######## sorted_run_merger ########
Figure 1. The metal 3 layer (sorted_run_merger).
Drawn at 4 px/µm.
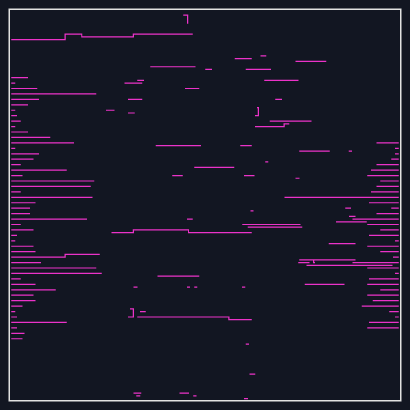

<file path="src/rtl/merge_sorter_pkg.sv">
// Shared types and constants for the merge sorter datapath: merger FSM states,
// batcher chunk size and the run-length counter width helper.
package merge_sorter_pkg;

  typedef enum logic [2:0] {
    IDLE,
    MERGE,
    DRAIN_A,
    DRAIN_B,
    FLUSH,
    DONE
  } merger_state_t;

  localparam int unsigned BATCH_SIZE = 8;

  // Counter must hold the full length value MAX, hence one extra bit.
  function automatic int unsigned len_width(input int unsigned max_len);
    return $clog2(max_len) + 1;
  endfunction

endpackage

</file>
<file path="src/rtl/merge_key_compare.sv">
// Key comparator for the two-way merge; selects A when a_key <= b_key.
// SORTED_RUN_MERGER_SIGNED_COMPARE_EN switches to two's-complement ordering.
module merge_key_compare #(
  parameter int DATA_WIDTH = 16
) (
  input  logic [DATA_WIDTH-1:0] i_a_key,
  input  logic [DATA_WIDTH-1:0] i_b_key,
  output logic                  o_select_a
);

`ifdef SORTED_RUN_MERGER_SIGNED_COMPARE_EN
  assign o_select_a = ($signed(i_a_key) <= $signed(i_b_key));
`else
  assign o_select_a = (i_a_key <= i_b_key);
`endif

endmodule

</file>
<file path="src/rtl/sorted_run_merger.sv">
// Two-way stable merge of ascending runs A and B into one registered output stream.
// Key ordering is signed when SORTED_RUN_MERGER_SIGNED_COMPARE_EN is defined.
module sorted_run_merger #(
  parameter int          DATA_WIDTH      = 16,
  parameter int          DEST_WIDTH      = 16,
  parameter int          USER_WIDTH      = 16,
  parameter int unsigned MAX_SORT_LENGTH = 256
) (
  input  logic                             clock,
  input  logic                             reset,
  input  logic                             start,
  input  logic [$clog2(MAX_SORT_LENGTH):0] len_a,
  input  logic [$clog2(MAX_SORT_LENGTH):0] len_b,
  input  logic [DATA_WIDTH-1:0]            in_a_data,
  input  logic [DEST_WIDTH-1:0]            in_a_dest,
  input  logic [USER_WIDTH-1:0]            in_a_user,
  input  logic                             in_a_valid,
  output logic                             in_a_ready,
  input  logic [DATA_WIDTH-1:0]            in_b_data,
  input  logic [DEST_WIDTH-1:0]            in_b_dest,
  input  logic [USER_WIDTH-1:0]            in_b_user,
  input  logic                             in_b_valid,
  output logic                             in_b_ready,
  output logic [DATA_WIDTH-1:0]            merged_data,
  output logic [DEST_WIDTH-1:0]            merged_dest,
  output logic [USER_WIDTH-1:0]            merged_user,
  output logic                             merged_valid,
  input  logic                             merged_ready,
  output logic                             merged_tlast,
  output logic                             busy,
  output logic                             done
);
  import merge_sorter_pkg::*;

  localparam int unsigned       LW      = len_width(MAX_SORT_LENGTH);
  localparam logic [LW-1:0]     LEN_ONE = LW'(1);

  merger_state_t         r_state;
  merger_state_t         w_next_state;
  logic [LW-1:0]         r_rem_a;
  logic [LW-1:0]         r_rem_b;
  logic [DATA_WIDTH-1:0] r_data;
  logic [DEST_WIDTH-1:0] r_dest;
  logic [USER_WIDTH-1:0] r_user;
  logic                  r_valid;
  logic                  r_tlast;

  logic w_slot_free;
  logic w_sel_a;
  logic w_a_hs;
  logic w_b_hs;
  logic w_a_last;
  logic w_b_last;
  logic w_load_last;

  merge_key_compare #(.DATA_WIDTH(DATA_WIDTH)) u_cmp (
    .i_a_key    (in_a_data),
    .i_b_key    (in_b_data),
    .o_select_a (w_sel_a)
  );

  assign w_slot_free = ~r_valid | merged_ready;
  assign w_a_hs      = in_a_valid & in_a_ready;
  assign w_b_hs      = in_b_valid & in_b_ready;
  assign w_a_last    = (r_rem_a == LEN_ONE);
  assign w_b_last    = (r_rem_b == LEN_ONE);
  // The element that empties both counters closes the merged run.
  assign w_load_last = (w_a_hs & w_a_last & (r_rem_b == '0)) |
                       (w_b_hs & w_b_last & (r_rem_a == '0));

  always_ff @(posedge clock) begin
    if (reset) r_state <= IDLE;
    else       r_state <= w_next_state;
  end

  always_comb begin
    w_next_state = r_state;
    case (r_state)
      IDLE: begin
        if (start) begin
          if (len_a == '0 && len_b == '0) w_next_state = DONE;
          else if (len_a == '0)           w_next_state = DRAIN_B;
          else if (len_b == '0)           w_next_state = DRAIN_A;
          else                            w_next_state = MERGE;
        end
      end
      MERGE: begin
        if (w_a_hs && w_a_last)      w_next_state = (r_rem_b == '0) ? FLUSH : DRAIN_B;
        else if (w_b_hs && w_b_last) w_next_state = (r_rem_a == '0) ? FLUSH : DRAIN_A;
      end
      DRAIN_A: if (w_a_hs && w_a_last) w_next_state = FLUSH;
      DRAIN_B: if (w_b_hs && w_b_last) w_next_state = FLUSH;
      FLUSH:   if (r_valid && merged_ready) w_next_state = DONE;
      DONE:    w_next_state = IDLE;
      default: w_next_state = IDLE;
    endcase
  end

  always_comb begin
    in_a_ready = 1'b0;
    in_b_ready = 1'b0;
    busy       = 1'b0;
    done       = 1'b0;
    case (r_state)
      MERGE: begin
        in_a_ready = in_a_valid & in_b_valid & w_slot_free &  w_sel_a;
        in_b_ready = in_a_valid & in_b_valid & w_slot_free & ~w_sel_a;
        busy       = 1'b1;
      end
      DRAIN_A: begin
        in_a_ready = w_slot_free;
        busy       = 1'b1;
      end
      DRAIN_B: begin
        in_b_ready = w_slot_free;
        busy       = 1'b1;
      end
      FLUSH:   busy = 1'b1;
      DONE:    done = 1'b1;
      default: ;
    endcase
  end

  always_ff @(posedge clock) begin
    if (reset) begin
      r_rem_a <= '0;
      r_rem_b <= '0;
      r_data  <= '0;
      r_dest  <= '0;
      r_user  <= '0;
      r_valid <= 1'b0;
      r_tlast <= 1'b0;
    end else begin
      if (r_state == IDLE && start) begin
        r_rem_a <= len_a;
        r_rem_b <= len_b;
      end else begin
        if (w_a_hs) r_rem_a <= r_rem_a - LEN_ONE;
        if (w_b_hs) r_rem_b <= r_rem_b - LEN_ONE;
      end
      if (w_a_hs || w_b_hs) begin
        r_valid <= 1'b1;
        r_data  <= w_a_hs ? in_a_data : in_b_data;
        r_dest  <= w_a_hs ? in_a_dest : in_b_dest;
        r_user  <= w_a_hs ? in_a_user : in_b_user;
        r_tlast <= w_load_last;
      end else if (merged_ready) begin
        r_valid <= 1'b0;
        r_tlast <= 1'b0;
      end
    end
  end

  assign merged_data  = r_data;
  assign merged_dest  = r_dest;
  assign merged_user  = r_user;
  assign merged_valid = r_valid;
  assign merged_tlast = r_tlast;

endmodule

</file>
<file path="config.mk">
export PLATFORM = sky130hd
export DESIGN_NAME = sorted_run_merger
export DESIGN_NICKNAME = d
export VERILOG_FILES = /design/src/rtl/merge_sorter_pkg.sv /design/src/rtl/merge_key_compare.sv /design/src/rtl/sorted_run_merger.sv
export SDC_FILE = /design/constraint.sdc
export NUM_CORES = 1
export LEC_CHECK = 0
export CAP_MARGIN = 0
export CORE_MARGIN = 2
export CORE_UTILIZATION = 47
export CTS_CLUSTER_DIAMETER = 150
export DETAILED_ROUTE_END_ITERATION = 10
export PLACE_DENSITY_LB_ADDON = 0.25
export SYNTH_ARGS = -nofsm -noshare
export SYNTH_HDL_FRONTEND = slang
export SYNTH_SLANG_ARGS = --single-unit
</file>
<file path="constraint.sdc">
create_clock -name clock -period 6.4 [get_ports clock]
set_clock_uncertainty 0.05 [all_clocks]
set_input_delay 1.28 -clock clock [delete_from_list [all_inputs] [get_ports clock]]
set_output_delay 1.28 -clock clock [all_outputs]
set_load 0.05 [all_outputs]
</file>
######## control_fsm ########
`src/rtl/control_fsm.sv`:
```
// Four-stage instruction sequencer (FETCH, DECODE, EXEC, WRBK) after an IDLE
// cycle; each stage strobe stays high for PHASE_CYCLES clock cycles.
module control_fsm #(
    parameter int PHASE_CYCLES = 1
) (
    input  logic clk,
    input  logic rst,
    output logic fetch_clk,
    output logic decode_clk,
    output logic exec_clk,
    output logic wrbk_clk
);

    localparam int CW = (PHASE_CYCLES > 1) ? $clog2(PHASE_CYCLES) : 1;
    localparam logic [CW-1:0] LAST = CW'(PHASE_CYCLES - 1);

    typedef enum logic [4:0] {
        IDLE   = 5'b00001,
        FETCH  = 5'b00010,
        DECODE = 5'b00100,
        EXEC   = 5'b01000,
        WRBK   = 5'b10000
    } state_t;

    // Held as a plain vector so any corrupted encoding is representable.
    logic [4:0]    state;
    logic [CW-1:0] cnt;
    state_t        succ;

    always_comb begin
        succ = FETCH;
        case (state)
            FETCH:   succ = DECODE;
            DECODE:  succ = EXEC;
            EXEC:    succ = WRBK;
            default: succ = FETCH;
        endcase
    end

    always_ff @(posedge clk or posedge rst) begin
        if (rst) begin
            state <= IDLE;
            cnt   <= '0;
        end else begin
            case (state)
                IDLE: begin
                    state <= FETCH;
                    cnt   <= '0;
                end
                FETCH, DECODE, EXEC, WRBK: begin
                    if (cnt == LAST) begin
                        state <= succ;
                        cnt   <= '0;
                    end else begin
                        cnt <= cnt + 1'b1;
                    end
                end
                default: begin
                    state <= FETCH;
                    cnt   <= '0;
                end
            endcase
        end
    end

    // Full-vector compare keeps every strobe low for a non-one-hot encoding.
    assign fetch_clk  = (state == FETCH);
    assign decode_clk = (state == DECODE);
    assign exec_clk   = (state == EXEC);
    assign wrbk_clk   = (state == WRBK);

endmodule

```
`config.mk`:
```
export PLATFORM = sky130hd
export DESIGN_NAME = control_fsm
export DESIGN_NICKNAME = d
export VERILOG_FILES = /design/src/rtl/control_fsm.sv
export SDC_FILE = /design/constraint.sdc
export NUM_CORES = 1
export LEC_CHECK = 0
export CORE_AREA = 2 2 39 41
export DETAILED_ROUTE_END_ITERATION = 7
export DIE_AREA = 0 0 41 43
export PLACE_DENSITY = 0.34
export SLEW_MARGIN = 10
export SYNTH_ARGS = -nofsm -noshare
export SYNTH_HDL_FRONTEND = slang
export SYNTH_SLANG_ARGS = --single-unit
```
`constraint.sdc`:
```
create_clock -name clk -period 1.2 [get_ports clk]
set_input_delay 0.24 -clock clk [delete_from_list [all_inputs] [get_ports clk]]
set_output_delay 0.24 -clock clk [all_outputs]
set_load 0.05 [all_outputs]
```
######## ga_sequencer ########
--- src/rtl/ga_sequencer.sv ---
`timescale 1ns/1ps
// ga_sequencer: run controller for a genetic-algorithm datapath.
// Sequences FIT -> SEL -> CROSS -> MUT -> COMMIT per generation for NUM_GEN
//   generations, with early exit on fit_target, abort and per-stage timeout.
// Latency: start edge -> fit_start one cycle later; each stage lasts >= 2 cycles.
// Backpressure: stages hold until their done flag (pulse or level) is sampled.
// Ports: clk/rst_n; start/abort run control; fit_target/best_fit fitness compare;
//   *_done stage completion inputs; *_start/pop_load one-cycle pulses;
//   gen_count/busy/done/error/hit status; state debug view. All outputs registered.
module ga_sequencer #(
  parameter int NUM_GEN = 100,
  parameter int GEN_W   = 8,
  parameter int FIT_W   = 16,
  parameter int TIMEOUT = 4096   // must be >= 2
) (
  input  logic             clk,
  input  logic             rst_n,
  input  logic             start,
  input  logic             abort,
  input  logic [FIT_W-1:0] fit_target,
  input  logic [FIT_W-1:0] best_fit,
  input  logic             fit_done,
  input  logic             sel_done,
  input  logic             cross_done,
  input  logic             mut_done,
  output logic             fit_start,
  output logic             sel_start,
  output logic             cross_start,
  output logic             mut_start,
  output logic             pop_load,
  output logic [GEN_W-1:0] gen_count,
  output logic             busy,
  output logic             done,
  output logic             error,
  output logic             hit,
  output logic [2:0]       state
);

  typedef enum logic [2:0] {
    IDLE   = 3'd0,
    FIT    = 3'd1,
    SEL    = 3'd2,
    CROSS  = 3'd3,
    MUT    = 3'd4,
    COMMIT = 3'd5,
    FINISH = 3'd6,
    ERR    = 3'd7
  } state_t;

  localparam int               CNT_W    = (TIMEOUT > 2) ? $clog2(TIMEOUT) : 1;
  localparam logic [CNT_W-1:0] CNT_LAST = CNT_W'(TIMEOUT - 1);
  localparam logic [GEN_W-1:0] GEN_LAST = GEN_W'(NUM_GEN);

  state_t           state_q, state_d;
  logic [CNT_W-1:0] cnt_q, cnt_d;
  logic [GEN_W-1:0] gen_q, gen_d;
  logic             start_low_q;
  logic             done_q, done_d;
  logic             hit_q, hit_d;
  logic             err_q, err_d;
  logic             busy_q, busy_d;
  logic             fit_start_q, fit_start_d;
  logic             sel_start_q, sel_start_d;
  logic             cross_start_q, cross_start_d;
  logic             mut_start_q, mut_start_d;
  logic             pop_load_q, pop_load_d;

  logic start_edge;
  logic stg_done;
  logic stg_taken;

  // start_low_q clears on reset, so a start held high through reset release
  // must drop and rise again before it counts as an edge.
  assign start_edge = start & start_low_q;

  always_comb begin
    stg_done = 1'b0;
    case (state_q)
      FIT:     stg_done = fit_done;
      SEL:     stg_done = sel_done;
      CROSS:   stg_done = cross_done;
      MUT:     stg_done = mut_done;
      default: stg_done = 1'b0;
    endcase
  end

  // cnt_q is zero only in a stage's entry cycle, so it doubles as the
  // "ignore done" qualifier: a level done left over from the previous stage
  // cannot skip this one.
  assign stg_taken = stg_done && (cnt_q != '0);

  always_comb begin
    state_d       = state_q;
    cnt_d         = '0;
    gen_d         = gen_q;
    done_d        = done_q;
    hit_d         = hit_q;
    err_d         = err_q;
    fit_start_d   = 1'b0;
    sel_start_d   = 1'b0;
    cross_start_d = 1'b0;
    mut_start_d   = 1'b0;
    pop_load_d    = 1'b0;

    case (state_q)
      IDLE, FINISH, ERR: begin
        if (start_edge) begin
          gen_d       = '0;
          done_d      = 1'b0;
          hit_d       = 1'b0;
          err_d       = 1'b0;
          state_d     = FIT;
          fit_start_d = 1'b1;
        end
      end

      FIT, SEL, CROSS, MUT: begin
        cnt_d = cnt_q + 1'b1;
        if (abort) begin
          state_d = IDLE;
          cnt_d   = '0;
        end else if (stg_taken) begin
          cnt_d = '0;
          case (state_q)
            FIT: begin
              if (best_fit >= fit_target) begin
                state_d = FINISH;
                hit_d   = 1'b1;
                done_d  = 1'b1;
              end else begin
                state_d     = SEL;
                sel_start_d = 1'b1;
              end
            end
            SEL: begin
              state_d       = CROSS;
              cross_start_d = 1'b1;
            end
            CROSS: begin
              state_d     = MUT;
              mut_start_d = 1'b1;
            end
            default: begin
              // Generation count advances together with the pop_load pulse so
              // an abort during COMMIT still reports the committed generation.
              state_d    = COMMIT;
              pop_load_d = 1'b1;
              gen_d      = (gen_q == GEN_LAST) ? gen_q : gen_q + 1'b1;
            end
          endcase
        end else if (cnt_q == CNT_LAST) begin
          state_d = ERR;
          err_d   = 1'b1;
          cnt_d   = '0;
        end
      end

      COMMIT: begin
        if (abort) begin
          state_d = IDLE;
        end else if (gen_q == GEN_LAST) begin
          state_d = FINISH;
          done_d  = 1'b1;
        end else begin
          state_d     = FIT;
          fit_start_d = 1'b1;
        end
      end

      default: state_d = IDLE;
    endcase

    busy_d = (state_d inside {FIT, SEL, CROSS, MUT, COMMIT});
  end

  always_ff @(posedge clk or negedge rst_n) begin
    if (!rst_n) begin
      state_q       <= IDLE;
      cnt_q         <= '0;
      gen_q         <= '0;
      start_low_q   <= 1'b0;
      done_q        <= 1'b0;
      hit_q         <= 1'b0;
      err_q         <= 1'b0;
      busy_q        <= 1'b0;
      fit_start_q   <= 1'b0;
      sel_start_q   <= 1'b0;
      cross_start_q <= 1'b0;
      mut_start_q   <= 1'b0;
      pop_load_q    <= 1'b0;
    end else begin
      state_q       <= state_d;
      cnt_q         <= cnt_d;
      gen_q         <= gen_d;
      start_low_q   <= ~start;
      done_q        <= done_d;
      hit_q         <= hit_d;
      err_q         <= err_d;
      busy_q        <= busy_d;
      fit_start_q   <= fit_start_d;
      sel_start_q   <= sel_start_d;
      cross_start_q <= cross_start_d;
      mut_start_q   <= mut_start_d;
      pop_load_q    <= pop_load_d;
    end
  end

  assign fit_start   = fit_start_q;
  assign sel_start   = sel_start_q;
  assign cross_start = cross_start_q;
  assign mut_start   = mut_start_q;
  assign pop_load    = pop_load_q;
  assign gen_count   = gen_q;
  assign busy        = busy_q;
  assign done        = done_q;
  assign error       = err_q;
  assign hit         = hit_q;
  assign state       = state_q;

endmodule
--- config.mk ---
export PLATFORM = sky130hd
export DESIGN_NAME = ga_sequencer
export DESIGN_NICKNAME = d
export VERILOG_FILES = /design/src/rtl/ga_sequencer.sv
export SDC_FILE = /design/constraint.sdc
export NUM_CORES = 1
export LEC_CHECK = 0
export CAP_MARGIN = 20
export CORE_MARGIN = 2
export CORE_UTILIZATION = 25
export DETAILED_ROUTE_END_ITERATION = 10
export GPL_TIMING_DRIVEN = 0
export PLACE_DENSITY = 0.53
export SYNTH_ARGS = -nofsm -noshare
export SYNTH_HDL_FRONTEND = slang
export SYNTH_SLANG_ARGS = --single-unit
--- constraint.sdc ---
create_clock -name clk -period 4.4 [get_ports clk]
set_input_delay 1.1 -clock clk [delete_from_list [all_inputs] [get_ports clk]]
set_output_delay 1.1 -clock clk [all_outputs]
set_load 0.02 [all_outputs]

==> screenshots <==
Sizing map.
Plate I
Drawn at 12 px/µm.
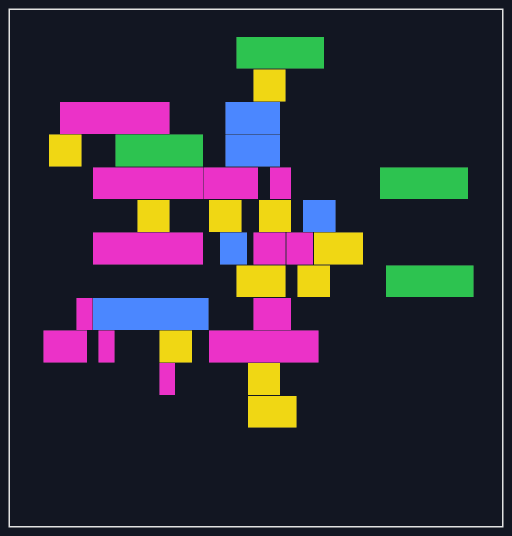
Plate II
Drawn at 4 px/µm.
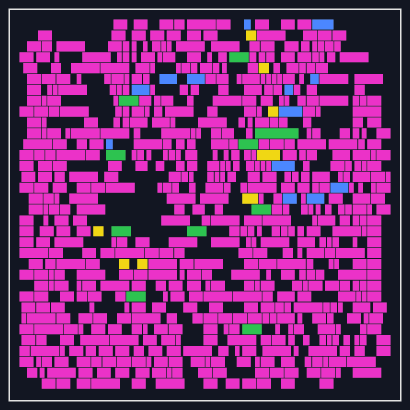
Plate III
Drawn at 4 px/µm.
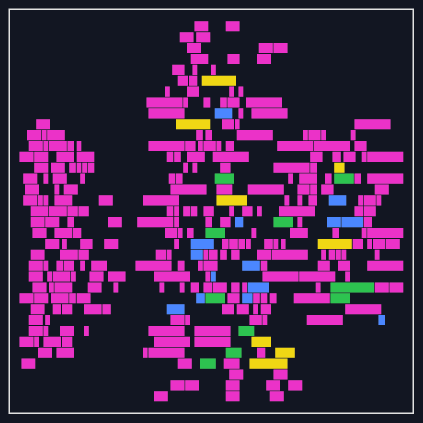
The one with the most cells is Plate II.
The one with the smallest die is Plate I.
ga_sequencer: Plate III
control_fsm: Plate I
sorted_run_merger: Plate II

Key to Plate I:
- green: _6 and larger (cells 4; share 12%)
- yellow: _3 and _4 cells (cells 11; share 33%)
- magenta: _0 and _1 cells (cells 13; share 39%)
- blue: _2 cells (cells 5; share 15%)

Figure 2. Clock wiring as the flow saved it (ga_sequencer).
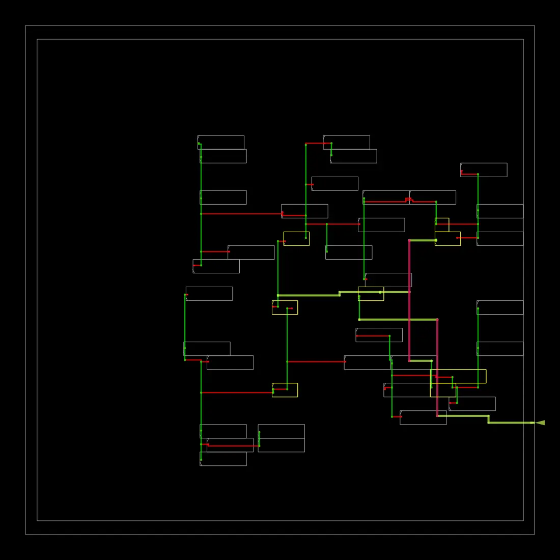
Sink Count: 33
# clk buffers: 6
flop count: 33
power attributed to the clock group: 0.296 mW

==> impl_metrics.csv, ga_sequencer <==
group,metric,value,unit
grt,track_usage,0.110,
placement,hpwl,4250,µm
final_timing,final_max_slew_viol_count,0,
drt,routed_via_density,4.66,
min_path,hp-start,"cnt_q[0]",
cts,clock_tree_from_tritoncts,"yes",
setup_path,levels_on_crit_path,9,
placement,dpl-instance-area,0.00305,mm²
setup_path,start_kind,"input port",
cts,clock_slew_at_reported_path_ffs,70,ps
drt,antenna_left,0,
drt,drtPass1Iterations,4,
setup_path,critical_path.cell_chain,"clkdlybuf4s50_1 -> inv_1 -> ha_1 -> nand2b_1 -> a2111o_1 -> a32oi_1 -> o211ai_1 -> o221ai_2 -> mux2i_1",
outcome,status,"finished, final reports clean",
grt,overflow,0,
synth,synthDistinctLibCells,56,
grt,globalRouteMet3Util,0.0305,
cells_and_area,register_area,826,µm²
setup_path,slowest_stage_cell_cp,"sky130_fd_sc_hd__clkdlybuf4s50_1",
setup_path,rr_endpoint,"busy",
drt,remaining_drc_errors,0,
cts,clock_tree_buf_depth,2,
synth,synth_flop_count,33,
die,floorplanUtilization,0.255,
synth,synthArstFlopShare,1.00,
setup_path,path_class,"input port to register",
-- ga_sequencer: report_power, final --
| group | internal, mW | switching [mW] |
|---|---|---|
| Sequential | 0.312 | 0.00890 |
| Combinational | 0.0757 | 0.0727 |
| Clock | 0.184 | 0.112 |
-- ga_sequencer: cell families after synthesis --
| kind of cell | Yosys count | synth area share |
|---|---|---|
| buffers and inverters | 30 | 0.0579 |
| XOR/XNOR | 18 | 0.0707 |
| AND-OR/OR-AND | 40 | 0.139 |
| flip-flops | 33 | 0.354 |
| adder cells (fa/ha/maj) | 20 | 0.107 |
| AND/OR/NAND/NOR | 100 | 0.258 |
| multiplexers | 3 | 0.0129 |
-- ga_sequencer: flip-flops by register name, summed over array words and instances (netlist names) --
signal / cells
cnt_q: 12
gen_count: 8
state: 3
busy: 1
cross_start: 1
done: 1
error: 1
fit_start: 1
hit: 1
mut_start: 1
pop_load: 1
sel_start: 1
start_low_q: 1
-- ga_sequencer: layout make-up --
type / count / area share
multi-input cells: 181 / 0.433
flip-flops and latches: 33 / 0.261
repair buffers: 58 / 0.182
well taps: 111 / 0.0438
inverters: 26 / 0.0308
clock buffers: 6 / 0.0261
clock inverters: 2 / 0.0118
plain buffers: 4 / 0.0118
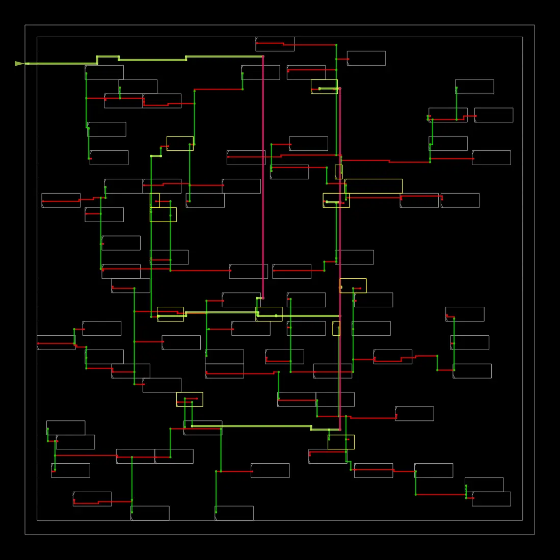
Figure 3: sorted_run_merger, clock wiring as the flow saved it.
flop count: 71
clock buffers created by TritonCTS: 9
Sink Count: 71
# clk buffers: 11

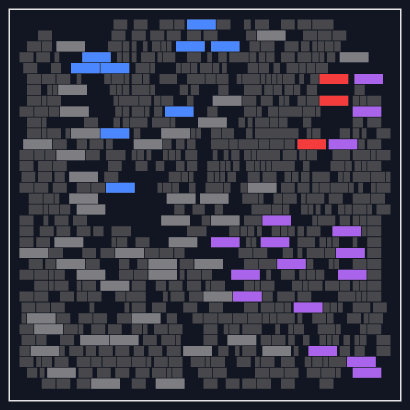
Figure 4: sorted_run_merger, sequential cells coloured by netlist name.
Drawn at 4 px/µm.
- blue: r_rem_a (placed flops 9)
- purple: merged_data (placed flops 16)
- red: r_state (placed flops 3)

Notes on Figure 1 above:
- share of all routed wire: 7.1%
- main direction: horizontal

==> impl_metrics.csv, sorted_run_merger <==
group,metric,value,unit
cells_and_area,final_net_count,795,
grt,gr-usage-met1,0.299,
drt,routed_via_density,5.74,
die,fp.coreArea,0.00859,mm²
cts,cts_repair_resize_count,0,
synth,post-synth-top-area-cell,"sky130_fd_sc_hd__dfxtp_1",
cells_and_area,antenna-diode-count,0,
setup_path,critical_path.startpoint,"in_b_data[14]",
grt,globalRouteMet3Util,0.0683,
cells_and_area,stdcell_count,763,
pwr,netSwitchingFraction,0.441,
min_path,hold_path_class,"register to register",
cts,clkLatencyLatePin,350,ps
final_timing,grt_setup_unrepaired,"false",
drt,route.final.wire_length,12700,µm
final_timing,timing_worst_slew_pin_value,879,ps
final_timing,final_max_slew_viol_count,0,
grt,grt_antenna_before_repair,0,
pwr,maxPowerGroup,"combinational cells",
outcome,status,"finished, final reports clean",
setup_path,rr_endpoint,"merged_dest[5]",
synth,yosys.area_share.xor_xnor,0.0107,
-- sorted_run_merger: placed cells by master, fill, tap and decap left out, drive strengths merged, types with 6 or more instances in the layout --
cell type        n
clkdlybuf4s50  172
nor2            78
dfxtp           71
a211oi          53
mux2i           34
a21oi           31
nor3            28
inv             24
ha              22
nand2           18
nand3           11
clkbuf          11
nor4            11
o21ai            9
nand2b           7
buf              7
nand4            6
-- sorted_run_merger: critical path, cell delays in order --
cell,delay (ps)
sky130_fd_sc_hd__clkdlybuf4s50_1,450
sky130_fd_sc_hd__inv_1,60
sky130_fd_sc_hd__ha_1,300
sky130_fd_sc_hd__nand4_2,150
sky130_fd_sc_hd__nor4_2,320
sky130_fd_sc_hd__a21bo_2,260
sky130_fd_sc_hd__nand3_1,100
sky130_fd_sc_hd__a32oi_2,130
sky130_fd_sc_hd__nor2_1,170
sky130_fd_sc_hd__clkdlybuf4s50_1,830
-- sorted_run_merger: sequential cells by signal, indices dropped and copies added, names as in the netlist --
signal        flops
merged_data      16
merged_dest      16
merged_tlast      1
merged_user      16
merged_valid      1
r_rem_a           9
r_rem_b           9
r_state           3
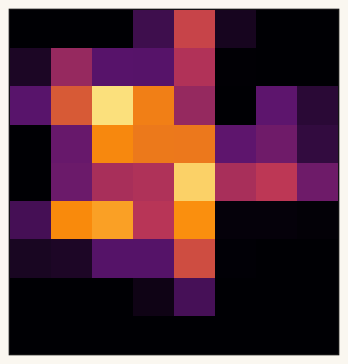
Figure 5: control_fsm, placement density heat map.
Drawn at 8 px/µm. The die is cut into 8 by 9 equal tiles; black is low, pale yellow is high, 0 to 100% covered.
- fullest tile: 93%
- nearly empty tiles: 43%
- mean over tiles: 23%

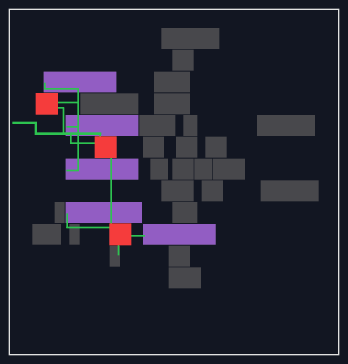
Figure 6: control_fsm, clock distribution.
Drawn at 8 px/µm.
- purple: flip-flops (count 5)
- red: clock drivers (count 3)
- green: clock wires (length 71.7 µm)
- flops lie: west
- routed clock nets: 4

==> impl_metrics.csv, control_fsm <==
group,metric,value,unit
setup_path,critical_path.startpoint,"state[0]",
cts,clkLatencyLatePin,240,ps
outcome,status,"complete, but fails checks",
outcome,violations,"negative setup slack",
cells_and_area,share_of_cell_area_taken_by_multi_input_logic_gates,0.277,
drt,first_iter_violations,1,
cts,post-cts-setup-buffer-count,3,
cells_and_area,non_clock_inverters,1,
setup_path,critPathCaptureType,"output pin",
synth,synth.logic.top_family,"simple AND/OR/NAND/NOR gates",
final_timing,setup-violations-final,4,
cells_and_area,seqAreaFraction,0.301,
synth,total_of_warnings_raised_by_yosys,0,
cells_and_area,largest_registers,"state x5",
cts,clock_tree_from_tritoncts,"yes",
cells_and_area,final_net_count,36,
cts,hold_buffers,0,
cells_and_area,final_layout_size_suffix_gt1_frac,0.606,
cts,tritoncts.num_buffers,3,
drt,avgRoutedWirePerCell,9.04,µm
setup_path,path_class,"register to output pin",
synth,synth.mux.area_fraction,0,
synth,yosys.area_share.xor_xnor,0.0389,
setup_path,critical_path.reg2reg.startpoint,"state[3]",
placement,gpl.final_weighted_congestion,0.723,
die,die_w,41,µm
final_timing,final.period_utilization,1.23,
final_timing,clock-skew-final,2.13,ps
drt,route.final.wire_length,443,µm
cells_and_area,antenna-diode-count,0,
cts,root_buffer,"sky130_fd_sc_hd__clkbuf_4",
die,fp.coreArea,0.00138,mm²
synth,yosys.area_share.aoi,0.0556,
cells_and_area,registers.top_by_ff_count,"state",
cells_and_area,fillCellCount,146,
final_timing,setup_slack,-270,ps
synth,syn_nets,21,
cells_and_area,logic_area,116,µm²
setup_path,critical_path.cell_chain,"buf_4 -> nor2_4 -> and3_4 -> buf_12",
final_timing,timing_hold_violations_final,0,
cells_and_area,flop-count,5,
## control_fsm: stage by stage
stage / cell area (µm²) / instances / hold slack [ps]
2_1_floorplan: 228 / 19 / 17.8
3_3_place_gp: 353 / 42 / 444
3_5_place_dp: 353 / 42 / 454
4_1_cts: 415 / 49 / 197
5_1_grt: 420 / 49 / 232
6_report: 420 / 49 / 195
## control_fsm: how the worst min path moves through the flow
stage / to / cells after the start / slack, ps
detailed placement: state[1] / 2 / 450
global route: state[1] / 2 / 230
finish: state[2] / 2 / 190
global placement: state[1] / 2 / 440
CTS: state[1] / 2 / 200
floorplan: state[1] / 1 / 20
## control_fsm: report_power, final
part           leakage (nW)  switching (mW)  internal (mW)
sequential           0.0618          0.0176          0.186
clock                0.0150          0.0651          0.125
combinational         0.118          0.0649         0.0773
## control_fsm: per-layer routing
metal,wire length [µm],global-route usage,part of all wire,up-vias
met5,0,0,0,-
met4,0,0.0600,0,0
met3,26,0.0314,0.059,0
met2,223,0.0969,0.50,5
met1,194,0.0759,0.44,86
li1,-,-,-,97
## control_fsm: cells by family after synthesis
family | after synthesis
XOR/XNOR | 1
other | 1
flip-flops | 5
AND-OR/OR-AND | 2
AND/OR/NAND/NOR | 9
buffers and inverters | 1

######## serial_subtractor ########
--- src/rtl/serial_subtractor_pkg.sv ---
// Shared definitions for the bit-serial subtractor: FSM state encoding and width.
package serial_subtractor_pkg;

    localparam int STATE_W = 2;

    typedef enum logic [STATE_W-1:0] {
        S_IDLE  = 2'b00,
        S_SHIFT = 2'b01,
        S_DONE  = 2'b10
    } state_t;

endpackage

--- src/rtl/serial_subtractor_full_subtractor.sv ---
// Gate-level full-subtractor cell: diff = x^y^bin, bout = ~x&y | ~(x^y)&bin.
module full_subtractor (
    input  logic x,
    input  logic y,
    input  logic bin,
    output logic diff,
    output logic bout
);

    logic xy;
    logic nx;
    logic nxy;
    logic t1;
    logic t2;

    xor g_xy   (xy, x, y);
    xor g_diff (diff, xy, bin);
    not g_nx   (nx, x);
    and g_t1   (t1, nx, y);
    not g_nxy  (nxy, xy);
    and g_t2   (t2, nxy, bin);
    or  g_bout (bout, t1, t2);

endmodule

--- src/rtl/serial_subtractor.sv ---
// Bit-serial unsigned subtractor, LSB first, with start/ready/done handshake.
module serial_subtractor
    import serial_subtractor_pkg::*;
#(
    parameter int WIDTH = 4,
    parameter int CNTW  = 3
) (
    input  logic             clk,
    input  logic             rst,
    input  logic             start,
    input  logic [WIDTH-1:0] a,
    input  logic [WIDTH-1:0] b,
    output logic             ready,
    output logic             done,
    output logic [WIDTH-1:0] d,
    output logic             bo
);

    state_t           state_reg;
    state_t           state_next;
    logic [WIDTH-1:0] a_sh_reg;
    logic [WIDTH-1:0] b_sh_reg;
    logic [WIDTH-1:0] r_sh_reg;
    logic [WIDTH-1:0] r_sh_next;
    logic             borrow_reg;
    logic [CNTW-1:0]  cnt_reg;
    logic [WIDTH-1:0] d_reg;
    logic             bo_reg;

    logic diff;
    logic bout;
    logic load;
    logic shift_en;
    logic last_bit;

    full_subtractor u_fs (
        .x    (a_sh_reg[0]),
        .y    (b_sh_reg[0]),
        .bin  (borrow_reg),
        .diff (diff),
        .bout (bout)
    );

    // Result register fills from the top; also covers WIDTH=1 where it is just diff.
    genvar gi;
    generate
        for (gi = 0; gi < WIDTH - 1; gi++) begin : g_rsh
            assign r_sh_next[gi] = r_sh_reg[gi+1];
        end
    endgenerate
    assign r_sh_next[WIDTH-1] = diff;

    assign last_bit = (cnt_reg == CNTW'(WIDTH - 1));

    always_comb begin
        state_next = state_reg;
        ready      = 1'b0;
        done       = 1'b0;
        load       = 1'b0;
        shift_en   = 1'b0;
        case (state_reg)
            S_SHIFT: begin
                shift_en = 1'b1;
                if (last_bit) begin
                    state_next = S_DONE;
                end
            end
            S_DONE: begin
                done       = 1'b1;
                state_next = S_IDLE;
            end
            default: begin
                // IDLE, and the unused 11 encoding behaves identically
                ready = 1'b1;
                if (start) begin
                    load       = 1'b1;
                    state_next = S_SHIFT;
                end
            end
        endcase
    end

    always_ff @(posedge clk) begin
        if (rst) begin
            state_reg  <= S_IDLE;
            a_sh_reg   <= '0;
            b_sh_reg   <= '0;
            r_sh_reg   <= '0;
            borrow_reg <= 1'b0;
            cnt_reg    <= '0;
            d_reg      <= '0;
            bo_reg     <= 1'b0;
        end else begin
            state_reg <= state_next;
            if (load) begin
                a_sh_reg   <= a;
                b_sh_reg   <= b;
                borrow_reg <= 1'b0;
                cnt_reg    <= '0;
            end
            if (shift_en) begin
                a_sh_reg   <= a_sh_reg >> 1;
                b_sh_reg   <= b_sh_reg >> 1;
                r_sh_reg   <= r_sh_next;
                borrow_reg <= bout;
                cnt_reg    <= cnt_reg + CNTW'(1);
                // Outputs update on entry to DONE so they are valid while done is high
                if (last_bit) begin
                    d_reg  <= r_sh_next;
                    bo_reg <= bout;
                end
            end
        end
    end

    assign d  = d_reg;
    assign bo = bo_reg;

endmodule

--- config.mk ---
export PLATFORM = sky130hd
export DESIGN_NAME = serial_subtractor
export DESIGN_NICKNAME = d
export VERILOG_FILES = /design/src/rtl/serial_subtractor_pkg.sv /design/src/rtl/serial_subtractor_full_subtractor.sv /design/src/rtl/serial_subtractor.sv
export SDC_FILE = /design/constraint.sdc
export NUM_CORES = 1
export LEC_CHECK = 0
export CAP_MARGIN = 5
export CORE_UTILIZATION = 50
export CTS_BUF_LIST = sky130_fd_sc_hd__clkbuf_8 sky130_fd_sc_hd__clkbuf_16
export CTS_CLUSTER_SIZE = 25
export DETAILED_ROUTE_END_ITERATION = 7
export PLACE_DENSITY_LB_ADDON = 0.1
export SLEW_MARGIN = 20
export SYNTH_ARGS = -nofsm -noshare
export SYNTH_HDL_FRONTEND = slang
export SYNTH_HIERARCHICAL = 1
export SYNTH_SLANG_ARGS = --single-unit
--- constraint.sdc ---
create_clock -name clk -period 1.6 [get_ports clk]
set_input_delay 0.24 -clock clk [delete_from_list [all_inputs] [get_ports clk]]
set_output_delay 0.24 -clock clk [all_outputs]
set_load 0.01 [all_outputs]
######## sat_counter ########
[src/rtl/sat_counter.sv]
// rtl/sat_counter.sv - W-bit up counter with synchronous clear that sticks at all-ones
module sat_counter #(
   parameter int W = 4
) (
   input  logic         clk,
   input  logic         reset,
   input  logic         clear,
   input  logic         inc,
   output logic [W-1:0] q
);

   logic [W-1:0] count_q;
   logic [W-1:0] count_d;

   always_comb begin
      count_d = count_q;
      if (clear) begin
         count_d = '0;
      end else if (inc && (count_q != {W{1'b1}})) begin
         count_d = count_q + 1'b1;
      end
   end

   always_ff @(posedge clk) begin
      if (reset) begin
         count_q <= '0;
      end else begin
         count_q <= count_d;
      end
   end

   assign q = count_q;

endmodule

[config.mk]
export PLATFORM = sky130hd
export DESIGN_NAME = sat_counter
export DESIGN_NICKNAME = d
export VERILOG_FILES = /design/src/rtl/sat_counter.sv
export SDC_FILE = /design/constraint.sdc
export NUM_CORES = 1
export LEC_CHECK = 0
export ABC_AREA = 1
export CAP_MARGIN = 20
export CORE_AREA = 5 5 42 44
export CTS_BUF_LIST = sky130_fd_sc_hd__clkbuf_4
export CTS_CLUSTER_SIZE = 28
export DETAILED_ROUTE_END_ITERATION = 8
export DIE_AREA = 0 0 47 49
export GPL_TIMING_DRIVEN = 0
export PLACE_DENSITY = 0.39
export REMOVE_ABC_BUFFERS = 1
export SETUP_SLACK_MARGIN = 0.3
export SYNTH_ARGS = -nofsm -noshare
export SYNTH_HDL_FRONTEND = slang
export SYNTH_SLANG_ARGS = --single-unit
[constraint.sdc]
create_clock -name clk -period 1.5 [get_ports clk]
set_input_delay 0.225 -clock clk [delete_from_list [all_inputs] [get_ports clk]]
set_output_delay 0.225 -clock clk [all_outputs]
set_load 0.02 [all_outputs]
######## bitstream_loader ########
===== src/rtl/fpga_cfg_pkg.sv =====
// fpga_cfg_pkg: constants and types shared by the configuration loader.
//   CFG_BITS     - configuration bit count of the target FPGACore
//   load_state_e - loader state encoding (IDLE, RUN, LUTRST, DONE)
package fpga_cfg_pkg;

    localparam int unsigned CFG_BITS = 10080;

    typedef enum logic [1:0] {
        IDLE   = 2'd0,
        RUN    = 2'd1,
        LUTRST = 2'd2,
        DONE   = 2'd3
    } load_state_e;

endpackage


===== src/rtl/cfg_byte_shifter.sv =====
// cfg_byte_shifter: one-byte holding register feeding an 8-bit LSB-first
// shifter. Generates the registered byte-ready and bit-enable/data outputs.
//   clk, reset_n - clock, asynchronous active-low reset
//   run_next     - the loader will be in RUN after this edge; low flushes
//   room_next    - the byte budget still has room after this edge
//   in_valid     - byte offered
//   in_data      - offered byte
//   in_ready     - registered ready for the offered byte
//   accept       - handshake this cycle (in_valid && in_ready)
//   den          - registered bit enable
//   dta          - registered bit value, holds while den is low
module cfg_byte_shifter (
    input  logic       clk,
    input  logic       reset_n,
    input  logic       run_next,
    input  logic       room_next,
    input  logic       in_valid,
    input  logic [7:0] in_data,
    output logic       in_ready,
    output logic       accept,
    output logic       den,
    output logic       dta
);

    logic [7:0] hold_data, hold_data_n;
    logic       hold_full, hold_full_n;
    logic [7:0] sh_data, sh_data_n;
    logic [3:0] sh_cnt, sh_cnt_n;   // bits left, including the one on dta
    logic       in_ready_n, den_n, dta_n;

    assign accept = in_valid && in_ready;

    always_comb begin
        hold_data_n = hold_data;
        hold_full_n = hold_full;
        sh_data_n   = sh_data;
        sh_cnt_n    = sh_cnt;

        // Refill while the last bit is still on the wire so byte
        // boundaries carry no bubble.
        if (sh_cnt <= 4'd1 && hold_full) begin
            sh_data_n   = hold_data;
            sh_cnt_n    = 4'd8;
            hold_full_n = 1'b0;
        end else if (sh_cnt != 4'd0) begin
            sh_data_n = {1'b0, sh_data[7:1]};
            sh_cnt_n  = sh_cnt - 4'd1;
        end

        // Ready is only raised while the holding register is empty, so an
        // accept never collides with the refill above.
        if (accept) begin
            hold_data_n = in_data;
            hold_full_n = 1'b1;
        end

        // Leaving RUN (final bit, abort) drops any partial-byte leftovers.
        if (!run_next) begin
            hold_full_n = 1'b0;
            sh_cnt_n    = 4'd0;
        end

        in_ready_n = run_next && !hold_full_n && room_next;
        den_n      = run_next && (sh_cnt_n != 4'd0);
        dta_n      = den_n ? sh_data_n[0] : dta;
    end

    always_ff @(posedge clk or negedge reset_n) begin
        if (!reset_n) begin
            hold_data <= '0;
            hold_full <= 1'b0;
            sh_data   <= '0;
            sh_cnt    <= '0;
            in_ready  <= 1'b0;
            den       <= 1'b0;
            dta       <= 1'b0;
        end else begin
            hold_data <= hold_data_n;
            hold_full <= hold_full_n;
            sh_data   <= sh_data_n;
            sh_cnt    <= sh_cnt_n;
            in_ready  <= in_ready_n;
            den       <= den_n;
            dta       <= dta_n;
        end
    end

endmodule


===== src/rtl/bitstream_loader.sv =====
// bitstream_loader: accepts a valid/ready byte stream and shifts it LSB-first
// into FPGACore's io_dta/io_den chain, then pulses the LUT reset and reports
// done.
//   BITS         - configuration bits per load
//   clk, reset_n - clock, asynchronous active-low reset
//   io_start     - begin a load (ignored while busy)
//   io_abort     - cancel a load in progress
//   io_in_valid / io_in_data / io_in_ready - byte stream handshake
//   io_dta, io_den - configuration bit and shift enable to the core
//   io_lut_reset - one-cycle LUT reset pulse to the core
//   io_busy      - load in progress
//   io_done      - sticky, last load completed
module bitstream_loader
    import fpga_cfg_pkg::*;
#(
    parameter int unsigned BITS = CFG_BITS
) (
    input  logic       clk,
    input  logic       reset_n,
    input  logic       io_start,
    input  logic       io_abort,
    input  logic       io_in_valid,
    input  logic [7:0] io_in_data,
    output logic       io_in_ready,
    output logic       io_dta,
    output logic       io_den,
    output logic       io_lut_reset,
    output logic       io_busy,
    output logic       io_done
);

    localparam int unsigned NBYTES = (BITS + 7) / 8;
    localparam int unsigned BCW    = $clog2(BITS + 1);
    localparam int unsigned YCW    = $clog2(NBYTES + 1);
    localparam logic [BCW-1:0] LAST_BIT = BCW'(BITS - 1);
    localparam logic [YCW-1:0] NBYTES_W = YCW'(NBYTES);

    load_state_e    state, state_n;
    logic [BCW-1:0] bit_cnt, bit_cnt_n;
    logic [YCW-1:0] byte_cnt, byte_cnt_n;
    logic           start_go, final_bit, run_next, room_next, accept;

    // A partial last byte needs no special case: the final-bit detect
    // leaves RUN and the shifter flush discards the unused upper bits.
    assign final_bit = io_den && (bit_cnt == LAST_BIT);

    always_comb begin
        state_n  = state;
        start_go = 1'b0;
        case (state)
            IDLE, DONE: begin
                if (io_start && !io_abort) begin
                    state_n  = RUN;
                    start_go = 1'b1;
                end
            end
            RUN: begin
                if (io_abort)       state_n = IDLE;
                else if (final_bit) state_n = LUTRST;
            end
            LUTRST: state_n = io_abort ? IDLE : DONE;
        endcase

        bit_cnt_n  = start_go ? '0 : (io_den ? bit_cnt + 1'b1 : bit_cnt);
        byte_cnt_n = start_go ? '0 : byte_cnt + YCW'(accept);
        run_next   = (state_n == RUN);
        room_next  = (byte_cnt_n < NBYTES_W);
    end

    always_ff @(posedge clk or negedge reset_n) begin
        if (!reset_n) begin
            state        <= IDLE;
            bit_cnt      <= '0;
            byte_cnt     <= '0;
            io_busy      <= 1'b0;
            io_done      <= 1'b0;
            io_lut_reset <= 1'b0;
        end else begin
            state        <= state_n;
            bit_cnt      <= bit_cnt_n;
            byte_cnt     <= byte_cnt_n;
            io_busy      <= (state_n == RUN) || (state_n == LUTRST);
            io_done      <= (state_n == DONE);
            io_lut_reset <= (state_n == LUTRST);
        end
    end

    cfg_byte_shifter u_shifter (
        .clk       (clk),
        .reset_n   (reset_n),
        .run_next  (run_next),
        .room_next (room_next),
        .in_valid  (io_in_valid),
        .in_data   (io_in_data),
        .in_ready  (io_in_ready),
        .accept    (accept),
        .den       (io_den),
        .dta       (io_dta)
    );

endmodule


===== config.mk =====
export PLATFORM = sky130hd
export DESIGN_NAME = bitstream_loader
export DESIGN_NICKNAME = d
export VERILOG_FILES = /design/src/rtl/fpga_cfg_pkg.sv /design/src/rtl/cfg_byte_shifter.sv /design/src/rtl/bitstream_loader.sv
export SDC_FILE = /design/constraint.sdc
export NUM_CORES = 1
export LEC_CHECK = 0
export ABC_AREA = 1
export CORE_MARGIN = 2
export CORE_UTILIZATION = 30
export DETAILED_ROUTE_END_ITERATION = 12
export SLEW_MARGIN = 5
export SYNTH_ARGS = -nofsm -noshare
export SYNTH_HDL_FRONTEND = slang
export SYNTH_SLANG_ARGS = --single-unit

===== constraint.sdc =====
create_clock -name clk -period 4.29 [get_ports clk]
set_clock_uncertainty 0.2 [all_clocks]
set_input_delay 0.429 -clock clk [delete_from_list [all_inputs] [get_ports clk]]
set_output_delay 0.429 -clock clk [all_outputs]
set_load 0.1 [all_outputs]

Figure 7. Sequential cells coloured by netlist name (serial_subtractor).
Drawn at 8 px/µm.
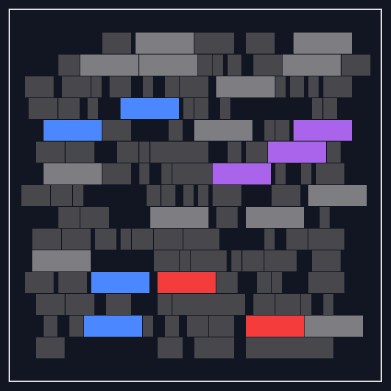
- red: state_reg (placed flops 2)
- blue: b_sh_reg (placed flops 4)
- purple: r_sh_reg (placed flops 3)
- not coloured: 13

==> impl_metrics.csv, serial_subtractor <==
group,metric,value,unit
outcome,status,"finished, final reports clean",
final_timing,slew-limit-headroom,0.765,
cts,clkLatencyLatePin,260,ps
cts,post-cts-setup-buffer-count,0,
setup_path,path_class,"register to output pin",
grt,grt_antenna_before_repair,0,
grt,track_usage,0.193,
cells_and_area,nMultiInputCombCells,69,
setup_path,crit_path_max_fanout,5,
cts,clock_slew_at_reported_path_ffs,80,ps
cells_and_area,fillCellCount,155,
synth,synthesis.area,982,µm²
setup_path,critical_path.reg2reg.startpoint,"state_reg[1]",
die,fp.coreArea,0.00178,mm²
cells_and_area,final_layout_top_logic_cells,"sky130_fd_sc_hd__dfxtp_1 (22), sky130_fd_sc_hd__clkdlybuf4s50_1 (15), sky130_fd_sc_hd__mux2i_1 (12), sky130_fd_sc_hd__nor2_1 (12)",
synth,netlist_top_cells_area,"sky130_fd_sc_hd__dfxtp_1 (45%), sky130_fd_sc_hd__mux2i_1 (12%), sky130_fd_sc_hd__ha_1 (6.4%), sky130_fd_sc_hd__a211oi_1 (5.4%), sky130_fd_sc_hd__nor2_1 (4.6%)",
flow_run,warning_count,28,
setup_path,critPathCaptureType,"output pin",
cells_and_area,area.growth.synth_to_final,28.5,%
die,chipHeight,46.3,µm
cells_and_area,flop-count,22,
setup_path,ff_to_ff_path_depth,5,
setup_path,slowest_stage_cell_cp,"sky130_fd_sc_hd__dfxtp_1",
drt,route.final.wire_length,1790,µm
setup_path,critical_path_buf_inv_count,2,
synth,dominantRegCellSynth,"sky130_fd_sc_hd__dfxtp_1",
cts,clock_tree.htree_level_count,1,
pwr,peak_vdd_ir,0.839,mV
synth,syn_nets,122,
min_path,hold_path_depth,2,
grt,grt_pass1_vias,667,
drt,remaining_drc_errors,0,
## serial_subtractor: per-layer routing
| layer | GRT usage | share of wire | vias up |
|---|---|---|---|
| met2 | 0.314 | 0.50 | 14 |
| met4 | 0.124 | 0.025 | 0 |
| met5 | 0 | 0 | - |
| li1 | - | - | 398 |
| met3 | 0.0235 | 0.023 | 5 |
| met1 | 0.237 | 0.45 | 367 |
## serial_subtractor: metrics by stage
stage,power (mW),worst slack [ps],cell area [µm²]
floorplan,0.840,178,982
global placement,0.906,86.0,1180
detailed placement,0.916,50.2,1180
CTS,1.43,3.71,1250
global route,1.50,31.9,1260
finish,1.43,85.7,1260
## serial_subtractor: cell families after synthesis
logic type / after synthesis / share of synthesized area
AND/OR/NAND/NOR: 31 / 0.141
flip-flops: 22 / 0.448
AND-OR/OR-AND: 20 / 0.135
buffers and inverters: 14 / 0.0688
multiplexers: 12 / 0.122
adder cells (fa/ha/maj): 6 / 0.0841
## serial_subtractor: worst max path at each step
stage	start	endpoint	slack [ps]
after floorplan	state_reg[0]	a_sh_reg[0]	180
after CTS	state_reg[0]	ready	4
after global placement	state_reg[0]	ready	90
after detailed placement	state_reg[0]	ready	50
after global routing	state_reg[0]	ready	30
final	state_reg[0]	ready	90
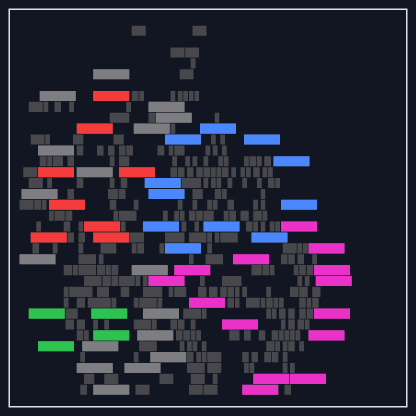
Figure 8: bitstream_loader, sequential cells coloured by netlist name.
Drawn at 4 px/µm.
- blue: byte_cnt (placed flops 11; where centre)
- green: u_shifter.sh_cnt (placed flops 4; where south-west)
- red: u_shifter.sh_data (placed flops 8; where west)
- magenta: bit_cnt (placed flops 14)

==> impl_metrics.csv, bitstream_loader <==
group,metric,value,unit
cts,tritoncts.num_buffers,5,
cells_and_area,nMultiInputCombCells,213,
final_timing,grt_setup_unrepaired,"false",
grt,overflow,0,
drt,first_iter_violations,105,
cells_and_area,logic_area,0.00115,mm²
synth,netlist_top_cells_area,"sky130_fd_sc_hd__dfrtp_1 (50%), sky130_fd_sc_hd__nand2_1 (7.9%), sky130_fd_sc_hd__nand3_1 (6.1%), sky130_fd_sc_hd__inv_1 (5.7%), sky130_fd_sc_hd__ha_1 (5.1%)",
setup_path,start_kind,"register",
setup_path,critical_path.cell_chain,"inv_1 -> ha_1 -> nand3_2 -> inv_2 -> a21oi_1 -> o21ai_0 -> a21oi_1 -> inv_1 -> ha_1 -> nand2_2 -> nor3_4 -> nor2_1 -> nand2_2 -> nand2_1 -> nand2_1",
cells_and_area,final_net_count,364,
flow_run,max-cap-violations,0,
placement,place.detailed.instances,441,
final_timing,maximum_clock_frequency,0.342,GHz
grt,wire_length_of_the_first_global_routing_pass,9030,µm
outcome,status,"finished, final reports clean",
die,die_w,99.0,µm
synth,synth.top_cells.by_count,"sky130_fd_sc_hd__nand2_1 (57), sky130_fd_sc_hd__dfrtp_1 (54), sky130_fd_sc_hd__inv_1 (41)",
placement,dpl-instance-area,0.00300,mm²
die,floorplanUtilization,0.311,
bitstream_loader: power groups by stage:
stage	logic, mW	clock network, mW	registers, mW
after floorplan	0.455	0	0.825
after CTS	0.710	0.289	0.712
final	0.696	0.278	0.710
after global routing	0.787	0.309	0.728
after detailed placement	0.706	0	0.722
after global placement	0.696	0	0.719
bitstream_loader: logic make-up after synthesis:
group	count (synthesis)
simple gates	149
flops	54
buf+inv	52
compound gates	51
fa+ha+maj	11
xor+xnor	2
bitstream_loader: sequential cells by signal (all words and copies together), names as in the netlist:
register,flops
io_busy,1
u_shifter.hold_full,1
u_shifter.dta,1
u_shifter.sh_data,8
io_lut_reset,1
state,2
byte_cnt,11
bit_cnt,14
u_shifter.sh_cnt,4
u_shifter.in_ready,1
u_shifter.den,1
io_done,1
u_shifter.hold_data,8
bitstream_loader: layer usage:
metal | vias to the layer above | part of all wire
met3 | 6 | 0.022
met4 | 0 | 0.017
met1 | 967 | 0.49
met5 | - | 0
li1 | 1075 | -
met2 | 22 | 0.47
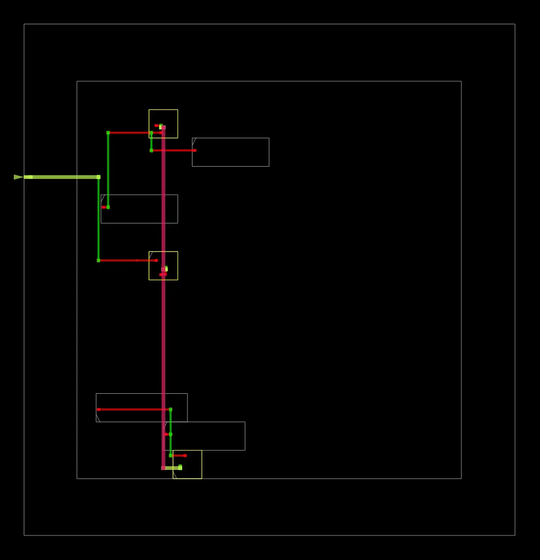
Figure 9: sat_counter, clock wiring as the flow saved it.
latest clock arrival within the worst-skew pair: 240 ps
# clk buffers: 3
clock buffers created by TritonCTS: 3
flop count: 4
power attributed to the clock group: 0.135 mW

==> impl_metrics.csv, sat_counter <==
group,metric,value,unit
die,die_w,47,µm
drt,drtPass1Iterations,1,
grt,grt_max_degree,7,
synth,edf_count,0,
synth,yosys.area_share.xor_xnor,0,
final_timing,maximum_clock_frequency,0.892,GHz
drt,wl_met1,214,µm
setup_path,critical_path.startpoint,"q[1]",
synth,synth.mux.area_fraction,0,
flow_run,max-cap-violations,0,
cts,sink_count,4,
final_timing,timing_worst_slew_pin_value,200,ps
die,chip_area,0.00230,mm²
drt,avgRoutedWirePerCell,8.34,µm
final_timing,period_needed,1120,ps
flow_run,warning_count,25,
grt,gr-usage-met1,0.0566,
min_path,hold_path_class,"register to register",
final_timing,fin_tns_setup,0,ps
synth,synthesis.area,224,µm²
synth,synth_dominant_cell_count,"sky130_fd_sc_hd__nor2_1",
outcome,status,"finished, final reports clean",
die,chipHeight,49,µm
synth,netlist_top_cells_area,"sky130_fd_sc_hd__dfxtp_1 (36%), sky130_fd_sc_hd__nor2_1 (13%), sky130_fd_sc_hd__nor2_8 (8.9%), sky130_fd_sc_hd__nand2_1 (6.7%), sky130_fd_sc_hd__ha_1 (5.6%)",
synth,synthSimpleGateAreaFrac,0.492,
## sat_counter: where the power goes
| part | internal (mW) | switching [mW] | total [mW] |
|---|---|---|---|
| sequential | 0.109 | 0.00350 | 0.112 |
| combinational | 0.0164 | 0.0166 | 0.0330 |
| clock | 0.0896 | 0.0456 | 0.135 |
## sat_counter: stage by stage
stage	utilization	instances	hold slack, ps	cell area (µm²)
finish	0.239	56	511	335
global route	0.239	56	547	335
CTS	0.241	56	525	338
detailed placement	0.224	53	521	314
global placement	0.224	53	511	314
floorplan	-	30	355	224
## sat_counter: kinds of logic (layout without fill, tap and decap cells)
group                      Yosys count  after routing
AOI/OAI and AO/OA                    2              2
adders and majority gates            1              1
buffers and inverters                3             13
DFF                                  4              4
and+or+nand+nor                     20             20
## sat_counter: area by class of cell
cell class	count	area [µm²]	area share
well taps	16	20.0	0.0597
inverters	3	11.3	0.0336
clock buffers	3	22.5	0.0672
multi-input cells	23	135	0.403
flip-flops and latches	4	85.1	0.254
repair buffers	7	61.3	0.183
## sat_counter: timing repair
item | CTS | global route
cloned | 0 | 0
endpoints found under the setup margin | 4 | 8
resized | 9 | 6

######## calc_fsm ########
<file path="config.mk">
export PLATFORM = sky130hd
export DESIGN_NAME = calc_fsm
export DESIGN_NICKNAME = d
export VERILOG_FILES = /design/src/rtl/calc_fsm.sv
export SDC_FILE = /design/constraint.sdc
export NUM_CORES = 1
export LEC_CHECK = 0
export ABC_CLOCK_PERIOD_IN_PS = 2580
export CORE_MARGIN = 2
export CORE_UTILIZATION = 55
export DETAILED_ROUTE_END_ITERATION = 7
export PLACE_DENSITY = 0.89
export RECOVER_POWER = 50
export SLEW_MARGIN = 0
export SYNTH_ARGS = -nofsm -noshare
export SYNTH_HDL_FRONTEND = slang
export SYNTH_SLANG_ARGS = --single-unit
</file>
<file path="constraint.sdc">
create_clock -name clk -period 2.58 [get_ports clk]
set_clock_uncertainty 0.05 [all_clocks]
set_input_delay 0.516 -clock clk [delete_from_list [all_inputs] [get_ports clk]]
set_output_delay 0.516 -clock clk [all_outputs]
set_load 0.05 [all_outputs]
</file>
<file path="src/rtl/calc_fsm.sv">
// calc_fsm: matrix calculator control FSM (ports: clk, rst, btn_confirm, btn_back, sw_mode[1:0], op_sel[3:0], *_done, compute_err -> state[3:0], op_type[3:0], start); optional CALC_FSM_WATCHDOG_EN
module calc_fsm #(
  parameter int unsigned CLK_HZ      = 100_000_000,
  parameter int unsigned WAIT_SEC    = 10,
  parameter int unsigned WDOG_CYCLES = 500_000_000
) (
  input  logic       clk,
  input  logic       rst,
  input  logic       btn_confirm,
  input  logic       btn_back,
  input  logic [1:0] sw_mode,
  input  logic [3:0] op_sel,
  input  logic       input_done,
  input  logic       gen_done,
  input  logic       display_done,
  input  logic       store_done,
  input  logic       compute_done,
  input  logic       compute_err,
  output logic [3:0] state,
  output logic [3:0] op_type,
  output logic       start
);
  typedef enum logic [3:0] {
    S0_IDLE = 4'd0, S1_MENU = 4'd1, S2_INPUT = 4'd2, S3_GEN = 4'd3, S4_DISPLAY = 4'd4,
    S5_COMPUTE = 4'd5, S6_ERROR = 4'd6, S7_STORE = 4'd7, S8_OPSEL = 4'd8, S9_WAIT = 4'd9
  } state_t;
  localparam int unsigned WAIT_N = CLK_HZ * WAIT_SEC;
  localparam int WAIT_W = WAIT_N > 1 ? $clog2(WAIT_N) : 1;
  localparam logic [WAIT_W-1:0] WAIT_LAST = WAIT_W'(WAIT_N - 1);
  state_t state_q, state_d;
  logic [3:0] op_q, op_d;
  logic start_q, start_d;
  logic [WAIT_W-1:0] wait_q, wait_d;
  logic sel_ok, live;
  state_t menu_tgt;
  assign sel_ok = (op_sel != 4'd0) && ((op_sel & (op_sel - 4'd1)) == 4'd0);
  // done/error pulses are masked in a state's entry cycle, which is exactly when start is high
  assign live = !start_q;
  assign menu_tgt = sw_mode == 2'd0 ? S2_INPUT : sw_mode == 2'd1 ? S3_GEN : sw_mode == 2'd2 ? S4_DISPLAY : S8_OPSEL;
`ifdef CALC_FSM_WATCHDOG_EN
  localparam int WDOG_W = WDOG_CYCLES > 1 ? $clog2(WDOG_CYCLES) : 1;
  localparam logic [WDOG_W-1:0] WDOG_LAST = WDOG_W'(WDOG_CYCLES - 1);
  logic [WDOG_W-1:0] wdog_q, wdog_d;
  logic wd_state;
  assign wd_state = state_q inside {S2_INPUT, S3_GEN, S5_COMPUTE, S7_STORE};
`endif
  always_comb begin
    state_d = state_q;
    op_d = op_q;
    case (state_q)
      S0_IDLE: state_d = btn_confirm ? S1_MENU : S0_IDLE;
      S1_MENU: state_d = btn_back ? S0_IDLE : btn_confirm ? menu_tgt : S1_MENU;
      S2_INPUT: state_d = live && input_done ? S7_STORE : S2_INPUT;
      S3_GEN: state_d = live && gen_done ? S7_STORE : S3_GEN;
      S7_STORE: state_d = live && store_done ? S1_MENU : S7_STORE;
      S4_DISPLAY: state_d = btn_back || (live && display_done) ? S1_MENU : S4_DISPLAY;
      S5_COMPUTE: state_d = !live ? S5_COMPUTE : compute_err ? S6_ERROR : compute_done ? S4_DISPLAY : S5_COMPUTE;
      S6_ERROR: state_d = btn_confirm ? S9_WAIT : S6_ERROR;
      S8_OPSEL: begin
        op_d = sel_ok ? op_sel : 4'd0;
        state_d = btn_back ? S1_MENU : btn_confirm ? (sel_ok ? S5_COMPUTE : S6_ERROR) : S8_OPSEL;
      end
      S9_WAIT: state_d = btn_back ? S1_MENU : wait_q == WAIT_LAST ? S8_OPSEL : S9_WAIT;
      default: state_d = S0_IDLE;
    endcase
`ifdef CALC_FSM_WATCHDOG_EN
    // a done pulse that already moved the state wins over the timeout
    if (wd_state && state_d == state_q && wdog_q == WDOG_LAST) state_d = S6_ERROR;
    wdog_d = wd_state && state_d == state_q ? wdog_q + 1'b1 : '0;
`endif
    if (state_d inside {S0_IDLE, S1_MENU}) op_d = 4'd0;
    start_d = state_d != state_q && state_d inside {S2_INPUT, S3_GEN, S4_DISPLAY, S5_COMPUTE, S7_STORE};
    // counter is zero on the S9 entry cycle and saturates rather than wrapping
    wait_d = state_q != S9_WAIT ? '0 : wait_q == WAIT_LAST ? wait_q : wait_q + 1'b1;
  end
  always_ff @(posedge clk) begin
    if (rst) begin
      state_q <= S0_IDLE;
      op_q <= 4'd0;
      start_q <= 1'b0;
      wait_q <= '0;
`ifdef CALC_FSM_WATCHDOG_EN
      wdog_q <= '0;
`endif
    end else begin
      state_q <= state_d;
      op_q <= op_d;
      start_q <= start_d;
      wait_q <= wait_d;
`ifdef CALC_FSM_WATCHDOG_EN
      wdog_q <= wdog_d;
`endif
    end
  end
  assign state = state_q;
  assign op_type = op_q;
  assign start = start_q;
endmodule

</file>
######## pipe_control_unit ########
$ cat config.mk
export PLATFORM = sky130hd
export DESIGN_NAME = pipe_control_unit
export DESIGN_NICKNAME = d
export VERILOG_FILES = /design/src/rtl/pipe_ctrl_pkg.sv /design/src/rtl/ctrl_decode.sv /design/src/rtl/pipe_control_unit.sv
export SDC_FILE = /design/constraint.sdc
export NUM_CORES = 1
export LEC_CHECK = 0
export ABC_AREA = 1
export CAP_MARGIN = 20
export CORE_AREA = 2 2 58 82
export CTS_CLUSTER_DIAMETER = 150
export DETAILED_ROUTE_END_ITERATION = 10
export DIE_AREA = 0 0 60 84
export HOLD_SLACK_MARGIN = 0.15
export PLACE_DENSITY = 0.8
export SYNTH_ARGS = -nofsm -noshare
export SYNTH_HDL_FRONTEND = slang
export SYNTH_SLANG_ARGS = --single-unit
$ cat constraint.sdc
create_clock -name clk_i -period 2.8 [get_ports clk_i]
set_input_delay 0.7 -clock clk_i [delete_from_list [all_inputs] [get_ports clk_i]]
set_output_delay 0.7 -clock clk_i [all_outputs]
set_load 0.02 [all_outputs]
$ cat src/rtl/pipe_ctrl_pkg.sv
// Encodings, control-bundle types and small helpers shared by the pipelined
// RV32I control unit and its ID decoder.
package pipe_ctrl_pkg;

  localparam int ALUOP_BITS = 5;
  localparam int REG_BITS   = 5;

  typedef logic [ALUOP_BITS-1:0] aluop_t;
  typedef logic [REG_BITS-1:0]   reg_t;

  localparam logic [6:0] OP_LOAD   = 7'b0000011;
  localparam logic [6:0] OP_IMM    = 7'b0010011;
  localparam logic [6:0] OP_AUIPC  = 7'b0010111;
  localparam logic [6:0] OP_STORE  = 7'b0100011;
  localparam logic [6:0] OP_REG    = 7'b0110011;
  localparam logic [6:0] OP_LUI    = 7'b0110111;
  localparam logic [6:0] OP_BRANCH = 7'b1100011;
  localparam logic [6:0] OP_JALR   = 7'b1100111;
  localparam logic [6:0] OP_JAL    = 7'b1101111;

  localparam aluop_t ALUOP_ADD  = 5'd0;
  localparam aluop_t ALUOP_SUB  = 5'd1;
  localparam aluop_t ALUOP_SLL  = 5'd2;
  localparam aluop_t ALUOP_SLT  = 5'd3;
  localparam aluop_t ALUOP_SLTU = 5'd4;
  localparam aluop_t ALUOP_XOR  = 5'd5;
  localparam aluop_t ALUOP_SRL  = 5'd6;
  localparam aluop_t ALUOP_SRA  = 5'd7;
  localparam aluop_t ALUOP_OR   = 5'd8;
  localparam aluop_t ALUOP_AND  = 5'd9;
  localparam aluop_t ALUOP_BEQ  = 5'd10;
  localparam aluop_t ALUOP_BNE  = 5'd11;
  localparam aluop_t ALUOP_BLT  = 5'd12;
  localparam aluop_t ALUOP_BGE  = 5'd13;
  localparam aluop_t ALUOP_BLTU = 5'd14;
  localparam aluop_t ALUOP_BGEU = 5'd15;
  localparam aluop_t ALUOP_NOP  = 5'd31;

  typedef struct packed {
    aluop_t     aluop;
    logic       alusrc;
    logic       branch;
    logic [1:0] jump;
    logic [1:0] asel;
    logic       memread;
    logic       memwrite;
    logic       regwrite;
    logic       memtoreg;
    reg_t       rd;
    reg_t       rs1;
    reg_t       rs2;
  } ctrl_bundle_t;

  typedef struct packed {
    logic memread;
    logic memwrite;
    logic regwrite;
    logic memtoreg;
    reg_t rd;
  } mem_ctrl_t;

  typedef struct packed {
    logic regwrite;
    logic memtoreg;
    reg_t rd;
  } wb_ctrl_t;

  localparam ctrl_bundle_t BUBBLE = '{
    aluop: ALUOP_NOP, alusrc: 1'b0, branch: 1'b0, jump: 2'b00, asel: 2'b00,
    memread: 1'b0, memwrite: 1'b0, regwrite: 1'b0, memtoreg: 1'b0,
    rd: '0, rs1: '0, rs2: '0
  };
  localparam mem_ctrl_t MEM_BUBBLE = '0;
  localparam wb_ctrl_t  WB_BUBBLE  = '0;

  function automatic aluop_t alu_op(input logic [2:0] f3, input logic f7b, input logic is_reg);
    case (f3)
      3'b000:  return (is_reg && f7b) ? ALUOP_SUB : ALUOP_ADD;
      3'b001:  return ALUOP_SLL;
      3'b010:  return ALUOP_SLT;
      3'b011:  return ALUOP_SLTU;
      3'b100:  return ALUOP_XOR;
      3'b101:  return f7b ? ALUOP_SRA : ALUOP_SRL;
      3'b110:  return ALUOP_OR;
      default: return ALUOP_AND;
    endcase
  endfunction

  function automatic aluop_t br_op(input logic [2:0] f3);
    case (f3)
      3'b000:  return ALUOP_BEQ;
      3'b001:  return ALUOP_BNE;
      3'b100:  return ALUOP_BLT;
      3'b101:  return ALUOP_BGE;
      3'b110:  return ALUOP_BLTU;
      3'b111:  return ALUOP_BGEU;
      default: return ALUOP_NOP;
    endcase
  endfunction

  // MEM wins over WB; x0 is never a forwarding source.
  function automatic logic [1:0] fwd_sel(input reg_t rs, input logic mem_rw, input reg_t mem_rd,
                                         input logic wb_rw, input reg_t wb_rd);
    if (mem_rw && (mem_rd != '0) && (mem_rd == rs)) return 2'b10;
    if (wb_rw && (wb_rd != '0) && (wb_rd == rs))    return 2'b01;
    return 2'b00;
  endfunction

endpackage

$ cat src/rtl/ctrl_decode.sv
// Combinational ID-stage decode of an RV32I instruction into a control bundle.
// Unsupported encodings come out as a bubble with o_illegal set.
module ctrl_decode
  import pipe_ctrl_pkg::*;
#(
  parameter int XLEN = 32
) (
  input  logic [31:0]  i_inst,
  output ctrl_bundle_t o_ctrl,
  output reg_t         o_rs1,
  output reg_t         o_rs2,
  output logic         o_rs2_used,
  output logic         o_illegal
);

  // lui/auipc produce full 32-bit upper immediates; a narrower datapath cannot hold them.
  localparam logic UPPER_IMM_OK = (XLEN >= 32);

  logic [6:0]   w_opcode;
  logic [2:0]   w_f3;
  logic         w_f7b;
  logic         w_legal;
  logic         w_rs2_used;
  ctrl_bundle_t w_ctrl;
  logic         w_unused_bits;

  assign w_opcode      = i_inst[6:0];
  assign w_f3          = i_inst[14:12];
  assign w_f7b         = i_inst[30];
  assign o_rs1         = i_inst[19:15];
  assign o_rs2         = i_inst[24:20];
  assign w_unused_bits = ^{i_inst[31], i_inst[29:25]};

  always_comb begin
    w_ctrl     = BUBBLE;
    w_ctrl.rs1 = o_rs1;
    w_ctrl.rs2 = o_rs2;
    w_legal    = 1'b1;
    w_rs2_used = 1'b0;
    case (w_opcode)
      OP_REG: begin
        w_ctrl.aluop    = alu_op(w_f3, w_f7b, 1'b1);
        w_ctrl.regwrite = 1'b1;
        w_rs2_used      = 1'b1;
        w_legal         = !w_f7b || (w_f3 == 3'b000) || (w_f3 == 3'b101);
      end
      OP_IMM: begin
        w_ctrl.aluop    = alu_op(w_f3, w_f7b, 1'b0);
        w_ctrl.alusrc   = 1'b1;
        w_ctrl.regwrite = 1'b1;
        w_legal         = !((w_f3 == 3'b001) && w_f7b);
      end
      OP_LOAD: begin
        w_ctrl.aluop    = ALUOP_ADD;
        w_ctrl.alusrc   = 1'b1;
        w_ctrl.memread  = 1'b1;
        w_ctrl.regwrite = 1'b1;
        w_ctrl.memtoreg = 1'b1;
        w_legal         = (w_f3 == 3'b010);
      end
      OP_STORE: begin
        w_ctrl.aluop    = ALUOP_ADD;
        w_ctrl.alusrc   = 1'b1;
        w_ctrl.memwrite = 1'b1;
        w_rs2_used      = 1'b1;
        w_legal         = (w_f3 == 3'b010);
      end
      OP_BRANCH: begin
        w_ctrl.aluop  = br_op(w_f3);
        w_ctrl.branch = 1'b1;
        w_rs2_used    = 1'b1;
        w_legal       = (w_f3 != 3'b010) && (w_f3 != 3'b011);
      end
      OP_LUI: begin
        w_ctrl.aluop    = ALUOP_ADD;
        w_ctrl.alusrc   = 1'b1;
        w_ctrl.regwrite = 1'b1;
        w_ctrl.asel     = 2'b10;
        w_legal         = UPPER_IMM_OK;
      end
      OP_AUIPC: begin
        w_ctrl.aluop    = ALUOP_ADD;
        w_ctrl.alusrc   = 1'b1;
        w_ctrl.regwrite = 1'b1;
        w_ctrl.asel     = 2'b01;
        w_legal         = UPPER_IMM_OK;
      end
      OP_JAL: begin
        w_ctrl.aluop    = ALUOP_ADD;
        w_ctrl.alusrc   = 1'b1;
        w_ctrl.regwrite = 1'b1;
        w_ctrl.jump     = 2'b01;
        w_ctrl.asel     = 2'b01;
      end
      OP_JALR: begin
        w_ctrl.aluop    = ALUOP_ADD;
        w_ctrl.alusrc   = 1'b1;
        w_ctrl.regwrite = 1'b1;
        w_ctrl.jump     = 2'b10;
        w_legal         = (w_f3 == 3'b000);
      end
      default: w_legal = 1'b0;
    endcase
    // rd only matters for writers; keeping it 0 otherwise stops stores/branches aliasing a destination.
    w_ctrl.rd = w_ctrl.regwrite ? i_inst[11:7] : '0;
    if (!w_legal) begin
      w_ctrl     = BUBBLE;
      w_rs2_used = 1'b0;
    end
  end

  assign o_ctrl     = w_ctrl;
  assign o_rs2_used = w_rs2_used;
  assign o_illegal  = !w_legal;

endmodule

$ cat src/rtl/pipe_control_unit.sv
// Pipelined RV32I control: ID decode, ID/EX, EX/MEM, MEM/WB control registers,
// load-use stall, flush on taken branch/jump, and EX-stage forwarding selects.
module pipe_control_unit
  import pipe_ctrl_pkg::*;
#(
  parameter int XLEN    = 32,
  parameter int RA_W    = 5,
  parameter int ALUOP_W = 5
) (
  input  logic               clk_i,
  input  logic               rst_i,
  input  logic [31:0]        Inst_i,
  input  logic               InstValid_i,
  input  logic               Flush_i,
  output logic               Stall_o,
  output logic               Illegal_o,
  output logic [ALUOP_W-1:0] ex_ALUOp_o,
  output logic               ex_ALUSrc_o,
  output logic               ex_Branch_o,
  output logic [1:0]         ex_Jump_o,
  output logic [1:0]         ex_ASel_o,
  output logic [1:0]         ForwardA_o,
  output logic [1:0]         ForwardB_o,
  output logic               mem_MemRead_o,
  output logic               mem_MemWrite_o,
  output logic               wb_RegWrite_o,
  output logic               wb_MemtoReg_o,
  output logic [RA_W-1:0]    wb_rd_o
);

  ctrl_bundle_t w_dec;
  ctrl_bundle_t w_id_next;
  reg_t         w_rs1;
  reg_t         w_rs2;
  logic         w_rs2_used;
  logic         w_illegal;
  logic         w_hazard;

  ctrl_bundle_t r_ex;
  mem_ctrl_t    r_mem;
  wb_ctrl_t     r_wb;

  ctrl_decode #(.XLEN(XLEN)) u_decode (
    .i_inst     (Inst_i),
    .o_ctrl     (w_dec),
    .o_rs1      (w_rs1),
    .o_rs2      (w_rs2),
    .o_rs2_used (w_rs2_used),
    .o_illegal  (w_illegal)
  );

  assign w_hazard = r_ex.memread && (r_ex.rd != '0) && InstValid_i &&
                    ((r_ex.rd == w_rs1) || (w_rs2_used && (r_ex.rd == w_rs2)));

  assign Stall_o   = w_hazard && !Flush_i;
  assign Illegal_o = InstValid_i && w_illegal;

  // Invalid slot, load-use stall and flush all collapse to a single bubble into EX.
  assign w_id_next = (!InstValid_i || w_hazard || Flush_i) ? BUBBLE : w_dec;

  always_ff @(posedge clk_i) begin
    if (rst_i) begin
      r_ex  <= BUBBLE;
      r_mem <= MEM_BUBBLE;
      r_wb  <= WB_BUBBLE;
    end else begin
      r_ex  <= w_id_next;
      r_mem <= '{memread: r_ex.memread, memwrite: r_ex.memwrite, regwrite: r_ex.regwrite,
                 memtoreg: r_ex.memtoreg, rd: r_ex.rd};
      r_wb  <= '{regwrite: r_mem.regwrite, memtoreg: r_mem.memtoreg, rd: r_mem.rd};
    end
  end

  assign ForwardA_o = fwd_sel(r_ex.rs1, r_mem.regwrite, r_mem.rd, r_wb.regwrite, r_wb.rd);
  assign ForwardB_o = fwd_sel(r_ex.rs2, r_mem.regwrite, r_mem.rd, r_wb.regwrite, r_wb.rd);

  assign ex_ALUOp_o     = ALUOP_W'(r_ex.aluop);
  assign ex_ALUSrc_o    = r_ex.alusrc;
  assign ex_Branch_o    = r_ex.branch;
  assign ex_Jump_o      = r_ex.jump;
  assign ex_ASel_o      = r_ex.asel;
  assign mem_MemRead_o  = r_mem.memread;
  assign mem_MemWrite_o = r_mem.memwrite;
  assign wb_RegWrite_o  = r_wb.regwrite;
  assign wb_MemtoReg_o  = r_wb.memtoreg;
  assign wb_rd_o        = RA_W'(r_wb.rd);

endmodule

######## boot_mem_arbiter ########
`src/rtl/boot_mem_pkg.sv`:
```
// Shared definitions for the boot-loader / CPU program RAM arbiter.
package boot_mem_pkg;

    typedef enum logic [1:0] {
        CLEAR      = 2'd0,
        LOADER_OWN = 2'd1,
        GUARD      = 2'd2,
        CPU_OWN    = 2'd3
    } state_t;

    localparam int unsigned ADDR_W_DEF = 6;
    localparam int unsigned DATA_W_DEF = 16;
    localparam int unsigned DEPTH      = 2 ** ADDR_W_DEF;

endpackage

```
`src/rtl/ram_sp_sync.sv`:
```
// Single-port RAM: synchronous write, registered read; dout only changes on a read.
module ram_sp_sync #(
    parameter int unsigned ADDR_W = 6,
    parameter int unsigned DATA_W = 16
) (
    input  logic              clk,
    input  logic              rst,
    input  logic              en,
    input  logic              we,
    input  logic [ADDR_W-1:0] adr,
    input  logic [DATA_W-1:0] din,
    output logic [DATA_W-1:0] dout
);

    logic [DATA_W-1:0] mem [2**ADDR_W];

    always_ff @(posedge clk) begin
        if (en && we) mem[adr] <= din;
    end

    always_ff @(posedge clk or posedge rst) begin
        if (rst)              dout <= '0;
        else if (en && !we)   dout <= mem[adr];
    end

endmodule

```
`src/rtl/boot_mem_arbiter.sv`:
```
// Program RAM shared by the UART boot loader and the CPU, cleared after reset,
// with a one-cycle GUARD state separating every ownership handover.
module boot_mem_arbiter
    import boot_mem_pkg::*;
#(
    parameter int unsigned ADDR_W = ADDR_W_DEF,
    parameter int unsigned DATA_W = DATA_W_DEF
) (
    input  logic              clk,
    input  logic              rst,
    input  logic              ce,
    input  logic              boot,
    input  logic              ld_enable,
    input  logic              ld_rw,
    input  logic [ADDR_W-1:0] ld_adr,
    input  logic [DATA_W-1:0] ld_in,
    output logic [DATA_W-1:0] ld_out,
    input  logic              cpu_req,
    input  logic              cpu_rw,
    input  logic [ADDR_W-1:0] cpu_adr,
    input  logic [DATA_W-1:0] cpu_in,
    output logic [DATA_W-1:0] cpu_out,
    output logic              cpu_ack,
    output logic              cpu_wait,
    output logic              mem_busy,
    output logic              drop_err,
    output logic [ADDR_W:0]   ld_wr_count
);

    localparam logic [ADDR_W:0] FULL_CNT = {1'b1, {ADDR_W{1'b0}}};

    state_t            state;
    logic [ADDR_W-1:0] clr_adr;

    logic              ram_en, ram_we;
    logic [ADDR_W-1:0] ram_adr;
    logic [DATA_W-1:0] ram_din, ram_dout;

    logic              ld_acc, ld_wr, ld_rd, ld_drop, cpu_acc, cpu_rd;
    logic              ld_sel, cpu_sel;
    logic [DATA_W-1:0] ld_hold, cpu_hold;

    assign ld_acc  = ce && (state == LOADER_OWN) && ld_enable;
    assign ld_wr   = ld_acc && ld_rw;
    assign ld_rd   = ld_acc && !ld_rw;
    assign ld_drop = ce && (state != LOADER_OWN) && ld_enable && ld_rw;
    assign cpu_acc = ce && (state == CPU_OWN) && cpu_req;
    assign cpu_rd  = cpu_acc && !cpu_rw;

    assign cpu_wait = cpu_req && (state != CPU_OWN);

    always_comb begin
        ram_en  = 1'b0;
        ram_we  = 1'b0;
        ram_adr = '0;
        ram_din = '0;
        unique case (state)
            CLEAR: begin
                ram_en  = ce;
                ram_we  = 1'b1;
                ram_adr = clr_adr;
            end
            LOADER_OWN: begin
                ram_en  = ld_acc;
                ram_we  = ld_rw;
                ram_adr = ld_adr;
                ram_din = ld_in;
            end
            CPU_OWN: begin
                ram_en  = cpu_acc;
                ram_we  = cpu_rw;
                ram_adr = cpu_adr;
                ram_din = cpu_in;
            end
            default: ;
        endcase
    end

    ram_sp_sync #(.ADDR_W(ADDR_W), .DATA_W(DATA_W)) u_ram (
        .clk  (clk),
        .rst  (rst),
        .en   (ram_en),
        .we   (ram_we),
        .adr  (ram_adr),
        .din  (ram_din),
        .dout (ram_dout)
    );

    always_ff @(posedge clk or posedge rst) begin
        if (rst) begin
            state    <= CLEAR;
            clr_adr  <= '0;
            mem_busy <= 1'b1;
        end else if (ce) begin
            unique case (state)
                CLEAR: begin
                    clr_adr <= clr_adr + ADDR_W'(1);
                    if (clr_adr == '1) begin
                        clr_adr  <= '0;
                        mem_busy <= 1'b0;
                        state    <= boot ? LOADER_OWN : GUARD;
                    end
                end
                LOADER_OWN: if (!boot) state <= GUARD;
                GUARD:      state <= boot ? LOADER_OWN : CPU_OWN;
                CPU_OWN:    if (boot) state <= GUARD;
                default:    state <= CLEAR;
            endcase
        end
    end

    // The RAM has one read register; *_sel marks whose data it currently holds,
    // and the other master's last word is parked in its hold register.
    always_ff @(posedge clk or posedge rst) begin
        if (rst) begin
            cpu_ack     <= 1'b0;
            drop_err    <= 1'b0;
            ld_wr_count <= '0;
            ld_sel      <= 1'b0;
            cpu_sel     <= 1'b0;
            ld_hold     <= '0;
            cpu_hold    <= '0;
        end else begin
            cpu_ack <= cpu_acc;
            if (ce) begin
                if (ld_drop) drop_err <= 1'b1;
                if (ld_wr && (ld_wr_count != FULL_CNT))
                    ld_wr_count <= ld_wr_count + (ADDR_W+1)'(1);
                if (ld_sel)  ld_hold  <= ram_dout;
                if (cpu_sel) cpu_hold <= ram_dout;
                if (ld_rd) begin
                    ld_sel  <= 1'b1;
                    cpu_sel <= 1'b0;
                end else if (cpu_rd) begin
                    cpu_sel <= 1'b1;
                    ld_sel  <= 1'b0;
                end
            end
        end
    end

    assign ld_out  = ld_sel  ? ram_dout : ld_hold;
    assign cpu_out = cpu_sel ? ram_dout : cpu_hold;

endmodule

```
`config.mk`:
```
export PLATFORM = sky130hd
export DESIGN_NAME = boot_mem_arbiter
export DESIGN_NICKNAME = d
export VERILOG_FILES = /design/src/rtl/boot_mem_pkg.sv /design/src/rtl/ram_sp_sync.sv /design/src/rtl/boot_mem_arbiter.sv
export SDC_FILE = /design/constraint.sdc
export NUM_CORES = 1
export LEC_CHECK = 0
export ABC_AREA = 1
export CAP_MARGIN = 20
export CORE_AREA = 2 2 346 348
export DETAILED_ROUTE_END_ITERATION = 12
export DIE_AREA = 0 0 348 350
export PLACE_DENSITY_LB_ADDON = 0.08
export SLEW_MARGIN = 20
export SYNTH_ARGS = -nofsm -noshare
export SYNTH_HDL_FRONTEND = slang
export SYNTH_HIERARCHICAL = 1
export SYNTH_SLANG_ARGS = --single-unit
```
`constraint.sdc`:
```
create_clock -name clk -period 5.99 [get_ports clk]
set_clock_uncertainty 0.1 [all_clocks]
set_input_delay 1.4975 -clock clk [delete_from_list [all_inputs] [get_ports clk]]
set_output_delay 1.4975 -clock clk [all_outputs]
set_load 0.005 [all_outputs]
```
######## shared_reg_arbiter ########
## config.mk

```make
export PLATFORM = sky130hd
export DESIGN_NAME = shared_reg_arbiter
export DESIGN_NICKNAME = d
export VERILOG_FILES = /design/src/rtl/shared_reg_arbiter_pkg.sv /design/src/rtl/shared_reg_arbiter_rr_pick.sv /design/src/rtl/shared_reg_arbiter.sv
export SDC_FILE = /design/constraint.sdc
export NUM_CORES = 1
export LEC_CHECK = 0
export CAP_MARGIN = 30
export CORE_UTILIZATION = 43
export CTS_CLUSTER_DIAMETER = 40
export DETAILED_ROUTE_END_ITERATION = 10
export MAX_ROUTING_LAYER = met4
export PLACE_DENSITY = 0.93
export SYNTH_ARGS = -nofsm -noshare
export SYNTH_HDL_FRONTEND = slang
export SYNTH_SLANG_ARGS = --single-unit
```

## constraint.sdc

```tcl
create_clock -name CLK -period 2.4 [get_ports CLK]
set_input_delay 0.48 -clock CLK [delete_from_list [all_inputs] [get_ports CLK]]
set_output_delay 0.48 -clock CLK [all_outputs]
set_load 0.05 [all_outputs]
```

## src/rtl/shared_reg_arbiter_pkg.sv

```systemverilog
// Shared definitions for the shared-register arbiter: FSM state type,
// parameter limits and a constant-evaluable ceil(log2) helper.
package shared_reg_arbiter_pkg;

  typedef enum logic [1:0] {
    IDLE    = 2'd0,
    OWN     = 2'd1,
    RELEASE = 2'd2
  } state_e;

  localparam int unsigned N_REQ_MIN    = 2;
  localparam int unsigned N_REQ_MAX    = 8;
  localparam int unsigned HOLD_MAX_MIN = 1;

  // ceil(log2(v)); returns 0 for v <= 1.
  function automatic int unsigned clog2(input int unsigned v);
    int unsigned r;
    r = 0;
    for (int unsigned i = 0; i < 32; i++) begin
      if ((32'd1 << i) < v) r = i + 1;
    end
    return r;
  endfunction

endpackage

```

## src/rtl/shared_reg_arbiter_rr_pick.sv

```systemverilog
// rr_pick: combinational round-robin picker.
//   req     : request vector
//   rr_last : index of the most recent winner
//   any     : at least one request is asserted
//   winner  : first asserted request scanning rr_last+1, rr_last+2, ... (mod N_REQ)
module rr_pick
  import shared_reg_arbiter_pkg::*;
#(
  parameter int unsigned N_REQ = 4
) (
  input  logic [N_REQ-1:0]        req,
  input  logic [clog2(N_REQ)-1:0] rr_last,
  output logic                    any,
  output logic [clog2(N_REQ)-1:0] winner
);

  localparam int unsigned RW = clog2(N_REQ);

  // Two passes replace the modulo scan: indices above rr_last first, then wrap.
  always_comb begin
    any    = 1'b0;
    winner = '0;
    for (int unsigned i = 0; i < N_REQ; i++) begin
      if (!any && (i > 32'(rr_last)) && req[i]) begin
        any    = 1'b1;
        winner = RW'(i);
      end
    end
    for (int unsigned i = 0; i < N_REQ; i++) begin
      if (!any && (i <= 32'(rr_last)) && req[i]) begin
        any    = 1'b1;
        winner = RW'(i);
      end
    end
  end

endmodule

```

## src/rtl/shared_reg_arbiter.sv

```systemverilog
// shared_reg_arbiter: round-robin owner of one shared WIDTH-bit register.
//   CLK, RST_n : clock, asynchronous active-low reset
//   req        : level-sensitive request per requester
//   wr_en      : write strobe per requester
//   wdata      : packed write data, requester i at [i*WIDTH +: WIDTH]
//   grant      : registered one-hot (or zero) ownership
//   q, q_valid : shared register and "written since reset" flag
//   busy       : FSM not IDLE
//   err        : one-cycle pulse, write strobe from a non-owner
module shared_reg_arbiter
  import shared_reg_arbiter_pkg::*;
#(
  parameter int unsigned N_REQ    = 4,
  parameter int unsigned WIDTH    = 8,
  parameter int unsigned HOLD_MAX = 3
) (
  input  logic                   CLK,
  input  logic                   RST_n,
  input  logic [N_REQ-1:0]       req,
  input  logic [N_REQ-1:0]       wr_en,
  input  logic [N_REQ*WIDTH-1:0] wdata,
  output logic [N_REQ-1:0]       grant,
  output logic [WIDTH-1:0]       q,
  output logic                   q_valid,
  output logic                   busy,
  output logic                   err
);

  localparam int unsigned    RW        = clog2(N_REQ);
  localparam int unsigned    HW        = clog2(HOLD_MAX + 1);
  localparam logic [HW-1:0]  HOLD_LAST = HW'(HOLD_MAX);
  localparam logic [RW-1:0]  RR_RESET  = RW'(N_REQ - 1);

  state_e            state_q,    state_d;
  logic [N_REQ-1:0]  grant_q,    grant_d;
  logic [RW-1:0]     rr_last_q,  rr_last_d;
  logic [HW-1:0]     hold_cnt_q, hold_cnt_d;
  logic [WIDTH-1:0]  q_q,        q_d;
  logic              q_valid_q,  q_valid_d;
  logic              busy_q,     busy_d;
  logic              err_q,      err_d;

  logic              pick_any;
  logic [RW-1:0]     pick_idx;

  rr_pick #(.N_REQ(N_REQ)) u_rr_pick (
    .req     (req),
    .rr_last (rr_last_q),
    .any     (pick_any),
    .winner  (pick_idx)
  );

  always_comb begin
    state_d    = state_q;
    grant_d    = grant_q;
    rr_last_d  = rr_last_q;
    hold_cnt_d = hold_cnt_q;
    q_d        = q_q;
    q_valid_d  = q_valid_q;
    err_d      = |(wr_en & ~grant_q);

    // Write path keys off the registered grant, so the final OWN cycle still writes.
    for (int unsigned i = 0; i < N_REQ; i++) begin
      if (grant_q[i] && wr_en[i]) begin
        q_d       = wdata[i*WIDTH +: WIDTH];
        q_valid_d = 1'b1;
      end
    end

    unique case (state_q)
      IDLE: begin
        if (pick_any) begin
          grant_d           = '0;
          grant_d[pick_idx] = 1'b1;
          rr_last_d         = pick_idx;
          hold_cnt_d        = HW'(1);
          state_d           = OWN;
        end
      end
      OWN: begin
        // rr_last_q is the current owner's index.
        if (!req[rr_last_q] || (hold_cnt_q == HOLD_LAST)) begin
          grant_d    = '0;
          hold_cnt_d = '0;
          state_d    = RELEASE;
        end else begin
          hold_cnt_d = hold_cnt_q + 1'b1;
        end
      end
      RELEASE: begin
        state_d = IDLE;
      end
      default: begin
        grant_d = '0;
        state_d = IDLE;
      end
    endcase

    busy_d = (state_d != IDLE);
  end

  always_ff @(posedge CLK or negedge RST_n) begin
    if (!RST_n) begin
      state_q    <= IDLE;
      grant_q    <= '0;
      rr_last_q  <= RR_RESET;
      hold_cnt_q <= '0;
      q_q        <= '0;
      q_valid_q  <= 1'b0;
      busy_q     <= 1'b0;
      err_q      <= 1'b0;
    end else begin
      state_q    <= state_d;
      grant_q    <= grant_d;
      rr_last_q  <= rr_last_d;
      hold_cnt_q <= hold_cnt_d;
      q_q        <= q_d;
      q_valid_q  <= q_valid_d;
      busy_q     <= busy_d;
      err_q      <= err_d;
    end
  end

  assign grant   = grant_q;
  assign q       = q_q;
  assign q_valid = q_valid_q;
  assign busy    = busy_q;
  assign err     = err_q;

endmodule

```

Figure 10. The metal 3 layer (pipe_control_unit).
Drawn at 6 px/µm.
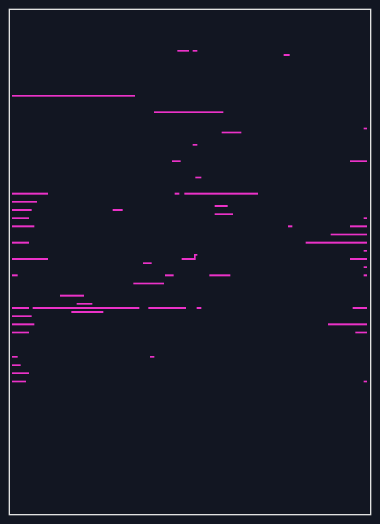
- share of all routed wire: 3.6%
- main direction: horizontal
- wire length on this layer: 186 µm
- nets with wire on the layer: 47

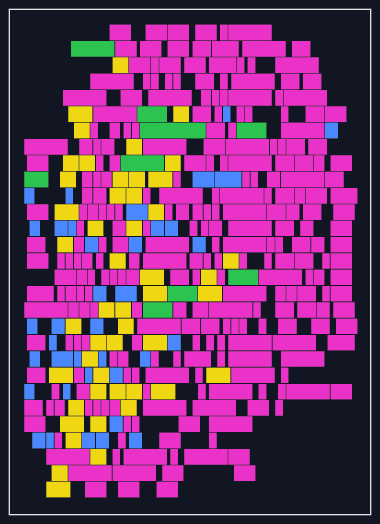
Figure 11: pipe_control_unit, sizing map.
Drawn at 6 px/µm.
- yellow: _3 and _4 cells (cells 48; share 13%)
- green: _6 and larger (cells 9; share 2.5%)
- blue: _2 cells (cells 37; share 10%)
- magenta: _0 and _1 cells (cells 269; share 74%)

==> impl_metrics.csv, pipe_control_unit <==
group,metric,value,unit
synth,syn_nets,312,
grt,track_usage,0.226,
cells_and_area,clockBufferCount,6,
setup_path,timing.critical_path.to,"Stall_o",
setup_path,worst_ep_required_time,2100,ps
synth,synth_flop_count,44,
setup_path,levels_on_crit_path,9,
synth,synth_dominant_cell_count,"sky130_fd_sc_hd__nor2_1",
synth,total_of_warnings_raised_by_yosys,0,
final_timing,final.period_utilization,0.975,
drt,remaining_drc_errors,0,
setup_path,ff_to_ff_path_depth,8,
die,floorplanUtilization,0.489,
synth,synthesis.area,0.00215,mm²
cells_and_area,final_net_count,398,
cells_and_area,nMultiInputCombCells,166,
pwr,maxPowerGroup,"sequential cells",
drt,detailroute.wirelength.met3,185,µm
synth,yosys.area_share.xor_xnor,0.106,
flow_run,max-cap-violations,0,
final_timing,slew-limit-headroom,0.749,
die,chip_area,0.00504,mm²
final_timing,timing_hold_violations_final,0,
synth,syn_area_per_cell,7.77,µm²
drt,via_count,2024,
grt,globalRouteMet3Util,0.0434,
cells_and_area,biggestCellCategory,"multi-input combinational cells",
min_path,hold_path_class,"register to register",
grt,globalRoute.busiestLayer,"met2",
outcome,status,"finished, final reports clean",
setup_path,timing.critical_path.arrival,2030,ps
synth,yosys.area_share.aoi,0.0519,
[pipe_control_unit: layout by cell type (no fill, tap or decap), types with 5 or more instances in the layout]
cell	count
sky130_fd_sc_hd__inv_1	45
sky130_fd_sc_hd__nor2_1	44
sky130_fd_sc_hd__dfxtp_1	44
sky130_fd_sc_hd__clkdlybuf4s50_1	37
sky130_fd_sc_hd__buf_4	36
sky130_fd_sc_hd__xnor2_1	15
sky130_fd_sc_hd__nand2_1	15
sky130_fd_sc_hd__nand3_1	13
sky130_fd_sc_hd__xor2_1	11
sky130_fd_sc_hd__nor2_2	10
sky130_fd_sc_hd__nor2_4	10
sky130_fd_sc_hd__inv_2	9
sky130_fd_sc_hd__nand4_1	7
sky130_fd_sc_hd__nand2_2	6
sky130_fd_sc_hd__dlymetal6s2s_1	6
sky130_fd_sc_hd__o21ai_0	5
sky130_fd_sc_hd__a21oi_1	5
sky130_fd_sc_hd__clkbuf_8	5
[pipe_control_unit: worst register-to-register path, delay by kind of cell, from the launching register on]
kind	cells	cell delay, ps
AND-OR/OR-AND	1	350
buffers and inverters	3	430
flip-flops	1	340
AND/OR/NAND/NOR	4	500
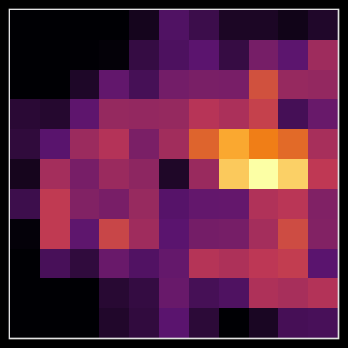
Figure 12: shared_reg_arbiter, wire density map.
Drawn at 6 px/µm. The die is cut into 11 by 11 equal tiles; black is low, pale yellow is high, scaled to the fullest tile. Values are wire area over tile area, all layers added.
- emptiest ninth of the die: north-west
- fullest tile: 0.70
- densest ninth of the die: east
- nearly empty tiles: 16%

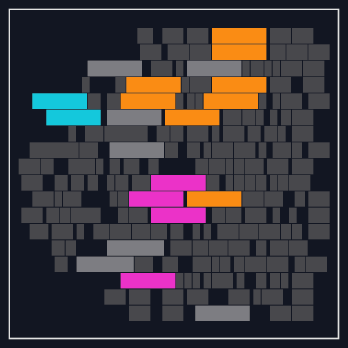
Figure 13: shared_reg_arbiter, sequential cells coloured by netlist name.
Drawn at 6 px/µm.
- magenta: grant (placed flops 4; where centre)
- cyan: hold_cnt_q (placed flops 2)
- orange: q (placed flops 8)
- not coloured: 7

==> impl_metrics.csv, shared_reg_arbiter <==
group,metric,value,unit
cells_and_area,design_area,0.00183,mm²
cells_and_area,largest_register_ff_count,8,
placement,dpl-instance-area,0.00180,mm²
min_path,hold_path_class,"input port to async pin",
final_timing,grt_setup_unrepaired,"false",
cts,cts_repair_resize_count,0,
synth,edf_count,0,
synth,synth.top_cells.by_count,"sky130_fd_sc_hd__nand2_1 (20), sky130_fd_sc_hd__dfrtp_1 (19), sky130_fd_sc_hd__o21ai_0 (13)",
outcome,status,"finished, final reports clean",
setup_path,ff_to_ff_path_depth,4,
cts,clock_tree_from_tritoncts,"yes",
setup_path,timing.critical_path.arrival,1560,ps
drt,drtPass1Iterations,4,
final_timing,timing_hold_violations_final,0,
grt,grt_pass1_vias,1210,
final_timing,final_max_slew_viol_count,0,
shared_reg_arbiter: report_power, final:
group	internal (mW)	switching (mW)	total, mW	leakage (nW)
Sequential	0.523	0.128	0.650	0.240
Clock	0.0622	0.108	0.170	0.0177
Combinational	0.541	0.816	1.36	0.474
Total	1.13	1.05	2.18	0.732
shared_reg_arbiter: cell families after synthesis:
logic type | Yosys count | share of synthesized area
compound gates | 44 | 0.269
fa+ha+maj | 1 | 0.0105
mux | 1 | 0.0189
simple gates | 54 | 0.219
flops | 21 | 0.443
buf+inv | 12 | 0.0399
shared_reg_arbiter: metal layers:
layer / vias to the layer above / wire length, µm / GRT usage
li1: 607 / - / -
met1: 617 / 1310 / 0.272
met2: 66 / 1670 / 0.436
met3: 9 / 414 / 0.0639
met4: 0 / 67 / 0.0983
met5: - / 0 / -
shared_reg_arbiter: area by class of cell:
cell class,count,share of cell area
timing repair buffer,60,0.324
clock inverter,1,0.00274
sequential,21,0.289
inverter,7,0.0144
tap,30,0.0206
multi-input combinational,100,0.337
clock buffer,3,0.0123
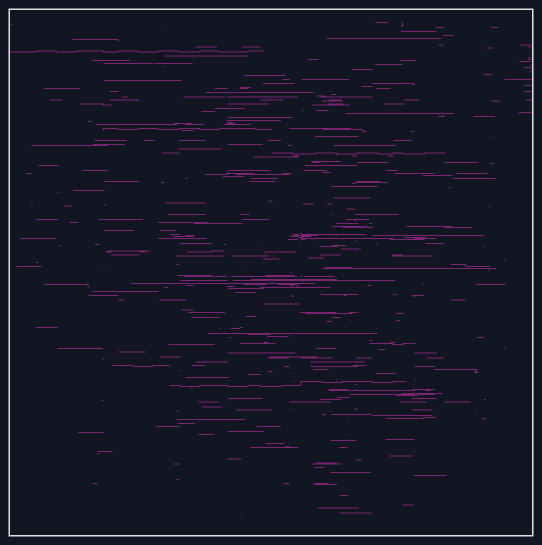
Figure 14: boot_mem_arbiter, the metal 3 layer.
Drawn at 1.5 px/µm.
- longest straight run: 122 µm
- nets with wire on the layer: 201
- share of all routed wire: 4.8%

==> impl_metrics.csv, boot_mem_arbiter <==
group,metric,value,unit
pwr,peak_vdd_ir,0.420,mV
outcome,status,"finished, final reports clean",
grt,track_usage,0.229,
synth,edf_count,1024,
cts,root_buffer,"sky130_fd_sc_hd__clkbuf_16",
drt,avgRoutedWirePerCell,21.6,µm
cells_and_area,final_layout_size_suffix_gt1_frac,0.0714,
cts,clock_tree_buf_depth,3,
setup_path,critical_path.most_common_cell,"sky130_fd_sc_hd__nand2_1",
pwr,clockPowerShare,0.235,
grt,overflow,0,
setup_path,critical_path.reg2reg.startpoint,"state[1]",
setup_path,cpLargestDelayFamily,"buffers and inverters",
die,chipHeight,350,µm
setup_path,start_kind,"input port",
-- boot_mem_arbiter: through the flow --
step | setup slack [ps] | cells
after detailed placement | 898 | 6263
final | 1520 | 6486
after CTS | 1660 | 6482
after global placement | 839 | 6263
after global routing | 1340 | 6482
after floorplan | 1790 | 4721
-- boot_mem_arbiter: registers in the layout, summed over array words and instances (netlist names) --
register     count
drop_err         1
ld_sel           1
u_ram/dout      16
clr_adr          6
cpu_ack          1
state            2
ld_wr_count      7
cpu_sel          1
ld_hold         16
mem_busy         1
u_ram/mem     1024
cpu_hold        16
-- boot_mem_arbiter: area by class of cell --
class,instances,area (µm²)
clock inverter,66,430
timing repair buffer,230,2140
sequential,1092,32500
multi-input combinational,3289,12900
antenna,4,10.0
fill,11158,64300
tap,1536,1920
inverter,116,453
clock buffer,153,3160
-- boot_mem_arbiter: metal layers --
metal	up-vias	part of all wire	global-route usage	routed length (µm)
met5	-	0	0	0
met4	0	0.027	0.0635	3790
met3	201	0.048	0.0318	6720
met2	731	0.47	0.372	65700
met1	15556	0.46	0.323	63600
li1	15488	-	-	-
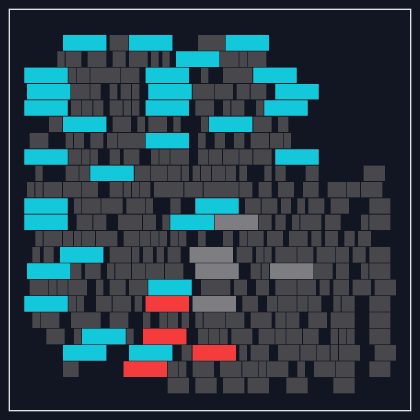
Figure 15: calc_fsm, sequential cells coloured by netlist name.
Drawn at 6 px/µm.
- cyan: wait_q (placed flops 30)
- red: op_type (placed flops 4; where south)
- not coloured: 5

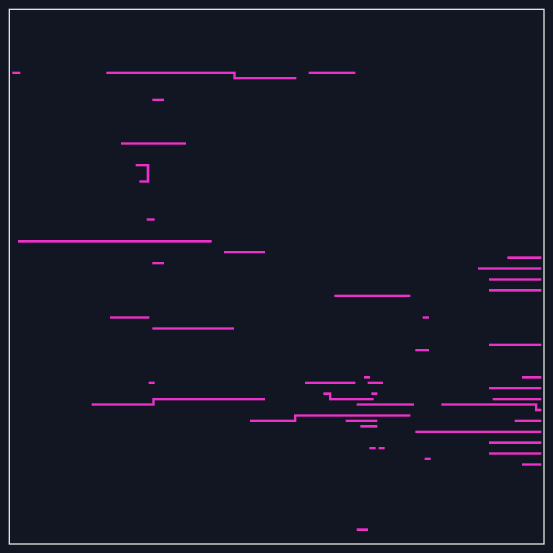
Figure 16: calc_fsm, the metal 3 layer.
Drawn at 8 px/µm.
- longest straight run: 23.9 µm
- main direction: horizontal
- wire length on this layer: 262 µm

==> impl_metrics.csv, calc_fsm <==
group,metric,value,unit
outcome,status,"finished, final reports clean",
setup_path,start_kind,"input port",
grt,grt_max_degree,20,
synth,synth.mux.area_fraction,0.00927,
final_timing,setup_slack,83.8,ps
cts,clock_tree.htree_level_count,2,
placement,hpwl,3790,µm
setup_path,r2r_setup_slack,190,ps
die,placement_rows,22,
grt,grt_pass1_vias,2055,
setup_path,crit_path_max_fanout,4,
cells_and_area,antenna-diode-count,0,
synth,netlist.area_leader.share,0.362,
cts,root_buffer,"sky130_fd_sc_hd__clkbuf_8",
die,fp.coreArea,0.00372,mm²
cts,tritoncts.num_buffers,5,
final_timing,fin_tns_setup,0,ps
final_timing,setup-violations-final,0,
setup_path,critical_path.startpoint,"op_sel[0]",
final_timing,timing_hold_violations_final,0,
synth,synth.logic.top_family,"simple AND/OR/NAND/NOR gates",
cts,cts_repair_resize_count,0,
final_timing,slew-limit-headroom,0.256,
placement,gpl.final_weighted_congestion,0.877,
synth,fa_ha_area_frac,0.00579,
drt,via_count,2140,
grt,wire_length_of_the_first_global_routing_pass,8930,µm
cells_and_area,area.growth.synth_to_final,21.8,%
cts,post-cts-setup-buffer-count,0,
cts,clkLatencyLatePin,300,ps
setup_path,critical_path.most_common_cell,"sky130_fd_sc_hd__a31oi_1",
flow_run,max-cap-violations,0,
drt,antenna_left,0,
cells_and_area,stdcell_count,356,
synth,netlist_instances,266,
synth,synth_flop_count,39,
setup_path,ff_to_ff_path_depth,7,
final_timing,period_needed,2500,ps
-- calc_fsm: area by class of cell --
type / instances / area (µm²) / share of cell area
clock buffers: 7 / 76.3 / 0.0290
clock inverters: 1 / 5.00 / 0.00190
inverters: 7 / 26.3 / 0.00999
multi-input cells: 214 / 1330 / 0.505
flip-flops and latches: 39 / 781 / 0.297
well taps: 48 / 60.1 / 0.0228
repair buffers: 40 / 353 / 0.134
-- calc_fsm: worst max-delay path, delay by kind of cell --
kind                   cells  cell delay (ps)
AOI/OAI and AO/OA          5              840
and+or+nand+nor            1              700
buffers and inverters      1              570
-- calc_fsm: layer usage --
| layer | GRT usage | part of all wire | vias to the layer above |
|---|---|---|---|
| li1 | - | - | 1048 |
| met1 | 0.313 | 0.44 | 1015 |
| met2 | 0.448 | 0.49 | 61 |
| met3 | 0.0574 | 0.050 | 16 |
| met4 | 0.120 | 0.023 | 0 |
| met5 | 0 | 0 | - |
-- calc_fsm: power breakdown --
group	total, mW	leakage [nW]	internal [mW]	switching (mW)
sequential	0.614	0.314	0.605	0.00874
combinational	0.109	0.463	0.0539	0.0550
clock	0.393	0.0422	0.189	0.203

==> gallery <==
Clock wiring as the flow saved it.
picture 1
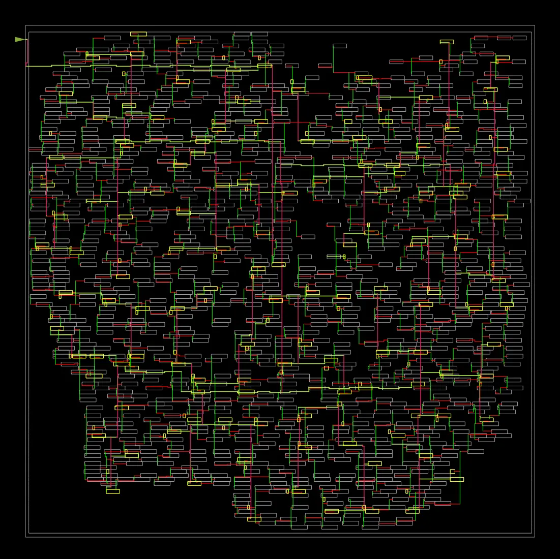
picture 2
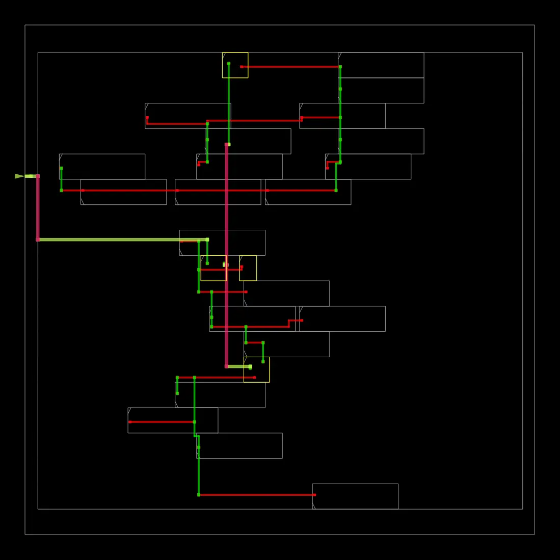
picture 3
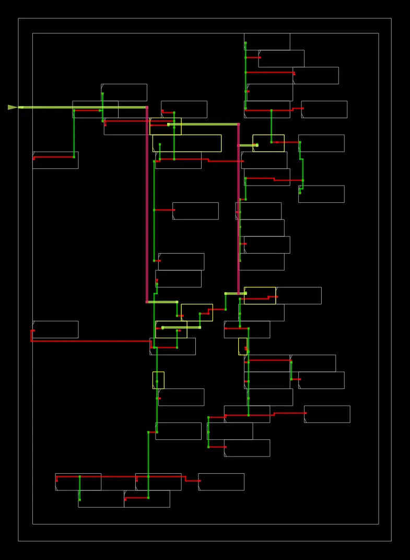
The one with the fewest clock buffers is picture 2.
The one with the most clock buffers is picture 1.
boot_mem_arbiter: picture 1
pipe_control_unit: picture 3
shared_reg_arbiter: picture 2


######## gray_codec_pipe ########
[src/rtl/gray_pkg.sv]
// Shared types and helpers for the pipelined Gray-code codec.
package gray_pkg;

    // Storage width for the stage record; instances use the low DATA_WIDTH bits.
    localparam int unsigned GRAY_MAX_W = 64;
    localparam int unsigned GRAY_IDX_W = 6;

    typedef logic [GRAY_MAX_W-1:0] gray_word_t;

    // One pipeline slot: handshake valid, per-word mode, checker flag,
    // partially resolved word and the running prefix-XOR parity.
    typedef struct packed {
        logic       valid;
        logic       mode;
        logic       jump;
        gray_word_t data;
        logic       par;
    } gray_stage_t;

    function automatic int unsigned ceil_div(input int unsigned a, input int unsigned b);
        return (a + b - 1) / b;
    endfunction

    function automatic gray_word_t gray_enc(input gray_word_t b);
        return b ^ (b >> 1);
    endfunction

    // True when the word has at most one bit set.
    function automatic logic gray_onehot_or_zero(input gray_word_t x);
        return (x & (x - gray_word_t'(1))) == '0;
    endfunction

endpackage

[src/rtl/gray_codec_stage.sv]
// One register stage: resolves its slice of the Gray decode chain, or
// performs the full encode when it is the first stage.
module gray_codec_stage
    import gray_pkg::*;
#(
    parameter int unsigned DATA_WIDTH  = 4,
    parameter int unsigned PIPE_STAGES = 2,
    parameter int unsigned STAGE       = 0
) (
    input  logic        clk_i,
    input  logic        rst_i,
    input  logic        load_i,
    input  gray_stage_t in_i,
    output gray_stage_t q_o
);

    localparam int unsigned CHUNK = ceil_div(DATA_WIDTH, PIPE_STAGES);

    gray_stage_t stg_d;
    gray_stage_t stg_q;
    logic        par;

    // Slice decode from the MSB side (k counts bits from the top), carrying parity onward.
    always_comb begin
        stg_d = in_i;
        par   = in_i.par;
        if (in_i.mode) begin
            if (STAGE == 0) begin
                stg_d.data = gray_enc(in_i.data);
            end
        end else begin
            for (int unsigned k = 0; k < DATA_WIDTH; k++) begin
                if ((k / CHUNK) == STAGE) begin
                    par = par ^ in_i.data[GRAY_IDX_W'(DATA_WIDTH - 1 - k)];
                    stg_d.data[GRAY_IDX_W'(DATA_WIDTH - 1 - k)] = par;
                end
            end
        end
        stg_d.par = par;
    end

    // Stage register: loads whenever it is empty or its word moves on.
    always_ff @(posedge clk_i or posedge rst_i) begin
        if (rst_i) begin
            stg_q <= '0;
        end else if (load_i) begin
            stg_q <= stg_d;
        end
    end

    assign q_o = stg_q;

endmodule

[src/rtl/gray_codec_pipe.sv]
// Pipelined Gray encode/decode with valid/ready handshake and an optional
// adjacency checker on decoded words.
module gray_codec_pipe
    import gray_pkg::*;
#(
    parameter int unsigned DATA_WIDTH  = 4,
    parameter int unsigned PIPE_STAGES = 2,
    parameter int unsigned CHECK_EN    = 1
) (
    input  logic                  clk_i,
    input  logic                  rst_i,
    input  logic                  valid_i,
    output logic                  ready_o,
    input  logic                  mode_i,
    input  logic [DATA_WIDTH-1:0] data_i,
    output logic                  valid_o,
    input  logic                  ready_i,
    output logic [DATA_WIDTH-1:0] data_o,
    output logic                  jump_o
);

    localparam int unsigned LAST = PIPE_STAGES - 1;

    gray_stage_t              stg_in [PIPE_STAGES];
    gray_stage_t              stg_q  [PIPE_STAGES];
    logic [PIPE_STAGES-1:0]   stg_vld;
    logic [PIPE_STAGES-1:0]   stg_load;
    gray_word_t               data_ext;
    logic                     jump_in;
    logic                     in_xfer;

    assign data_ext = GRAY_MAX_W'(data_i);
    assign in_xfer  = valid_i & ready_o;

    if (CHECK_EN != 0) begin : g_chk
        gray_word_t prev_g_d;
        gray_word_t prev_g_q;
        logic       prev_vld_d;
        logic       prev_vld_q;

        // History tracks decode words only; encode words leave it untouched.
        always_comb begin
            prev_g_d   = prev_g_q;
            prev_vld_d = prev_vld_q;
            if (in_xfer && !mode_i) begin
                prev_g_d   = data_ext;
                prev_vld_d = 1'b1;
            end
        end

        // Checker history register.
        always_ff @(posedge clk_i or posedge rst_i) begin
            if (rst_i) begin
                prev_g_q   <= '0;
                prev_vld_q <= 1'b0;
            end else begin
                prev_g_q   <= prev_g_d;
                prev_vld_q <= prev_vld_d;
            end
        end

        assign jump_in = !mode_i && prev_vld_q && !gray_onehot_or_zero(data_ext ^ prev_g_q);
    end else begin : g_nochk
        assign jump_in = 1'b0;
    end

    assign stg_in[0] = '{valid: valid_i, mode: mode_i, jump: jump_in, data: data_ext, par: 1'b0};

    for (genvar s = 0; s < PIPE_STAGES; s++) begin : g_stage
        // Stage s can load unless it and every stage after it are full and
        // the output is stalled; the closed form avoids a ripple through
        // the per-stage advance terms.
        localparam logic [PIPE_STAGES-1:0] BELOW = PIPE_STAGES'((64'd1 << s) - 64'd1);

        if (s > 0) begin : g_link
            assign stg_in[s] = stg_q[s-1];
        end

        assign stg_vld[s]  = stg_q[s].valid;
        assign stg_load[s] = ready_i | ~&(stg_vld | BELOW);

        gray_codec_stage #(
            .DATA_WIDTH (DATA_WIDTH),
            .PIPE_STAGES(PIPE_STAGES),
            .STAGE      (s)
        ) u_stage (
            .clk_i (clk_i),
            .rst_i (rst_i),
            .load_i(stg_load[s]),
            .in_i  (stg_in[s]),
            .q_o   (stg_q[s])
        );
    end

    assign ready_o = stg_load[0];
    assign valid_o = stg_q[LAST].valid;
    assign data_o  = stg_q[LAST].data[DATA_WIDTH-1:0];
    assign jump_o  = stg_q[LAST].jump;

    logic unused_last;
    assign unused_last = ^{stg_q[LAST].par, stg_q[LAST].data >> DATA_WIDTH};

endmodule

[config.mk]
export PLATFORM = sky130hd
export DESIGN_NAME = gray_codec_pipe
export DESIGN_NICKNAME = d
export VERILOG_FILES = /design/src/rtl/gray_pkg.sv /design/src/rtl/gray_codec_stage.sv /design/src/rtl/gray_codec_pipe.sv
export SDC_FILE = /design/constraint.sdc
export NUM_CORES = 1
export LEC_CHECK = 0
export CORE_ASPECT_RATIO = 0.9
export CORE_MARGIN = 2
export CORE_UTILIZATION = 53
export DETAILED_ROUTE_END_ITERATION = 8
export GPL_TIMING_DRIVEN = 0
export PLACE_DENSITY = 0.87
export RECOVER_POWER = 50
export SLEW_MARGIN = 40
export SYNTH_ARGS = -nofsm -noshare
export SYNTH_HDL_FRONTEND = slang
export SYNTH_SLANG_ARGS = --single-unit
[constraint.sdc]
create_clock -name clk_i -period 3.4 [get_ports clk_i]
set_input_delay 0.68 -clock clk_i [delete_from_list [all_inputs] [get_ports clk_i]]
set_output_delay 0.68 -clock clk_i [all_outputs]
set_load 0.02 [all_outputs]
######## disaggregator ########
==> src/rtl/disaggregator_pkg.sv <==
// Shared constants and types for the wide-to-narrow
// disaggregator and its aggregator counterpart.
package disaggregator_pkg;

  localparam int DATA_WIDTH_DEF  = 11;
  localparam int FETCH_WIDTH_DEF = 6;

  function automatic int cnt_width(input int fw);
    return $clog2(fw + 1);
  endfunction

  typedef enum logic {
    IDLE = 1'b0,
    EMIT = 1'b1
  } state_e;

endpackage

==> src/rtl/disaggregator.sv <==
// Splits one wide word into a run of narrow elements,
// element 0 (LSB slice) first, with runtime fetch width.
module disaggregator
  import disaggregator_pkg::*;
#(
  parameter int DATA_WIDTH  = DATA_WIDTH_DEF,
  parameter int FETCH_WIDTH = FETCH_WIDTH_DEF,
  parameter int CNT_WIDTH   = cnt_width(FETCH_WIDTH)
) (
  input  logic                              clk,
  input  logic                              rst,
  input  logic [FETCH_WIDTH*DATA_WIDTH-1:0] sender_data,
  input  logic                              sender_empty_n,
  output logic                              sender_deq,
  output logic [DATA_WIDTH-1:0]             receiver_data,
  input  logic                              receiver_full_n,
  output logic                              receiver_enq,
  input  logic                              change_fetch_width,
  input  logic [CNT_WIDTH-1:0]              input_fetch_width,
  output logic                              busy
);

  localparam int WW = FETCH_WIDTH * DATA_WIDTH;
  localparam logic [CNT_WIDTH-1:0] FW_MAX =
    CNT_WIDTH'(FETCH_WIDTH);

  logic [WW-1:0]        sr_q, sr_d;
  logic [CNT_WIDTH-1:0] rem_q, rem_d;
  logic [CNT_WIDTH-1:0] fw_r_q, fw_r_d;
  logic [CNT_WIDTH-1:0] fw_p_q, fw_p_d;
  logic                 pend_q, pend_d;
  state_e               state_q, state_d;

  logic [CNT_WIDTH-1:0] fw_eff;
  logic                 fw_ok;
  logic                 last;

  assign busy          = (state_q == EMIT);
  assign receiver_data = sr_q[DATA_WIDTH-1:0];
  assign receiver_enq  = busy & receiver_full_n;
  assign last          = (rem_q == CNT_WIDTH'(1));
  assign sender_deq    = sender_empty_n &
                         (~busy | (last & receiver_enq));
  assign fw_eff        = pend_q ? fw_p_q : fw_r_q;
  assign fw_ok         = change_fetch_width &
                         (input_fetch_width != '0) &
                         (input_fetch_width <= FW_MAX);

  // Next-state: load/shift, width handover, FSM view
  always_comb begin
    sr_d   = sr_q;
    rem_d  = rem_q;
    fw_r_d = fw_r_q;
    fw_p_d = fw_p_q;
    pend_d = pend_q;
    if (sender_deq) begin
      sr_d   = sender_data;
      rem_d  = fw_eff;
      fw_r_d = fw_eff;
      pend_d = 1'b0;
    end else if (receiver_enq) begin
      sr_d  = sr_q >> DATA_WIDTH;
      rem_d = rem_q - CNT_WIDTH'(1);
    end else if (!busy && pend_q) begin
      fw_r_d = fw_p_q;
      pend_d = 1'b0;
    end
    // A new request always targets the following word.
    if (fw_ok) begin
      fw_p_d = input_fetch_width;
      pend_d = 1'b1;
    end
    state_d = (rem_d != '0) ? EMIT : IDLE;
  end

  // State registers, cleared asynchronously
  always_ff @(posedge clk or posedge rst) begin
    if (rst) begin
      sr_q    <= '0;
      rem_q   <= '0;
      fw_r_q  <= FW_MAX;
      fw_p_q  <= FW_MAX;
      pend_q  <= 1'b0;
      state_q <= IDLE;
    end else begin
      sr_q    <= sr_d;
      rem_q   <= rem_d;
      fw_r_q  <= fw_r_d;
      fw_p_q  <= fw_p_d;
      pend_q  <= pend_d;
      state_q <= state_d;
    end
  end

endmodule

==> config.mk <==
export PLATFORM = sky130hd
export DESIGN_NAME = disaggregator
export DESIGN_NICKNAME = d
export VERILOG_FILES = /design/src/rtl/disaggregator_pkg.sv /design/src/rtl/disaggregator.sv
export SDC_FILE = /design/constraint.sdc
export NUM_CORES = 1
export LEC_CHECK = 0
export CELL_PAD_IN_SITES_DETAIL_PLACEMENT = 2
export CELL_PAD_IN_SITES_GLOBAL_PLACEMENT = 2
export CORE_ASPECT_RATIO = 1.5
export CORE_MARGIN = 4
export CORE_UTILIZATION = 25
export CTS_CLUSTER_SIZE = 40
export DETAILED_ROUTE_END_ITERATION = 10
export PLACE_DENSITY_LB_ADDON = 0.1
export SYNTH_ARGS = -nofsm -noshare
export SYNTH_HDL_FRONTEND = slang
export SYNTH_SLANG_ARGS = --single-unit
==> constraint.sdc <==
create_clock -name clk -period 7.16 [get_ports clk]
set_clock_uncertainty 0.05 [all_clocks]
set_input_delay 1.432 -clock clk [delete_from_list [all_inputs] [get_ports clk]]
set_output_delay 1.432 -clock clk [all_outputs]
set_load 0.02 [all_outputs]
Figure 17. Wire density map (gray_codec_pipe).
Drawn at 8 px/µm. The die is cut into 9 by 8 equal tiles; black is low, pale yellow is high, scaled to the fullest tile. Values are wire area over tile area, all layers added.
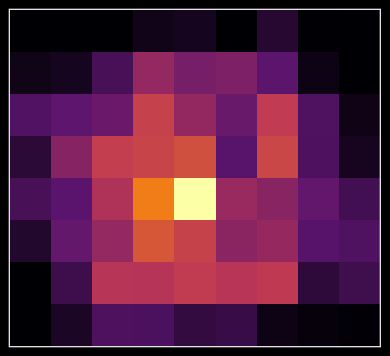
- nearly empty tiles: 15%
- tiles over half the peak: 17%
- mean over tiles: 0.11
- emptiest ninth of the die: north-west

==> impl_metrics.csv, gray_codec_pipe <==
group,metric,value,unit
cts,root_buffer,"sky130_fd_sc_hd__clkbuf_4",
setup_path,ff_to_ff_path_depth,4,
synth,synth_flop_count,19,
synth,synth.top_cells.by_count,"sky130_fd_sc_hd__dfrtp_1 (19), sky130_fd_sc_hd__mux2_2 (10), sky130_fd_sc_hd__xor2_1 (7)",
flow_run,warning_count,26,
setup_path,critical_path.startpoint,"ready_i",
cts,clkLatencyLatePin,290,ps
setup_path,levels_on_crit_path,4,
outcome,status,"finished, final reports clean",
final_timing,period_needed,3030,ps
setup_path,cpLargestDelayFamily,"buffers and inverters",
synth,fa_ha_area_frac,0,
synth,total_of_warnings_raised_by_yosys,0,
grt,overflow,0,
final_timing,clock-skew-final,5.62,ps
placement,gpl.final_weighted_congestion,0.732,
pwr,peak_vdd_ir,0.257,mV
die,floorplanUtilization,0.574,
final_timing,fin_tns_setup,0,ps
die,chip_area,0.00194,mm²
setup_path,worst_ep_required_time,2720,ps
synth,synthSimpleGateAreaFrac,0.127,
synth,netlist_instances,68,
final_timing,maximum_clock_frequency,0.330,GHz
setup_path,r2r_setup_slack,2000,ps
synth,yosys.area_share.xor_xnor,0.0928,
synth,dominantRegCellSynth,"sky130_fd_sc_hd__dfrtp_1",
placement,preCtsSetupSlack,610,ps
pwr,report.power.total,0.538,mW
grt,wire_length_of_the_first_global_routing_pass,2480,µm
synth,syn_nets,77,
final_timing,setup-violations-final,0,
cts,clock_tree.htree_level_count,1,
cts,clock_slew_at_reported_path_ffs,100,ps
synth,post-synth-top-area-cell,"sky130_fd_sc_hd__dfrtp_1",
cells_and_area,layout.core_utilization,0.708,
==> gray_codec_pipe: final cells by class <==
type,count,area share
multi-input combinational,45,0.338
inverter,2,0.00716
sequential,19,0.453
timing repair buffer,15,0.143
tap,22,0.0263
buffer,2,0.00716
clock buffer,4,0.0251
==> gray_codec_pipe: registers in the layout, indices dropped and copies added (netlist names) <==
signal,cells
g_chk.prev_vld_q,1
g_chk.prev_g_q,4
g_stage.u_stage.q_o,14
==> gray_codec_pipe: where the power goes <==
| group | internal (mW) | switching (mW) |
|---|---|---|
| clock network | 0.0457 | 0.0663 |
| registers | 0.262 | 0.0225 |
| logic | 0.0757 | 0.0659 |
| total | 0.383 | 0.155 |
==> gray_codec_pipe: through the flow <==
stage | hold WS, ps | std cells
after floorplan | 435 | 68
after global placement | 449 | 105
after detailed placement | 460 | 105
after CTS | 496 | 109
after global routing | 519 | 109
final | 498 | 109
==> gray_codec_pipe: layer usage <==
layer | up-vias | routed length, µm | global-route usage
li1 | 274 | - | -
met1 | 273 | 592 | 0.231
met2 | 18 | 704 | 0.289
met3 | 4 | 63 | 0.0388
met4 | 0 | 25 | 0.0857
met5 | - | 0 | 0
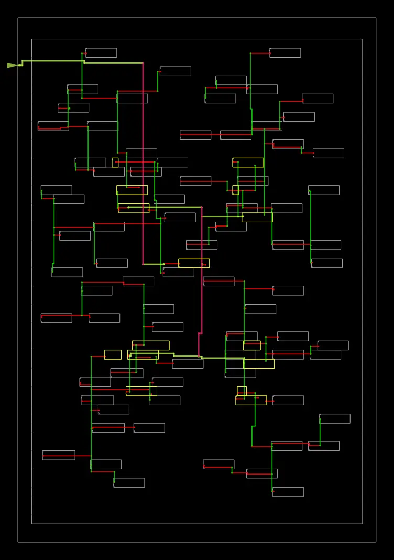
Figure 18: disaggregator, clock wiring as the flow saved it.
clock buffers created by TritonCTS: 9
# clk buffers: 11
power attributed to the clock group: 0.460 mW
Sink Count: 77
latest clock arrival within the worst-skew pair: 330 ps

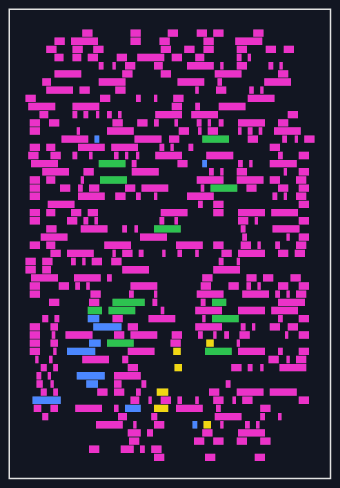
Figure 19: disaggregator, sizing map.
Drawn at 3 px/µm.
- yellow: _3 and _4 cells (cells 6; share 1.5%)
- magenta: _0 and _1 cells (cells 375; share 93%)
- blue: _2 cells (cells 11; share 2.7%)
- green: _6 and larger (cells 12; share 3.0%)

==> impl_metrics.csv, disaggregator <==
group,metric,value,unit
outcome,status,"finished, final reports clean",
setup_path,r2r_setup_slack,4500,ps
drt,drtPass1Iterations,4,
setup_path,slowest_delay,740,ps
die,placement_rows,53,
grt,track_usage,0.114,
setup_path,crit_path_max_fanout,28,
synth,dominantRegCellSynth,"sky130_fd_sc_hd__dfrtp_1",
cts,clock_tree_from_tritoncts,"yes",
cts,hold_buffers,0,
setup_path,critical_path.cell_chain,"clkdlybuf4s50_1 -> nor2b_1 -> nand2b_4 -> clkdlybuf4s50_1",
setup_path,critPathCaptureType,"output pin",
pwr,peak_vdd_ir,0.116,mV
pwr,p_switching,0.569,mW
die,floorplanUtilization,0.257,
synth,post-synth-top-area-cell,"sky130_fd_sc_hd__dfrtp_1",
cells_and_area,seqAreaFraction,0.400,
cells_and_area,register_area,0.00193,mm²
drt,via_count,2617,
drt,first_iter_violations,61,
synth,synth.top_cells.by_count,"sky130_fd_sc_hd__dfrtp_1 (73), sky130_fd_sc_hd__mux2i_1 (61), sky130_fd_sc_hd__nand2_1 (56)",
pwr,power_density,361,mW/mm²
cells_and_area,area.growth.synth_to_final,32.5,%
drt,wl_met1,3970,µm
==> disaggregator: path summary, 6_finish.rpt <==
check / startpoint / endpoint / depth (start not counted)
max in group asynchronous: rst / sr_q[53] / 3
setup reg to reg: busy / busy / 5
hold reg to reg: sr_q[46] / sr_q[46] / 2
min in group asynchronous: rst / sr_q[30] / 3
setup / recovery: sender_empty_n / sender_deq / 4
hold / removal: sr_q[46] / sr_q[46] / 2
==> disaggregator: kinds of logic after synthesis <==
group,after synthesis,synth area share
adder cells (fa/ha/maj),2,0.00686
AND-OR/OR-AND,79,0.125
buffers and inverters,40,0.0765
AND/OR/NAND/NOR,69,0.0810
flip-flops,77,0.530
XOR/XNOR,2,0.00480
multiplexers,64,0.177
==> disaggregator: through the flow <==
stage,instance area [µm²],instances,setup slack [ps],hold slack [ps]
6_report,4830,596,2180,429
5_1_grt,4830,596,2020,463
4_1_cts,4830,596,2140,433
3_5_place_dp,4530,581,2150,420
3_3_place_gp,4530,581,2170,412
2_1_floorplan,3650,333,3480,399
==> disaggregator: tightest hold or removal path: stages, from the launching register on <==
cell and delay [ps]:
sky130_fd_sc_hd__dfrtp_1 340, sky130_fd_sc_hd__nand2_1 50, sky130_fd_sc_hd__o21ai_0 60

## Gallery

The metal 3 layer.
image #1
Drawn at 3 px/µm.
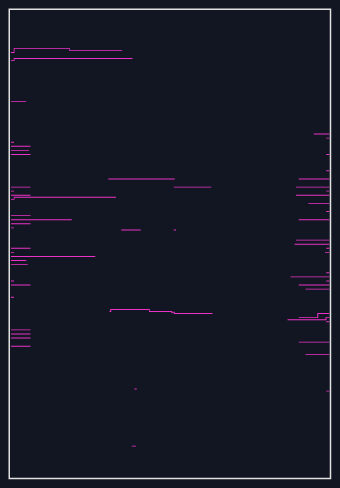
image #2
Drawn at 10 px/µm.
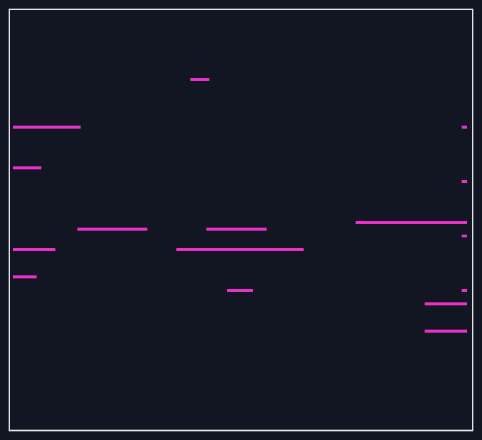
image #2 -> gray_codec_pipe
image #1 -> disaggregator
Of these, largest die: image #1


######## spi_peripheral_flat ########
Figure 20. Sequential cells coloured by netlist name (spi_peripheral_flat).
Drawn at 4 px/µm.
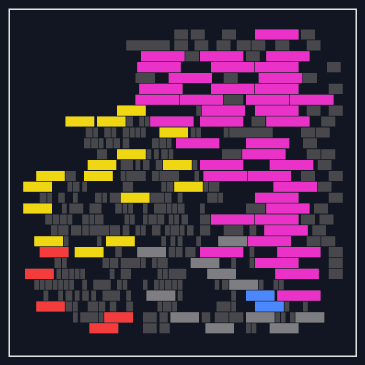

## src/rtl/spi_peripheral_if.sv

```systemverilog
// Bundle of SPI pins and register outputs shared between an SPI controller
// (master side) and the spi_peripheral register block (slave side).
`timescale 1ns/1ps
interface spi_peripheral_if;
  logic       sclk;
  logic       ncs;
  logic       copi;
  logic [7:0] en_reg_out_7_0;
  logic [7:0] en_reg_out_15_8;
  logic [7:0] en_reg_pwm_7_0;
  logic [7:0] en_reg_pwm_15_8;
  logic [7:0] pwm_duty_cycle;
  logic       wr_strobe;

  modport master (
    output sclk, ncs, copi,
    input  en_reg_out_7_0, en_reg_out_15_8, en_reg_pwm_7_0, en_reg_pwm_15_8,
           pwm_duty_cycle, wr_strobe
  );

  modport slave (
    input  sclk, ncs, copi,
    output en_reg_out_7_0, en_reg_out_15_8, en_reg_pwm_7_0, en_reg_pwm_15_8,
           pwm_duty_cycle, wr_strobe
  );
endinterface

```

## src/rtl/spi_peripheral.sv

```systemverilog
// SPI mode-0 write-only register file: 16-bit frames {wr, addr[6:0], data[7:0]}
// are oversampled on clk and committed to one of five 8-bit registers on ncs rise.
`timescale 1ns/1ps
module spi_peripheral #(
  parameter int unsigned SYNC_STAGES = 2,
  parameter logic [6:0]  MAX_ADDR    = 7'h04
) (
  input logic             clk,
  input logic             rst_n,
  spi_peripheral_if.slave bus
);

  typedef enum logic {IDLE, ACTIVE} state_e;

  localparam int unsigned NUM_REGS   = 5;
  localparam logic [6:0]  LAST_REG   = 7'(NUM_REGS - 1);
  localparam logic [4:0]  FRAME_BITS = 5'd16;
  localparam logic [4:0]  CNT_SAT    = 5'd17;

  logic [SYNC_STAGES-1:0] sclkSync_q;
  logic [SYNC_STAGES-1:0] ncsSync_q;
  logic [SYNC_STAGES-1:0] copiSync_q;
  logic [SYNC_STAGES-1:0] syncValid_q;
  logic                   sclkPrev_q;
  logic                   ncsPrev_q;
  logic                   armed_q;
  state_e                 state_q;
  logic [15:0]            shift_q;
  logic [15:0]            shift_d;
  logic [4:0]             bitCnt_q;
  logic [4:0]             bitCnt_d;
  logic [7:0]             regs_q [NUM_REGS];
  logic                   wrStrobe_q;

  logic       sclkS;
  logic       ncsS;
  logic       copiS;
  logic       syncReady;
  logic       sclkRise;
  logic       ncsFall;
  logic       ncsRise;
  logic       commitOk;
  logic [6:0] frameAddr;

  // Reset values model an idle bus (sclk low, ncs high) so reset itself makes no edges.
  always_ff @(posedge clk) begin
    if (!rst_n) begin
      sclkSync_q  <= '0;
      ncsSync_q   <= '1;
      copiSync_q  <= '0;
      syncValid_q <= '0;
      sclkPrev_q  <= 1'b0;
      ncsPrev_q   <= 1'b1;
    end else begin
      sclkSync_q  <= {sclkSync_q[SYNC_STAGES-2:0], bus.sclk};
      ncsSync_q   <= {ncsSync_q[SYNC_STAGES-2:0], bus.ncs};
      copiSync_q  <= {copiSync_q[SYNC_STAGES-2:0], bus.copi};
      syncValid_q <= {syncValid_q[SYNC_STAGES-2:0], 1'b1};
      sclkPrev_q  <= sclkS;
      ncsPrev_q   <= ncsS;
    end
  end

  assign sclkS     = sclkSync_q[SYNC_STAGES-1];
  assign ncsS      = ncsSync_q[SYNC_STAGES-1];
  assign copiS     = copiSync_q[SYNC_STAGES-1];
  assign syncReady = syncValid_q[SYNC_STAGES-1];

  assign sclkRise  = ~sclkPrev_q & sclkS;
  assign ncsFall   = ncsPrev_q & ~ncsS;
  assign ncsRise   = ~ncsPrev_q & ncsS;

  assign frameAddr = shift_q[14:8];
  assign commitOk  = (bitCnt_q == FRAME_BITS) && shift_q[15] &&
                     (frameAddr <= MAX_ADDR) && (frameAddr <= LAST_REG);

  always_comb begin
    shift_d  = {shift_q[14:0], copiS};
    bitCnt_d = (bitCnt_q == CNT_SAT) ? bitCnt_q : bitCnt_q + 5'd1;
  end

  // armed_q blocks a frame already in progress at reset release: a fall only
  // counts once the flushed synchronizer has shown ncs genuinely high.
  always_ff @(posedge clk) begin
    if (!rst_n) begin
      state_q    <= IDLE;
      shift_q    <= '0;
      bitCnt_q   <= '0;
      wrStrobe_q <= 1'b0;
      armed_q    <= 1'b0;
      for (int i = 0; i < NUM_REGS; i++) begin
        regs_q[i] <= '0;
      end
    end else begin
      wrStrobe_q <= 1'b0;
      if (syncReady && ncsS) begin
        armed_q <= 1'b1;
      end
      case (state_q)
        IDLE: begin
          if (ncsFall && armed_q) begin
            state_q  <= ACTIVE;
            shift_q  <= '0;
            bitCnt_q <= '0;
          end
        end
        ACTIVE: begin
          if (ncsRise) begin
            state_q <= IDLE;
            if (commitOk) begin
              wrStrobe_q <= 1'b1;
              for (int i = 0; i < NUM_REGS; i++) begin
                if (frameAddr == 7'(i)) begin
                  regs_q[i] <= shift_q[7:0];
                end
              end
            end
          end else if (sclkRise) begin
            shift_q  <= shift_d;
            bitCnt_q <= bitCnt_d;
          end
        end
        default: state_q <= IDLE;
      endcase
    end
  end

  assign bus.en_reg_out_7_0  = regs_q[0];
  assign bus.en_reg_out_15_8 = regs_q[1];
  assign bus.en_reg_pwm_7_0  = regs_q[2];
  assign bus.en_reg_pwm_15_8 = regs_q[3];
  assign bus.pwm_duty_cycle  = regs_q[4];
  assign bus.wr_strobe       = wrStrobe_q;

endmodule

```

## src/flat_wrapper.sv

```systemverilog
// flat-port wrapper written by rule: the top's interface ports become plain ports
module spi_peripheral_flat 
#(
  parameter int unsigned SYNC_STAGES = 2,
  parameter logic [6:0]  MAX_ADDR    = 7'h04
)
  (clk, rst_n, bus_sclk, bus_ncs, bus_copi, bus_en_reg_out_7_0, bus_en_reg_out_15_8, bus_en_reg_pwm_7_0, bus_en_reg_pwm_15_8, bus_pwm_duty_cycle, bus_wr_strobe);
  spi_peripheral_if bus_i ();
  input logic clk;
  input logic rst_n;
  input wire logic [$bits(bus_i.sclk)-1:0] bus_sclk;
  input wire logic [$bits(bus_i.ncs)-1:0] bus_ncs;
  input wire logic [$bits(bus_i.copi)-1:0] bus_copi;
  output wire logic [$bits(bus_i.en_reg_out_7_0)-1:0] bus_en_reg_out_7_0;
  output wire logic [$bits(bus_i.en_reg_out_15_8)-1:0] bus_en_reg_out_15_8;
  output wire logic [$bits(bus_i.en_reg_pwm_7_0)-1:0] bus_en_reg_pwm_7_0;
  output wire logic [$bits(bus_i.en_reg_pwm_15_8)-1:0] bus_en_reg_pwm_15_8;
  output wire logic [$bits(bus_i.pwm_duty_cycle)-1:0] bus_pwm_duty_cycle;
  output wire logic [$bits(bus_i.wr_strobe)-1:0] bus_wr_strobe;
  assign bus_i.sclk = bus_sclk;
  assign bus_i.ncs = bus_ncs;
  assign bus_i.copi = bus_copi;
  assign bus_en_reg_out_7_0 = bus_i.en_reg_out_7_0;
  assign bus_en_reg_out_15_8 = bus_i.en_reg_out_15_8;
  assign bus_en_reg_pwm_7_0 = bus_i.en_reg_pwm_7_0;
  assign bus_en_reg_pwm_15_8 = bus_i.en_reg_pwm_15_8;
  assign bus_pwm_duty_cycle = bus_i.pwm_duty_cycle;
  assign bus_wr_strobe = bus_i.wr_strobe;
  spi_peripheral #(.SYNC_STAGES(SYNC_STAGES), .MAX_ADDR(MAX_ADDR)) u_core (.clk(clk), .rst_n(rst_n), .bus(bus_i));
endmodule
```

## config.mk

```make
export PLATFORM = sky130hd
export DESIGN_NAME = spi_peripheral_flat
export DESIGN_NICKNAME = d
export VERILOG_FILES = /design/src/rtl/spi_peripheral_if.sv /design/src/rtl/spi_peripheral.sv /design/src/flat_wrapper.sv
export SDC_FILE = /design/constraint.sdc
export NUM_CORES = 1
export LEC_CHECK = 0
export ABC_AREA = 1
export CAP_MARGIN = 15
export CORE_MARGIN = 3
export CORE_UTILIZATION = 42
export DETAILED_ROUTE_END_ITERATION = 6
export PLACE_DENSITY_LB_ADDON = 0.2
export SYNTH_ARGS = -nofsm -noshare
export SYNTH_HDL_FRONTEND = slang
export SYNTH_SLANG_ARGS = --single-unit
```

## constraint.sdc

```tcl
create_clock -name clk -period 2.6 [get_ports clk]
set_input_delay 0.78 -clock clk [delete_from_list [all_inputs] [get_ports clk]]
set_output_delay 0.78 -clock clk [all_outputs]
set_load 0.05 [all_outputs]
```

######## operand_digit_decoder ########
## config.mk

```make
export PLATFORM = sky130hd
export DESIGN_NAME = operand_digit_decoder
export DESIGN_NICKNAME = d
export VERILOG_FILES = /design/src/rtl/operand_digit_decoder.sv
export SDC_FILE = /design/constraint.sdc
export NUM_CORES = 1
export LEC_CHECK = 0
export ABC_AREA = 0
export CAP_MARGIN = 20
export CORE_ASPECT_RATIO = 0.8
export CORE_MARGIN = 3
export CORE_UTILIZATION = 40
export CTS_CLUSTER_SIZE = 25
export DETAILED_ROUTE_END_ITERATION = 12
export GPL_TIMING_DRIVEN = 0
export PLACE_DENSITY = 0.64
export SLEW_MARGIN = 40
export SYNTH_ARGS = -nofsm -noshare
export SYNTH_HDL_FRONTEND = slang
export SYNTH_SLANG_ARGS = --single-unit
```

## constraint.sdc

```tcl
create_clock -name clk -period 2.35 [get_ports clk]
set_clock_uncertainty 0.2 [all_clocks]
set_input_delay 0.5875 -clock clk [delete_from_list [all_inputs] [get_ports clk]]
set_output_delay 0.5875 -clock clk [all_outputs]
set_load 0.005 [all_outputs]
```

## src/rtl/operand_digit_decoder.sv

```systemverilog
// operand_digit_decoder
// Splits a 16-bit calculator value into display digit codes, most significant
// digit first in the packed output. Hex mode gives the four nibbles in one
// conversion cycle. Decimal mode runs a shift-add-3 (double-dabble) loop, one
// input bit per clock, for 16 clocks. Start/done handshake; the last result is
// held until the next conversion completes.
//
// Build option: define LEADING_ZERO_BLANK_EN to output the blank code 5'h1F in
// the positions above the highest significant digit. Digit0 is never blanked.
module operand_digit_decoder (
  input  logic        clk,
  input  logic        reset,
  input  logic        start,
  input  logic        mode,
  input  logic [15:0] value,
  output logic        busy,
  output logic        done,
  output logic [24:0] digits,
  output logic [2:0]  ndigits
);

  localparam int WIDTH = 16;
  localparam int NDIG  = 5;

`ifdef LEADING_ZERO_BLANK_EN
  localparam logic [4:0]        BLANK      = 5'h1F;
  localparam logic [5*NDIG-1:0] DIGITS_RST = {BLANK, BLANK, BLANK, BLANK, 5'h00};
`else
  localparam logic [5*NDIG-1:0] DIGITS_RST = {5*NDIG{1'b0}};
`endif

  typedef enum logic [1:0] {
    S_IDLE = 2'd0,
    S_CONV = 2'd1,
    S_DONE = 2'd2
  } state_t;

  state_t              state_q, state_d;
  logic                mode_q, mode_d;
  logic [WIDTH-1:0]    shreg_q, shreg_d;
  logic [4*NDIG-1:0]   bcd_q, bcd_d;
  logic [3:0]          cnt_q, cnt_d;
  logic [5*NDIG-1:0]   digits_q, digits_d;
  logic [2:0]          ndigits_q, ndigits_d;
  logic [4*NDIG-1:0]   bcd_adj_s;
  logic [4*NDIG-1:0]   result_s;

  // Add 3 to every BCD nibble that is 5 or more, ahead of the next left shift.
  function automatic logic [4*NDIG-1:0] add3_all(input logic [4*NDIG-1:0] b);
    logic [4*NDIG-1:0] r;
    r = b;
    for (int i = 0; i < NDIG; i++) begin
      if (b[4*i +: 4] >= 4'd5) begin
        r[4*i +: 4] = b[4*i +: 4] + 4'd3;
      end else begin
        r[4*i +: 4] = b[4*i +: 4];
      end
    end
    return r;
  endfunction

  // Significant digit count: index of highest nonzero nibble plus one, min 1.
  function automatic logic [2:0] count_digits(input logic [4*NDIG-1:0] d);
    logic [2:0] n;
    n = 3'd1;
    for (int i = 1; i < NDIG; i++) begin
      if (d[4*i +: 4] != 4'h0) begin
        n = 3'(i + 1);
      end else begin
        n = n;
      end
    end
    return n;
  endfunction

  // Widen 4-bit nibbles to 5-bit digit codes, blanking leading positions if enabled.
  function automatic logic [5*NDIG-1:0] pack_digits(input logic [4*NDIG-1:0] d);
    logic [5*NDIG-1:0] r;
`ifdef LEADING_ZERO_BLANK_EN
    logic [2:0] n;
    n = count_digits(d);
`endif
    for (int i = 0; i < NDIG; i++) begin
      r[5*i +: 5] = {1'b0, d[4*i +: 4]};
`ifdef LEADING_ZERO_BLANK_EN
      if ((i != 0) && (i >= int'(n))) begin
        r[5*i +: 5] = BLANK;
      end else begin
        r[5*i +: 5] = {1'b0, d[4*i +: 4]};
      end
`endif
    end
    return r;
  endfunction

  // State and datapath registers with synchronous reset.
  always_ff @(posedge clk) begin
    if (reset) begin
      state_q   <= S_IDLE;
      mode_q    <= 1'b0;
      shreg_q   <= {WIDTH{1'b0}};
      bcd_q     <= {4*NDIG{1'b0}};
      cnt_q     <= 4'd0;
      digits_q  <= DIGITS_RST;
      ndigits_q <= 3'd1;
    end else begin
      state_q   <= state_d;
      mode_q    <= mode_d;
      shreg_q   <= shreg_d;
      bcd_q     <= bcd_d;
      cnt_q     <= cnt_d;
      digits_q  <= digits_d;
      ndigits_q <= ndigits_d;
    end
  end

  // Next-state logic: capture on start, convert, publish the result entering DONE.
  always_comb begin
    state_d   = state_q;
    mode_d    = mode_q;
    shreg_d   = shreg_q;
    bcd_d     = bcd_q;
    cnt_d     = cnt_q;
    digits_d  = digits_q;
    ndigits_d = ndigits_q;
    bcd_adj_s = add3_all(bcd_q);
    result_s  = {4*NDIG{1'b0}};
    case (state_q)
      S_IDLE, S_DONE: begin
        if (start) begin
          mode_d  = mode;
          shreg_d = value;
          bcd_d   = {4*NDIG{1'b0}};
          cnt_d   = 4'd15;
          state_d = S_CONV;
        end else begin
          state_d = S_IDLE;
        end
      end
      S_CONV: begin
        if (!mode_q) begin
          // Hex: the captured value already is the nibble string.
          result_s  = {4'h0, shreg_q};
          digits_d  = pack_digits(result_s);
          ndigits_d = count_digits(result_s);
          state_d   = S_DONE;
        end else begin
          // Decimal: adjust, then shift {bcd, shreg} left by one bit.
          bcd_d   = {bcd_adj_s[4*NDIG-2:0], shreg_q[WIDTH-1]};
          shreg_d = {shreg_q[WIDTH-2:0], 1'b0};
          cnt_d   = cnt_q - 4'd1;
          if (cnt_q == 4'd0) begin
            result_s  = bcd_d;
            digits_d  = pack_digits(result_s);
            ndigits_d = count_digits(result_s);
            state_d   = S_DONE;
          end else begin
            state_d = S_CONV;
          end
        end
      end
      default: begin
        state_d = S_IDLE;
      end
    endcase
  end

  assign busy    = (state_q == S_CONV);
  assign done    = (state_q == S_DONE);
  assign digits  = digits_q;
  assign ndigits = ndigits_q;

endmodule
```

######## interposer_arbiter ########
$ cat src/rtl/interposer_pkg.sv
// Shared constants and types for the interposer ring arbiter.
// Control encodings, request field layout and controller state enum.
package interposer_pkg;

    localparam int CTRL_W = 3;

    localparam logic [CTRL_W-1:0] CTRL_GRANT  = 3'b100;
    localparam logic [CTRL_W-1:0] CTRL_RECV   = 3'b010;
    localparam logic [CTRL_W-1:0] CTRL_BYPASS = 3'b001;
    localparam logic [CTRL_W-1:0] CTRL_IDLE   = 3'b000;

    // Each request slice is {valid, dest_id}: dest in the low bits, valid on top.
    localparam int REQ_DEST_LSB = 0;

    function automatic int req_valid_pos(input int id_w);
        return id_w;
    endfunction

    localparam int MSG_W = 22;

    typedef enum logic [1:0] {
        ST_IDLE,
        ST_GRANT,
        ST_TRANSFER,
        ST_RELEASE
    } state_e;

endpackage

$ cat src/rtl/rr_picker.sv
// Round-robin priority select: first valid index at or above ptr, wrapping.
// N must be a power of two so the index wraps by natural overflow.
module rr_picker #(
    parameter int N = 8,
    parameter int W = 3
) (
    input  logic [N-1:0] valid,
    input  logic [W-1:0] ptr,
    output logic         found,
    output logic [W-1:0] idx
);

    logic [W-1:0] k;

    // Scan from the far end down so the closest candidate is assigned last.
    always_comb begin
        found = 1'b0;
        idx   = '0;
        k     = '0;
        for (int i = N - 1; i >= 0; i--) begin
            k = ptr + W'(i);
            if (valid[k]) begin
                found = 1'b1;
                idx   = k;
            end
        end
    end

endmodule

$ cat src/rtl/interposer_arbiter.sv
// Ring bus controller: round-robin sender selection and per-node
// GRANT/RECEIVE/BYPASS control sequencing, one transaction at a time.
module interposer_arbiter
    import interposer_pkg::*;
#(
    parameter int NUM_NODES   = 8,
    parameter int ID_W        = 3,
    parameter int HOLD_CYCLES = 2
) (
    input  logic                          clk,
    input  logic                          reset,
    input  logic [NUM_NODES*(ID_W+1)-1:0] req_in,
    output logic [NUM_NODES*CTRL_W-1:0]   control_out,
    output logic                          busy,
    output logic [ID_W-1:0]               grant_id,
    output logic                          req_err
);

    localparam int RW = ID_W + 1;
    localparam int VB = req_valid_pos(ID_W);
    localparam int CW = 4;

    state_e              state;
    logic [CW-1:0]       cnt;
    logic [ID_W-1:0]     src;
    logic [ID_W-1:0]     dst;
    logic [ID_W-1:0]     rr_ptr;

    logic [NUM_NODES-1:0] valid_vec;
    logic [ID_W-1:0]      dest_arr [NUM_NODES];
    logic                 pick_found;
    logic [ID_W-1:0]      pick_idx;
    logic [ID_W-1:0]      pick_dst;
    logic                 pick_ok;
    logic [NUM_NODES-1:0] bypass_mask;
    logic [NUM_NODES*CTRL_W-1:0] ctrl_nxt;

    always_comb begin
        for (int i = 0; i < NUM_NODES; i++) begin
            valid_vec[i] = req_in[i*RW+VB];
            dest_arr[i]  = req_in[i*RW+REQ_DEST_LSB +: ID_W];
        end
    end

    rr_picker #(
        .N (NUM_NODES),
        .W (ID_W)
    ) u_pick (
        .valid (valid_vec),
        .ptr   (rr_ptr),
        .found (pick_found),
        .idx   (pick_idx)
    );

    assign pick_dst = dest_arr[pick_idx];
    assign pick_ok  = (pick_dst != pick_idx) &&
                      ({1'b0, pick_dst} < RW'(NUM_NODES));

    // Nodes strictly after s and before d walking upward around the ring.
    function automatic logic [NUM_NODES-1:0] seg_mask(
        input logic [ID_W-1:0] s,
        input logic [ID_W-1:0] d
    );
        logic [NUM_NODES-1:0] m;
        logic [ID_W-1:0]      p;
        logic                 hit;
        m   = '0;
        hit = 1'b0;
        for (int k = 1; k < NUM_NODES; k++) begin
            p = s + ID_W'(k);
            if (p == d) hit = 1'b1;
            if (!hit) m[p] = 1'b1;
        end
        return m;
    endfunction

    assign bypass_mask = seg_mask(src, dst);

    always_comb begin
        ctrl_nxt = '0;
        unique case (state)
            ST_GRANT: ctrl_nxt[src*CTRL_W +: CTRL_W] = CTRL_GRANT;
            ST_TRANSFER: begin
                for (int i = 0; i < NUM_NODES; i++) begin
                    ctrl_nxt[i*CTRL_W +: CTRL_W] =
                        bypass_mask[i] ? CTRL_BYPASS : CTRL_IDLE;
                end
                ctrl_nxt[dst*CTRL_W +: CTRL_W] = CTRL_RECV;
            end
            default: ctrl_nxt = '0;
        endcase
    end

    // Outputs are registered images of the state one cycle behind it.
    always_ff @(posedge clk) begin
        if (reset) begin
            state       <= ST_IDLE;
            cnt         <= '0;
            src         <= '0;
            dst         <= '0;
            rr_ptr      <= '0;
            control_out <= '0;
            busy        <= 1'b0;
            grant_id    <= '0;
            req_err     <= 1'b0;
        end else begin
            control_out <= ctrl_nxt;
            busy        <= (state != ST_IDLE);
            req_err     <= 1'b0;
            unique case (state)
                ST_IDLE: begin
                    if (pick_found) begin
                        rr_ptr <= pick_idx + ID_W'(1);
                        if (pick_ok) begin
                            src   <= pick_idx;
                            dst   <= pick_dst;
                            state <= ST_GRANT;
                        end else begin
                            req_err <= 1'b1;
                        end
                    end
                end
                ST_GRANT: begin
                    grant_id <= src;
                    cnt      <= CW'(HOLD_CYCLES);
                    state    <= ST_TRANSFER;
                end
                ST_TRANSFER: begin
                    cnt <= cnt - CW'(1);
                    if (cnt == CW'(1)) state <= ST_RELEASE;
                end
                ST_RELEASE: state <= ST_IDLE;
                default:    state <= ST_IDLE;
            endcase
        end
    end

endmodule

$ cat config.mk
export PLATFORM = sky130hd
export DESIGN_NAME = interposer_arbiter
export DESIGN_NICKNAME = d
export VERILOG_FILES = /design/src/rtl/interposer_pkg.sv /design/src/rtl/rr_picker.sv /design/src/rtl/interposer_arbiter.sv
export SDC_FILE = /design/constraint.sdc
export NUM_CORES = 1
export LEC_CHECK = 0
export CAP_MARGIN = 10
export CORE_MARGIN = 2
export CORE_UTILIZATION = 40
export CTS_CLUSTER_SIZE = 16
export DETAILED_ROUTE_END_ITERATION = 10
export PLACE_DENSITY_LB_ADDON = 0.05
export SLEW_MARGIN = 20
export SYNTH_ARGS = -nofsm -noshare
export SYNTH_HDL_FRONTEND = slang
export SYNTH_SLANG_ARGS = --single-unit
$ cat constraint.sdc
create_clock -name clk -period 6.99 [get_ports clk]
set_clock_uncertainty 0.2 [all_clocks]
set_input_delay 1.398 -clock clk [delete_from_list [all_inputs] [get_ports clk]]
set_output_delay 1.398 -clock clk [all_outputs]
set_load 0.005 [all_outputs]
######## me_anim_player ########
[config.mk]
export PLATFORM = sky130hd
export DESIGN_NAME = me_anim_player
export DESIGN_NICKNAME = d
export VERILOG_FILES = /design/src/rtl/me_anim_pkg.sv /design/src/rtl/me_anim_player_sync_edge_detect.sv /design/src/rtl/me_anim_player.sv
export SDC_FILE = /design/constraint.sdc
export NUM_CORES = 1
export LEC_CHECK = 0
export CAP_MARGIN = 20
export CELL_PAD_IN_SITES_DETAIL_PLACEMENT = 1
export CELL_PAD_IN_SITES_GLOBAL_PLACEMENT = 1
export CORE_MARGIN = 2
export CORE_UTILIZATION = 46
export DETAILED_ROUTE_END_ITERATION = 8
export GPL_ROUTABILITY_DRIVEN = 0
export GPL_TIMING_DRIVEN = 1
export PLACE_DENSITY_LB_ADDON = 0.1
export SLEW_MARGIN = 20
export SYNTH_ARGS = -nofsm -noshare
export SYNTH_HDL_FRONTEND = slang
export SYNTH_HIERARCHICAL = 1
export SYNTH_SLANG_ARGS = --single-unit
export TNS_END_PERCENT = 100
[constraint.sdc]
create_clock -name Clk -period 6.8 [get_ports Clk]
set_input_delay 0.68 -clock Clk [delete_from_list [all_inputs] [get_ports Clk]]
set_output_delay 0.68 -clock Clk [all_outputs]
set_load 0.005 [all_outputs]
[src/rtl/me_anim_pkg.sv]
// Player sprite animation: shared state codes, table entry type and lookup.
package me_anim_pkg;

  localparam int ANIM_HOLD_W = 4;

  localparam logic [7:0] ST_IDLE = 8'h01;
  localparam logic [7:0] ST_WALK = 8'h02;
  localparam logic [7:0] ST_JUMP = 8'h03;
  localparam logic [7:0] ST_ATK1 = 8'h05;
  localparam logic [7:0] ST_ATK2 = 8'h06;
  localparam logic [7:0] ST_ATK3 = 8'h07;
  localparam logic [7:0] ST_ATK4 = 8'h08;
  localparam logic [7:0] ST_ATK5 = 8'h09;

  typedef struct packed {
    logic [4:0]             base;
    logic [2:0]             count;
    logic [ANIM_HOLD_W-1:0] hold;
    logic                   oneshot;
  } anim_t;

  typedef enum logic [1:0] {
    S_WAIT,
    S_PLAY,
    S_DONE
  } anim_st_e;

  function automatic anim_t anim_lookup(input logic [7:0] code);
    anim_t a;
    unique case (1'b1)
      code == ST_IDLE: a = '{5'd0,  3'd4, 4'd8,  1'b0};
      code == ST_WALK: a = '{5'd4,  3'd4, 4'd8,  1'b0};
      code == ST_JUMP: a = '{5'd8,  3'd2, 4'd12, 1'b0};
      code == ST_ATK1: a = '{5'd10, 3'd3, 4'd5,  1'b1};
      code == ST_ATK2: a = '{5'd13, 3'd3, 4'd5,  1'b1};
      code == ST_ATK3: a = '{5'd16, 3'd4, 4'd4,  1'b1};
      code == ST_ATK4: a = '{5'd20, 3'd4, 4'd4,  1'b1};
      code == ST_ATK5: a = '{5'd24, 3'd6, 4'd4,  1'b1};
      default:         a = '{5'd0,  3'd1, 4'd1,  1'b0};
    endcase
    return a;
  endfunction

endpackage

[src/rtl/me_anim_player_sync_edge_detect.sv]
// Two-flop synchronizer (idle-high) followed by a registered rising-edge pulse.
module sync_edge_detect (
  input  logic Clk,
  input  logic Reset,
  input  logic d_i,
  output logic pulse_o
);

  logic s1_q, s2_q, prev_q, pulse_q;

  // Flops reset high so a level already high at release is not an edge.
  always_ff @(posedge Clk) begin
    if (Reset) begin
      s1_q    <= 1'b1;
      s2_q    <= 1'b1;
      prev_q  <= 1'b1;
      pulse_q <= 1'b0;
    end else begin
      s1_q    <= d_i;
      s2_q    <= s1_q;
      prev_q  <= s2_q;
      pulse_q <= s2_q & ~prev_q;
    end
  end

  assign pulse_o = pulse_q;

endmodule

[src/rtl/me_anim_player.sv]
// Sprite animation sequencer: steps per-state sprite frames on vsync ticks
// and reports completion of one-shot (attack) animations.
module me_anim_player
  import me_anim_pkg::*;
#(
  parameter int HOLD_W = 4
) (
  input  logic       Clk,
  input  logic       Reset,
  input  logic       frame_clk,
  input  logic [7:0] state_code,
  output logic [4:0] frame_idx,
  output logic       anim_done,
  output logic       busy
);

  logic tick;

  sync_edge_detect u_sync (
    .Clk     (Clk),
    .Reset   (Reset),
    .d_i     (frame_clk),
    .pulse_o (tick)
  );

  anim_st_e          state_q, state_d;
  logic [7:0]        cur_code_q, cur_code_d;
  logic [2:0]        offs_q, offs_d;
  logic [HOLD_W-1:0] hold_q, hold_d;
  logic [4:0]        frame_idx_q, frame_idx_d;
  logic              busy_q, busy_d;
  logic              done_q, done_d;

  anim_t ent_cur, ent_new, ent_nxt;
  logic  hold_last, offs_last, restart;
  logic  unused_fields;

  always_ff @(posedge Clk) begin
    if (Reset) begin
      state_q     <= S_WAIT;
      cur_code_q  <= 8'h00;
      offs_q      <= 3'd0;
      hold_q      <= '0;
      frame_idx_q <= 5'd0;
      busy_q      <= 1'b0;
      done_q      <= 1'b0;
    end else begin
      state_q     <= state_d;
      cur_code_q  <= cur_code_d;
      offs_q      <= offs_d;
      hold_q      <= hold_d;
      frame_idx_q <= frame_idx_d;
      busy_q      <= busy_d;
      done_q      <= done_d;
    end
  end

  always_comb begin
    ent_cur   = anim_lookup(cur_code_q);
    ent_new   = anim_lookup(state_code);
    hold_last = hold_q == HOLD_W'(ent_cur.hold - 4'd1);
    offs_last = offs_q == (ent_cur.count - 3'd1);
    // A code change outranks any hold/advance decision on the same tick.
    restart   = (state_q == S_WAIT) || (state_code != cur_code_q);
  end

  always_comb begin
    state_d    = state_q;
    cur_code_d = cur_code_q;
    offs_d     = offs_q;
    hold_d     = hold_q;
    busy_d     = busy_q;
    done_d     = 1'b0;
    if (tick) begin
      if (restart) begin
        cur_code_d = state_code;
        offs_d     = 3'd0;
        hold_d     = '0;
        busy_d     = ent_new.oneshot;
        state_d    = S_PLAY;
      end else if (state_q == S_PLAY) begin
        if (!hold_last) begin
          hold_d = hold_q + HOLD_W'(1);
        end else begin
          hold_d = '0;
          if (!offs_last) begin
            offs_d = offs_q + 3'd1;
          end else if (!ent_cur.oneshot) begin
            offs_d = 3'd0;
          end else begin
            done_d  = 1'b1;
            busy_d  = 1'b0;
            state_d = S_DONE;
          end
        end
      end
    end
  end

  always_comb begin
    ent_nxt     = anim_lookup(cur_code_d);
    frame_idx_d = ent_nxt.base + {2'b00, offs_d};
  end

  assign unused_fields = ^{ent_cur.base, ent_new.base, ent_new.count,
                           ent_new.hold, ent_nxt.count, ent_nxt.hold,
                           ent_nxt.oneshot};

  assign frame_idx = frame_idx_q;
  assign anim_done = done_q;
  assign busy      = busy_q;

endmodule

Figure 21. Sizing map (spi_peripheral_flat).
Drawn at 6 px/µm.
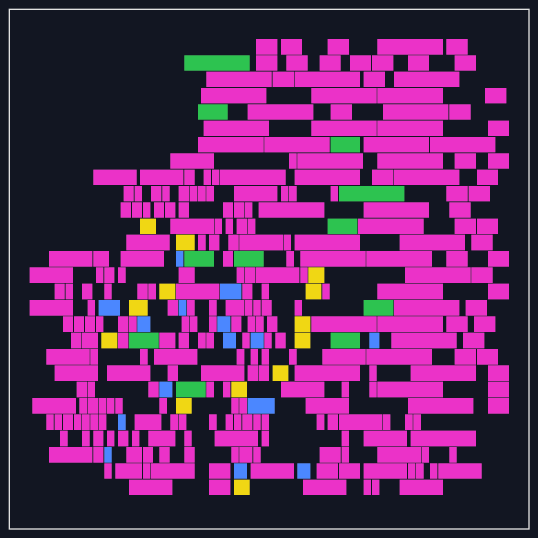
- green: _6 and larger (cells 11; share 3.5%)
- blue: _2 cells (cells 15; share 4.7%)
- magenta: _0 and _1 cells (cells 277; share 88%)
- yellow: _3 and _4 cells (cells 13; share 4.1%)

## Picture notes: Figure 20
- magenta: u_core.regs_q (placed flops 40)
- red: u_core.bitCnt_q (placed flops 5; where south-west)
- yellow: u_core.shift_q (placed flops 16)
- blue: u_core.syncValid_q (placed flops 2)

==> impl_metrics.csv, spi_peripheral_flat <==
group,metric,value,unit
cts,clkLatencyLatePin,330,ps
placement,preCtsSetupSlack,185,ps
grt,gr-usage-met1,0.205,
cells_and_area,final_layout_top_logic_cells,"sky130_fd_sc_hd__nand2_1 (51), sky130_fd_sc_hd__clkdlybuf4s50_1 (45), sky130_fd_sc_hd__edfxtp_1 (40), sky130_fd_sc_hd__dfxtp_1 (34), sky130_fd_sc_hd__inv_1 (32)",
pwr,clockPowerShare,0.392,
grt,grt_antenna_before_repair,0,
synth,synthArstFlopShare,0,
drt,remaining_drc_errors,0,
die,chipHeight,86.4,µm
cells_and_area,area_share_clock_buf_inv,0.0620,
pwr,internal-power,1.86,mW
pwr,power_density,684,mW/mm²
final_timing,clock-skew-final,7.80,ps
setup_path,critical_path.cell_chain,"clkdlybuf4s50_1",
pwr,p_switching,0.545,mW
placement,hpwl,3520,µm
outcome,status,"finished, final reports clean",
synth,post-synth-top-area-cell,"sky130_fd_sc_hd__edfxtp_1",
final_timing,timing_worst_slew_pin_value,519,ps
cells_and_area,non_clock_inverters,36,
cells_and_area,flop-count,74,
cells_and_area,layout.buffer.nonclock.area_share,0.150,
pwr,maxPowerGroup,"sequential cells",
synth,netlist_top_cells_area,"sky130_fd_sc_hd__edfxtp_1 (44%), sky130_fd_sc_hd__dfxtp_1 (25%), sky130_fd_sc_hd__nand2_1 (7.1%), sky130_fd_sc_hd__inv_1 (4.4%), sky130_fd_sc_hd__a21oi_1 (4.1%)",
grt,overflow,0,
flow_run,warning_count,28,
cts,clock_slew_at_reported_path_ffs,80,ps
cts,clock_tree_from_tritoncts,"yes",
final_timing,grt_setup_unrepaired,"false",
cts,sink_count,74,
cells_and_area,final_net_count,319,
cells_and_area,layout.non_clock_buffers,55,
final_timing,setup-violations-final,0,
-- spi_peripheral_flat: worst max-delay path by stage --
stage / startpoint / end / slack, ps / depth (start not counted)
after floorplan: rst_n / u_core.regs_q[0][24] / 430 / 4
after CTS: u_core.regs_q[0][30] / bus_en_reg_pwm_15_8[6] / 300 / 1
after global placement: rst_n / u_core.regs_q[0][21] / 220 / 6
final: u_core.regs_q[0][30] / bus_en_reg_pwm_15_8[6] / 320 / 1
after detailed placement: rst_n / u_core.regs_q[0][21] / 180 / 6
after global routing: u_core.regs_q[0][30] / bus_en_reg_pwm_15_8[6] / 270 / 1
-- spi_peripheral_flat: cell families after synthesis --
group / share of synthesized area
flops: 0.694
compound gates: 0.0724
fa+ha+maj: 0.0138
buf+inv: 0.0637
simple gates: 0.156
-- spi_peripheral_flat: layer usage --
metal	wire length, µm	vias up	share of wire
li1	-	955	-
met3	262	9	0.053
met1	2430	827	0.49
met5	0	-	0
met4	83	0	0.017
met2	2190	49	0.44
-- spi_peripheral_flat: stage by stage --
stage                     utilization  power (mW)
final                           0.576        2.40
after floorplan                     -        1.42
after detailed placement        0.540        1.49
after global routing            0.576        2.50
after CTS                       0.576        2.43
after global placement          0.540        1.49
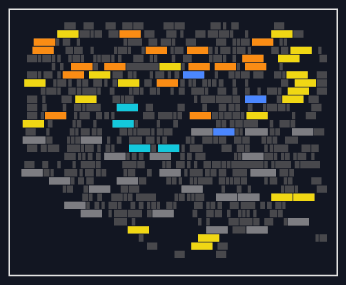
Figure 22: operand_digit_decoder, sequential cells coloured by netlist name.
Drawn at 3 px/µm.
- orange: shreg_q (placed flops 16)
- yellow: digits (placed flops 20; where spread over the die)
- blue: ndigits (placed flops 3)
- cyan: cnt_q (placed flops 4)
- not coloured: 23

==> impl_metrics.csv, operand_digit_decoder <==
group,metric,value,unit
synth,netlist.area_leader.share,0.391,
drt,wl_met1,4710,µm
drt,drtPass1Iterations,5,
synth,synthesis.area,0.00338,mm²
cells_and_area,stdcell_count,605,
grt,grt_pass1_vias,3066,
grt,grt_util_met2,0.319,
grt,gr-usage-met1,0.294,
die,chipHeight,88.2,µm
setup_path,timing.critical_path.arrival,2310,ps
pwr,static-leakage-power,1.55,nW
synth,synth.logic.top_family,"simple AND/OR/NAND/NOR gates",
setup_path,path_class,"input port to register",
synth,fa_ha_area_frac,0.0407,
outcome,status,"finished, final reports clean",
drt,highest_metal_layer_with_signal_wires,"met4",
synth,share_of_synthesized_area_occupied_by_flip_flops_and_latches,0.391,
cells_and_area,design_area,0.00429,mm²
cts,root_buffer,"sky130_fd_sc_hd__clkbuf_8",
synth,total_of_warnings_raised_by_yosys,0,
placement,dpl-instance-area,0.00397,mm²
==> operand_digit_decoder: cell type report <==
cell class / instances / area share
Buffer: 31 / 0.0400
Clock buffer: 10 / 0.0321
Clock inverter: 6 / 0.0210
Inverter: 19 / 0.0184
Multi-Input combinational cell: 315 / 0.434
Sequential cell: 66 / 0.310
Tap cell: 108 / 0.0315
Timing Repair Buffer: 50 / 0.113
==> operand_digit_decoder: flip-flops by register name, indices dropped and copies added, names as in the netlist <==
name     cells
cnt_q        4
digits      20
shreg_q     16
bcd_q       20
state_q      2
ndigits      3
mode_q       1
==> operand_digit_decoder: critical path: stages <==
cell	delay, ps
sky130_fd_sc_hd__clkdlybuf4s50_1	540
sky130_fd_sc_hd__clkbuf_1	490
sky130_fd_sc_hd__clkbuf_1	540
sky130_fd_sc_hd__nor2_1	150
==> operand_digit_decoder: where the power goes <==
part           switching (mW)  internal [mW]
registers              0.0477           1.17
logic                   0.198          0.165
clock network           0.463          0.628
==> operand_digit_decoder: final timing paths <==
check | startpoint | end | cells after the start
worst min register to register | digits[3] | digits[3] | 2
worst min-delay path | digits[3] | digits[3] | 2
worst max-delay path | reset | state_q[0] | 4
worst max register to register | bcd_q[12] | ndigits[1] | 8
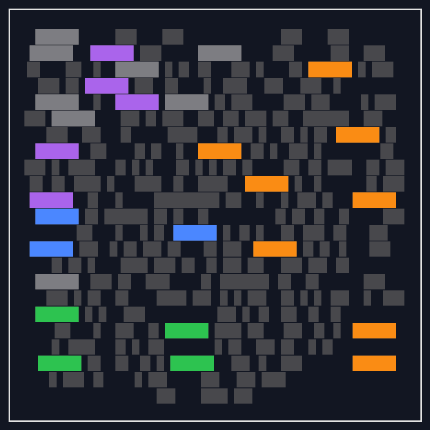
Figure 23: me_anim_player, sequential cells coloured by netlist name.
Drawn at 6 px/µm.
- purple: frame_idx (placed flops 5; where north-west)
- blue: offs_q (placed flops 3)
- green: hold_q (placed flops 4)
- orange: cur_code_q (placed flops 8)
- not coloured: 8

==> impl_metrics.csv, me_anim_player <==
group,metric,value,unit
drt,met2_length,2430,µm
flow_run,warning_count,26,
pwr,sequentialPower,0.168,mW
final_timing,fin_tns_setup,0,ps
synth,synth-cells-yosys,234,
min_path,hp-start,"u_sync/prev_q",
synth,syn_area_per_cell,8.15,µm²
pwr,maxPowerGroup,"sequential cells",
drt,wl_met1,2510,µm
pwr,p_switching,0.0786,mW
placement,number_of_port_buffers,17,
cells_and_area,final_layout_top_logic_cells,"sky130_fd_sc_hd__dfxtp_1 (28), sky130_fd_sc_hd__nor2_1 (25), sky130_fd_sc_hd__clkdlybuf4s50_1 (17), sky130_fd_sc_hd__nand2_1 (16)",
cts,post-cts-setup-buffer-count,0,
setup_path,timing.critical_path.to,"frame_idx[4]",
cells_and_area,largest_register_ff_count,8,
drt,route.final.wire_length,5210,µm
synth,share_of_synthesized_area_occupied_by_flip_flops_and_latches,0.294,
cts,clock_tree_from_tritoncts,"yes",
final_timing,grt_setup_unrepaired,"false",
setup_path,critical_path_buf_inv_count,2,
grt,grt_antenna_before_repair,0,
outcome,status,"finished, final reports clean",
setup_path,crit_path_max_fanout,15,
drt,drtPass1Iterations,4,
setup_path,slowest_delay,680,ps
die,chip_area,0.00468,mm²
-- me_anim_player: synth_stat cells (all sizes together) (7+ instances only) --
master,count
nand2,16
dfxtp,28
ha,7
nor2,25
clkbuf,9
inv,9
xnor2,10
mux2i,9
xor2,8
o21ai,12
a21oi,12
nor2b,8
-- me_anim_player: metrics by stage --
| stage | util | std cells | power, mW |
|---|---|---|---|
| finish | 0.540 | 292 | 0.339 |
| global route | 0.540 | 292 | 0.352 |
| CTS | 0.540 | 292 | 0.341 |
| detailed placement | 0.522 | 288 | 0.207 |
| global placement | 0.522 | 288 | 0.205 |
| floorplan | - | 234 | 0.193 |
-- me_anim_player: area by class of cell --
class | count | area [µm²]
Timing Repair Buffer | 17 | 170
Multi-Input combinational cell | 184 | 1260
Clock buffer | 3 | 41.3
Tap cell | 50 | 62.6
Clock inverter | 1 | 30.0
Fill cell | 479 | 1840
Inverter | 9 | 33.8
Sequential cell | 28 | 561
-- me_anim_player: per-layer routing --
layer | GRT usage | vias up
li1 | - | 859
met1 | 0.329 | 881
met2 | 0.404 | 40
met3 | 0.0395 | 18
met4 | 0.0900 | 0
met5 | 0 | -
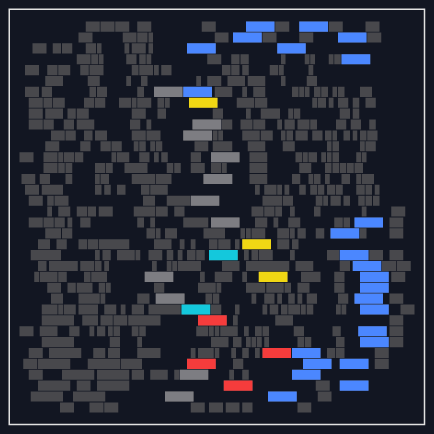
Figure 24: interposer_arbiter, sequential cells coloured by netlist name.
Drawn at 4 px/µm.
- yellow: grant_id (placed flops 3)
- cyan: state (placed flops 2)
- blue: control_out (placed flops 24)
- red: cnt (placed flops 4; where south)

==> impl_metrics.csv, interposer_arbiter <==
group,metric,value,unit
cts,post-cts-setup-buffer-count,0,
synth,netlist.area_leader.share,0.223,
setup_path,critical_path_buf_inv_count,1,
final_timing,period_needed,5140,ps
die,design.portCount,63,
cells_and_area,logic_area,0.00285,mm²
flow_run,warning_count,39,
setup_path,crit_path_max_fanout,12,
grt,wire_length_of_the_first_global_routing_pass,16400,µm
synth,synth_dominant_cell_count,"sky130_fd_sc_hd__nand2_1",
drt,route.final.wire_length,10000,µm
setup_path,critical_path.reg2reg.startpoint,"rr_ptr[0]",
final_timing,slew-limit-headroom,0.362,
cells_and_area,final_layout_size_suffix_gt1_frac,0.115,
final_timing,maximum_clock_frequency,0.195,GHz
synth,synthDistinctLibCells,75,
grt,grt_max_degree,46,
pwr,seq_power_share,0.145,
synth,edf_count,0,
setup_path,timing.critical_path.arrival,5130,ps
setup_path,start_kind,"input port",
cells_and_area,final_net_count,574,
drt,via_count,3737,
cts,clock_tree.htree_level_count,2,
die,chip_area,0.0107,mm²
drt,avgRoutedWirePerCell,15.4,µm
setup_path,levels_on_crit_path,12,
min_path,timing.hold.worst_endpoint,"cnt[1]",
flow_run,max-cap-violations,0,
die,placement_rows,36,
cts,clock_tree_buf_depth,2,
min_path,hp-start,"cnt[1]",
setup_path,critPathCaptureType,"register",
drt,first_iter_violations,118,
pwr,peak_vdd_ir,0.382,mV
die,fp.coreArea,0.00968,mm²
final_timing,final.period_utilization,0.735,
cells_and_area,mostFrequentLayoutCell,"sky130_fd_sc_hd__clkdlybuf4s50_1",
synth,synth_flop_count,44,
grt,grt_pass1_vias,3410,
synth,share_of_synthesized_area_occupied_by_flip_flops_and_latches,0.223,
outcome,status,"finished, final reports clean",
setup_path,critical_path.startpoint,"req_in[3]",
final_timing,final_max_slew_viol_count,0,
interposer_arbiter: per-layer routing:
metal  vias up  part of all wire  global-route usage
li1       1857                 -                   -
met1      1742              0.45               0.244
met2       120              0.49               0.329
met3        18             0.042              0.0175
met4         0             0.021              0.0668
met5         -                 0                   0
interposer_arbiter: flip-flops by register name (all words and copies together) (netlist names):
name         count
busy             1
dst              3
req_err          1
control_out     24
cnt              4
state            2
src              3
rr_ptr           3
grant_id         3
interposer_arbiter: power by group through the flow:
stage	Clock, mW	Sequential, mW	Combinational, mW
final	0.200	0.350	1.86
after global routing	0.218	0.357	2.05
after CTS	0.209	0.350	1.86
after detailed placement	0	0.356	1.85
after global placement	0	0.355	1.85
after floorplan	0	0.328	1.51
interposer_arbiter: cell families after synthesis:
logic type,share of synthesized area
buffers and inverters,0.0560
xor gates and xnor gates,0.0462
adders and majority gates,0.0633
muxes,0.126
AOI/OAI and AO/OA,0.274
DFF,0.223
and+or+nand+nor,0.213
interposer_arbiter: layout make-up:
type,count,area share
multi-input cells,377,0.599
flip-flops and latches,44,0.185
clock inverters,3,0.00973
inverters,27,0.0213
well taps,133,0.0350
clock buffers,5,0.0145
repair buffers,65,0.135

######## pwm_capture ########
Figure 25. Wire density map (pwm_capture).
Drawn at 4 px/µm. The die is cut into 21 by 21 equal tiles; black is low, pale yellow is high, scaled to the fullest tile. Values are wire area over tile area, all layers added.
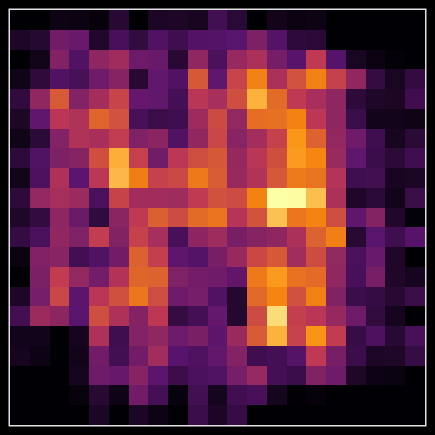

--- src/rtl/pwm_capture.sv ---
// PWM period / high-time capture with timeout detection.
// PWM_IN is synchronized, edge-detected and measured in CLK cycles.
module pwm_capture #(
  parameter int unsigned WIDTH       = 28,
  parameter int unsigned TIMEOUT_CYC = 32'd268435455
) (
  input  logic             CLK,
  input  logic             RST_N,
  input  logic             PWM_IN,
  input  logic             EN,
  output logic [WIDTH-1:0] PERIOD_OUT,
  output logic [WIDTH-1:0] HIGH_OUT,
  output logic             VALID,
  output logic             NO_SIGNAL
);

  typedef enum logic [1:0] {
    IDLE    = 2'd0,
    ARM     = 2'd1,
    MEASURE = 2'd2
  } state_t;

  localparam logic [WIDTH-1:0] TMO = WIDTH'(TIMEOUT_CYC);
  localparam logic [WIDTH-1:0] ONE = WIDTH'(1);

  state_t           state;
  logic             s1;
  logic             s2;
  logic             d;
  logic [WIDTH-1:0] cnt;
  logic [WIDTH-1:0] hcnt;
  logic             rise;
  logic             tmo;

  assign rise = s2 & ~d;
  // a rise in the same cycle wins over the timeout
  assign tmo  = (cnt == TMO) & ~rise;

  always_ff @(posedge CLK) begin
    if (!RST_N) begin
      s1         <= 1'b0;
      s2         <= 1'b0;
      d          <= 1'b0;
      cnt        <= '0;
      hcnt       <= '0;
      PERIOD_OUT <= '0;
      HIGH_OUT   <= '0;
      VALID      <= 1'b0;
      NO_SIGNAL  <= 1'b0;
      state      <= IDLE;
    end else begin
      s1    <= PWM_IN;
      s2    <= s1;
      d     <= s2;
      VALID <= 1'b0;
      if (!EN) begin
        state <= IDLE;
        cnt   <= '0;
        hcnt  <= '0;
      end else begin
        unique case (state)
          IDLE: begin
            state <= ARM;
            cnt   <= '0;
            hcnt  <= '0;
          end
          ARM: begin
            unique case (1'b1)
              rise: begin
                state <= MEASURE;
                cnt   <= ONE;
                hcnt  <= ONE;
              end
              tmo: begin
                NO_SIGNAL  <= 1'b1;
                PERIOD_OUT <= '0;
                HIGH_OUT   <= '0;
                cnt        <= '0;
                hcnt       <= '0;
              end
              default: cnt <= cnt + ONE;
            endcase
          end
          MEASURE: begin
            unique case (1'b1)
              rise: begin
                PERIOD_OUT <= cnt;
                HIGH_OUT   <= hcnt;
                VALID      <= 1'b1;
                NO_SIGNAL  <= 1'b0;
                cnt        <= ONE;
                hcnt       <= ONE;
              end
              tmo: begin
                state      <= ARM;
                NO_SIGNAL  <= 1'b1;
                PERIOD_OUT <= '0;
                HIGH_OUT   <= '0;
                cnt        <= '0;
                hcnt       <= '0;
              end
              default: begin
                cnt <= cnt + ONE;
                if (s2) hcnt <= hcnt + ONE;
              end
            endcase
          end
          default: state <= IDLE;
        endcase
      end
    end
  end

endmodule

--- config.mk ---
export PLATFORM = sky130hd
export DESIGN_NAME = pwm_capture
export DESIGN_NICKNAME = d
export VERILOG_FILES = /design/src/rtl/pwm_capture.sv
export SDC_FILE = /design/constraint.sdc
export NUM_CORES = 1
export LEC_CHECK = 0
export CAP_MARGIN = 20
export CORE_MARGIN = 3
export CORE_UTILIZATION = 55
export CTS_CLUSTER_DIAMETER = 80
export DETAILED_ROUTE_END_ITERATION = 12
export PLACE_DENSITY = 0.79
export SYNTH_ARGS = -nofsm -noshare
export SYNTH_HDL_FRONTEND = slang
export SYNTH_SLANG_ARGS = --single-unit
--- constraint.sdc ---
create_clock -name CLK -period 2.6 [get_ports CLK]
set_clock_uncertainty 0.1 [all_clocks]
set_input_delay 0.39 -clock CLK [delete_from_list [all_inputs] [get_ports CLK]]
set_output_delay 0.39 -clock CLK [all_outputs]
set_load 0.01 [all_outputs]
######## fifo_wr_arbiter ########
<file path="src/rtl/fifo_arb_pkg.sv">
// Shared types and helpers for the FIFO-side arbiters.
// State encoding and width function used by the write arbiter and its picker.
package fifo_arb_pkg;

    typedef enum logic {
        ST_IDLE  = 1'b0,
        ST_GRANT = 1'b1
    } state_t;

    // Ceiling log2; returns 0 for an argument of 1.
    function automatic int unsigned clog2(input int unsigned value);
        int unsigned result;
        result = 0;
        for (int unsigned w = value - 1; w > 0; w = w >> 1) begin
            result++;
        end
        return result;
    endfunction

endpackage

</file>
<file path="src/rtl/rr_pick.sv">
// Combinational round-robin selector: first set request after last_ptr,
// wrapping modulo NUM_REQ, so last_ptr itself has the lowest priority.
module rr_pick
    import fifo_arb_pkg::*;
#(
    parameter int unsigned NUM_REQ = 4,
    parameter int unsigned ID_BITS = 2
) (
    input  logic [NUM_REQ-1:0] req,
    input  logic [ID_BITS-1:0] last_ptr,
    output logic [ID_BITS-1:0] pick,
    output logic               any
);

    logic [ID_BITS-1:0] idx;

    always_comb begin
        pick = '0;
        any  = 1'b0;
        idx  = '0;
        for (int unsigned off = 1; off <= NUM_REQ; off++) begin
            idx = ID_BITS'((32'(last_ptr) + off) % NUM_REQ);
            if (!any && req[idx]) begin
                pick = idx;
                any  = 1'b1;
            end
        end
    end

endmodule

</file>
<file path="src/rtl/fifo_wr_arbiter.sv">
// Burst-locked round-robin arbiter sharing one syncFifo write port among
// NUM_REQ valid/ready producers.
module fifo_wr_arbiter
    import fifo_arb_pkg::*;
#(
    parameter int unsigned NUM_REQ   = 4,
    parameter int unsigned DATA_BITS = 8,
    parameter int unsigned MAX_BURST = 8,
    parameter int unsigned ID_BITS   = 2
) (
    input  logic                           clk,
    input  logic                           rst_n,
    input  logic [NUM_REQ-1:0]             req_valid,
    input  logic [NUM_REQ-1:0]             req_last,
    input  logic [NUM_REQ*DATA_BITS-1:0]   req_data,
    output logic [NUM_REQ-1:0]             req_ready,
    output logic                           fifo_we,
    output logic [DATA_BITS-1:0]           fifo_dataIn,
    input  logic                           fifo_wfull,
    output logic                           grant_valid,
    output logic [ID_BITS-1:0]             grant_id,
    output logic                           busy
);

    localparam int unsigned CNT_BITS = clog2(MAX_BURST + 1);

    state_t               state;
    logic [ID_BITS-1:0]   last_ptr;
    logic [CNT_BITS-1:0]  beat_cnt;
    logic [ID_BITS-1:0]   pick;
    logic                 any;
    logic                 g_valid;
    logic                 burst_end;
    logic [DATA_BITS-1:0] data_arr [NUM_REQ];

    rr_pick #(
        .NUM_REQ (NUM_REQ),
        .ID_BITS (ID_BITS)
    ) u_pick (
        .req      (req_valid),
        .last_ptr (last_ptr),
        .pick     (pick),
        .any      (any)
    );

    always_comb begin
        for (int unsigned i = 0; i < NUM_REQ; i++) begin
            data_arr[i] = req_data[i*DATA_BITS +: DATA_BITS];
        end
    end

    assign g_valid     = req_valid[grant_id];
    assign burst_end   = req_last[grant_id] || (beat_cnt == CNT_BITS'(MAX_BURST - 1));
    assign fifo_dataIn = data_arr[grant_id];
    assign busy        = (|req_valid) | grant_valid;

    // Handshake is combinational so the FIFO write lands in the accept cycle.
    always_comb begin
        req_ready = '0;
        fifo_we   = 1'b0;
        if (state == ST_GRANT) begin
            req_ready[grant_id] = ~fifo_wfull;
            fifo_we             = g_valid & ~fifo_wfull;
        end
    end

    always_ff @(posedge clk or negedge rst_n) begin
        if (!rst_n) begin
            state       <= ST_IDLE;
            grant_id    <= '0;
            last_ptr    <= ID_BITS'(NUM_REQ - 1);
            beat_cnt    <= '0;
            grant_valid <= 1'b0;
        end else begin
            case (state)
                ST_IDLE: begin
                    if (any) begin
                        grant_id    <= pick;
                        last_ptr    <= pick;
                        beat_cnt    <= '0;
                        state       <= ST_GRANT;
                        grant_valid <= 1'b1;
                    end
                end
                ST_GRANT: begin
                    if (!g_valid) begin
                        state       <= ST_IDLE;
                        grant_valid <= 1'b0;
                    end else if (fifo_we) begin
                        if (burst_end) begin
                            state       <= ST_IDLE;
                            grant_valid <= 1'b0;
                        end else begin
                            beat_cnt <= beat_cnt + CNT_BITS'(1);
                        end
                    end
                end
            endcase
        end
    end

endmodule

</file>
<file path="config.mk">
export PLATFORM = sky130hd
export DESIGN_NAME = fifo_wr_arbiter
export DESIGN_NICKNAME = d
export VERILOG_FILES = /design/src/rtl/fifo_arb_pkg.sv /design/src/rtl/rr_pick.sv /design/src/rtl/fifo_wr_arbiter.sv
export SDC_FILE = /design/constraint.sdc
export NUM_CORES = 1
export LEC_CHECK = 0
export CAP_MARGIN = 30
export CORE_ASPECT_RATIO = 1.4
export CORE_MARGIN = 1.5
export CORE_UTILIZATION = 31
export DETAILED_ROUTE_END_ITERATION = 7
export GPL_ROUTABILITY_DRIVEN = 0
export PLACE_DENSITY = 0.88
export SLEW_MARGIN = 20
export SYNTH_ARGS = -nofsm -noshare
export SYNTH_HDL_FRONTEND = slang
export SYNTH_SLANG_ARGS = --single-unit
</file>
<file path="constraint.sdc">
create_clock -name clk -period 1.53 [get_ports clk]
set_input_delay 0.2295 -clock clk [delete_from_list [all_inputs] [get_ports clk]]
set_output_delay 0.2295 -clock clk [all_outputs]
set_load 0.05 [all_outputs]
</file>

==> gallery <==
Sequential cells coloured by netlist name.
(a)
Drawn at 6 px/µm.
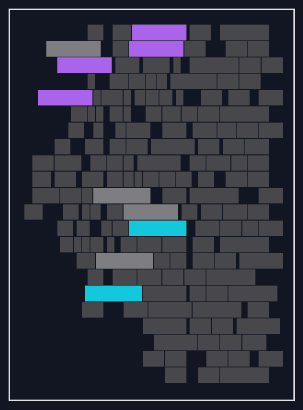
(b)
Drawn at 4 px/µm.
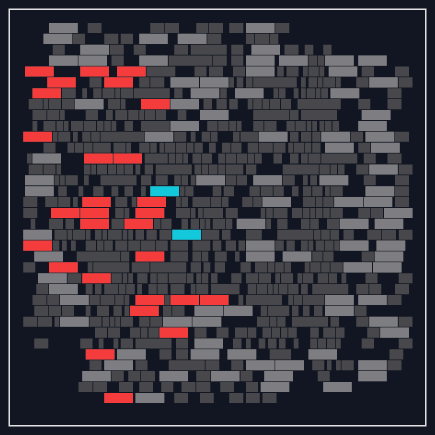
| from | picture |
|---|---|
| fifo_wr_arbiter | (a) |
| pwm_capture | (b) |
The one with the most sequential cells is (b).

Key to (a):
- cyan: grant_id (placed flops 2)
- purple: beat_cnt (placed flops 4)
- not coloured: 4

Figure 26. Clock wiring as the flow saved it (pwm_capture).
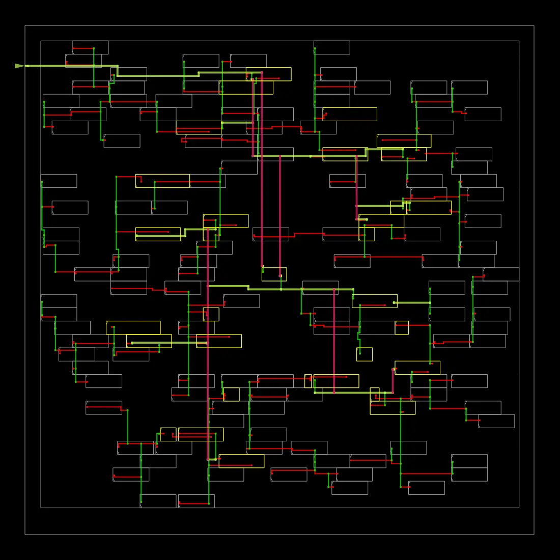
# clk buffers: 18
power attributed to the clock group: 2.53 mW

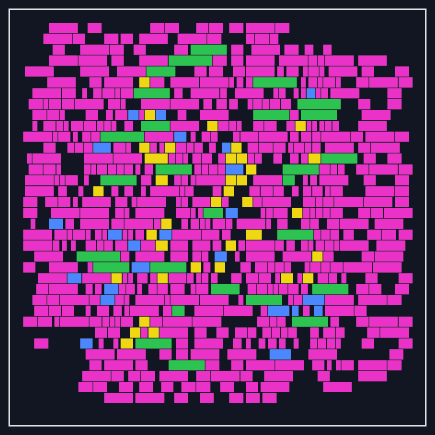
Figure 27: pwm_capture, sizing map.
Drawn at 4 px/µm.
- green: _6 and larger (cells 27; share 4.1%)
- magenta: _0 and _1 cells (cells 568; share 87%)
- yellow: _3 and _4 cells (cells 36; share 5.5%)
- blue: _2 cells (cells 23; share 3.5%)

## Picture notes: Figure 25
- nearly empty tiles: 12%
- fullest tile: 0.70
- densest ninth of the die: centre

==> impl_metrics.csv, pwm_capture <==
group,metric,value,unit
setup_path,r2r_setup_slack,60,ps
setup_path,start_kind,"register",
drt,drtPass1Iterations,6,
placement,number_of_port_buffers,61,
setup_path,crit_path_max_fanout,13,
pwr,sequentialPower,1.83,mW
cells_and_area,final_layout_size_suffix_gt1_frac,0.131,
synth,edf_count,0,
cells_and_area,fillCellCount,680,
cts,clock_tree_buf_depth,2,
drt,remaining_drc_errors,0,
setup_path,cpLargestDelayFamily,"simple AND/OR/NAND/NOR gates",
pwr,maxPowerGroup,"clock",
synth,synth.mux.area_fraction,0.00381,
pwr,report.power.total,4.48,mW
cells_and_area,antenna-diode-count,0,
outcome,status,"finished, final reports clean",
synth,synthesis.area,0.00526,mm²
placement,dpl-instance-area,0.00609,mm²
drt,routed_via_density,6.15,
synth,synth_chip_area,0.00526,mm²
pwr,pwr.group.combinational,0.117,mW
synth,syn_nets,582,
cells_and_area,area.growth.synth_to_final,28.3,%
cts,sink_count,119,
synth,yosys.area_share.aoi,0.194,
final_timing,final.period_utilization,0.978,
drt,antenna_left,0,
flow_run,warning_count,30,
pwr,seq_power_share,0.409,
grt,grt_antenna_before_repair,0,
drt,avgRoutedWirePerCell,17.5,µm
die,fp.coreArea,0.00928,mm²
grt,track_usage,0.257,
cells_and_area,mostFrequentLayoutCell,"sky130_fd_sc_hd__dfxtp_1",
pwm_capture: stage by stage:
step                      hold WS, ps  setup slack (ps)
after floorplan                   312               193
after global placement            322               196
after detailed placement          320              90.8
after CTS                         340              12.7
after global routing              370             -19.7
final                             338              56.7
pwm_capture: registers in the layout, indices dropped and copies added (netlist names):
| register | count |
|---|---|
| cnt | 28 |
| NO_SIGNAL | 1 |
| VALID | 1 |
| state | 2 |
| s1 | 1 |
| d | 1 |
| HIGH_OUT | 28 |
| s2 | 1 |
| PERIOD_OUT | 28 |
| hcnt | 28 |
pwm_capture: area by class of cell:
type,instances,area [µm²],share of cell area
well taps,129,161,0.0239
flip-flops and latches,119,2380,0.353
clock inverters,14,224,0.0332
inverters,20,75.1,0.0111
clock buffers,18,418,0.0619
multi-input cells,391,2610,0.386
repair buffers,92,881,0.131
pwm_capture: repair_timing:
item | 4_1_cts | 5_1_grt
hold buffers | 0 | 0
setup endpoints to repair | 0 | 51
gates resized | 0 | 3
pwm_capture: metal layers:
metal  vias up  part of all wire  track usage
li1       2281                 -            -
met1      2291              0.41        0.306
met2       195              0.50        0.441
met3        47             0.059       0.0561
met4         0             0.031        0.125
met5         -                 0            0
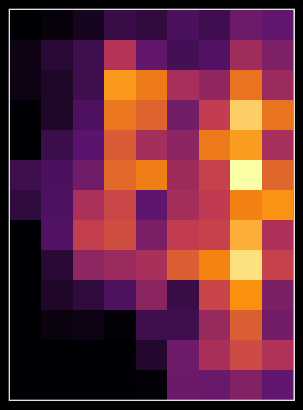
Figure 28: fifo_wr_arbiter, wire density map.
Drawn at 6 px/µm. The die is cut into 9 by 13 equal tiles; black is low, pale yellow is high, scaled to the fullest tile. Values are wire area over tile area, all layers added.
- emptiest ninth of the die: south-west
- mean over tiles: 0.20
- fullest tile: 0.60
- tiles over half the peak: 28%
- densest ninth of the die: east

==> impl_metrics.csv, fifo_wr_arbiter <==
group,metric,value,unit
synth,synthDistinctLibCells,35,
synth,synthSimpleGateAreaFrac,0.159,
setup_path,cpLargestDelayFamily,"multiplexers",
setup_path,path_class,"register to output pin",
cts,clock_tree_buf_depth,2,
final_timing,setup_slack,-227,ps
outcome,violations,"negative setup slack",
pwr,static-leakage-power,0.755,nW
final_timing,period_needed,1760,ps
cells_and_area,area.growth.synth_to_final,113,%
synth,fa_ha_area_frac,0.0147,
final_timing,setup-violations-final,19,
grt,globalRouteMet3Util,0.0724,
grt,grt_pass1_vias,996,
synth,synth.top_cells.by_count,"sky130_fd_sc_hd__mux4_2 (9), sky130_fd_sc_hd__dfrtp_1 (8), sky130_fd_sc_hd__nor2_1 (7)",
grt,grt_antenna_before_repair,0,
final_timing,clock-skew-final,4.90,ps
final_timing,finalHoldWorstSlack,266,ps
outcome,status,"complete, but fails checks",
cts,clkLatencyLatePin,270,ps
drt,routed_via_density,5.14,
[fifo_wr_arbiter: logic make-up (layout without fill, tap and decap cells)]
group           count (synthesis)  after routing
compound gates                 19             19
fa+ha+maj                       1              1
buf+inv                        11             91
flops                          10             10
mux                            14             14
simple gates                   26             26
[fifo_wr_arbiter: path summary, 6_finish.rpt]
check	start	end	slack, ps	cells after the start
setup / recovery	grant_id[0]	fifo_dataIn[6]	-230	3
hold / removal	rst_n	beat_cnt[2]	270	1
setup reg to reg	grant_id[0]	beat_cnt[0]	-180	5
hold reg to reg	last_ptr[0]	last_ptr[0]	510	2
max in group asynchronous	rst_n	last_ptr[0]	920	1
min in group clk	last_ptr[0]	last_ptr[0]	510	2
[fifo_wr_arbiter: report_power, final]
group | switching [mW] | internal, mW | total, mW
Clock | 0.0921 | 0.101 | 0.193
Combinational | 1.49 | 1.32 | 2.81
Sequential | 0.123 | 0.402 | 0.525
Total | 1.71 | 1.82 | 3.53
[fifo_wr_arbiter: registers in the layout, indices dropped and copies added (netlist names)]
register	flops
grant_valid	1
grant_id	2
beat_cnt	4
state	1
last_ptr	2

######## rfid_poll_ctrl ########
[config.mk]
export PLATFORM = sky130hd
export DESIGN_NAME = rfid_poll_ctrl
export DESIGN_NICKNAME = d
export VERILOG_FILES = /design/src/rtl/rfid_pkg.sv /design/src/rtl/baud_tick_gen.sv /design/src/rtl/rfid_poll_ctrl.sv
export SDC_FILE = /design/constraint.sdc
export NUM_CORES = 1
export LEC_CHECK = 0
export CAP_MARGIN = 20
export CORE_ASPECT_RATIO = 1.2
export CORE_MARGIN = 4
export CORE_UTILIZATION = 53
export DETAILED_ROUTE_END_ITERATION = 10
export PLACE_DENSITY = 0.85
export SLEW_MARGIN = 15
export SYNTH_ARGS = -nofsm -noshare
export SYNTH_HDL_FRONTEND = slang
export SYNTH_SLANG_ARGS = --single-unit
[constraint.sdc]
create_clock -name clk_24M -period 1.85 [get_ports clk_24M]
set_input_delay 0.555 -clock clk_24M [delete_from_list [all_inputs] [get_ports clk_24M]]
set_output_delay 0.555 -clock clk_24M [all_outputs]
set_load 0.01 [all_outputs]
[src/rtl/rfid_pkg.sv]
// Shared types and reply-frame constants for the RFID reader link.
// Pure declarations: no logic, no latency, no flow control.
package rfid_pkg;

    typedef enum logic [2:0] {
        ST_IDLE,
        ST_TRIG,
        ST_TX,
        ST_RESP,
        ST_HOLD
    } poll_state_t;

    localparam logic [7:0] RFID_HDR         = 8'hBB;
    localparam logic [7:0] RFID_TYPE_NOTICE = 8'h02;
    localparam logic [7:0] RFID_END         = 8'h7E;
    localparam int         RFID_RESP_LEN    = 7;

    // Counter width for a terminal count of n-1, never narrower than one bit.
    function automatic int cnt_w(input int n);
        return (n > 1) ? $clog2(n) : 1;
    endfunction

endpackage

[src/rtl/baud_tick_gen.sv]
// Free-running divider: one-cycle baud_tick every DIV clocks, first tick DIV-1 cycles after reset.
// No handshake; the tick is combinational from the divider count and never stalls.
module baud_tick_gen
    import rfid_pkg::*;
#(
    parameter int DIV = 2500
) (
    input  logic clk_24M,
    input  logic rst,
    output logic baud_tick
);

    localparam int           W    = cnt_w(DIV);
    localparam logic [W-1:0] LAST = W'(DIV - 1);

    logic [W-1:0] cnt;

    always_ff @(posedge clk_24M or negedge rst) begin
        if (!rst) begin
            cnt <= '0;
        end else if (cnt == LAST) begin
            cnt <= '0;
        end else begin
            cnt <= cnt + W'(1);
        end
    end

    assign baud_tick = (cnt == LAST);

endmodule

[src/rtl/rfid_poll_ctrl.sv]
// RFID poll sequencer: trigger frame_tx, await and parse the 7-byte reply, retry on timeout, report tag or no-tag.
// tx_trig_n, tag_valid and no_tag are registered (one cycle after the deciding state); rx bytes are never stalled.
module rfid_poll_ctrl
    import rfid_pkg::*;
#(
    parameter int CLK_HZ    = 24_000_000,
    parameter int BAUD      = 9600,
    parameter int POLL_CYC  = 4_800_000,
    parameter int RESP_CYC  = 1_200_000,
    parameter int MAX_RETRY = 3,
    parameter int TRIG_LEN  = 4
) (
    input  logic        clk_24M,
    input  logic        rst,
    input  logic        enable,
    input  logic        tx_done,
    input  logic        rx_valid,
    input  logic [7:0]  rx_byte,
    output logic        baud_tick,
    output logic        tx_trig_n,
    output logic        busy,
    output logic        tag_valid,
    output logic [31:0] tag_id,
    output logic        no_tag
);

    localparam int DIV = CLK_HZ / BAUD;
    localparam int TW  = cnt_w(TRIG_LEN);
    localparam int RW  = cnt_w(RESP_CYC);
    localparam int PW  = cnt_w(POLL_CYC);
    localparam int NW  = cnt_w(MAX_RETRY);

    localparam logic [TW-1:0] TRIG_LAST = TW'(TRIG_LEN - 1);
    localparam logic [RW-1:0] RESP_LAST = RW'(RESP_CYC - 1);
    localparam logic [PW-1:0] POLL_LAST = PW'(POLL_CYC - 1);
    localparam logic [2:0]    IDX_LAST  = 3'(RFID_RESP_LEN - 1);

    poll_state_t   state_q;
    poll_state_t   state_d;
    logic [TW-1:0] trig_cnt;
    logic [RW-1:0] resp_cnt;
    logic [PW-1:0] hold_cnt;
    logic [NW-1:0] retry_cnt;
    logic [2:0]    idx;
    logic [31:0]   id_hold;
    logic          abort;
    logic          frame_end;
    logic          retry_last;
    logic          good_frame;
    logic          timeout;
    logic          give_up;

    baud_tick_gen #(.DIV(DIV)) u_baud (
        .clk_24M   (clk_24M),
        .rst       (rst),
        .baud_tick (baud_tick)
    );

    assign frame_end  = rx_valid && (idx == IDX_LAST) && (rx_byte == RFID_END);
    assign retry_last = (int'(retry_cnt) + 1) == MAX_RETRY;
    assign busy       = (state_q != ST_IDLE);

    always_ff @(posedge clk_24M or negedge rst) begin
        if (!rst) begin
            state_q <= ST_IDLE;
        end else begin
            state_q <= state_d;
        end
    end

    // Good frame is tested before the timeout so it wins a same-cycle tie.
    always_comb begin
        state_d    = state_q;
        good_frame = 1'b0;
        timeout    = 1'b0;
        give_up    = 1'b0;
        case (state_q)
            ST_IDLE: begin
                if (enable) state_d = ST_TRIG;
            end
            ST_TRIG: begin
                if (trig_cnt == TRIG_LAST) state_d = ST_TX;
            end
            ST_TX: begin
                if (tx_done) state_d = (abort || !enable) ? ST_IDLE : ST_RESP;
            end
            ST_RESP: begin
                if (!enable) begin
                    state_d = ST_IDLE;
                end else if (frame_end) begin
                    good_frame = 1'b1;
                    state_d    = ST_HOLD;
                end else if (resp_cnt == RESP_LAST) begin
                    timeout = 1'b1;
                    if (retry_last) begin
                        give_up = 1'b1;
                        state_d = ST_HOLD;
                    end else begin
                        state_d = ST_TRIG;
                    end
                end
            end
            ST_HOLD: begin
                if (!enable) begin
                    state_d = ST_IDLE;
                end else if (hold_cnt == POLL_LAST) begin
                    state_d = ST_TRIG;
                end
            end
            default: state_d = ST_IDLE;
        endcase
    end

    always_ff @(posedge clk_24M or negedge rst) begin
        if (!rst) begin
            trig_cnt  <= '0;
            resp_cnt  <= '0;
            hold_cnt  <= '0;
            retry_cnt <= '0;
            abort     <= 1'b0;
            tx_trig_n <= 1'b1;
            tag_valid <= 1'b0;
            no_tag    <= 1'b0;
            tag_id    <= '0;
        end else begin
            tx_trig_n <= (state_q != ST_TRIG);
            tag_valid <= good_frame;
            no_tag    <= give_up;
            if (good_frame) tag_id <= id_hold;

            if (state_q == ST_TRIG && trig_cnt != TRIG_LAST) trig_cnt <= trig_cnt + TW'(1);
            else                                             trig_cnt <= '0;

            if (state_q != ST_RESP)        resp_cnt <= '0;
            else if (resp_cnt != RESP_LAST) resp_cnt <= resp_cnt + RW'(1);

            if (state_q != ST_HOLD)        hold_cnt <= '0;
            else if (hold_cnt != POLL_LAST) hold_cnt <= hold_cnt + PW'(1);

            if (state_q == ST_IDLE || good_frame || give_up) retry_cnt <= '0;
            else if (timeout)                                retry_cnt <= retry_cnt + NW'(1);

            // An enable drop during the trigger/frame is remembered until tx_done.
            if (state_q == ST_TX && tx_done)                                  abort <= 1'b0;
            else if ((state_q == ST_TRIG || state_q == ST_TX) && !enable)     abort <= 1'b1;
        end
    end

    always_ff @(posedge clk_24M or negedge rst) begin
        if (!rst) begin
            idx     <= '0;
            id_hold <= '0;
        end else if (state_q != ST_RESP) begin
            idx <= '0;
        end else if (rx_valid) begin
            case (idx)
                3'd0: idx <= (rx_byte == RFID_HDR) ? 3'd1 : 3'd0;
                3'd1: begin
                    if (rx_byte == RFID_TYPE_NOTICE) idx <= 3'd2;
                    else                             idx <= (rx_byte == RFID_HDR) ? 3'd1 : 3'd0;
                end
                3'd2, 3'd3, 3'd4, 3'd5: begin
                    id_hold <= {id_hold[23:0], rx_byte};
                    idx     <= idx + 3'd1;
                end
                default: idx <= 3'd0;
            endcase
        end
    end

endmodule

######## pipe_hazard_ctrl ########
<file path="src/rtl/pipe_hazard_ctrl_pkg.sv">
// Shared Tuse/Tnew encodings, MDU latencies and HI/LO decode constants for the hazard controller.
// Used by the decoder as well as by pipe_hazard_ctrl and md_busy_timer.
package pipe_hazard_ctrl_pkg;

    localparam logic [1:0] TUSE_0    = 2'd0;
    localparam logic [1:0] TUSE_1    = 2'd1;
    localparam logic [1:0] TUSE_2    = 2'd2;
    localparam logic [1:0] TUSE_NONE = 2'd3;

    localparam logic [1:0] TNEW_0 = 2'd0;
    localparam logic [1:0] TNEW_1 = 2'd1;
    localparam logic [1:0] TNEW_2 = 2'd2;

    localparam int MULT_CYCLES_DEF = 5;
    localparam int DIV_CYCLES_DEF  = 10;

    // Opcode/funct values the decoder uses to raise E_md_start and D_md_use
    localparam logic [5:0] OP_SPECIAL = 6'h00;
    localparam logic [5:0] FN_MFHI    = 6'h10;
    localparam logic [5:0] FN_MTHI    = 6'h11;
    localparam logic [5:0] FN_MFLO    = 6'h12;
    localparam logic [5:0] FN_MTLO    = 6'h13;
    localparam logic [5:0] FN_MULT    = 6'h18;
    localparam logic [5:0] FN_MULTU   = 6'h19;
    localparam logic [5:0] FN_DIV     = 6'h1A;
    localparam logic [5:0] FN_DIVU    = 6'h1B;

    typedef enum logic {
        MD_IDLE = 1'b0,
        MD_BUSY = 1'b1
    } md_state_e;

    // A producer blocks a consumer only if its result arrives strictly later than needed.
    function automatic logic data_hazard(
        input logic [4:0] src,
        input logic [1:0] tuse,
        input logic [4:0] dst,
        input logic [1:0] tnew
    );
        return (src != 5'd0) && (src == dst) && (tnew > tuse);
    endfunction

endpackage

</file>
<file path="src/rtl/pipe_hazard_ctrl_md_busy_timer.sv">
// MDU occupancy timer: loads the operation latency when a mult/div enters E and counts down.
// busy_o is high for exactly N cycles following the start cycle.
module md_busy_timer
    import pipe_hazard_ctrl_pkg::*;
#(
    parameter int MULT_CYCLES = MULT_CYCLES_DEF,
    parameter int DIV_CYCLES  = DIV_CYCLES_DEF
) (
    input  logic clk,
    input  logic reset,
    input  logic start_i,
    input  logic is_div_i,
    output logic busy_o
);

    localparam logic [3:0] MULT_LOAD = 4'(MULT_CYCLES);
    localparam logic [3:0] DIV_LOAD  = 4'(DIV_CYCLES);

    md_state_e  state_q, state_d;
    logic [3:0] cnt_q, cnt_d;

    always_ff @(posedge clk) begin
        if (reset) begin
            state_q <= MD_IDLE;
            cnt_q   <= 4'd0;
        end else begin
            state_q <= state_d;
            cnt_q   <= cnt_d;
        end
    end

    always_comb begin
        cnt_d   = cnt_q;
        state_d = state_q;
        // A start while busy is illegal upstream; if it happens the reload wins.
        if (start_i) begin
            cnt_d   = is_div_i ? DIV_LOAD : MULT_LOAD;
            state_d = MD_BUSY;
        end else begin
            case (state_q)
                MD_BUSY: begin
                    cnt_d   = cnt_q - 4'd1;
                    state_d = (cnt_q == 4'd1) ? MD_IDLE : MD_BUSY;
                end
                default: begin
                    cnt_d   = 4'd0;
                    state_d = MD_IDLE;
                end
            endcase
        end
    end

    assign busy_o = (cnt_q != 4'd0);

endmodule

</file>
<file path="src/rtl/pipe_hazard_ctrl.sv">
// Stall/bubble controller for the 5-stage pipeline: Tuse/Tnew data hazards plus HI/LO (MDU) hazards.
// Define HAZARD_STATS_EN to add saturating stall_count and md_stall_count outputs.
module pipe_hazard_ctrl
    import pipe_hazard_ctrl_pkg::*;
#(
    parameter int MULT_CYCLES = MULT_CYCLES_DEF,
    parameter int DIV_CYCLES  = DIV_CYCLES_DEF
) (
    input  logic        clk,
    input  logic        reset,
    input  logic [4:0]  D_rs_addr,
    input  logic [4:0]  D_rt_addr,
    input  logic [1:0]  D_Tuse_rs,
    input  logic [1:0]  D_Tuse_rt,
    input  logic        D_md_use,
    input  logic [4:0]  E_dst_addr,
    input  logic [1:0]  E_Tnew,
    input  logic [4:0]  M_dst_addr,
    input  logic [1:0]  M_Tnew,
    input  logic        E_md_start,
    input  logic        E_md_is_div,
    output logic        stall_PC,
    output logic        stall_FD,
    output logic        flush_DE,
    output logic        md_busy
`ifdef HAZARD_STATS_EN
    ,
    output logic [31:0] stall_count,
    output logic [31:0] md_stall_count
`endif
);

    logic data_stall;
    logic md_stall;
    logic stall;

    assign data_stall = data_hazard(D_rs_addr, D_Tuse_rs, E_dst_addr, E_Tnew)
                      | data_hazard(D_rt_addr, D_Tuse_rt, E_dst_addr, E_Tnew)
                      | data_hazard(D_rs_addr, D_Tuse_rs, M_dst_addr, M_Tnew)
                      | data_hazard(D_rt_addr, D_Tuse_rt, M_dst_addr, M_Tnew);

    // E_md_start covers the first cycle, before the timer register has loaded.
    assign md_stall = D_md_use & (md_busy | E_md_start);
    assign stall    = data_stall | md_stall;

    assign stall_PC = stall;
    assign stall_FD = stall;
    assign flush_DE = stall;

    md_busy_timer #(
        .MULT_CYCLES (MULT_CYCLES),
        .DIV_CYCLES  (DIV_CYCLES)
    ) u_md_busy_timer (
        .clk      (clk),
        .reset    (reset),
        .start_i  (E_md_start),
        .is_div_i (E_md_is_div),
        .busy_o   (md_busy)
    );

`ifdef HAZARD_STATS_EN
    logic [31:0] stat_q   [2];
    logic [31:0] stat_d   [2];
    logic        stat_inc [2];

    assign stat_inc[0] = stall;
    assign stat_inc[1] = md_stall;

    for (genvar gi = 0; gi < 2; gi++) begin : g_stat
        always_comb begin
            stat_d[gi] = stat_q[gi];
            if (stat_inc[gi] && (stat_q[gi] != 32'hFFFF_FFFF))
                stat_d[gi] = stat_q[gi] + 32'd1;
        end

        always_ff @(posedge clk) begin
            if (reset)
                stat_q[gi] <= 32'd0;
            else
                stat_q[gi] <= stat_d[gi];
        end
    end

    assign stall_count    = stat_q[0];
    assign md_stall_count = stat_q[1];
`endif

endmodule

</file>
<file path="config.mk">
export PLATFORM = sky130hd
export DESIGN_NAME = pipe_hazard_ctrl
export DESIGN_NICKNAME = d
export VERILOG_FILES = /design/src/rtl/pipe_hazard_ctrl_pkg.sv /design/src/rtl/pipe_hazard_ctrl_md_busy_timer.sv /design/src/rtl/pipe_hazard_ctrl.sv
export SDC_FILE = /design/constraint.sdc
export NUM_CORES = 1
export LEC_CHECK = 0
export CORE_MARGIN = 2
export CORE_UTILIZATION = 38
export CTS_CLUSTER_SIZE = 25
export DETAILED_ROUTE_END_ITERATION = 7
export PLACE_DENSITY = 0.86
export SLEW_MARGIN = 40
export SYNTH_ARGS = -nofsm -noshare
export SYNTH_HDL_FRONTEND = slang
export SYNTH_SLANG_ARGS = --single-unit
</file>
<file path="constraint.sdc">
create_clock -name clk -period 2.4 [get_ports clk]
set_input_delay 0.48 -clock clk [delete_from_list [all_inputs] [get_ports clk]]
set_output_delay 0.48 -clock clk [all_outputs]
set_load 0.02 [all_outputs]
</file>
Figure 29. Sequential cells coloured by netlist name (rfid_poll_ctrl).
Drawn at 3 px/µm.
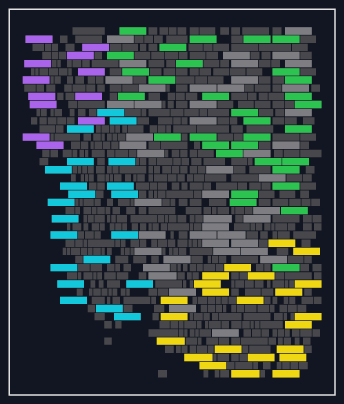
- purple: u_baud.cnt (placed flops 12; where north-west)
- cyan: resp_cnt (placed flops 21; where west)
- yellow: hold_cnt (placed flops 23)
- green: tag_id (placed flops 32)
- not coloured: 46

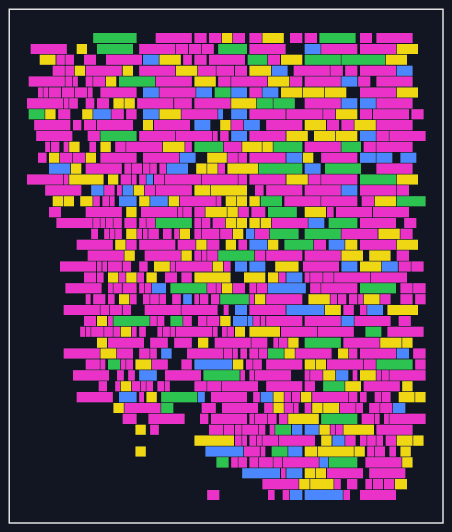
Figure 30: rfid_poll_ctrl, sizing map.
Drawn at 4 px/µm.
- magenta: _0 and _1 cells (cells 452; share 63%)
- blue: _2 cells (cells 70; share 9.7%)
- green: _6 and larger (cells 47; share 6.5%)
- yellow: _3 and _4 cells (cells 151; share 21%)

==> impl_metrics.csv, rfid_poll_ctrl <==
group,metric,value,unit
outcome,status,"complete, but fails checks",
outcome,violations,"negative setup slack",
cts,clock_tree.htree_level_count,4,
synth,synth_chip_area,0.00637,mm²
final_timing,setup-violations-final,82,
final_timing,slew-limit-headroom,0.671,
cells_and_area,logic_area,0.00328,mm²
final_timing,grt_setup_unrepaired,"true",
placement,gpl.final_weighted_congestion,0.850,
synth,synthesis.area,0.00637,mm²
cells_and_area,layout.core_utilization,0.762,
final_timing,final.period_utilization,1.16,
synth,fa_ha_area_frac,0.0197,
cells_and_area,non_clock_inverters,10,
setup_path,critical_path.reg2reg.startpoint,"hold_cnt[14]",
die,chip_area,0.0138,mm²
setup_path,crit_path_max_fanout,2,
setup_path,worst_ep_required_time,1290,ps
pwr,report.power.total,7.65,mW
grt,track_usage,0.304,
pwr,peak_vdd_ir,0.645,mV
pwr,pwr-share-comb,0.122,
cts,clock_tree_buf_depth,2,
placement,dpl-instance-area,0.00756,mm²
synth,syn_nets,583,
final_timing,setup_slack,-300,ps
pwr,clockPowerShare,0.473,
pwr,static-leakage-power,4.06,nW
min_path,hold_path_class,"input port to async pin",
synth,synth_flop_count,134,
drt,avgRoutedWirePerCell,25.8,µm
pwr,maxPowerGroup,"clock",
drt,via_count,5853,
synth,netlist.area_leader.share,0.523,
pwr,netSwitchingFraction,0.267,
[rfid_poll_ctrl: flip-flops by register name, indices dropped and copies added, names as in the netlist]
register	cells
no_tag	1
trig_cnt	2
u_baud.cnt	12
idx	3
abort	1
tag_valid	1
retry_cnt	2
tag_id	32
resp_cnt	21
hold_cnt	23
state_q	3
tx_trig_n	1
id_hold	32
[rfid_poll_ctrl: critical path, cell delays in order, from the launching register on]
cell and delay [ps]:
sky130_fd_sc_hd__dfrtp_1 380, sky130_fd_sc_hd__nor4b_1 430, sky130_fd_sc_hd__and3_4 260, sky130_fd_sc_hd__buf_6 100
[rfid_poll_ctrl: what timing repair did]
action	4_1_cts	5_1_grt
cloned	4	3
pin swaps	9	21
hold buffers	0	0
setup buffers	14	16
setup endpoints to repair	81	94
resized	106	85
[rfid_poll_ctrl: worst max path at each step]
stage,cells after the start,to,from,slack (ps)
3_5_place_dp,5,tag_id[3],enable,-670
5_1_grt,3,baud_tick,u_baud.cnt[5],-360
6_report,3,baud_tick,u_baud.cnt[5],-300
2_1_floorplan,6,tag_id[10],idx[0],-20
3_3_place_gp,5,tag_id[3],enable,-580
4_1_cts,4,baud_tick,u_baud.cnt[0],-210
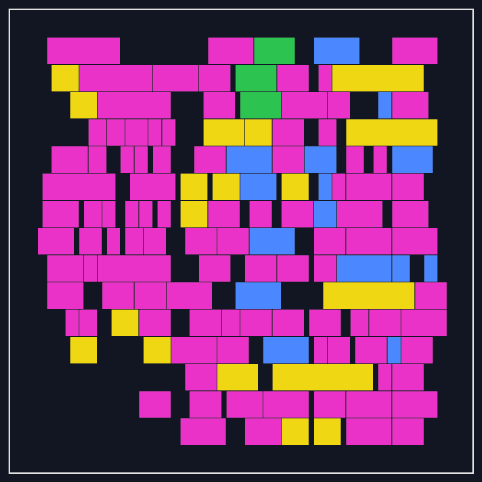
Figure 31: pipe_hazard_ctrl, sizing map.
Drawn at 10 px/µm.
- magenta: _0 and _1 cells (cells 98; share 73%)
- blue: _2 cells (cells 15; share 11%)
- yellow: _3 and _4 cells (cells 18; share 13%)
- green: _6 and larger (cells 3; share 2.2%)

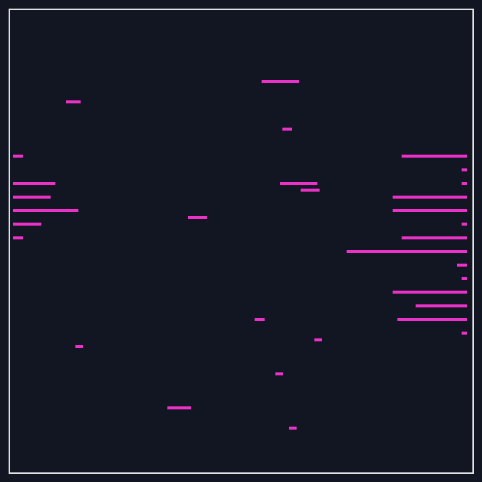
Figure 32: pipe_hazard_ctrl, the metal 3 layer.
Drawn at 10 px/µm.
- share of all routed wire: 4.1%
- wire length on this layer: 92.0 µm

==> impl_metrics.csv, pipe_hazard_ctrl <==
group,metric,value,unit
pwr,seq_power_share,0.228,
grt,grt_max_degree,6,
min_path,hold_path_depth,2,
drt,route.final.wire_length,2270,µm
flow_run,warning_count,27,
grt,grt_antenna_before_repair,0,
drt,first_iter_violations,5,
synth,fa_ha_area_frac,0.185,
cells_and_area,design_area,0.00126,mm²
synth,synth_chip_area,678,µm²
cts,hold_buffers,0,
cells_and_area,stdcell_count,159,
cts,root_buffer,"sky130_fd_sc_hd__clkbuf_4",
drt,wl_met1,729,µm
synth,netlist.area_leader.share,0.185,
pwr,peak_vdd_ir,0.464,mV
placement,gpl.final_weighted_congestion,0.810,
placement,dpl-instance-area,0.00112,mm²
synth,syn_nets,130,
setup_path,worst_ep_required_time,1920,ps
synth,synth.logic.top_family,"XOR/XNOR gates",
grt,wire_length_of_the_first_global_routing_pass,3100,µm
cells_and_area,final_net_count,178,
cts,post-cts-setup-buffer-count,0,
synth,edf_count,0,
synth,synth-cells-yosys,87,
drt,highest_metal_layer_with_signal_wires,"met4",
grt,gr-usage-met1,0.163,
final_timing,timing_worst_slew_pin_value,329,ps
final_timing,setup_slack,26.5,ps
drt,antenna_left,0,
setup_path,timing.critical_path.to,"flush_DE",
cts,clock_tree_from_tritoncts,"yes",
synth,syn_area_per_cell,7.79,µm²
setup_path,critical_path.reg2reg.startpoint,"u_md_busy_timer.cnt_q[0]",
setup_path,critPathCaptureType,"output pin",
synth,synth.mux.area_fraction,0,
grt,track_usage,0.210,
outcome,status,"finished, final reports clean",
cells_and_area,final_layout_size_suffix_gt1_frac,0.269,
==> pipe_hazard_ctrl: timing repair <==
| action | CTS | global route |
|---|---|---|
| resized | 49 | 21 |
| pin swaps | 11 | 12 |
| endpoints found under the setup margin | 3 | 3 |
==> pipe_hazard_ctrl: final cells by class <==
type                            instances  area [µm²]  share of cell area
Tap cell                               25        31.3              0.0247
Inverter                                9        33.8              0.0267
Timing Repair Buffer                   45         442               0.349
Clock buffer                            4        26.3              0.0208
Sequential cell                         5         100              0.0791
Multi-Input combinational cell         71         632               0.500
==> pipe_hazard_ctrl: sequential cells by signal, summed over array words and instances, names as in the netlist <==
signal and count:
u_md_busy_timer.cnt_q 4, u_md_busy_timer.state_q 1
==> pipe_hazard_ctrl: worst max-delay path: stages <==
cell                            delay (ps)
sky130_fd_sc_hd__dlygate4sd2_1         280
sky130_fd_sc_hd__ha_4                  250
sky130_fd_sc_hd__nand2_1                70
sky130_fd_sc_hd__nand4_1                90
sky130_fd_sc_hd__nor4_2                350
sky130_fd_sc_hd__o22ai_2               110
sky130_fd_sc_hd__nand3_2               130
sky130_fd_sc_hd__buf_6                 130

==> notes/layouts.md <==
Pictures saved along the way, in no particular order.

Clock wiring as the flow saved it.
panel A
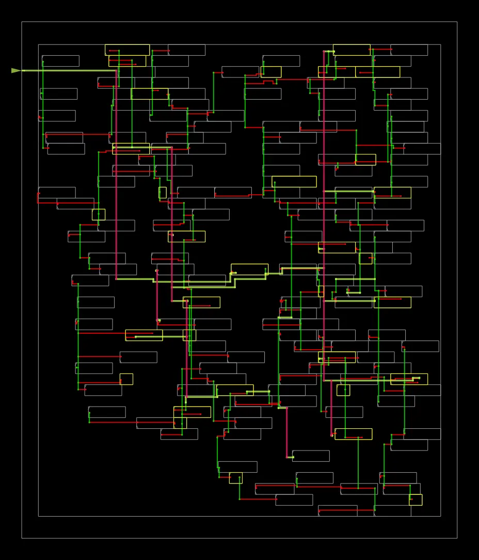
panel B
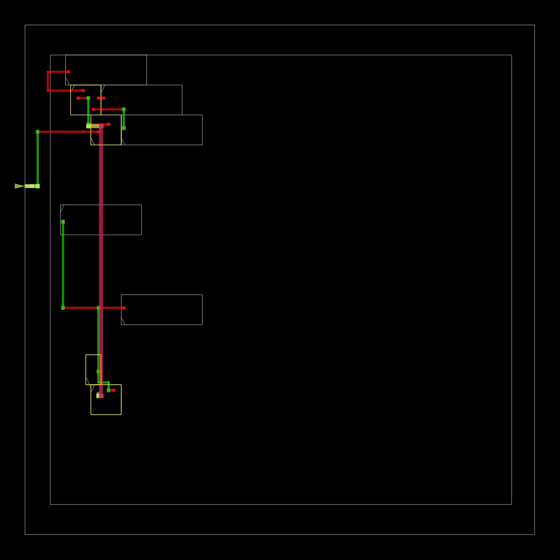
| from | picture |
|---|---|
| pipe_hazard_ctrl | panel B |
| rfid_poll_ctrl | panel A |
Of these, most sequential cells: panel A
Of these, most clock buffers: panel A


######## reg_timeout_guard ########
Figure 33. Clock wiring as the flow saved it (reg_timeout_guard).
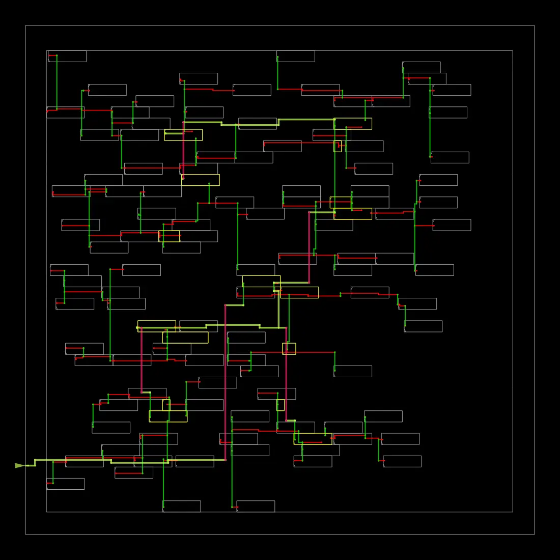

$ cat src/rtl/core_v_mcu_pkg.sv
// Shared bus-subsystem types and constants for the 32-bit register interface.
// Provides reg request/response structs, reg watchdog defaults and guard FSM states.
package core_v_mcu_pkg;

    typedef struct packed {
        logic [31:0] addr;
        logic        write;
        logic [31:0] wdata;
        logic [3:0]  wstrb;
        logic        valid;
    } reg_req_t;

    typedef struct packed {
        logic [31:0] rdata;
        logic        error;
        logic        ready;
    } reg_rsp_t;

    localparam int unsigned RegTimeoutCycles  = 1024;
    localparam logic [31:0] RegTimeoutErrData = 32'hBADCAB1E;

    typedef enum logic [1:0] {
        GuardIdle,
        GuardActive,
        GuardErrRsp,
        GuardDrain
    } guard_state_e;

endpackage

$ cat src/rtl/reg_timeout_guard.sv
// Per-port reg watchdog: zero-latency passthrough, aborts stalled requests with an
// error upstream and isolates the port until the peripheral finally completes.
// Ports: clk_i, rst_ni (async low); slv_req_i/slv_rsp_o upstream side;
// mst_req_o/mst_rsp_i peripheral side; timeout_o pulse, isolated_o, timeout_count_o.
module reg_timeout_guard
    import core_v_mcu_pkg::*;
#(
    parameter int unsigned TimeoutCycles = RegTimeoutCycles,
    parameter logic [31:0] ErrData       = RegTimeoutErrData,
    parameter type         req_t         = reg_req_t,
    parameter type         rsp_t         = reg_rsp_t
) (
    input  logic        clk_i,
    input  logic        rst_ni,
    input  req_t        slv_req_i,
    output rsp_t        slv_rsp_o,
    output req_t        mst_req_o,
    input  rsp_t        mst_rsp_i,
    output logic        timeout_o,
    output logic        isolated_o,
    output logic [15:0] timeout_count_o
);

    if (TimeoutCycles < 2 || TimeoutCycles > 65535) begin : g_bad_timeout
        $error("reg_timeout_guard: TimeoutCycles must be within 2..65535");
    end

    localparam logic [15:0] CntLast = 16'(TimeoutCycles - 1);

    guard_state_e state_q, state_d;
    logic [15:0]  cnt_q, cnt_d;
    logic [15:0]  timeout_count_q, timeout_count_d;
    req_t         req_q, req_d;

    always_ff @(posedge clk_i or negedge rst_ni) begin
        if (!rst_ni) begin
            state_q         <= GuardIdle;
            cnt_q           <= '0;
            timeout_count_q <= '0;
            req_q           <= '0;
        end else begin
            state_q         <= state_d;
            cnt_q           <= cnt_d;
            timeout_count_q <= timeout_count_d;
            req_q           <= req_d;
        end
    end

    always_comb begin
        state_d         = state_q;
        cnt_d           = cnt_q;
        timeout_count_d = timeout_count_q;
        req_d           = req_q;
        unique case (state_q)
            GuardIdle: begin
                if (slv_req_i.valid && !mst_rsp_i.ready) begin
                    req_d   = slv_req_i;
                    cnt_d   = 16'd1;
                    state_d = GuardActive;
                end
            end
            GuardActive: begin
                if (mst_rsp_i.ready) begin
                    cnt_d   = '0;
                    state_d = GuardIdle;
                end else if (cnt_q == CntLast) begin
                    state_d = GuardErrRsp;
                end else begin
                    cnt_d = cnt_q + 16'd1;
                end
            end
            GuardErrRsp: begin
                cnt_d = '0;
                if (timeout_count_q != 16'hFFFF) begin
                    timeout_count_d = timeout_count_q + 16'd1;
                end
                // A response landing in the abort cycle is dropped; upstream
                // already sees the error, so there is nothing left to drain.
                state_d = mst_rsp_i.ready ? GuardIdle : GuardDrain;
            end
            GuardDrain: begin
                if (mst_rsp_i.ready) begin
                    state_d = GuardIdle;
                end
            end
            default: state_d = GuardIdle;
        endcase
    end

    always_comb begin
        mst_req_o  = slv_req_i;
        slv_rsp_o  = mst_rsp_i;
        timeout_o  = 1'b0;
        isolated_o = 1'b0;
        unique case (state_q)
            GuardIdle: begin
            end
            GuardActive: begin
                mst_req_o       = req_q;
                mst_req_o.valid = 1'b1;
            end
            GuardErrRsp: begin
                mst_req_o       = req_q;
                mst_req_o.valid = 1'b1;
                slv_rsp_o.rdata = ErrData;
                slv_rsp_o.error = 1'b1;
                slv_rsp_o.ready = 1'b1;
                timeout_o       = 1'b1;
                isolated_o      = 1'b1;
            end
            GuardDrain: begin
                // Peripheral keeps the stuck request; new upstream requests
                // are refused in the same cycle and never forwarded.
                mst_req_o       = req_q;
                mst_req_o.valid = 1'b1;
                slv_rsp_o.rdata = ErrData;
                slv_rsp_o.error = slv_req_i.valid;
                slv_rsp_o.ready = slv_req_i.valid;
                isolated_o      = 1'b1;
            end
            default: begin
            end
        endcase
    end

    assign timeout_count_o = timeout_count_q;

endmodule

$ cat config.mk
export PLATFORM = sky130hd
export DESIGN_NAME = reg_timeout_guard
export DESIGN_NICKNAME = d
export VERILOG_FILES = /design/src/rtl/core_v_mcu_pkg.sv /design/src/rtl/reg_timeout_guard.sv
export SDC_FILE = /design/constraint.sdc
export NUM_CORES = 1
export LEC_CHECK = 0
export CAP_MARGIN = 20
export CORE_MARGIN = 5
export CORE_UTILIZATION = 44
export DETAILED_ROUTE_END_ITERATION = 6
export PLACE_DENSITY_LB_ADDON = 0.2
export SKIP_LAST_GASP = 1
export SYNTH_ARGS = -nofsm -noshare
export SYNTH_HDL_FRONTEND = slang
export SYNTH_SLANG_ARGS = --single-unit
$ cat constraint.sdc
create_clock -name clk_i -period 2.5 [get_ports clk_i]
set_input_delay 0.5 -clock clk_i [delete_from_list [all_inputs] [get_ports clk_i]]
set_output_delay 0.5 -clock clk_i [all_outputs]
set_load 0.01 [all_outputs]
######## gnrl_dconv_accum_decim ########
`config.mk`:
```
export PLATFORM = sky130hd
export DESIGN_NAME = gnrl_dconv_accum_decim
export DESIGN_NICKNAME = d
export VERILOG_FILES = /design/src/rtl/gnrl_dconv_accum_decim.sv
export SDC_FILE = /design/constraint.sdc
export NUM_CORES = 1
export LEC_CHECK = 0
export CAP_MARGIN = 10
export CORE_UTILIZATION = 50
export CTS_CLUSTER_DIAMETER = 30
export DETAILED_ROUTE_END_ITERATION = 8
export GPL_TIMING_DRIVEN = 0
export PLACE_DENSITY = 0.88
export SLEW_MARGIN = 30
export SYNTH_ARGS = -nofsm -noshare
export SYNTH_HDL_FRONTEND = slang
export SYNTH_SLANG_ARGS = --single-unit
```
`constraint.sdc`:
```
create_clock -name CLK -period 5.55 [get_ports CLK]
set_input_delay 1.11 -clock CLK [delete_from_list [all_inputs] [get_ports CLK]]
set_output_delay 1.11 -clock CLK [all_outputs]
set_load 0.01 [all_outputs]
```
`src/rtl/gnrl_dconv_accum_decim.sv`:
```
// gnrl_dconv_accum_decim
//
// Boxcar integrate-and-dump decimator placed after the I/Q downconverter.
// Sums N consecutive enabled I and Q samples and emits one complex result
// per N samples through a one-deep valid/ready output register.
//
// Ports:
//   CLK          system clock
//   RESET        asynchronous, active-high reset
//   data_i       signed in-phase sample (IN_WIDTH)
//   data_q       signed quadrature sample (IN_WIDTH)
//   conv_en      sample-valid strobe shared with the downconverter phase counter
//   decim_factor samples per output N (0 behaves as 1), captured on start
//   start        one-cycle pulse: arm/restart accumulation
//   stop         one-cycle pulse: return to idle, dropping the partial sum
//   out_i/out_q  signed summed I/Q (ACC_WIDTH)
//   out_valid    result available
//   out_ready    consumer accepts when out_valid && out_ready
//   busy         high while accumulating
//   overflow     sticky: an unread result was overwritten
module gnrl_dconv_accum_decim #(
  parameter int IN_WIDTH    = 15,
  parameter int ACC_WIDTH   = 32,
  parameter int DECIM_WIDTH = 16
) (
  input  logic                        CLK,
  input  logic                        RESET,
  input  logic signed [IN_WIDTH-1:0]  data_i,
  input  logic signed [IN_WIDTH-1:0]  data_q,
  input  logic                        conv_en,
  input  logic [DECIM_WIDTH-1:0]      decim_factor,
  input  logic                        start,
  input  logic                        stop,
  output logic signed [ACC_WIDTH-1:0] out_i,
  output logic signed [ACC_WIDTH-1:0] out_q,
  output logic                        out_valid,
  input  logic                        out_ready,
  output logic                        busy,
  output logic                        overflow
);

  localparam logic [0:0] IDLE  = 1'b0;
  localparam logic [0:0] ACCUM = 1'b1;

  logic [0:0]                  state;
  logic [DECIM_WIDTH-1:0]      n_lat;
  logic [DECIM_WIDTH-1:0]      count;
  logic signed [ACC_WIDTH-1:0] acc_i;
  logic signed [ACC_WIDTH-1:0] acc_q;
  logic signed [ACC_WIDTH-1:0] ext_i;
  logic signed [ACC_WIDTH-1:0] ext_q;
  logic signed [ACC_WIDTH-1:0] sum_i;
  logic signed [ACC_WIDTH-1:0] sum_q;
  logic                        last_sample;

  // Sign-extend the incoming samples and form the running sums including the
  // current sample; the dump path uses these so the Nth sample lands in the
  // result on the same edge that captures it.
  always_comb begin
    ext_i       = ACC_WIDTH'(data_i);
    ext_q       = ACC_WIDTH'(data_q);
    sum_i       = acc_i + ext_i;
    sum_q       = acc_q + ext_q;
    last_sample = (count == n_lat - DECIM_WIDTH'(1));
  end

  assign busy = (state == ACCUM);

  // Control, accumulation and output register. Priority is stop > start >
  // accumulate; the consumer handshake is applied first so a dump on the same
  // edge simply re-asserts out_valid with the new data.
  always_ff @(posedge CLK or posedge RESET) begin
    if (RESET) begin
      state     <= IDLE;
      n_lat     <= DECIM_WIDTH'(1);
      count     <= '0;
      acc_i     <= '0;
      acc_q     <= '0;
      out_i     <= '0;
      out_q     <= '0;
      out_valid <= 1'b0;
      overflow  <= 1'b0;
    end else begin
      if (out_valid && out_ready)
        out_valid <= 1'b0;

      if (stop) begin
        state <= IDLE;
        acc_i <= '0;
        acc_q <= '0;
        count <= '0;
      end else if (start) begin
        state    <= ACCUM;
        n_lat    <= (decim_factor == '0) ? DECIM_WIDTH'(1) : decim_factor;
        acc_i    <= '0;
        acc_q    <= '0;
        count    <= '0;
        overflow <= 1'b0;
      end else if (state == ACCUM && conv_en) begin
        if (last_sample) begin
          out_i     <= sum_i;
          out_q     <= sum_q;
          out_valid <= 1'b1;
          acc_i     <= '0;
          acc_q     <= '0;
          count     <= '0;
          // Only an unconsumed result being replaced counts as lost data.
          if (out_valid && !out_ready)
            overflow <= 1'b1;
        end else begin
          acc_i <= sum_i;
          acc_q <= sum_q;
          count <= count + DECIM_WIDTH'(1);
        end
      end
    end
  end

endmodule

```
Figure 34. Sizing map (gnrl_dconv_accum_decim).
Drawn at 3 px/µm.
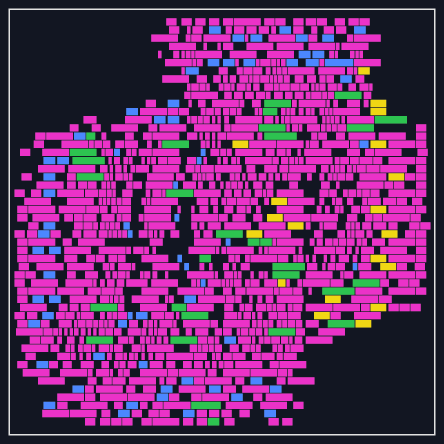
- blue: _2 cells (cells 69; share 6.3%)
- green: _6 and larger (cells 30; share 2.7%)
- yellow: _3 and _4 cells (cells 19; share 1.7%)
- magenta: _0 and _1 cells (cells 980; share 89%)

==> impl_metrics.csv, gnrl_dconv_accum_decim <==
group,metric,value,unit
outcome,status,"finished, final reports clean",
pwr,internal-power,2.20,mW
synth,total_of_warnings_raised_by_yosys,0,
min_path,hold_path_depth,2,
placement,number_of_port_buffers,118,
cells_and_area,stdcell_count,1358,
cts,sink_count,163,
cells_and_area,layout.core_utilization,0.629,
setup_path,crit_path_max_fanout,18,
die,fp.coreArea,0.0189,mm²
pwr,sequentialPower,1.25,mW
cts,root_buffer,"sky130_fd_sc_hd__clkbuf_16",
setup_path,start_kind,"input port",
final_timing,setup_slack,804,ps
setup_path,critical_path.reg2reg.startpoint,"n_lat[2]",
drt,antenna_left,0,
pwr,netSwitchingFraction,0.246,
die,chipHeight,141,µm
drt,via_count,7971,
cts,clock_tree_buf_depth,2,
drt,avgRoutedWirePerCell,17.2,µm
gnrl_dconv_accum_decim: cell type report:
cell class                      instances  area, µm²
Fill cell                            1513       7010
Multi-Input combinational cell        726       5370
Sequential cell                       163       4080
Timing Repair Buffer                  119       1210
Clock buffer                           22        464
Tap cell                              260        325
Clock inverter                          9        176
Buffer                                 31        150
Inverter                               28        113
gnrl_dconv_accum_decim: kinds of logic (layout without fill, tap and decap cells):
kind of cell	count (synthesis)	in the layout	share of synthesized area
AND/OR/NAND/NOR	220	220	0.112
XOR/XNOR	79	79	0.0713
buffers and inverters	59	209	0.0263
AND-OR/OR-AND	292	292	0.196
flip-flops	163	163	0.420
multiplexers	69	69	0.0864
adder cells (fa/ha/maj)	66	66	0.0866
gnrl_dconv_accum_decim: routing by layer:
metal	GRT usage	vias up	wire length, µm
met2	0.391	258	10800
met5	0	-	0
li1	-	3781	-
met4	0.0995	0	640
met3	0.0472	58	1150
met1	0.326	3874	10800
gnrl_dconv_accum_decim: flip-flops by register name (all words and copies together), names as in the netlist:
register and cells:
out_valid 1, n_lat 16, out_q 32, out_i 32, overflow 1, count 16, busy 1, acc_i 32
acc_q 32
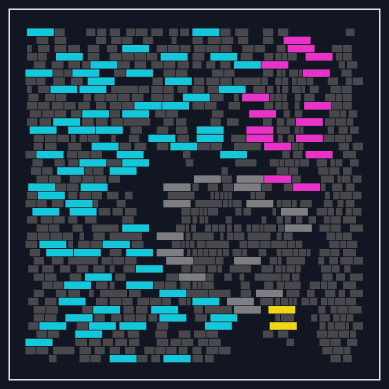
Figure 35: reg_timeout_guard, sequential cells coloured by netlist name.
Drawn at 3 px/µm.
- yellow: state_q (placed flops 2)
- magenta: timeout_count_o (placed flops 16)
- cyan: req_q (placed flops 69)

## Picture notes: Figure 33
Sink Count: 103
Worst Skew: 7.76 ps
# clk buffers: 11
clock buffers created by TritonCTS: 9

==> impl_metrics.csv, reg_timeout_guard <==
group,metric,value,unit
setup_path,rr_endpoint,"cnt_q[1]",
setup_path,critPathCaptureType,"output pin",
synth,netlist_instances,468,
cells_and_area,design_area,0.00864,mm²
synth,synth.mux.area_fraction,0.288,
drt,drtPass1Iterations,4,
placement,preCtsSetupSlack,117,ps
grt,wire_length_of_the_first_global_routing_pass,25200,µm
synth,synth_dominant_cell_count,"sky130_fd_sc_hd__mux2_2",
cells_and_area,non_clock_inverters,9,
die,die_w,123,µm
pwr,static-leakage-power,3.84,nW
drt,routed_via_density,5.35,
synth,synthesis.area,0.00562,mm²
pwr,sequentialPower,2.65,mW
cells_and_area,biggestCellCategory,"multi-input combinational cells",
outcome,status,"finished, final reports clean",
setup_path,slowest_stage_cell_cp,"sky130_fd_sc_hd__dfrtp_1",
synth,netlist_top_cells_area,"sky130_fd_sc_hd__dfrtp_1 (46%), sky130_fd_sc_hd__mux2_2 (28%), sky130_fd_sc_hd__or3_1 (2.2%), sky130_fd_sc_hd__o22a_1 (1.9%), sky130_fd_sc_hd__and2_1 (1.7%)",
placement,hpwl,11900,µm
cells_and_area,seqAreaFraction,0.298,
flow_run,max-cap-violations,0,
cts,hold_buffers,0,
setup_path,ff_to_ff_path_depth,6,
synth,synth_chip_area,0.00562,mm²
synth,yosys.area_share.aoi,0.0574,
drt,route.final.wire_length,16200,µm
cells_and_area,layout.non_clock_buffers,262,
drt,first_iter_violations,148,
synth,syn_area_per_cell,12.0,µm²
die,chip_area,0.0151,mm²
min_path,hold_path_class,"input port to async pin",
synth,synth-cells-yosys,468,
synth,syn_nets,581,
[reg_timeout_guard: sequential cells by signal, indices dropped and copies added, names as in the netlist]
| register | count |
|---|---|
| cnt_q | 16 |
| req_q | 69 |
| state_q | 2 |
| timeout_count_o | 16 |
[reg_timeout_guard: how the worst min path moves through the flow]
stage | startpoint | to | slack [ps] | depth (start not counted)
final | rst_ni | req_q[42] | 180 | 2
after CTS | rst_ni | req_q[42] | 240 | 2
after global placement | timeout_count_o[15] | timeout_count_o[15] | 470 | 1
after detailed placement | timeout_count_o[11] | timeout_count_o[11] | 490 | 1
after floorplan | rst_ni | cnt_q[0] | 200 | 0
after global routing | rst_ni | req_q[42] | 250 | 2
[reg_timeout_guard: per-layer routing]
layer	GRT usage	vias up	part of all wire
met2	0.368	183	0.50
met3	0.0924	23	0.11
li1	-	2210	-
met4	0.0720	0	0.019
met5	0	-	0
met1	0.231	2352	0.37
[reg_timeout_guard: what timing repair did]
item | 4_1_cts | 5_1_grt
gates cloned | 3 | 0
pin swaps | 1 | 0
endpoints found under the setup margin | 104 | 72
buffers inserted | 8 | 8
resized | 111 | 68

==> screenshots <==
The metal 3 layer.
shot_01.png
Drawn at 4 px/µm.
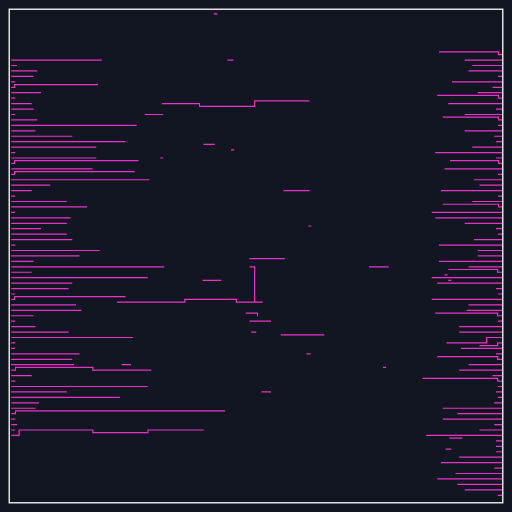
shot_02.png
Drawn at 3 px/µm.
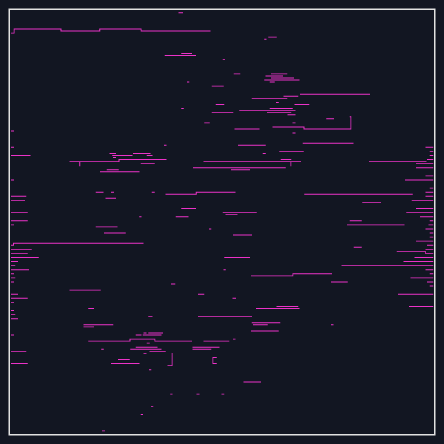
reg_timeout_guard: shot_01.png
gnrl_dconv_accum_decim: shot_02.png
- largest die: shot_02.png

Key to shot_01.png:
- wire length on this layer: 1,830 µm
- nets with wire on the layer: 163
- share of all routed wire: 11%
- main direction: horizontal


######## sample_seq_flat ########
[config.mk]
export PLATFORM = sky130hd
export DESIGN_NAME = sample_seq_flat
export DESIGN_NICKNAME = d
export VERILOG_FILES = /design/src/rtl/sample_seq_if.sv /design/src/rtl/sample_seq.sv /design/src/flat_wrapper.sv
export SDC_FILE = /design/constraint.sdc
export NUM_CORES = 1
export LEC_CHECK = 0
export ABC_AREA = 1
export CORE_ASPECT_RATIO = 1.25
export CORE_UTILIZATION = 45
export CTS_BUF_LIST = sky130_fd_sc_hd__clkbuf_8
export DETAILED_ROUTE_END_ITERATION = 12
export GPL_ROUTABILITY_DRIVEN = 0
export PLACE_DENSITY = 0.84
export SETUP_SLACK_MARGIN = 0.5
export SYNTH_ARGS = -nofsm -noshare
export SYNTH_HDL_FRONTEND = slang
export SYNTH_SLANG_ARGS = --single-unit
[constraint.sdc]
create_clock -name clk -period 2.17 [get_ports clk]
set_input_delay 0.434 -clock clk [delete_from_list [all_inputs] [get_ports clk]]
set_output_delay 0.434 -clock clk [all_outputs]
set_load 0.05 [all_outputs]
[src/rtl/sample_seq_if.sv]
// sample_seq_if -- control, memory-read and sample-datapath signals of sample_seq.
//   start/len/abort       : run request, byte count and cancel (from controller)
//   busy/done/count       : run status (to controller)
//   mem_rd/mem_addr       : source memory read strobe and address (to memory)
//   mem_rdata             : read data, one cycle after mem_rd (from memory)
//   smp_w/smp_in          : byte write into the sample datapath (to datapath)
//   smp_r/smp_out         : datapath stall and output byte (from datapath)
//   res_valid/res_data    : captured datapath result strobe and byte
// slave is the sequencer side, master is the environment side.
interface sample_seq_if #(
  parameter int ADDR_W = 10
);
  logic              start;
  logic [ADDR_W:0]   len;
  logic              abort;
  logic              busy;
  logic              done;
  logic              mem_rd;
  logic [ADDR_W-1:0] mem_addr;
  logic [7:0]        mem_rdata;
  logic              smp_w;
  logic [7:0]        smp_in;
  logic              smp_r;
  logic [7:0]        smp_out;
  logic              res_valid;
  logic [7:0]        res_data;
  logic [ADDR_W:0]   count;

  modport slave (
    input  start, len, abort, mem_rdata, smp_r, smp_out,
    output busy, done, mem_rd, mem_addr, smp_w, smp_in, res_valid, res_data, count
  );

  modport master (
    output start, len, abort, mem_rdata, smp_r, smp_out,
    input  busy, done, mem_rd, mem_addr, smp_w, smp_in, res_valid, res_data, count
  );
endinterface

[src/rtl/sample_seq.sv]
// sample_seq -- streams min(len, DATA_SIZE) bytes from a source memory into a
// sample datapath, one byte per FETCH/LOAD/ISSUE round, and returns the
// datapath output captured at each issue.
//   clk  : single clock, rising edge
//   rst  : asynchronous active-low reset
//   bus  : sample_seq_if.slave (run control, memory read port, datapath port)
//
// state | meaning
// IDLE  | waiting for start; count holds the last run's value
// FETCH | mem_rd pulse with mem_addr = idx
// LOAD  | mem_rdata captured into the holding register
// ISSUE | byte presented on smp_in; issued on the first cycle smp_r is low
// DONE  | one-cycle done pulse, then back to IDLE
module sample_seq #(
  parameter int DATA_SIZE = 1024,
  parameter int ADDR_W    = 10
) (
  input  logic         clk,
  input  logic         rst,
  sample_seq_if.slave  bus
);

  localparam logic [ADDR_W:0] DSZ = (ADDR_W+1)'(DATA_SIZE);

  typedef enum logic [2:0] {IDLE, FETCH, LOAD, ISSUE, DONE} state_t;

  state_t            state;
  logic [ADDR_W:0]   len_q;
  // idx doubles as the issued-byte count: both clear on start and step on issue.
  logic [ADDR_W:0]   idx;
  logic [ADDR_W-1:0] addr_q;
  logic [7:0]        hold;
  logic [7:0]        res_hold;

  logic [ADDR_W:0]   len_clamp;
  logic [ADDR_W:0]   idx_nxt;
  logic              issue_go;

  assign len_clamp = (bus.len > DSZ) ? DSZ : bus.len;
  assign idx_nxt   = idx + 1'b1;

  // The issue decision has to react to smp_r and abort in the same cycle,
  // so the issue strobes are decoded from the registered state.
  assign issue_go  = (state == ISSUE) && !bus.smp_r && !bus.abort;

  always_ff @(posedge clk or negedge rst) begin
    if (!rst) begin
      state    <= IDLE;
      len_q    <= '0;
      idx      <= '0;
      addr_q   <= '0;
      hold     <= '0;
      res_hold <= '0;
    end else if (state != IDLE && bus.abort) begin
      state <= IDLE;
    end else begin
      case (state)
        IDLE: begin
          if (bus.start) begin
            len_q <= len_clamp;
            idx   <= '0;
            if (len_clamp != '0) begin
              addr_q <= '0;
              state  <= FETCH;
            end else begin
              state <= DONE;
            end
          end
        end
        FETCH: state <= LOAD;
        LOAD: begin
          hold  <= bus.mem_rdata;
          state <= ISSUE;
        end
        ISSUE: begin
          if (!bus.smp_r) begin
            res_hold <= bus.smp_out;
            idx      <= idx_nxt;
            if (idx_nxt == len_q) begin
              state <= DONE;
            end else begin
              // idx_nxt < len_q <= DATA_SIZE, so the address stays in range.
              addr_q <= idx_nxt[ADDR_W-1:0];
              state  <= FETCH;
            end
          end
        end
        DONE:    state <= IDLE;
        default: state <= IDLE;
      endcase
    end
  end

  assign bus.busy      = (state != IDLE);
  assign bus.done      = (state == DONE) && !bus.abort;
  assign bus.mem_rd    = (state == FETCH) && !bus.abort;
  assign bus.mem_addr  = addr_q;
  assign bus.smp_w     = issue_go;
  assign bus.smp_in    = hold;
  assign bus.res_valid = issue_go;
  assign bus.res_data  = issue_go ? bus.smp_out : res_hold;
  assign bus.count     = idx;

endmodule
[src/flat_wrapper.sv]
// flat-port wrapper written by rule: the top's interface ports become plain ports
module sample_seq_flat 
#(
  parameter int DATA_SIZE = 1024,
  parameter int ADDR_W    = 10
)
  (clk, rst, bus_start, bus_len, bus_abort, bus_mem_rdata, bus_smp_r, bus_smp_out, bus_busy, bus_done, bus_mem_rd, bus_mem_addr, bus_smp_w, bus_smp_in, bus_res_valid, bus_res_data, bus_count);
  sample_seq_if #(.ADDR_W(ADDR_W)) bus_i ();
  input  logic clk;
  input  logic rst;
  input wire logic [$bits(bus_i.start)-1:0] bus_start;
  input wire logic [$bits(bus_i.len)-1:0] bus_len;
  input wire logic [$bits(bus_i.abort)-1:0] bus_abort;
  input wire logic [$bits(bus_i.mem_rdata)-1:0] bus_mem_rdata;
  input wire logic [$bits(bus_i.smp_r)-1:0] bus_smp_r;
  input wire logic [$bits(bus_i.smp_out)-1:0] bus_smp_out;
  output wire logic [$bits(bus_i.busy)-1:0] bus_busy;
  output wire logic [$bits(bus_i.done)-1:0] bus_done;
  output wire logic [$bits(bus_i.mem_rd)-1:0] bus_mem_rd;
  output wire logic [$bits(bus_i.mem_addr)-1:0] bus_mem_addr;
  output wire logic [$bits(bus_i.smp_w)-1:0] bus_smp_w;
  output wire logic [$bits(bus_i.smp_in)-1:0] bus_smp_in;
  output wire logic [$bits(bus_i.res_valid)-1:0] bus_res_valid;
  output wire logic [$bits(bus_i.res_data)-1:0] bus_res_data;
  output wire logic [$bits(bus_i.count)-1:0] bus_count;
  assign bus_i.start = bus_start;
  assign bus_i.len = bus_len;
  assign bus_i.abort = bus_abort;
  assign bus_i.mem_rdata = bus_mem_rdata;
  assign bus_i.smp_r = bus_smp_r;
  assign bus_i.smp_out = bus_smp_out;
  assign bus_busy = bus_i.busy;
  assign bus_done = bus_i.done;
  assign bus_mem_rd = bus_i.mem_rd;
  assign bus_mem_addr = bus_i.mem_addr;
  assign bus_smp_w = bus_i.smp_w;
  assign bus_smp_in = bus_i.smp_in;
  assign bus_res_valid = bus_i.res_valid;
  assign bus_res_data = bus_i.res_data;
  assign bus_count = bus_i.count;
  sample_seq #(.DATA_SIZE(DATA_SIZE), .ADDR_W(ADDR_W)) u_core (.clk(clk), .rst(rst), .bus(bus_i));
endmodule
######## pp_shift_accumulator ########
==> src/rtl/pp_shift_accumulator.sv <==
// -----------------------------------------------------------------------------
// pp_shift_accumulator
//
// Final stage of the byte-serial 32x32 multiply path. It accepts NBEATS
// shifted partial products, least significant multiplier byte first. Beat k is
// weighted by 2^(8k). The full product sum is then offered on a valid/ready
// output.
//
// Optional feature macro: PP_ACC_OVF_EN
//   When defined, the sticky overflow output 'ovf' is present. It is raised when
//   an add carries out of the accumulator, or when a shifted beat loses
//   nonzero bits above ACC_W-1.
//   When undefined, truncation mod 2^ACC_W is silent and the port does not
//   exist.
//
// Ports
//   clk        in   1      rising-edge clock
//   rst_n      in   1      asynchronous active-low reset
//   clr        in   1      synchronous abort: drop partial sum / pending result
//   in_valid   in   1      in_data valid
//   in_ready   out  1      accumulator can take a beat (ACCUM state)
//   in_data    in   IN_W   shifted partial product for the current beat
//   out_valid  out  1      out_data holds a finished sum (DONE state)
//   out_ready  in   1      downstream accepts out_data
//   out_data   out  ACC_W  accumulated result, held until the handshake
//   ovf        out  1      sticky overflow flag (PP_ACC_OVF_EN only)
// -----------------------------------------------------------------------------
module pp_shift_accumulator #(
  parameter int IN_W   = 48,
  parameter int ACC_W  = 72,
  parameter int NBEATS = 4
) (
  input  logic             clk,
  input  logic             rst_n,
  input  logic             clr,
  input  logic             in_valid,
  output logic             in_ready,
  input  logic [IN_W-1:0]  in_data,
  output logic             out_valid,
  input  logic             out_ready,
  output logic [ACC_W-1:0] out_data
`ifdef PP_ACC_OVF_EN
  ,
  output logic             ovf
`endif
);

  localparam int CNT_W     = (NBEATS > 1) ? $clog2(NBEATS) : 1;
  localparam int SHIFT_MAX = 8 * (NBEATS - 1);
  localparam int RAW_W     = IN_W + SHIFT_MAX;
  // One spare bit above the widest possible shifted beat. This keeps the
  // "lost bits" slice non-empty even when ACC_W covers the whole shifted beat.
  localparam int WIDE_W    = ((RAW_W > ACC_W) ? RAW_W : ACC_W) + 1;

  typedef enum logic {
    S_ACCUM = 1'b0,
    S_DONE  = 1'b1
  } state_t;

  state_t             r_state;
  state_t             w_state_next;
  logic [ACC_W-1:0]   r_acc;
  logic [ACC_W-1:0]   w_acc_next;
  logic [CNT_W-1:0]   r_beat_cnt;
  logic [CNT_W-1:0]   w_beat_cnt_next;
  logic [ACC_W-1:0]   r_out_data;
  logic [ACC_W-1:0]   w_out_data_next;

  logic               w_accept;
  logic               w_last;
  logic [CNT_W+2:0]   w_shamt;
  logic [WIDE_W-1:0]  w_wide;
  logic [ACC_W:0]     w_sum;

  assign w_accept = in_valid && (r_state == S_ACCUM);
  assign w_last   = (r_beat_cnt == CNT_W'(NBEATS - 1));
  assign w_shamt  = {r_beat_cnt, 3'b000};
  assign w_wide   = WIDE_W'(in_data) << w_shamt;
  // Extra top bit captures the carry out of the accumulator.
  assign w_sum    = {1'b0, r_acc} + {1'b0, w_wide[ACC_W-1:0]};

  // ---------------------------------------------------------------------------
  // State / datapath registers
  // ---------------------------------------------------------------------------
  always_ff @(posedge clk or negedge rst_n) begin
    if (!rst_n) begin
      r_state    <= S_ACCUM;
      r_acc      <= '0;
      r_beat_cnt <= '0;
      r_out_data <= '0;
    end else begin
      r_state    <= w_state_next;
      r_acc      <= w_acc_next;
      r_beat_cnt <= w_beat_cnt_next;
      r_out_data <= w_out_data_next;
    end
  end

  // ---------------------------------------------------------------------------
  // Next-state / datapath logic. clr overrides any beat or handshake.
  // ---------------------------------------------------------------------------
  always_comb begin
    w_state_next    = r_state;
    w_acc_next      = r_acc;
    w_beat_cnt_next = r_beat_cnt;
    w_out_data_next = r_out_data;

    if (clr) begin
      w_state_next    = S_ACCUM;
      w_acc_next      = '0;
      w_beat_cnt_next = '0;
    end else begin
      case (r_state)
        S_ACCUM: begin
          if (in_valid) begin
            w_acc_next = w_sum[ACC_W-1:0];
            if (w_last) begin
              // The final beat is folded into the result in the same cycle.
              w_out_data_next = w_sum[ACC_W-1:0];
              w_beat_cnt_next = '0;
              w_state_next    = S_DONE;
            end else begin
              w_beat_cnt_next = r_beat_cnt + 1'b1;
            end
          end
        end
        S_DONE: begin
          if (out_ready) begin
            w_state_next    = S_ACCUM;
            w_acc_next      = '0;
            w_beat_cnt_next = '0;
          end
        end
        default: begin
          w_state_next = S_ACCUM;
        end
      endcase
    end
  end

  // Keep in_ready low while reset is asserted, so nothing is accepted until
  // the reset is released.
  assign in_ready  = rst_n && (r_state == S_ACCUM);
  assign out_valid = (r_state == S_DONE);
  assign out_data  = r_out_data;

`ifdef PP_ACC_OVF_EN
  logic r_ovf;
  logic w_ovf_next;
  logic w_lost;

  assign w_lost = |w_wide[WIDE_W-1:ACC_W];

  always_comb begin
    w_ovf_next = r_ovf;
    if (clr) begin
      w_ovf_next = 1'b0;
    end else if (w_accept) begin
      w_ovf_next = r_ovf | w_sum[ACC_W] | w_lost;
    end else if ((r_state == S_DONE) && out_ready) begin
      w_ovf_next = 1'b0;
    end
  end

  always_ff @(posedge clk or negedge rst_n) begin
    if (!rst_n) begin
      r_ovf <= 1'b0;
    end else begin
      r_ovf <= w_ovf_next;
    end
  end

  assign ovf = r_ovf;
`else
  // Carry and discarded bits only matter for the overflow flag.
  logic [WIDE_W-ACC_W:0] w_unused_bits;
  assign w_unused_bits = {w_wide[WIDE_W-1:ACC_W], w_sum[ACC_W], w_accept};
`endif

endmodule
==> config.mk <==
export PLATFORM = sky130hd
export DESIGN_NAME = pp_shift_accumulator
export DESIGN_NICKNAME = d
export VERILOG_FILES = /design/src/rtl/pp_shift_accumulator.sv
export SDC_FILE = /design/constraint.sdc
export NUM_CORES = 1
export LEC_CHECK = 0
export ABC_AREA = 1
export CORE_ASPECT_RATIO = 1.1
export CORE_MARGIN = 10
export CORE_UTILIZATION = 45
export DETAILED_ROUTE_END_ITERATION = 6
export GPL_TIMING_DRIVEN = 0
export PLACE_DENSITY_LB_ADDON = 0.2
export SETUP_SLACK_MARGIN = 0.05
export SYNTH_ARGS = -nofsm -noshare
export SYNTH_HDL_FRONTEND = slang
export SYNTH_SLANG_ARGS = --single-unit
==> constraint.sdc <==
create_clock -name clk -period 4.15 [get_ports clk]
set_input_delay 0.83 -clock clk [delete_from_list [all_inputs] [get_ports clk]]
set_output_delay 0.83 -clock clk [all_outputs]
set_load 0.01 [all_outputs]

==> notes/layouts.md <==
Pictures saved along the way, in no particular order.

Wire density map.
picture 1
Drawn at 2 px/µm. The die is cut into 36 by 39 equal tiles; black is low, pale yellow is high, scaled to the fullest tile. Values are wire area over tile area, all layers added.
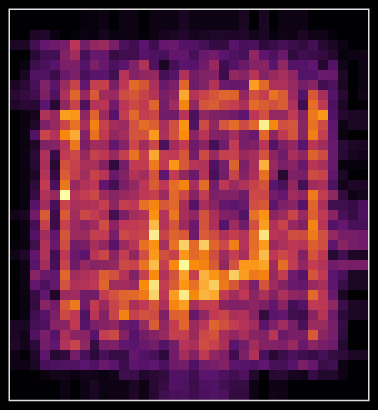
picture 2
Drawn at 4 px/µm. The die is cut into 14 by 18 equal tiles; black is low, pale yellow is high, scaled to the fullest tile. Values are wire area over tile area, all layers added.
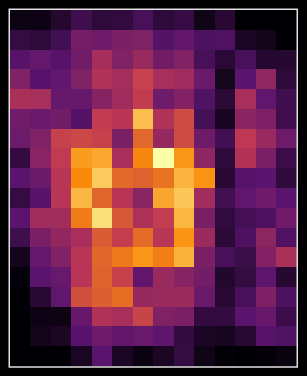
For pp_shift_accumulator, see picture 1.
For sample_seq_flat, see picture 2.
Of these, largest die: picture 1

Key to picture 2:
- tiles over half the peak: 19%
- fullest tile: 0.71
- densest ninth of the die: centre
- nearly empty tiles: 5.6%
- mean over tiles: 0.23

Figure 36. Sizing map (sample_seq_flat).
Drawn at 6 px/µm.
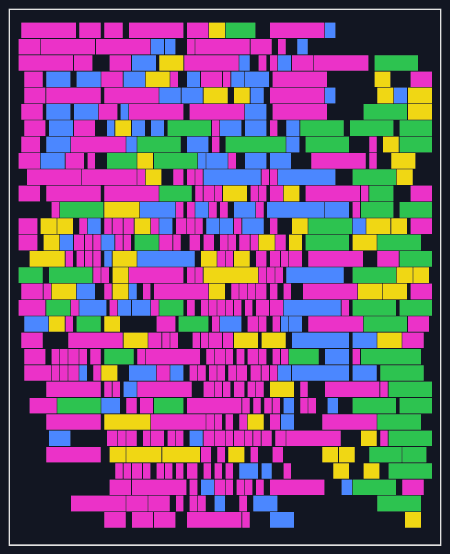
- yellow: _3 and _4 cells (cells 61; share 12%)
- blue: _2 cells (cells 89; share 18%)
- green: _6 and larger (cells 50; share 10%)
- magenta: _0 and _1 cells (cells 289; share 59%)

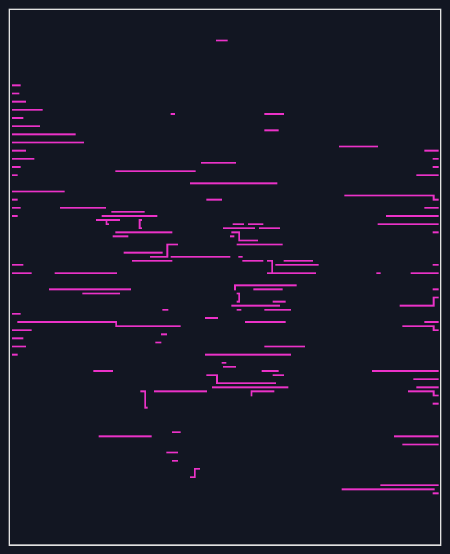
Figure 37: sample_seq_flat, the metal 3 layer.
Drawn at 6 px/µm.
- nets with wire on the layer: 91
- longest straight run: 16.3 µm

==> impl_metrics.csv, sample_seq_flat <==
group,metric,value,unit
outcome,status,"complete, but fails checks",
outcome,violations,"negative setup slack",
grt,wire_length_of_the_first_global_routing_pass,13000,µm
setup_path,critical_path.most_common_cell,"sky130_fd_sc_hd__nand2_1",
synth,total_of_warnings_raised_by_yosys,0,
setup_path,slowest_stage_cell_cp,"sky130_fd_sc_hd__dfrtp_2",
drt,avgRoutedWirePerCell,16.0,µm
final_timing,setup_slack,-72.1,ps
grt,overflow,0,
final_timing,slew-limit-headroom,0.659,
grt,track_usage,0.267,
cts,sink_count,51,
synth,dominantRegCellSynth,"sky130_fd_sc_hd__dfrtp_1",
final_timing,timing_hold_violations_final,0,
placement,dpl-instance-area,0.00402,mm²
synth,fa_ha_area_frac,0.00459,
pwr,static-leakage-power,2.27,nW
synth,share_of_synthesized_area_occupied_by_flip_flops_and_latches,0.468,
drt,first_iter_violations,210,
die,floorplanUtilization,0.469,
grt,grt_max_degree,31,
final_timing,setup-violations-final,12,
final_timing,final_max_slew_viol_count,0,
pwr,peak_vdd_ir,1.10,mV
cells_and_area,mostFrequentLayoutCell,"sky130_fd_sc_hd__nand2_1",
cells_and_area,final_net_count,521,
die,chipHeight,89.1,µm
drt,drtPass1Iterations,5,
final_timing,maximum_clock_frequency,0.446,GHz
## sample_seq_flat: layer usage
layer	wire length (µm)	up-vias	share of wire	track usage
met3	548	35	0.062	0.0530
li1	-	1395	-	-
met1	3230	1403	0.36	0.290
met5	0	-	0	0
met4	405	0	0.046	0.141
met2	4680	158	0.53	0.491
## sample_seq_flat: final cells by class
class | instances | area [µm²] | area share
Multi-Input combinational cell | 257 | 1800 | 0.380
Sequential cell | 51 | 1290 | 0.272
Timing Repair Buffer | 123 | 1290 | 0.272
Inverter | 50 | 190 | 0.0402
Clock buffer | 6 | 82.6 | 0.0174
Tap cell | 66 | 82.6 | 0.0174
Clock inverter | 2 | 8.76 | 0.00185
## sample_seq_flat: sequential cells by signal, indices dropped and copies added (netlist names)
signal and count:
u_core.bus.count 11, u_core.bus.mem_addr 10, u_core.bus.smp_in 8, u_core.len_q 11
u_core.res_hold 8, u_core.state 3
## sample_seq_flat: power breakdown
part	switching, mW	internal [mW]
sequential	0.250	1.23
combinational	2.02	1.41
clock	0.313	0.253
total	2.58	2.90
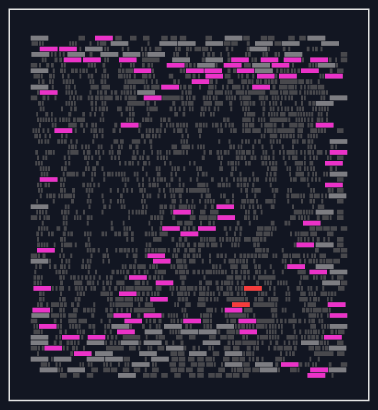
Figure 38: pp_shift_accumulator, sequential cells coloured by netlist name.
Drawn at 2 px/µm.
- red: r_beat_cnt (placed flops 2)
- magenta: r_acc (placed flops 72; where spread over the die)
- not coloured: 73

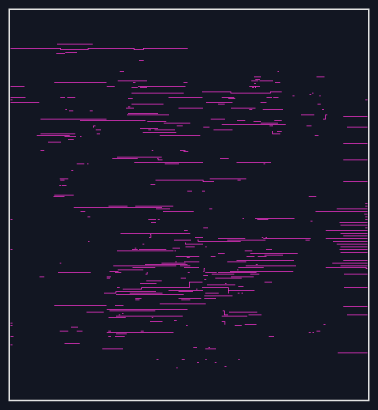
Figure 39: pp_shift_accumulator, the metal 3 layer.
Drawn at 2 px/µm.
- main direction: horizontal
- longest straight run: 43.9 µm
- wire length on this layer: 2,630 µm
- nets with wire on the layer: 220
- share of all routed wire: 5.1%

==> impl_metrics.csv, pp_shift_accumulator <==
group,metric,value,unit
outcome,status,"finished, final reports clean",
cells_and_area,antenna-diode-count,0,
synth,synth.logic.top_family,"simple AND/OR/NAND/NOR gates",
drt,drtPass1Iterations,5,
synth,fa_ha_area_frac,0.0736,
drt,detailroute.wirelength.met3,2630,µm
synth,synth_flop_count,147,
cts,hold_buffers,0,
die,floorplanUtilization,0.460,
synth,synthSimpleGateAreaFrac,0.370,
pwr,report.power.total,6.65,mW
cells_and_area,design_area,0.0149,mm²
placement,gpl.final_weighted_congestion,1.05,
cts,clkLatencyLatePin,460,ps
cells_and_area,nMultiInputCombCells,1520,
final_timing,timing_worst_slew_pin_value,855,ps
placement,dpl-instance-area,0.0143,mm²
synth,syn_nets,2146,
grt,track_usage,0.294,
synth,edf_count,0,
cts,cts_repair_resize_count,0,
pwr,maxPowerGroup,"combinational cells",
grt,gr-usage-met1,0.334,
cells_and_area,layout.core_utilization,0.546,
die,placement_rows,63,
setup_path,critical_path_buf_inv_count,5,
final_timing,setup-violations-final,0,
-- pp_shift_accumulator: synthesized netlist by cell type, types with 2 or more instances --
cell type and n:
sky130_fd_sc_hd__nand2_1 757, sky130_fd_sc_hd__inv_1 302, sky130_fd_sc_hd__nor2_1 152, sky130_fd_sc_hd__dfrtp_1 147, sky130_fd_sc_hd__o21ai_0 142, sky130_fd_sc_hd__nand3_1 128, sky130_fd_sc_hd__a21oi_1 86, sky130_fd_sc_hd__ha_1 72
sky130_fd_sc_hd__clkbuf_1 33, sky130_fd_sc_hd__mux2i_1 30, sky130_fd_sc_hd__nand2_2 27, sky130_fd_sc_hd__xor2_1 20, sky130_fd_sc_hd__xnor2_1 18, sky130_fd_sc_hd__nor2_2 17, sky130_fd_sc_hd__buf_2 15, sky130_fd_sc_hd__nor3_1 13
sky130_fd_sc_hd__o21ai_1 13, sky130_fd_sc_hd__nor4_1 8, sky130_fd_sc_hd__nand3_2 6, sky130_fd_sc_hd__nand3b_1 6, sky130_fd_sc_hd__o21bai_1 6, sky130_fd_sc_hd__a31oi_1 3, sky130_fd_sc_hd__and2_1 3, sky130_fd_sc_hd__nor2_4 3
sky130_fd_sc_hd__nand4_1 2, sky130_fd_sc_hd__o21a_1 2


==> notes/layouts.md <==
Pictures saved along the way, in no particular order.

Sequential cells coloured by netlist name.
(a)
Drawn at 8 px/µm.
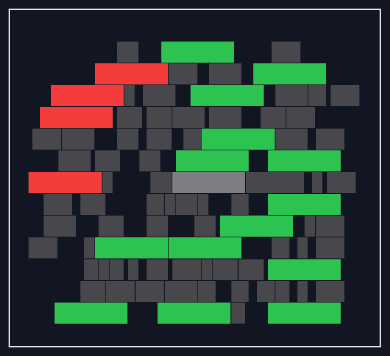
(b)
Drawn at 4 px/µm.
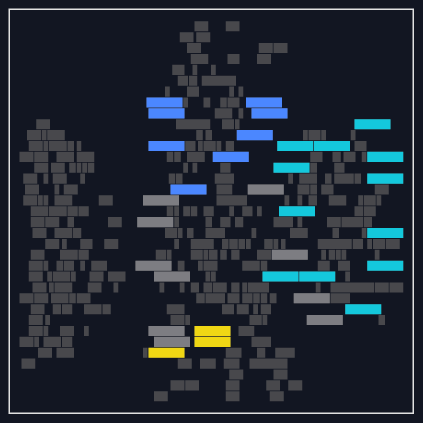
(c)
Drawn at 3 px/µm.
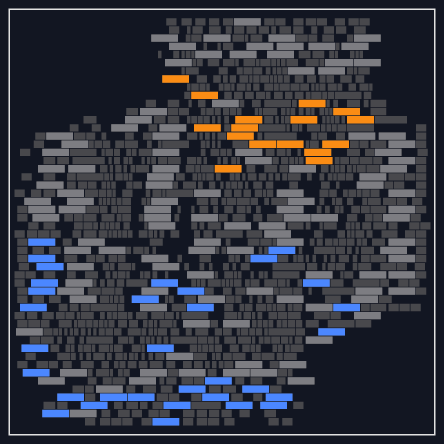
(d)
Drawn at 1 px/µm.
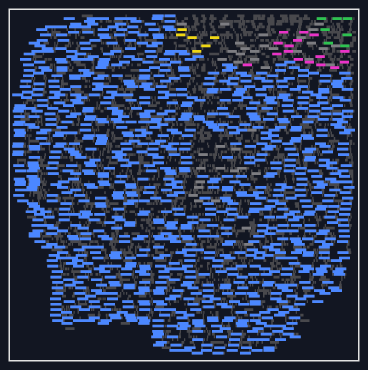
(e)
Drawn at 2 px/µm.
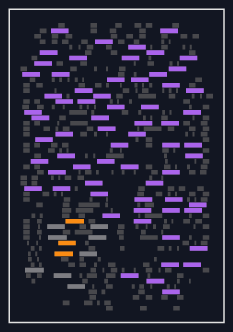
(f)
Drawn at 4 px/µm.
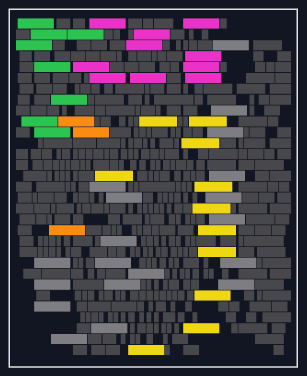
Of these, fewest sequential cells: (a)
Of these, largest die: (d)
- disaggregator = (e)
- gray_codec_pipe = (a)
- ga_sequencer = (b)
- sample_seq_flat = (f)
- boot_mem_arbiter = (d)
- gnrl_dconv_accum_decim = (c)


==> layout pictures side by side <==
The metal 3 layer.
image #1
Drawn at 10 px/µm.
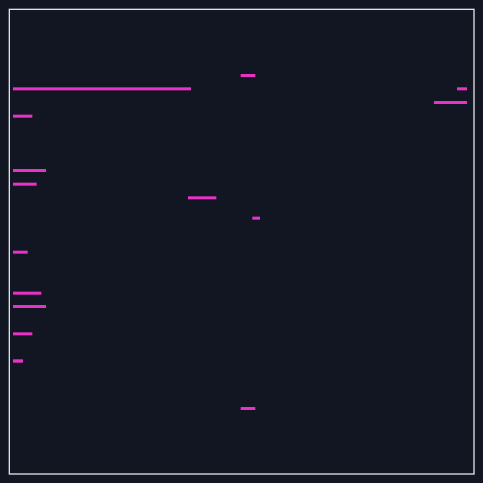
image #2
Drawn at 8 px/µm.
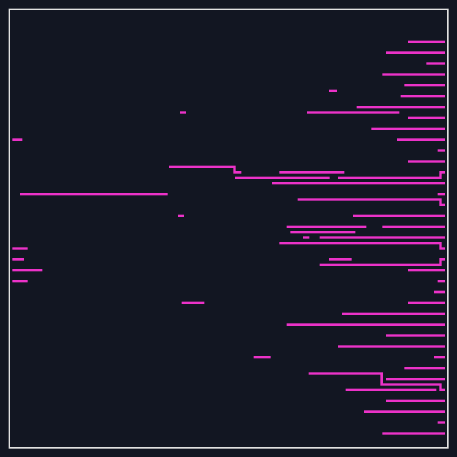
image #3
Drawn at 4 px/µm.
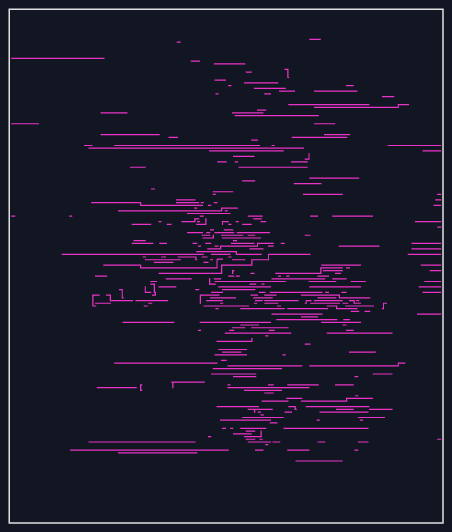
image #4
Drawn at 4 px/µm.
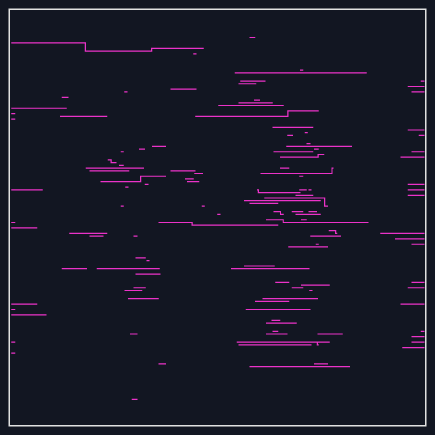
image #5
Drawn at 4 px/µm.
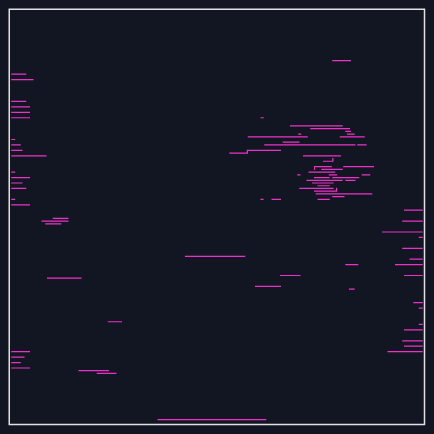
image #6
Drawn at 6 px/µm.
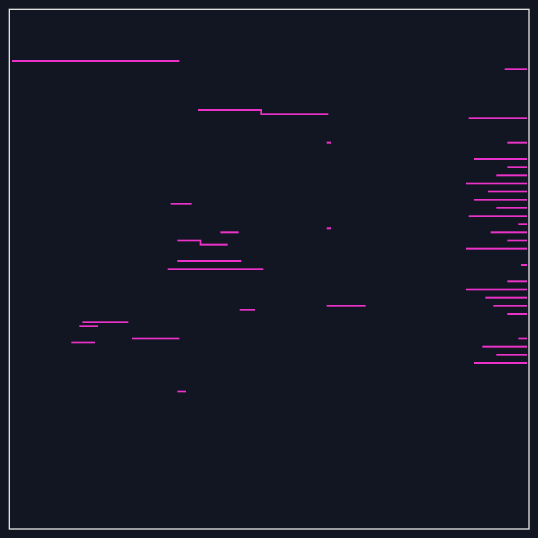
| from | picture |
|---|---|
| shared_reg_arbiter | image #2 |
| serial_subtractor | image #1 |
| rfid_poll_ctrl | image #3 |
| pwm_capture | image #4 |
| interposer_arbiter | image #5 |
| spi_peripheral_flat | image #6 |
- smallest die: image #1
- largest die: image #3

Key to image #6:
- nets with wire on the layer: 34
- longest straight run: 27.6 µm

No activity file was given, so power comes from the tool's default toggle rates.
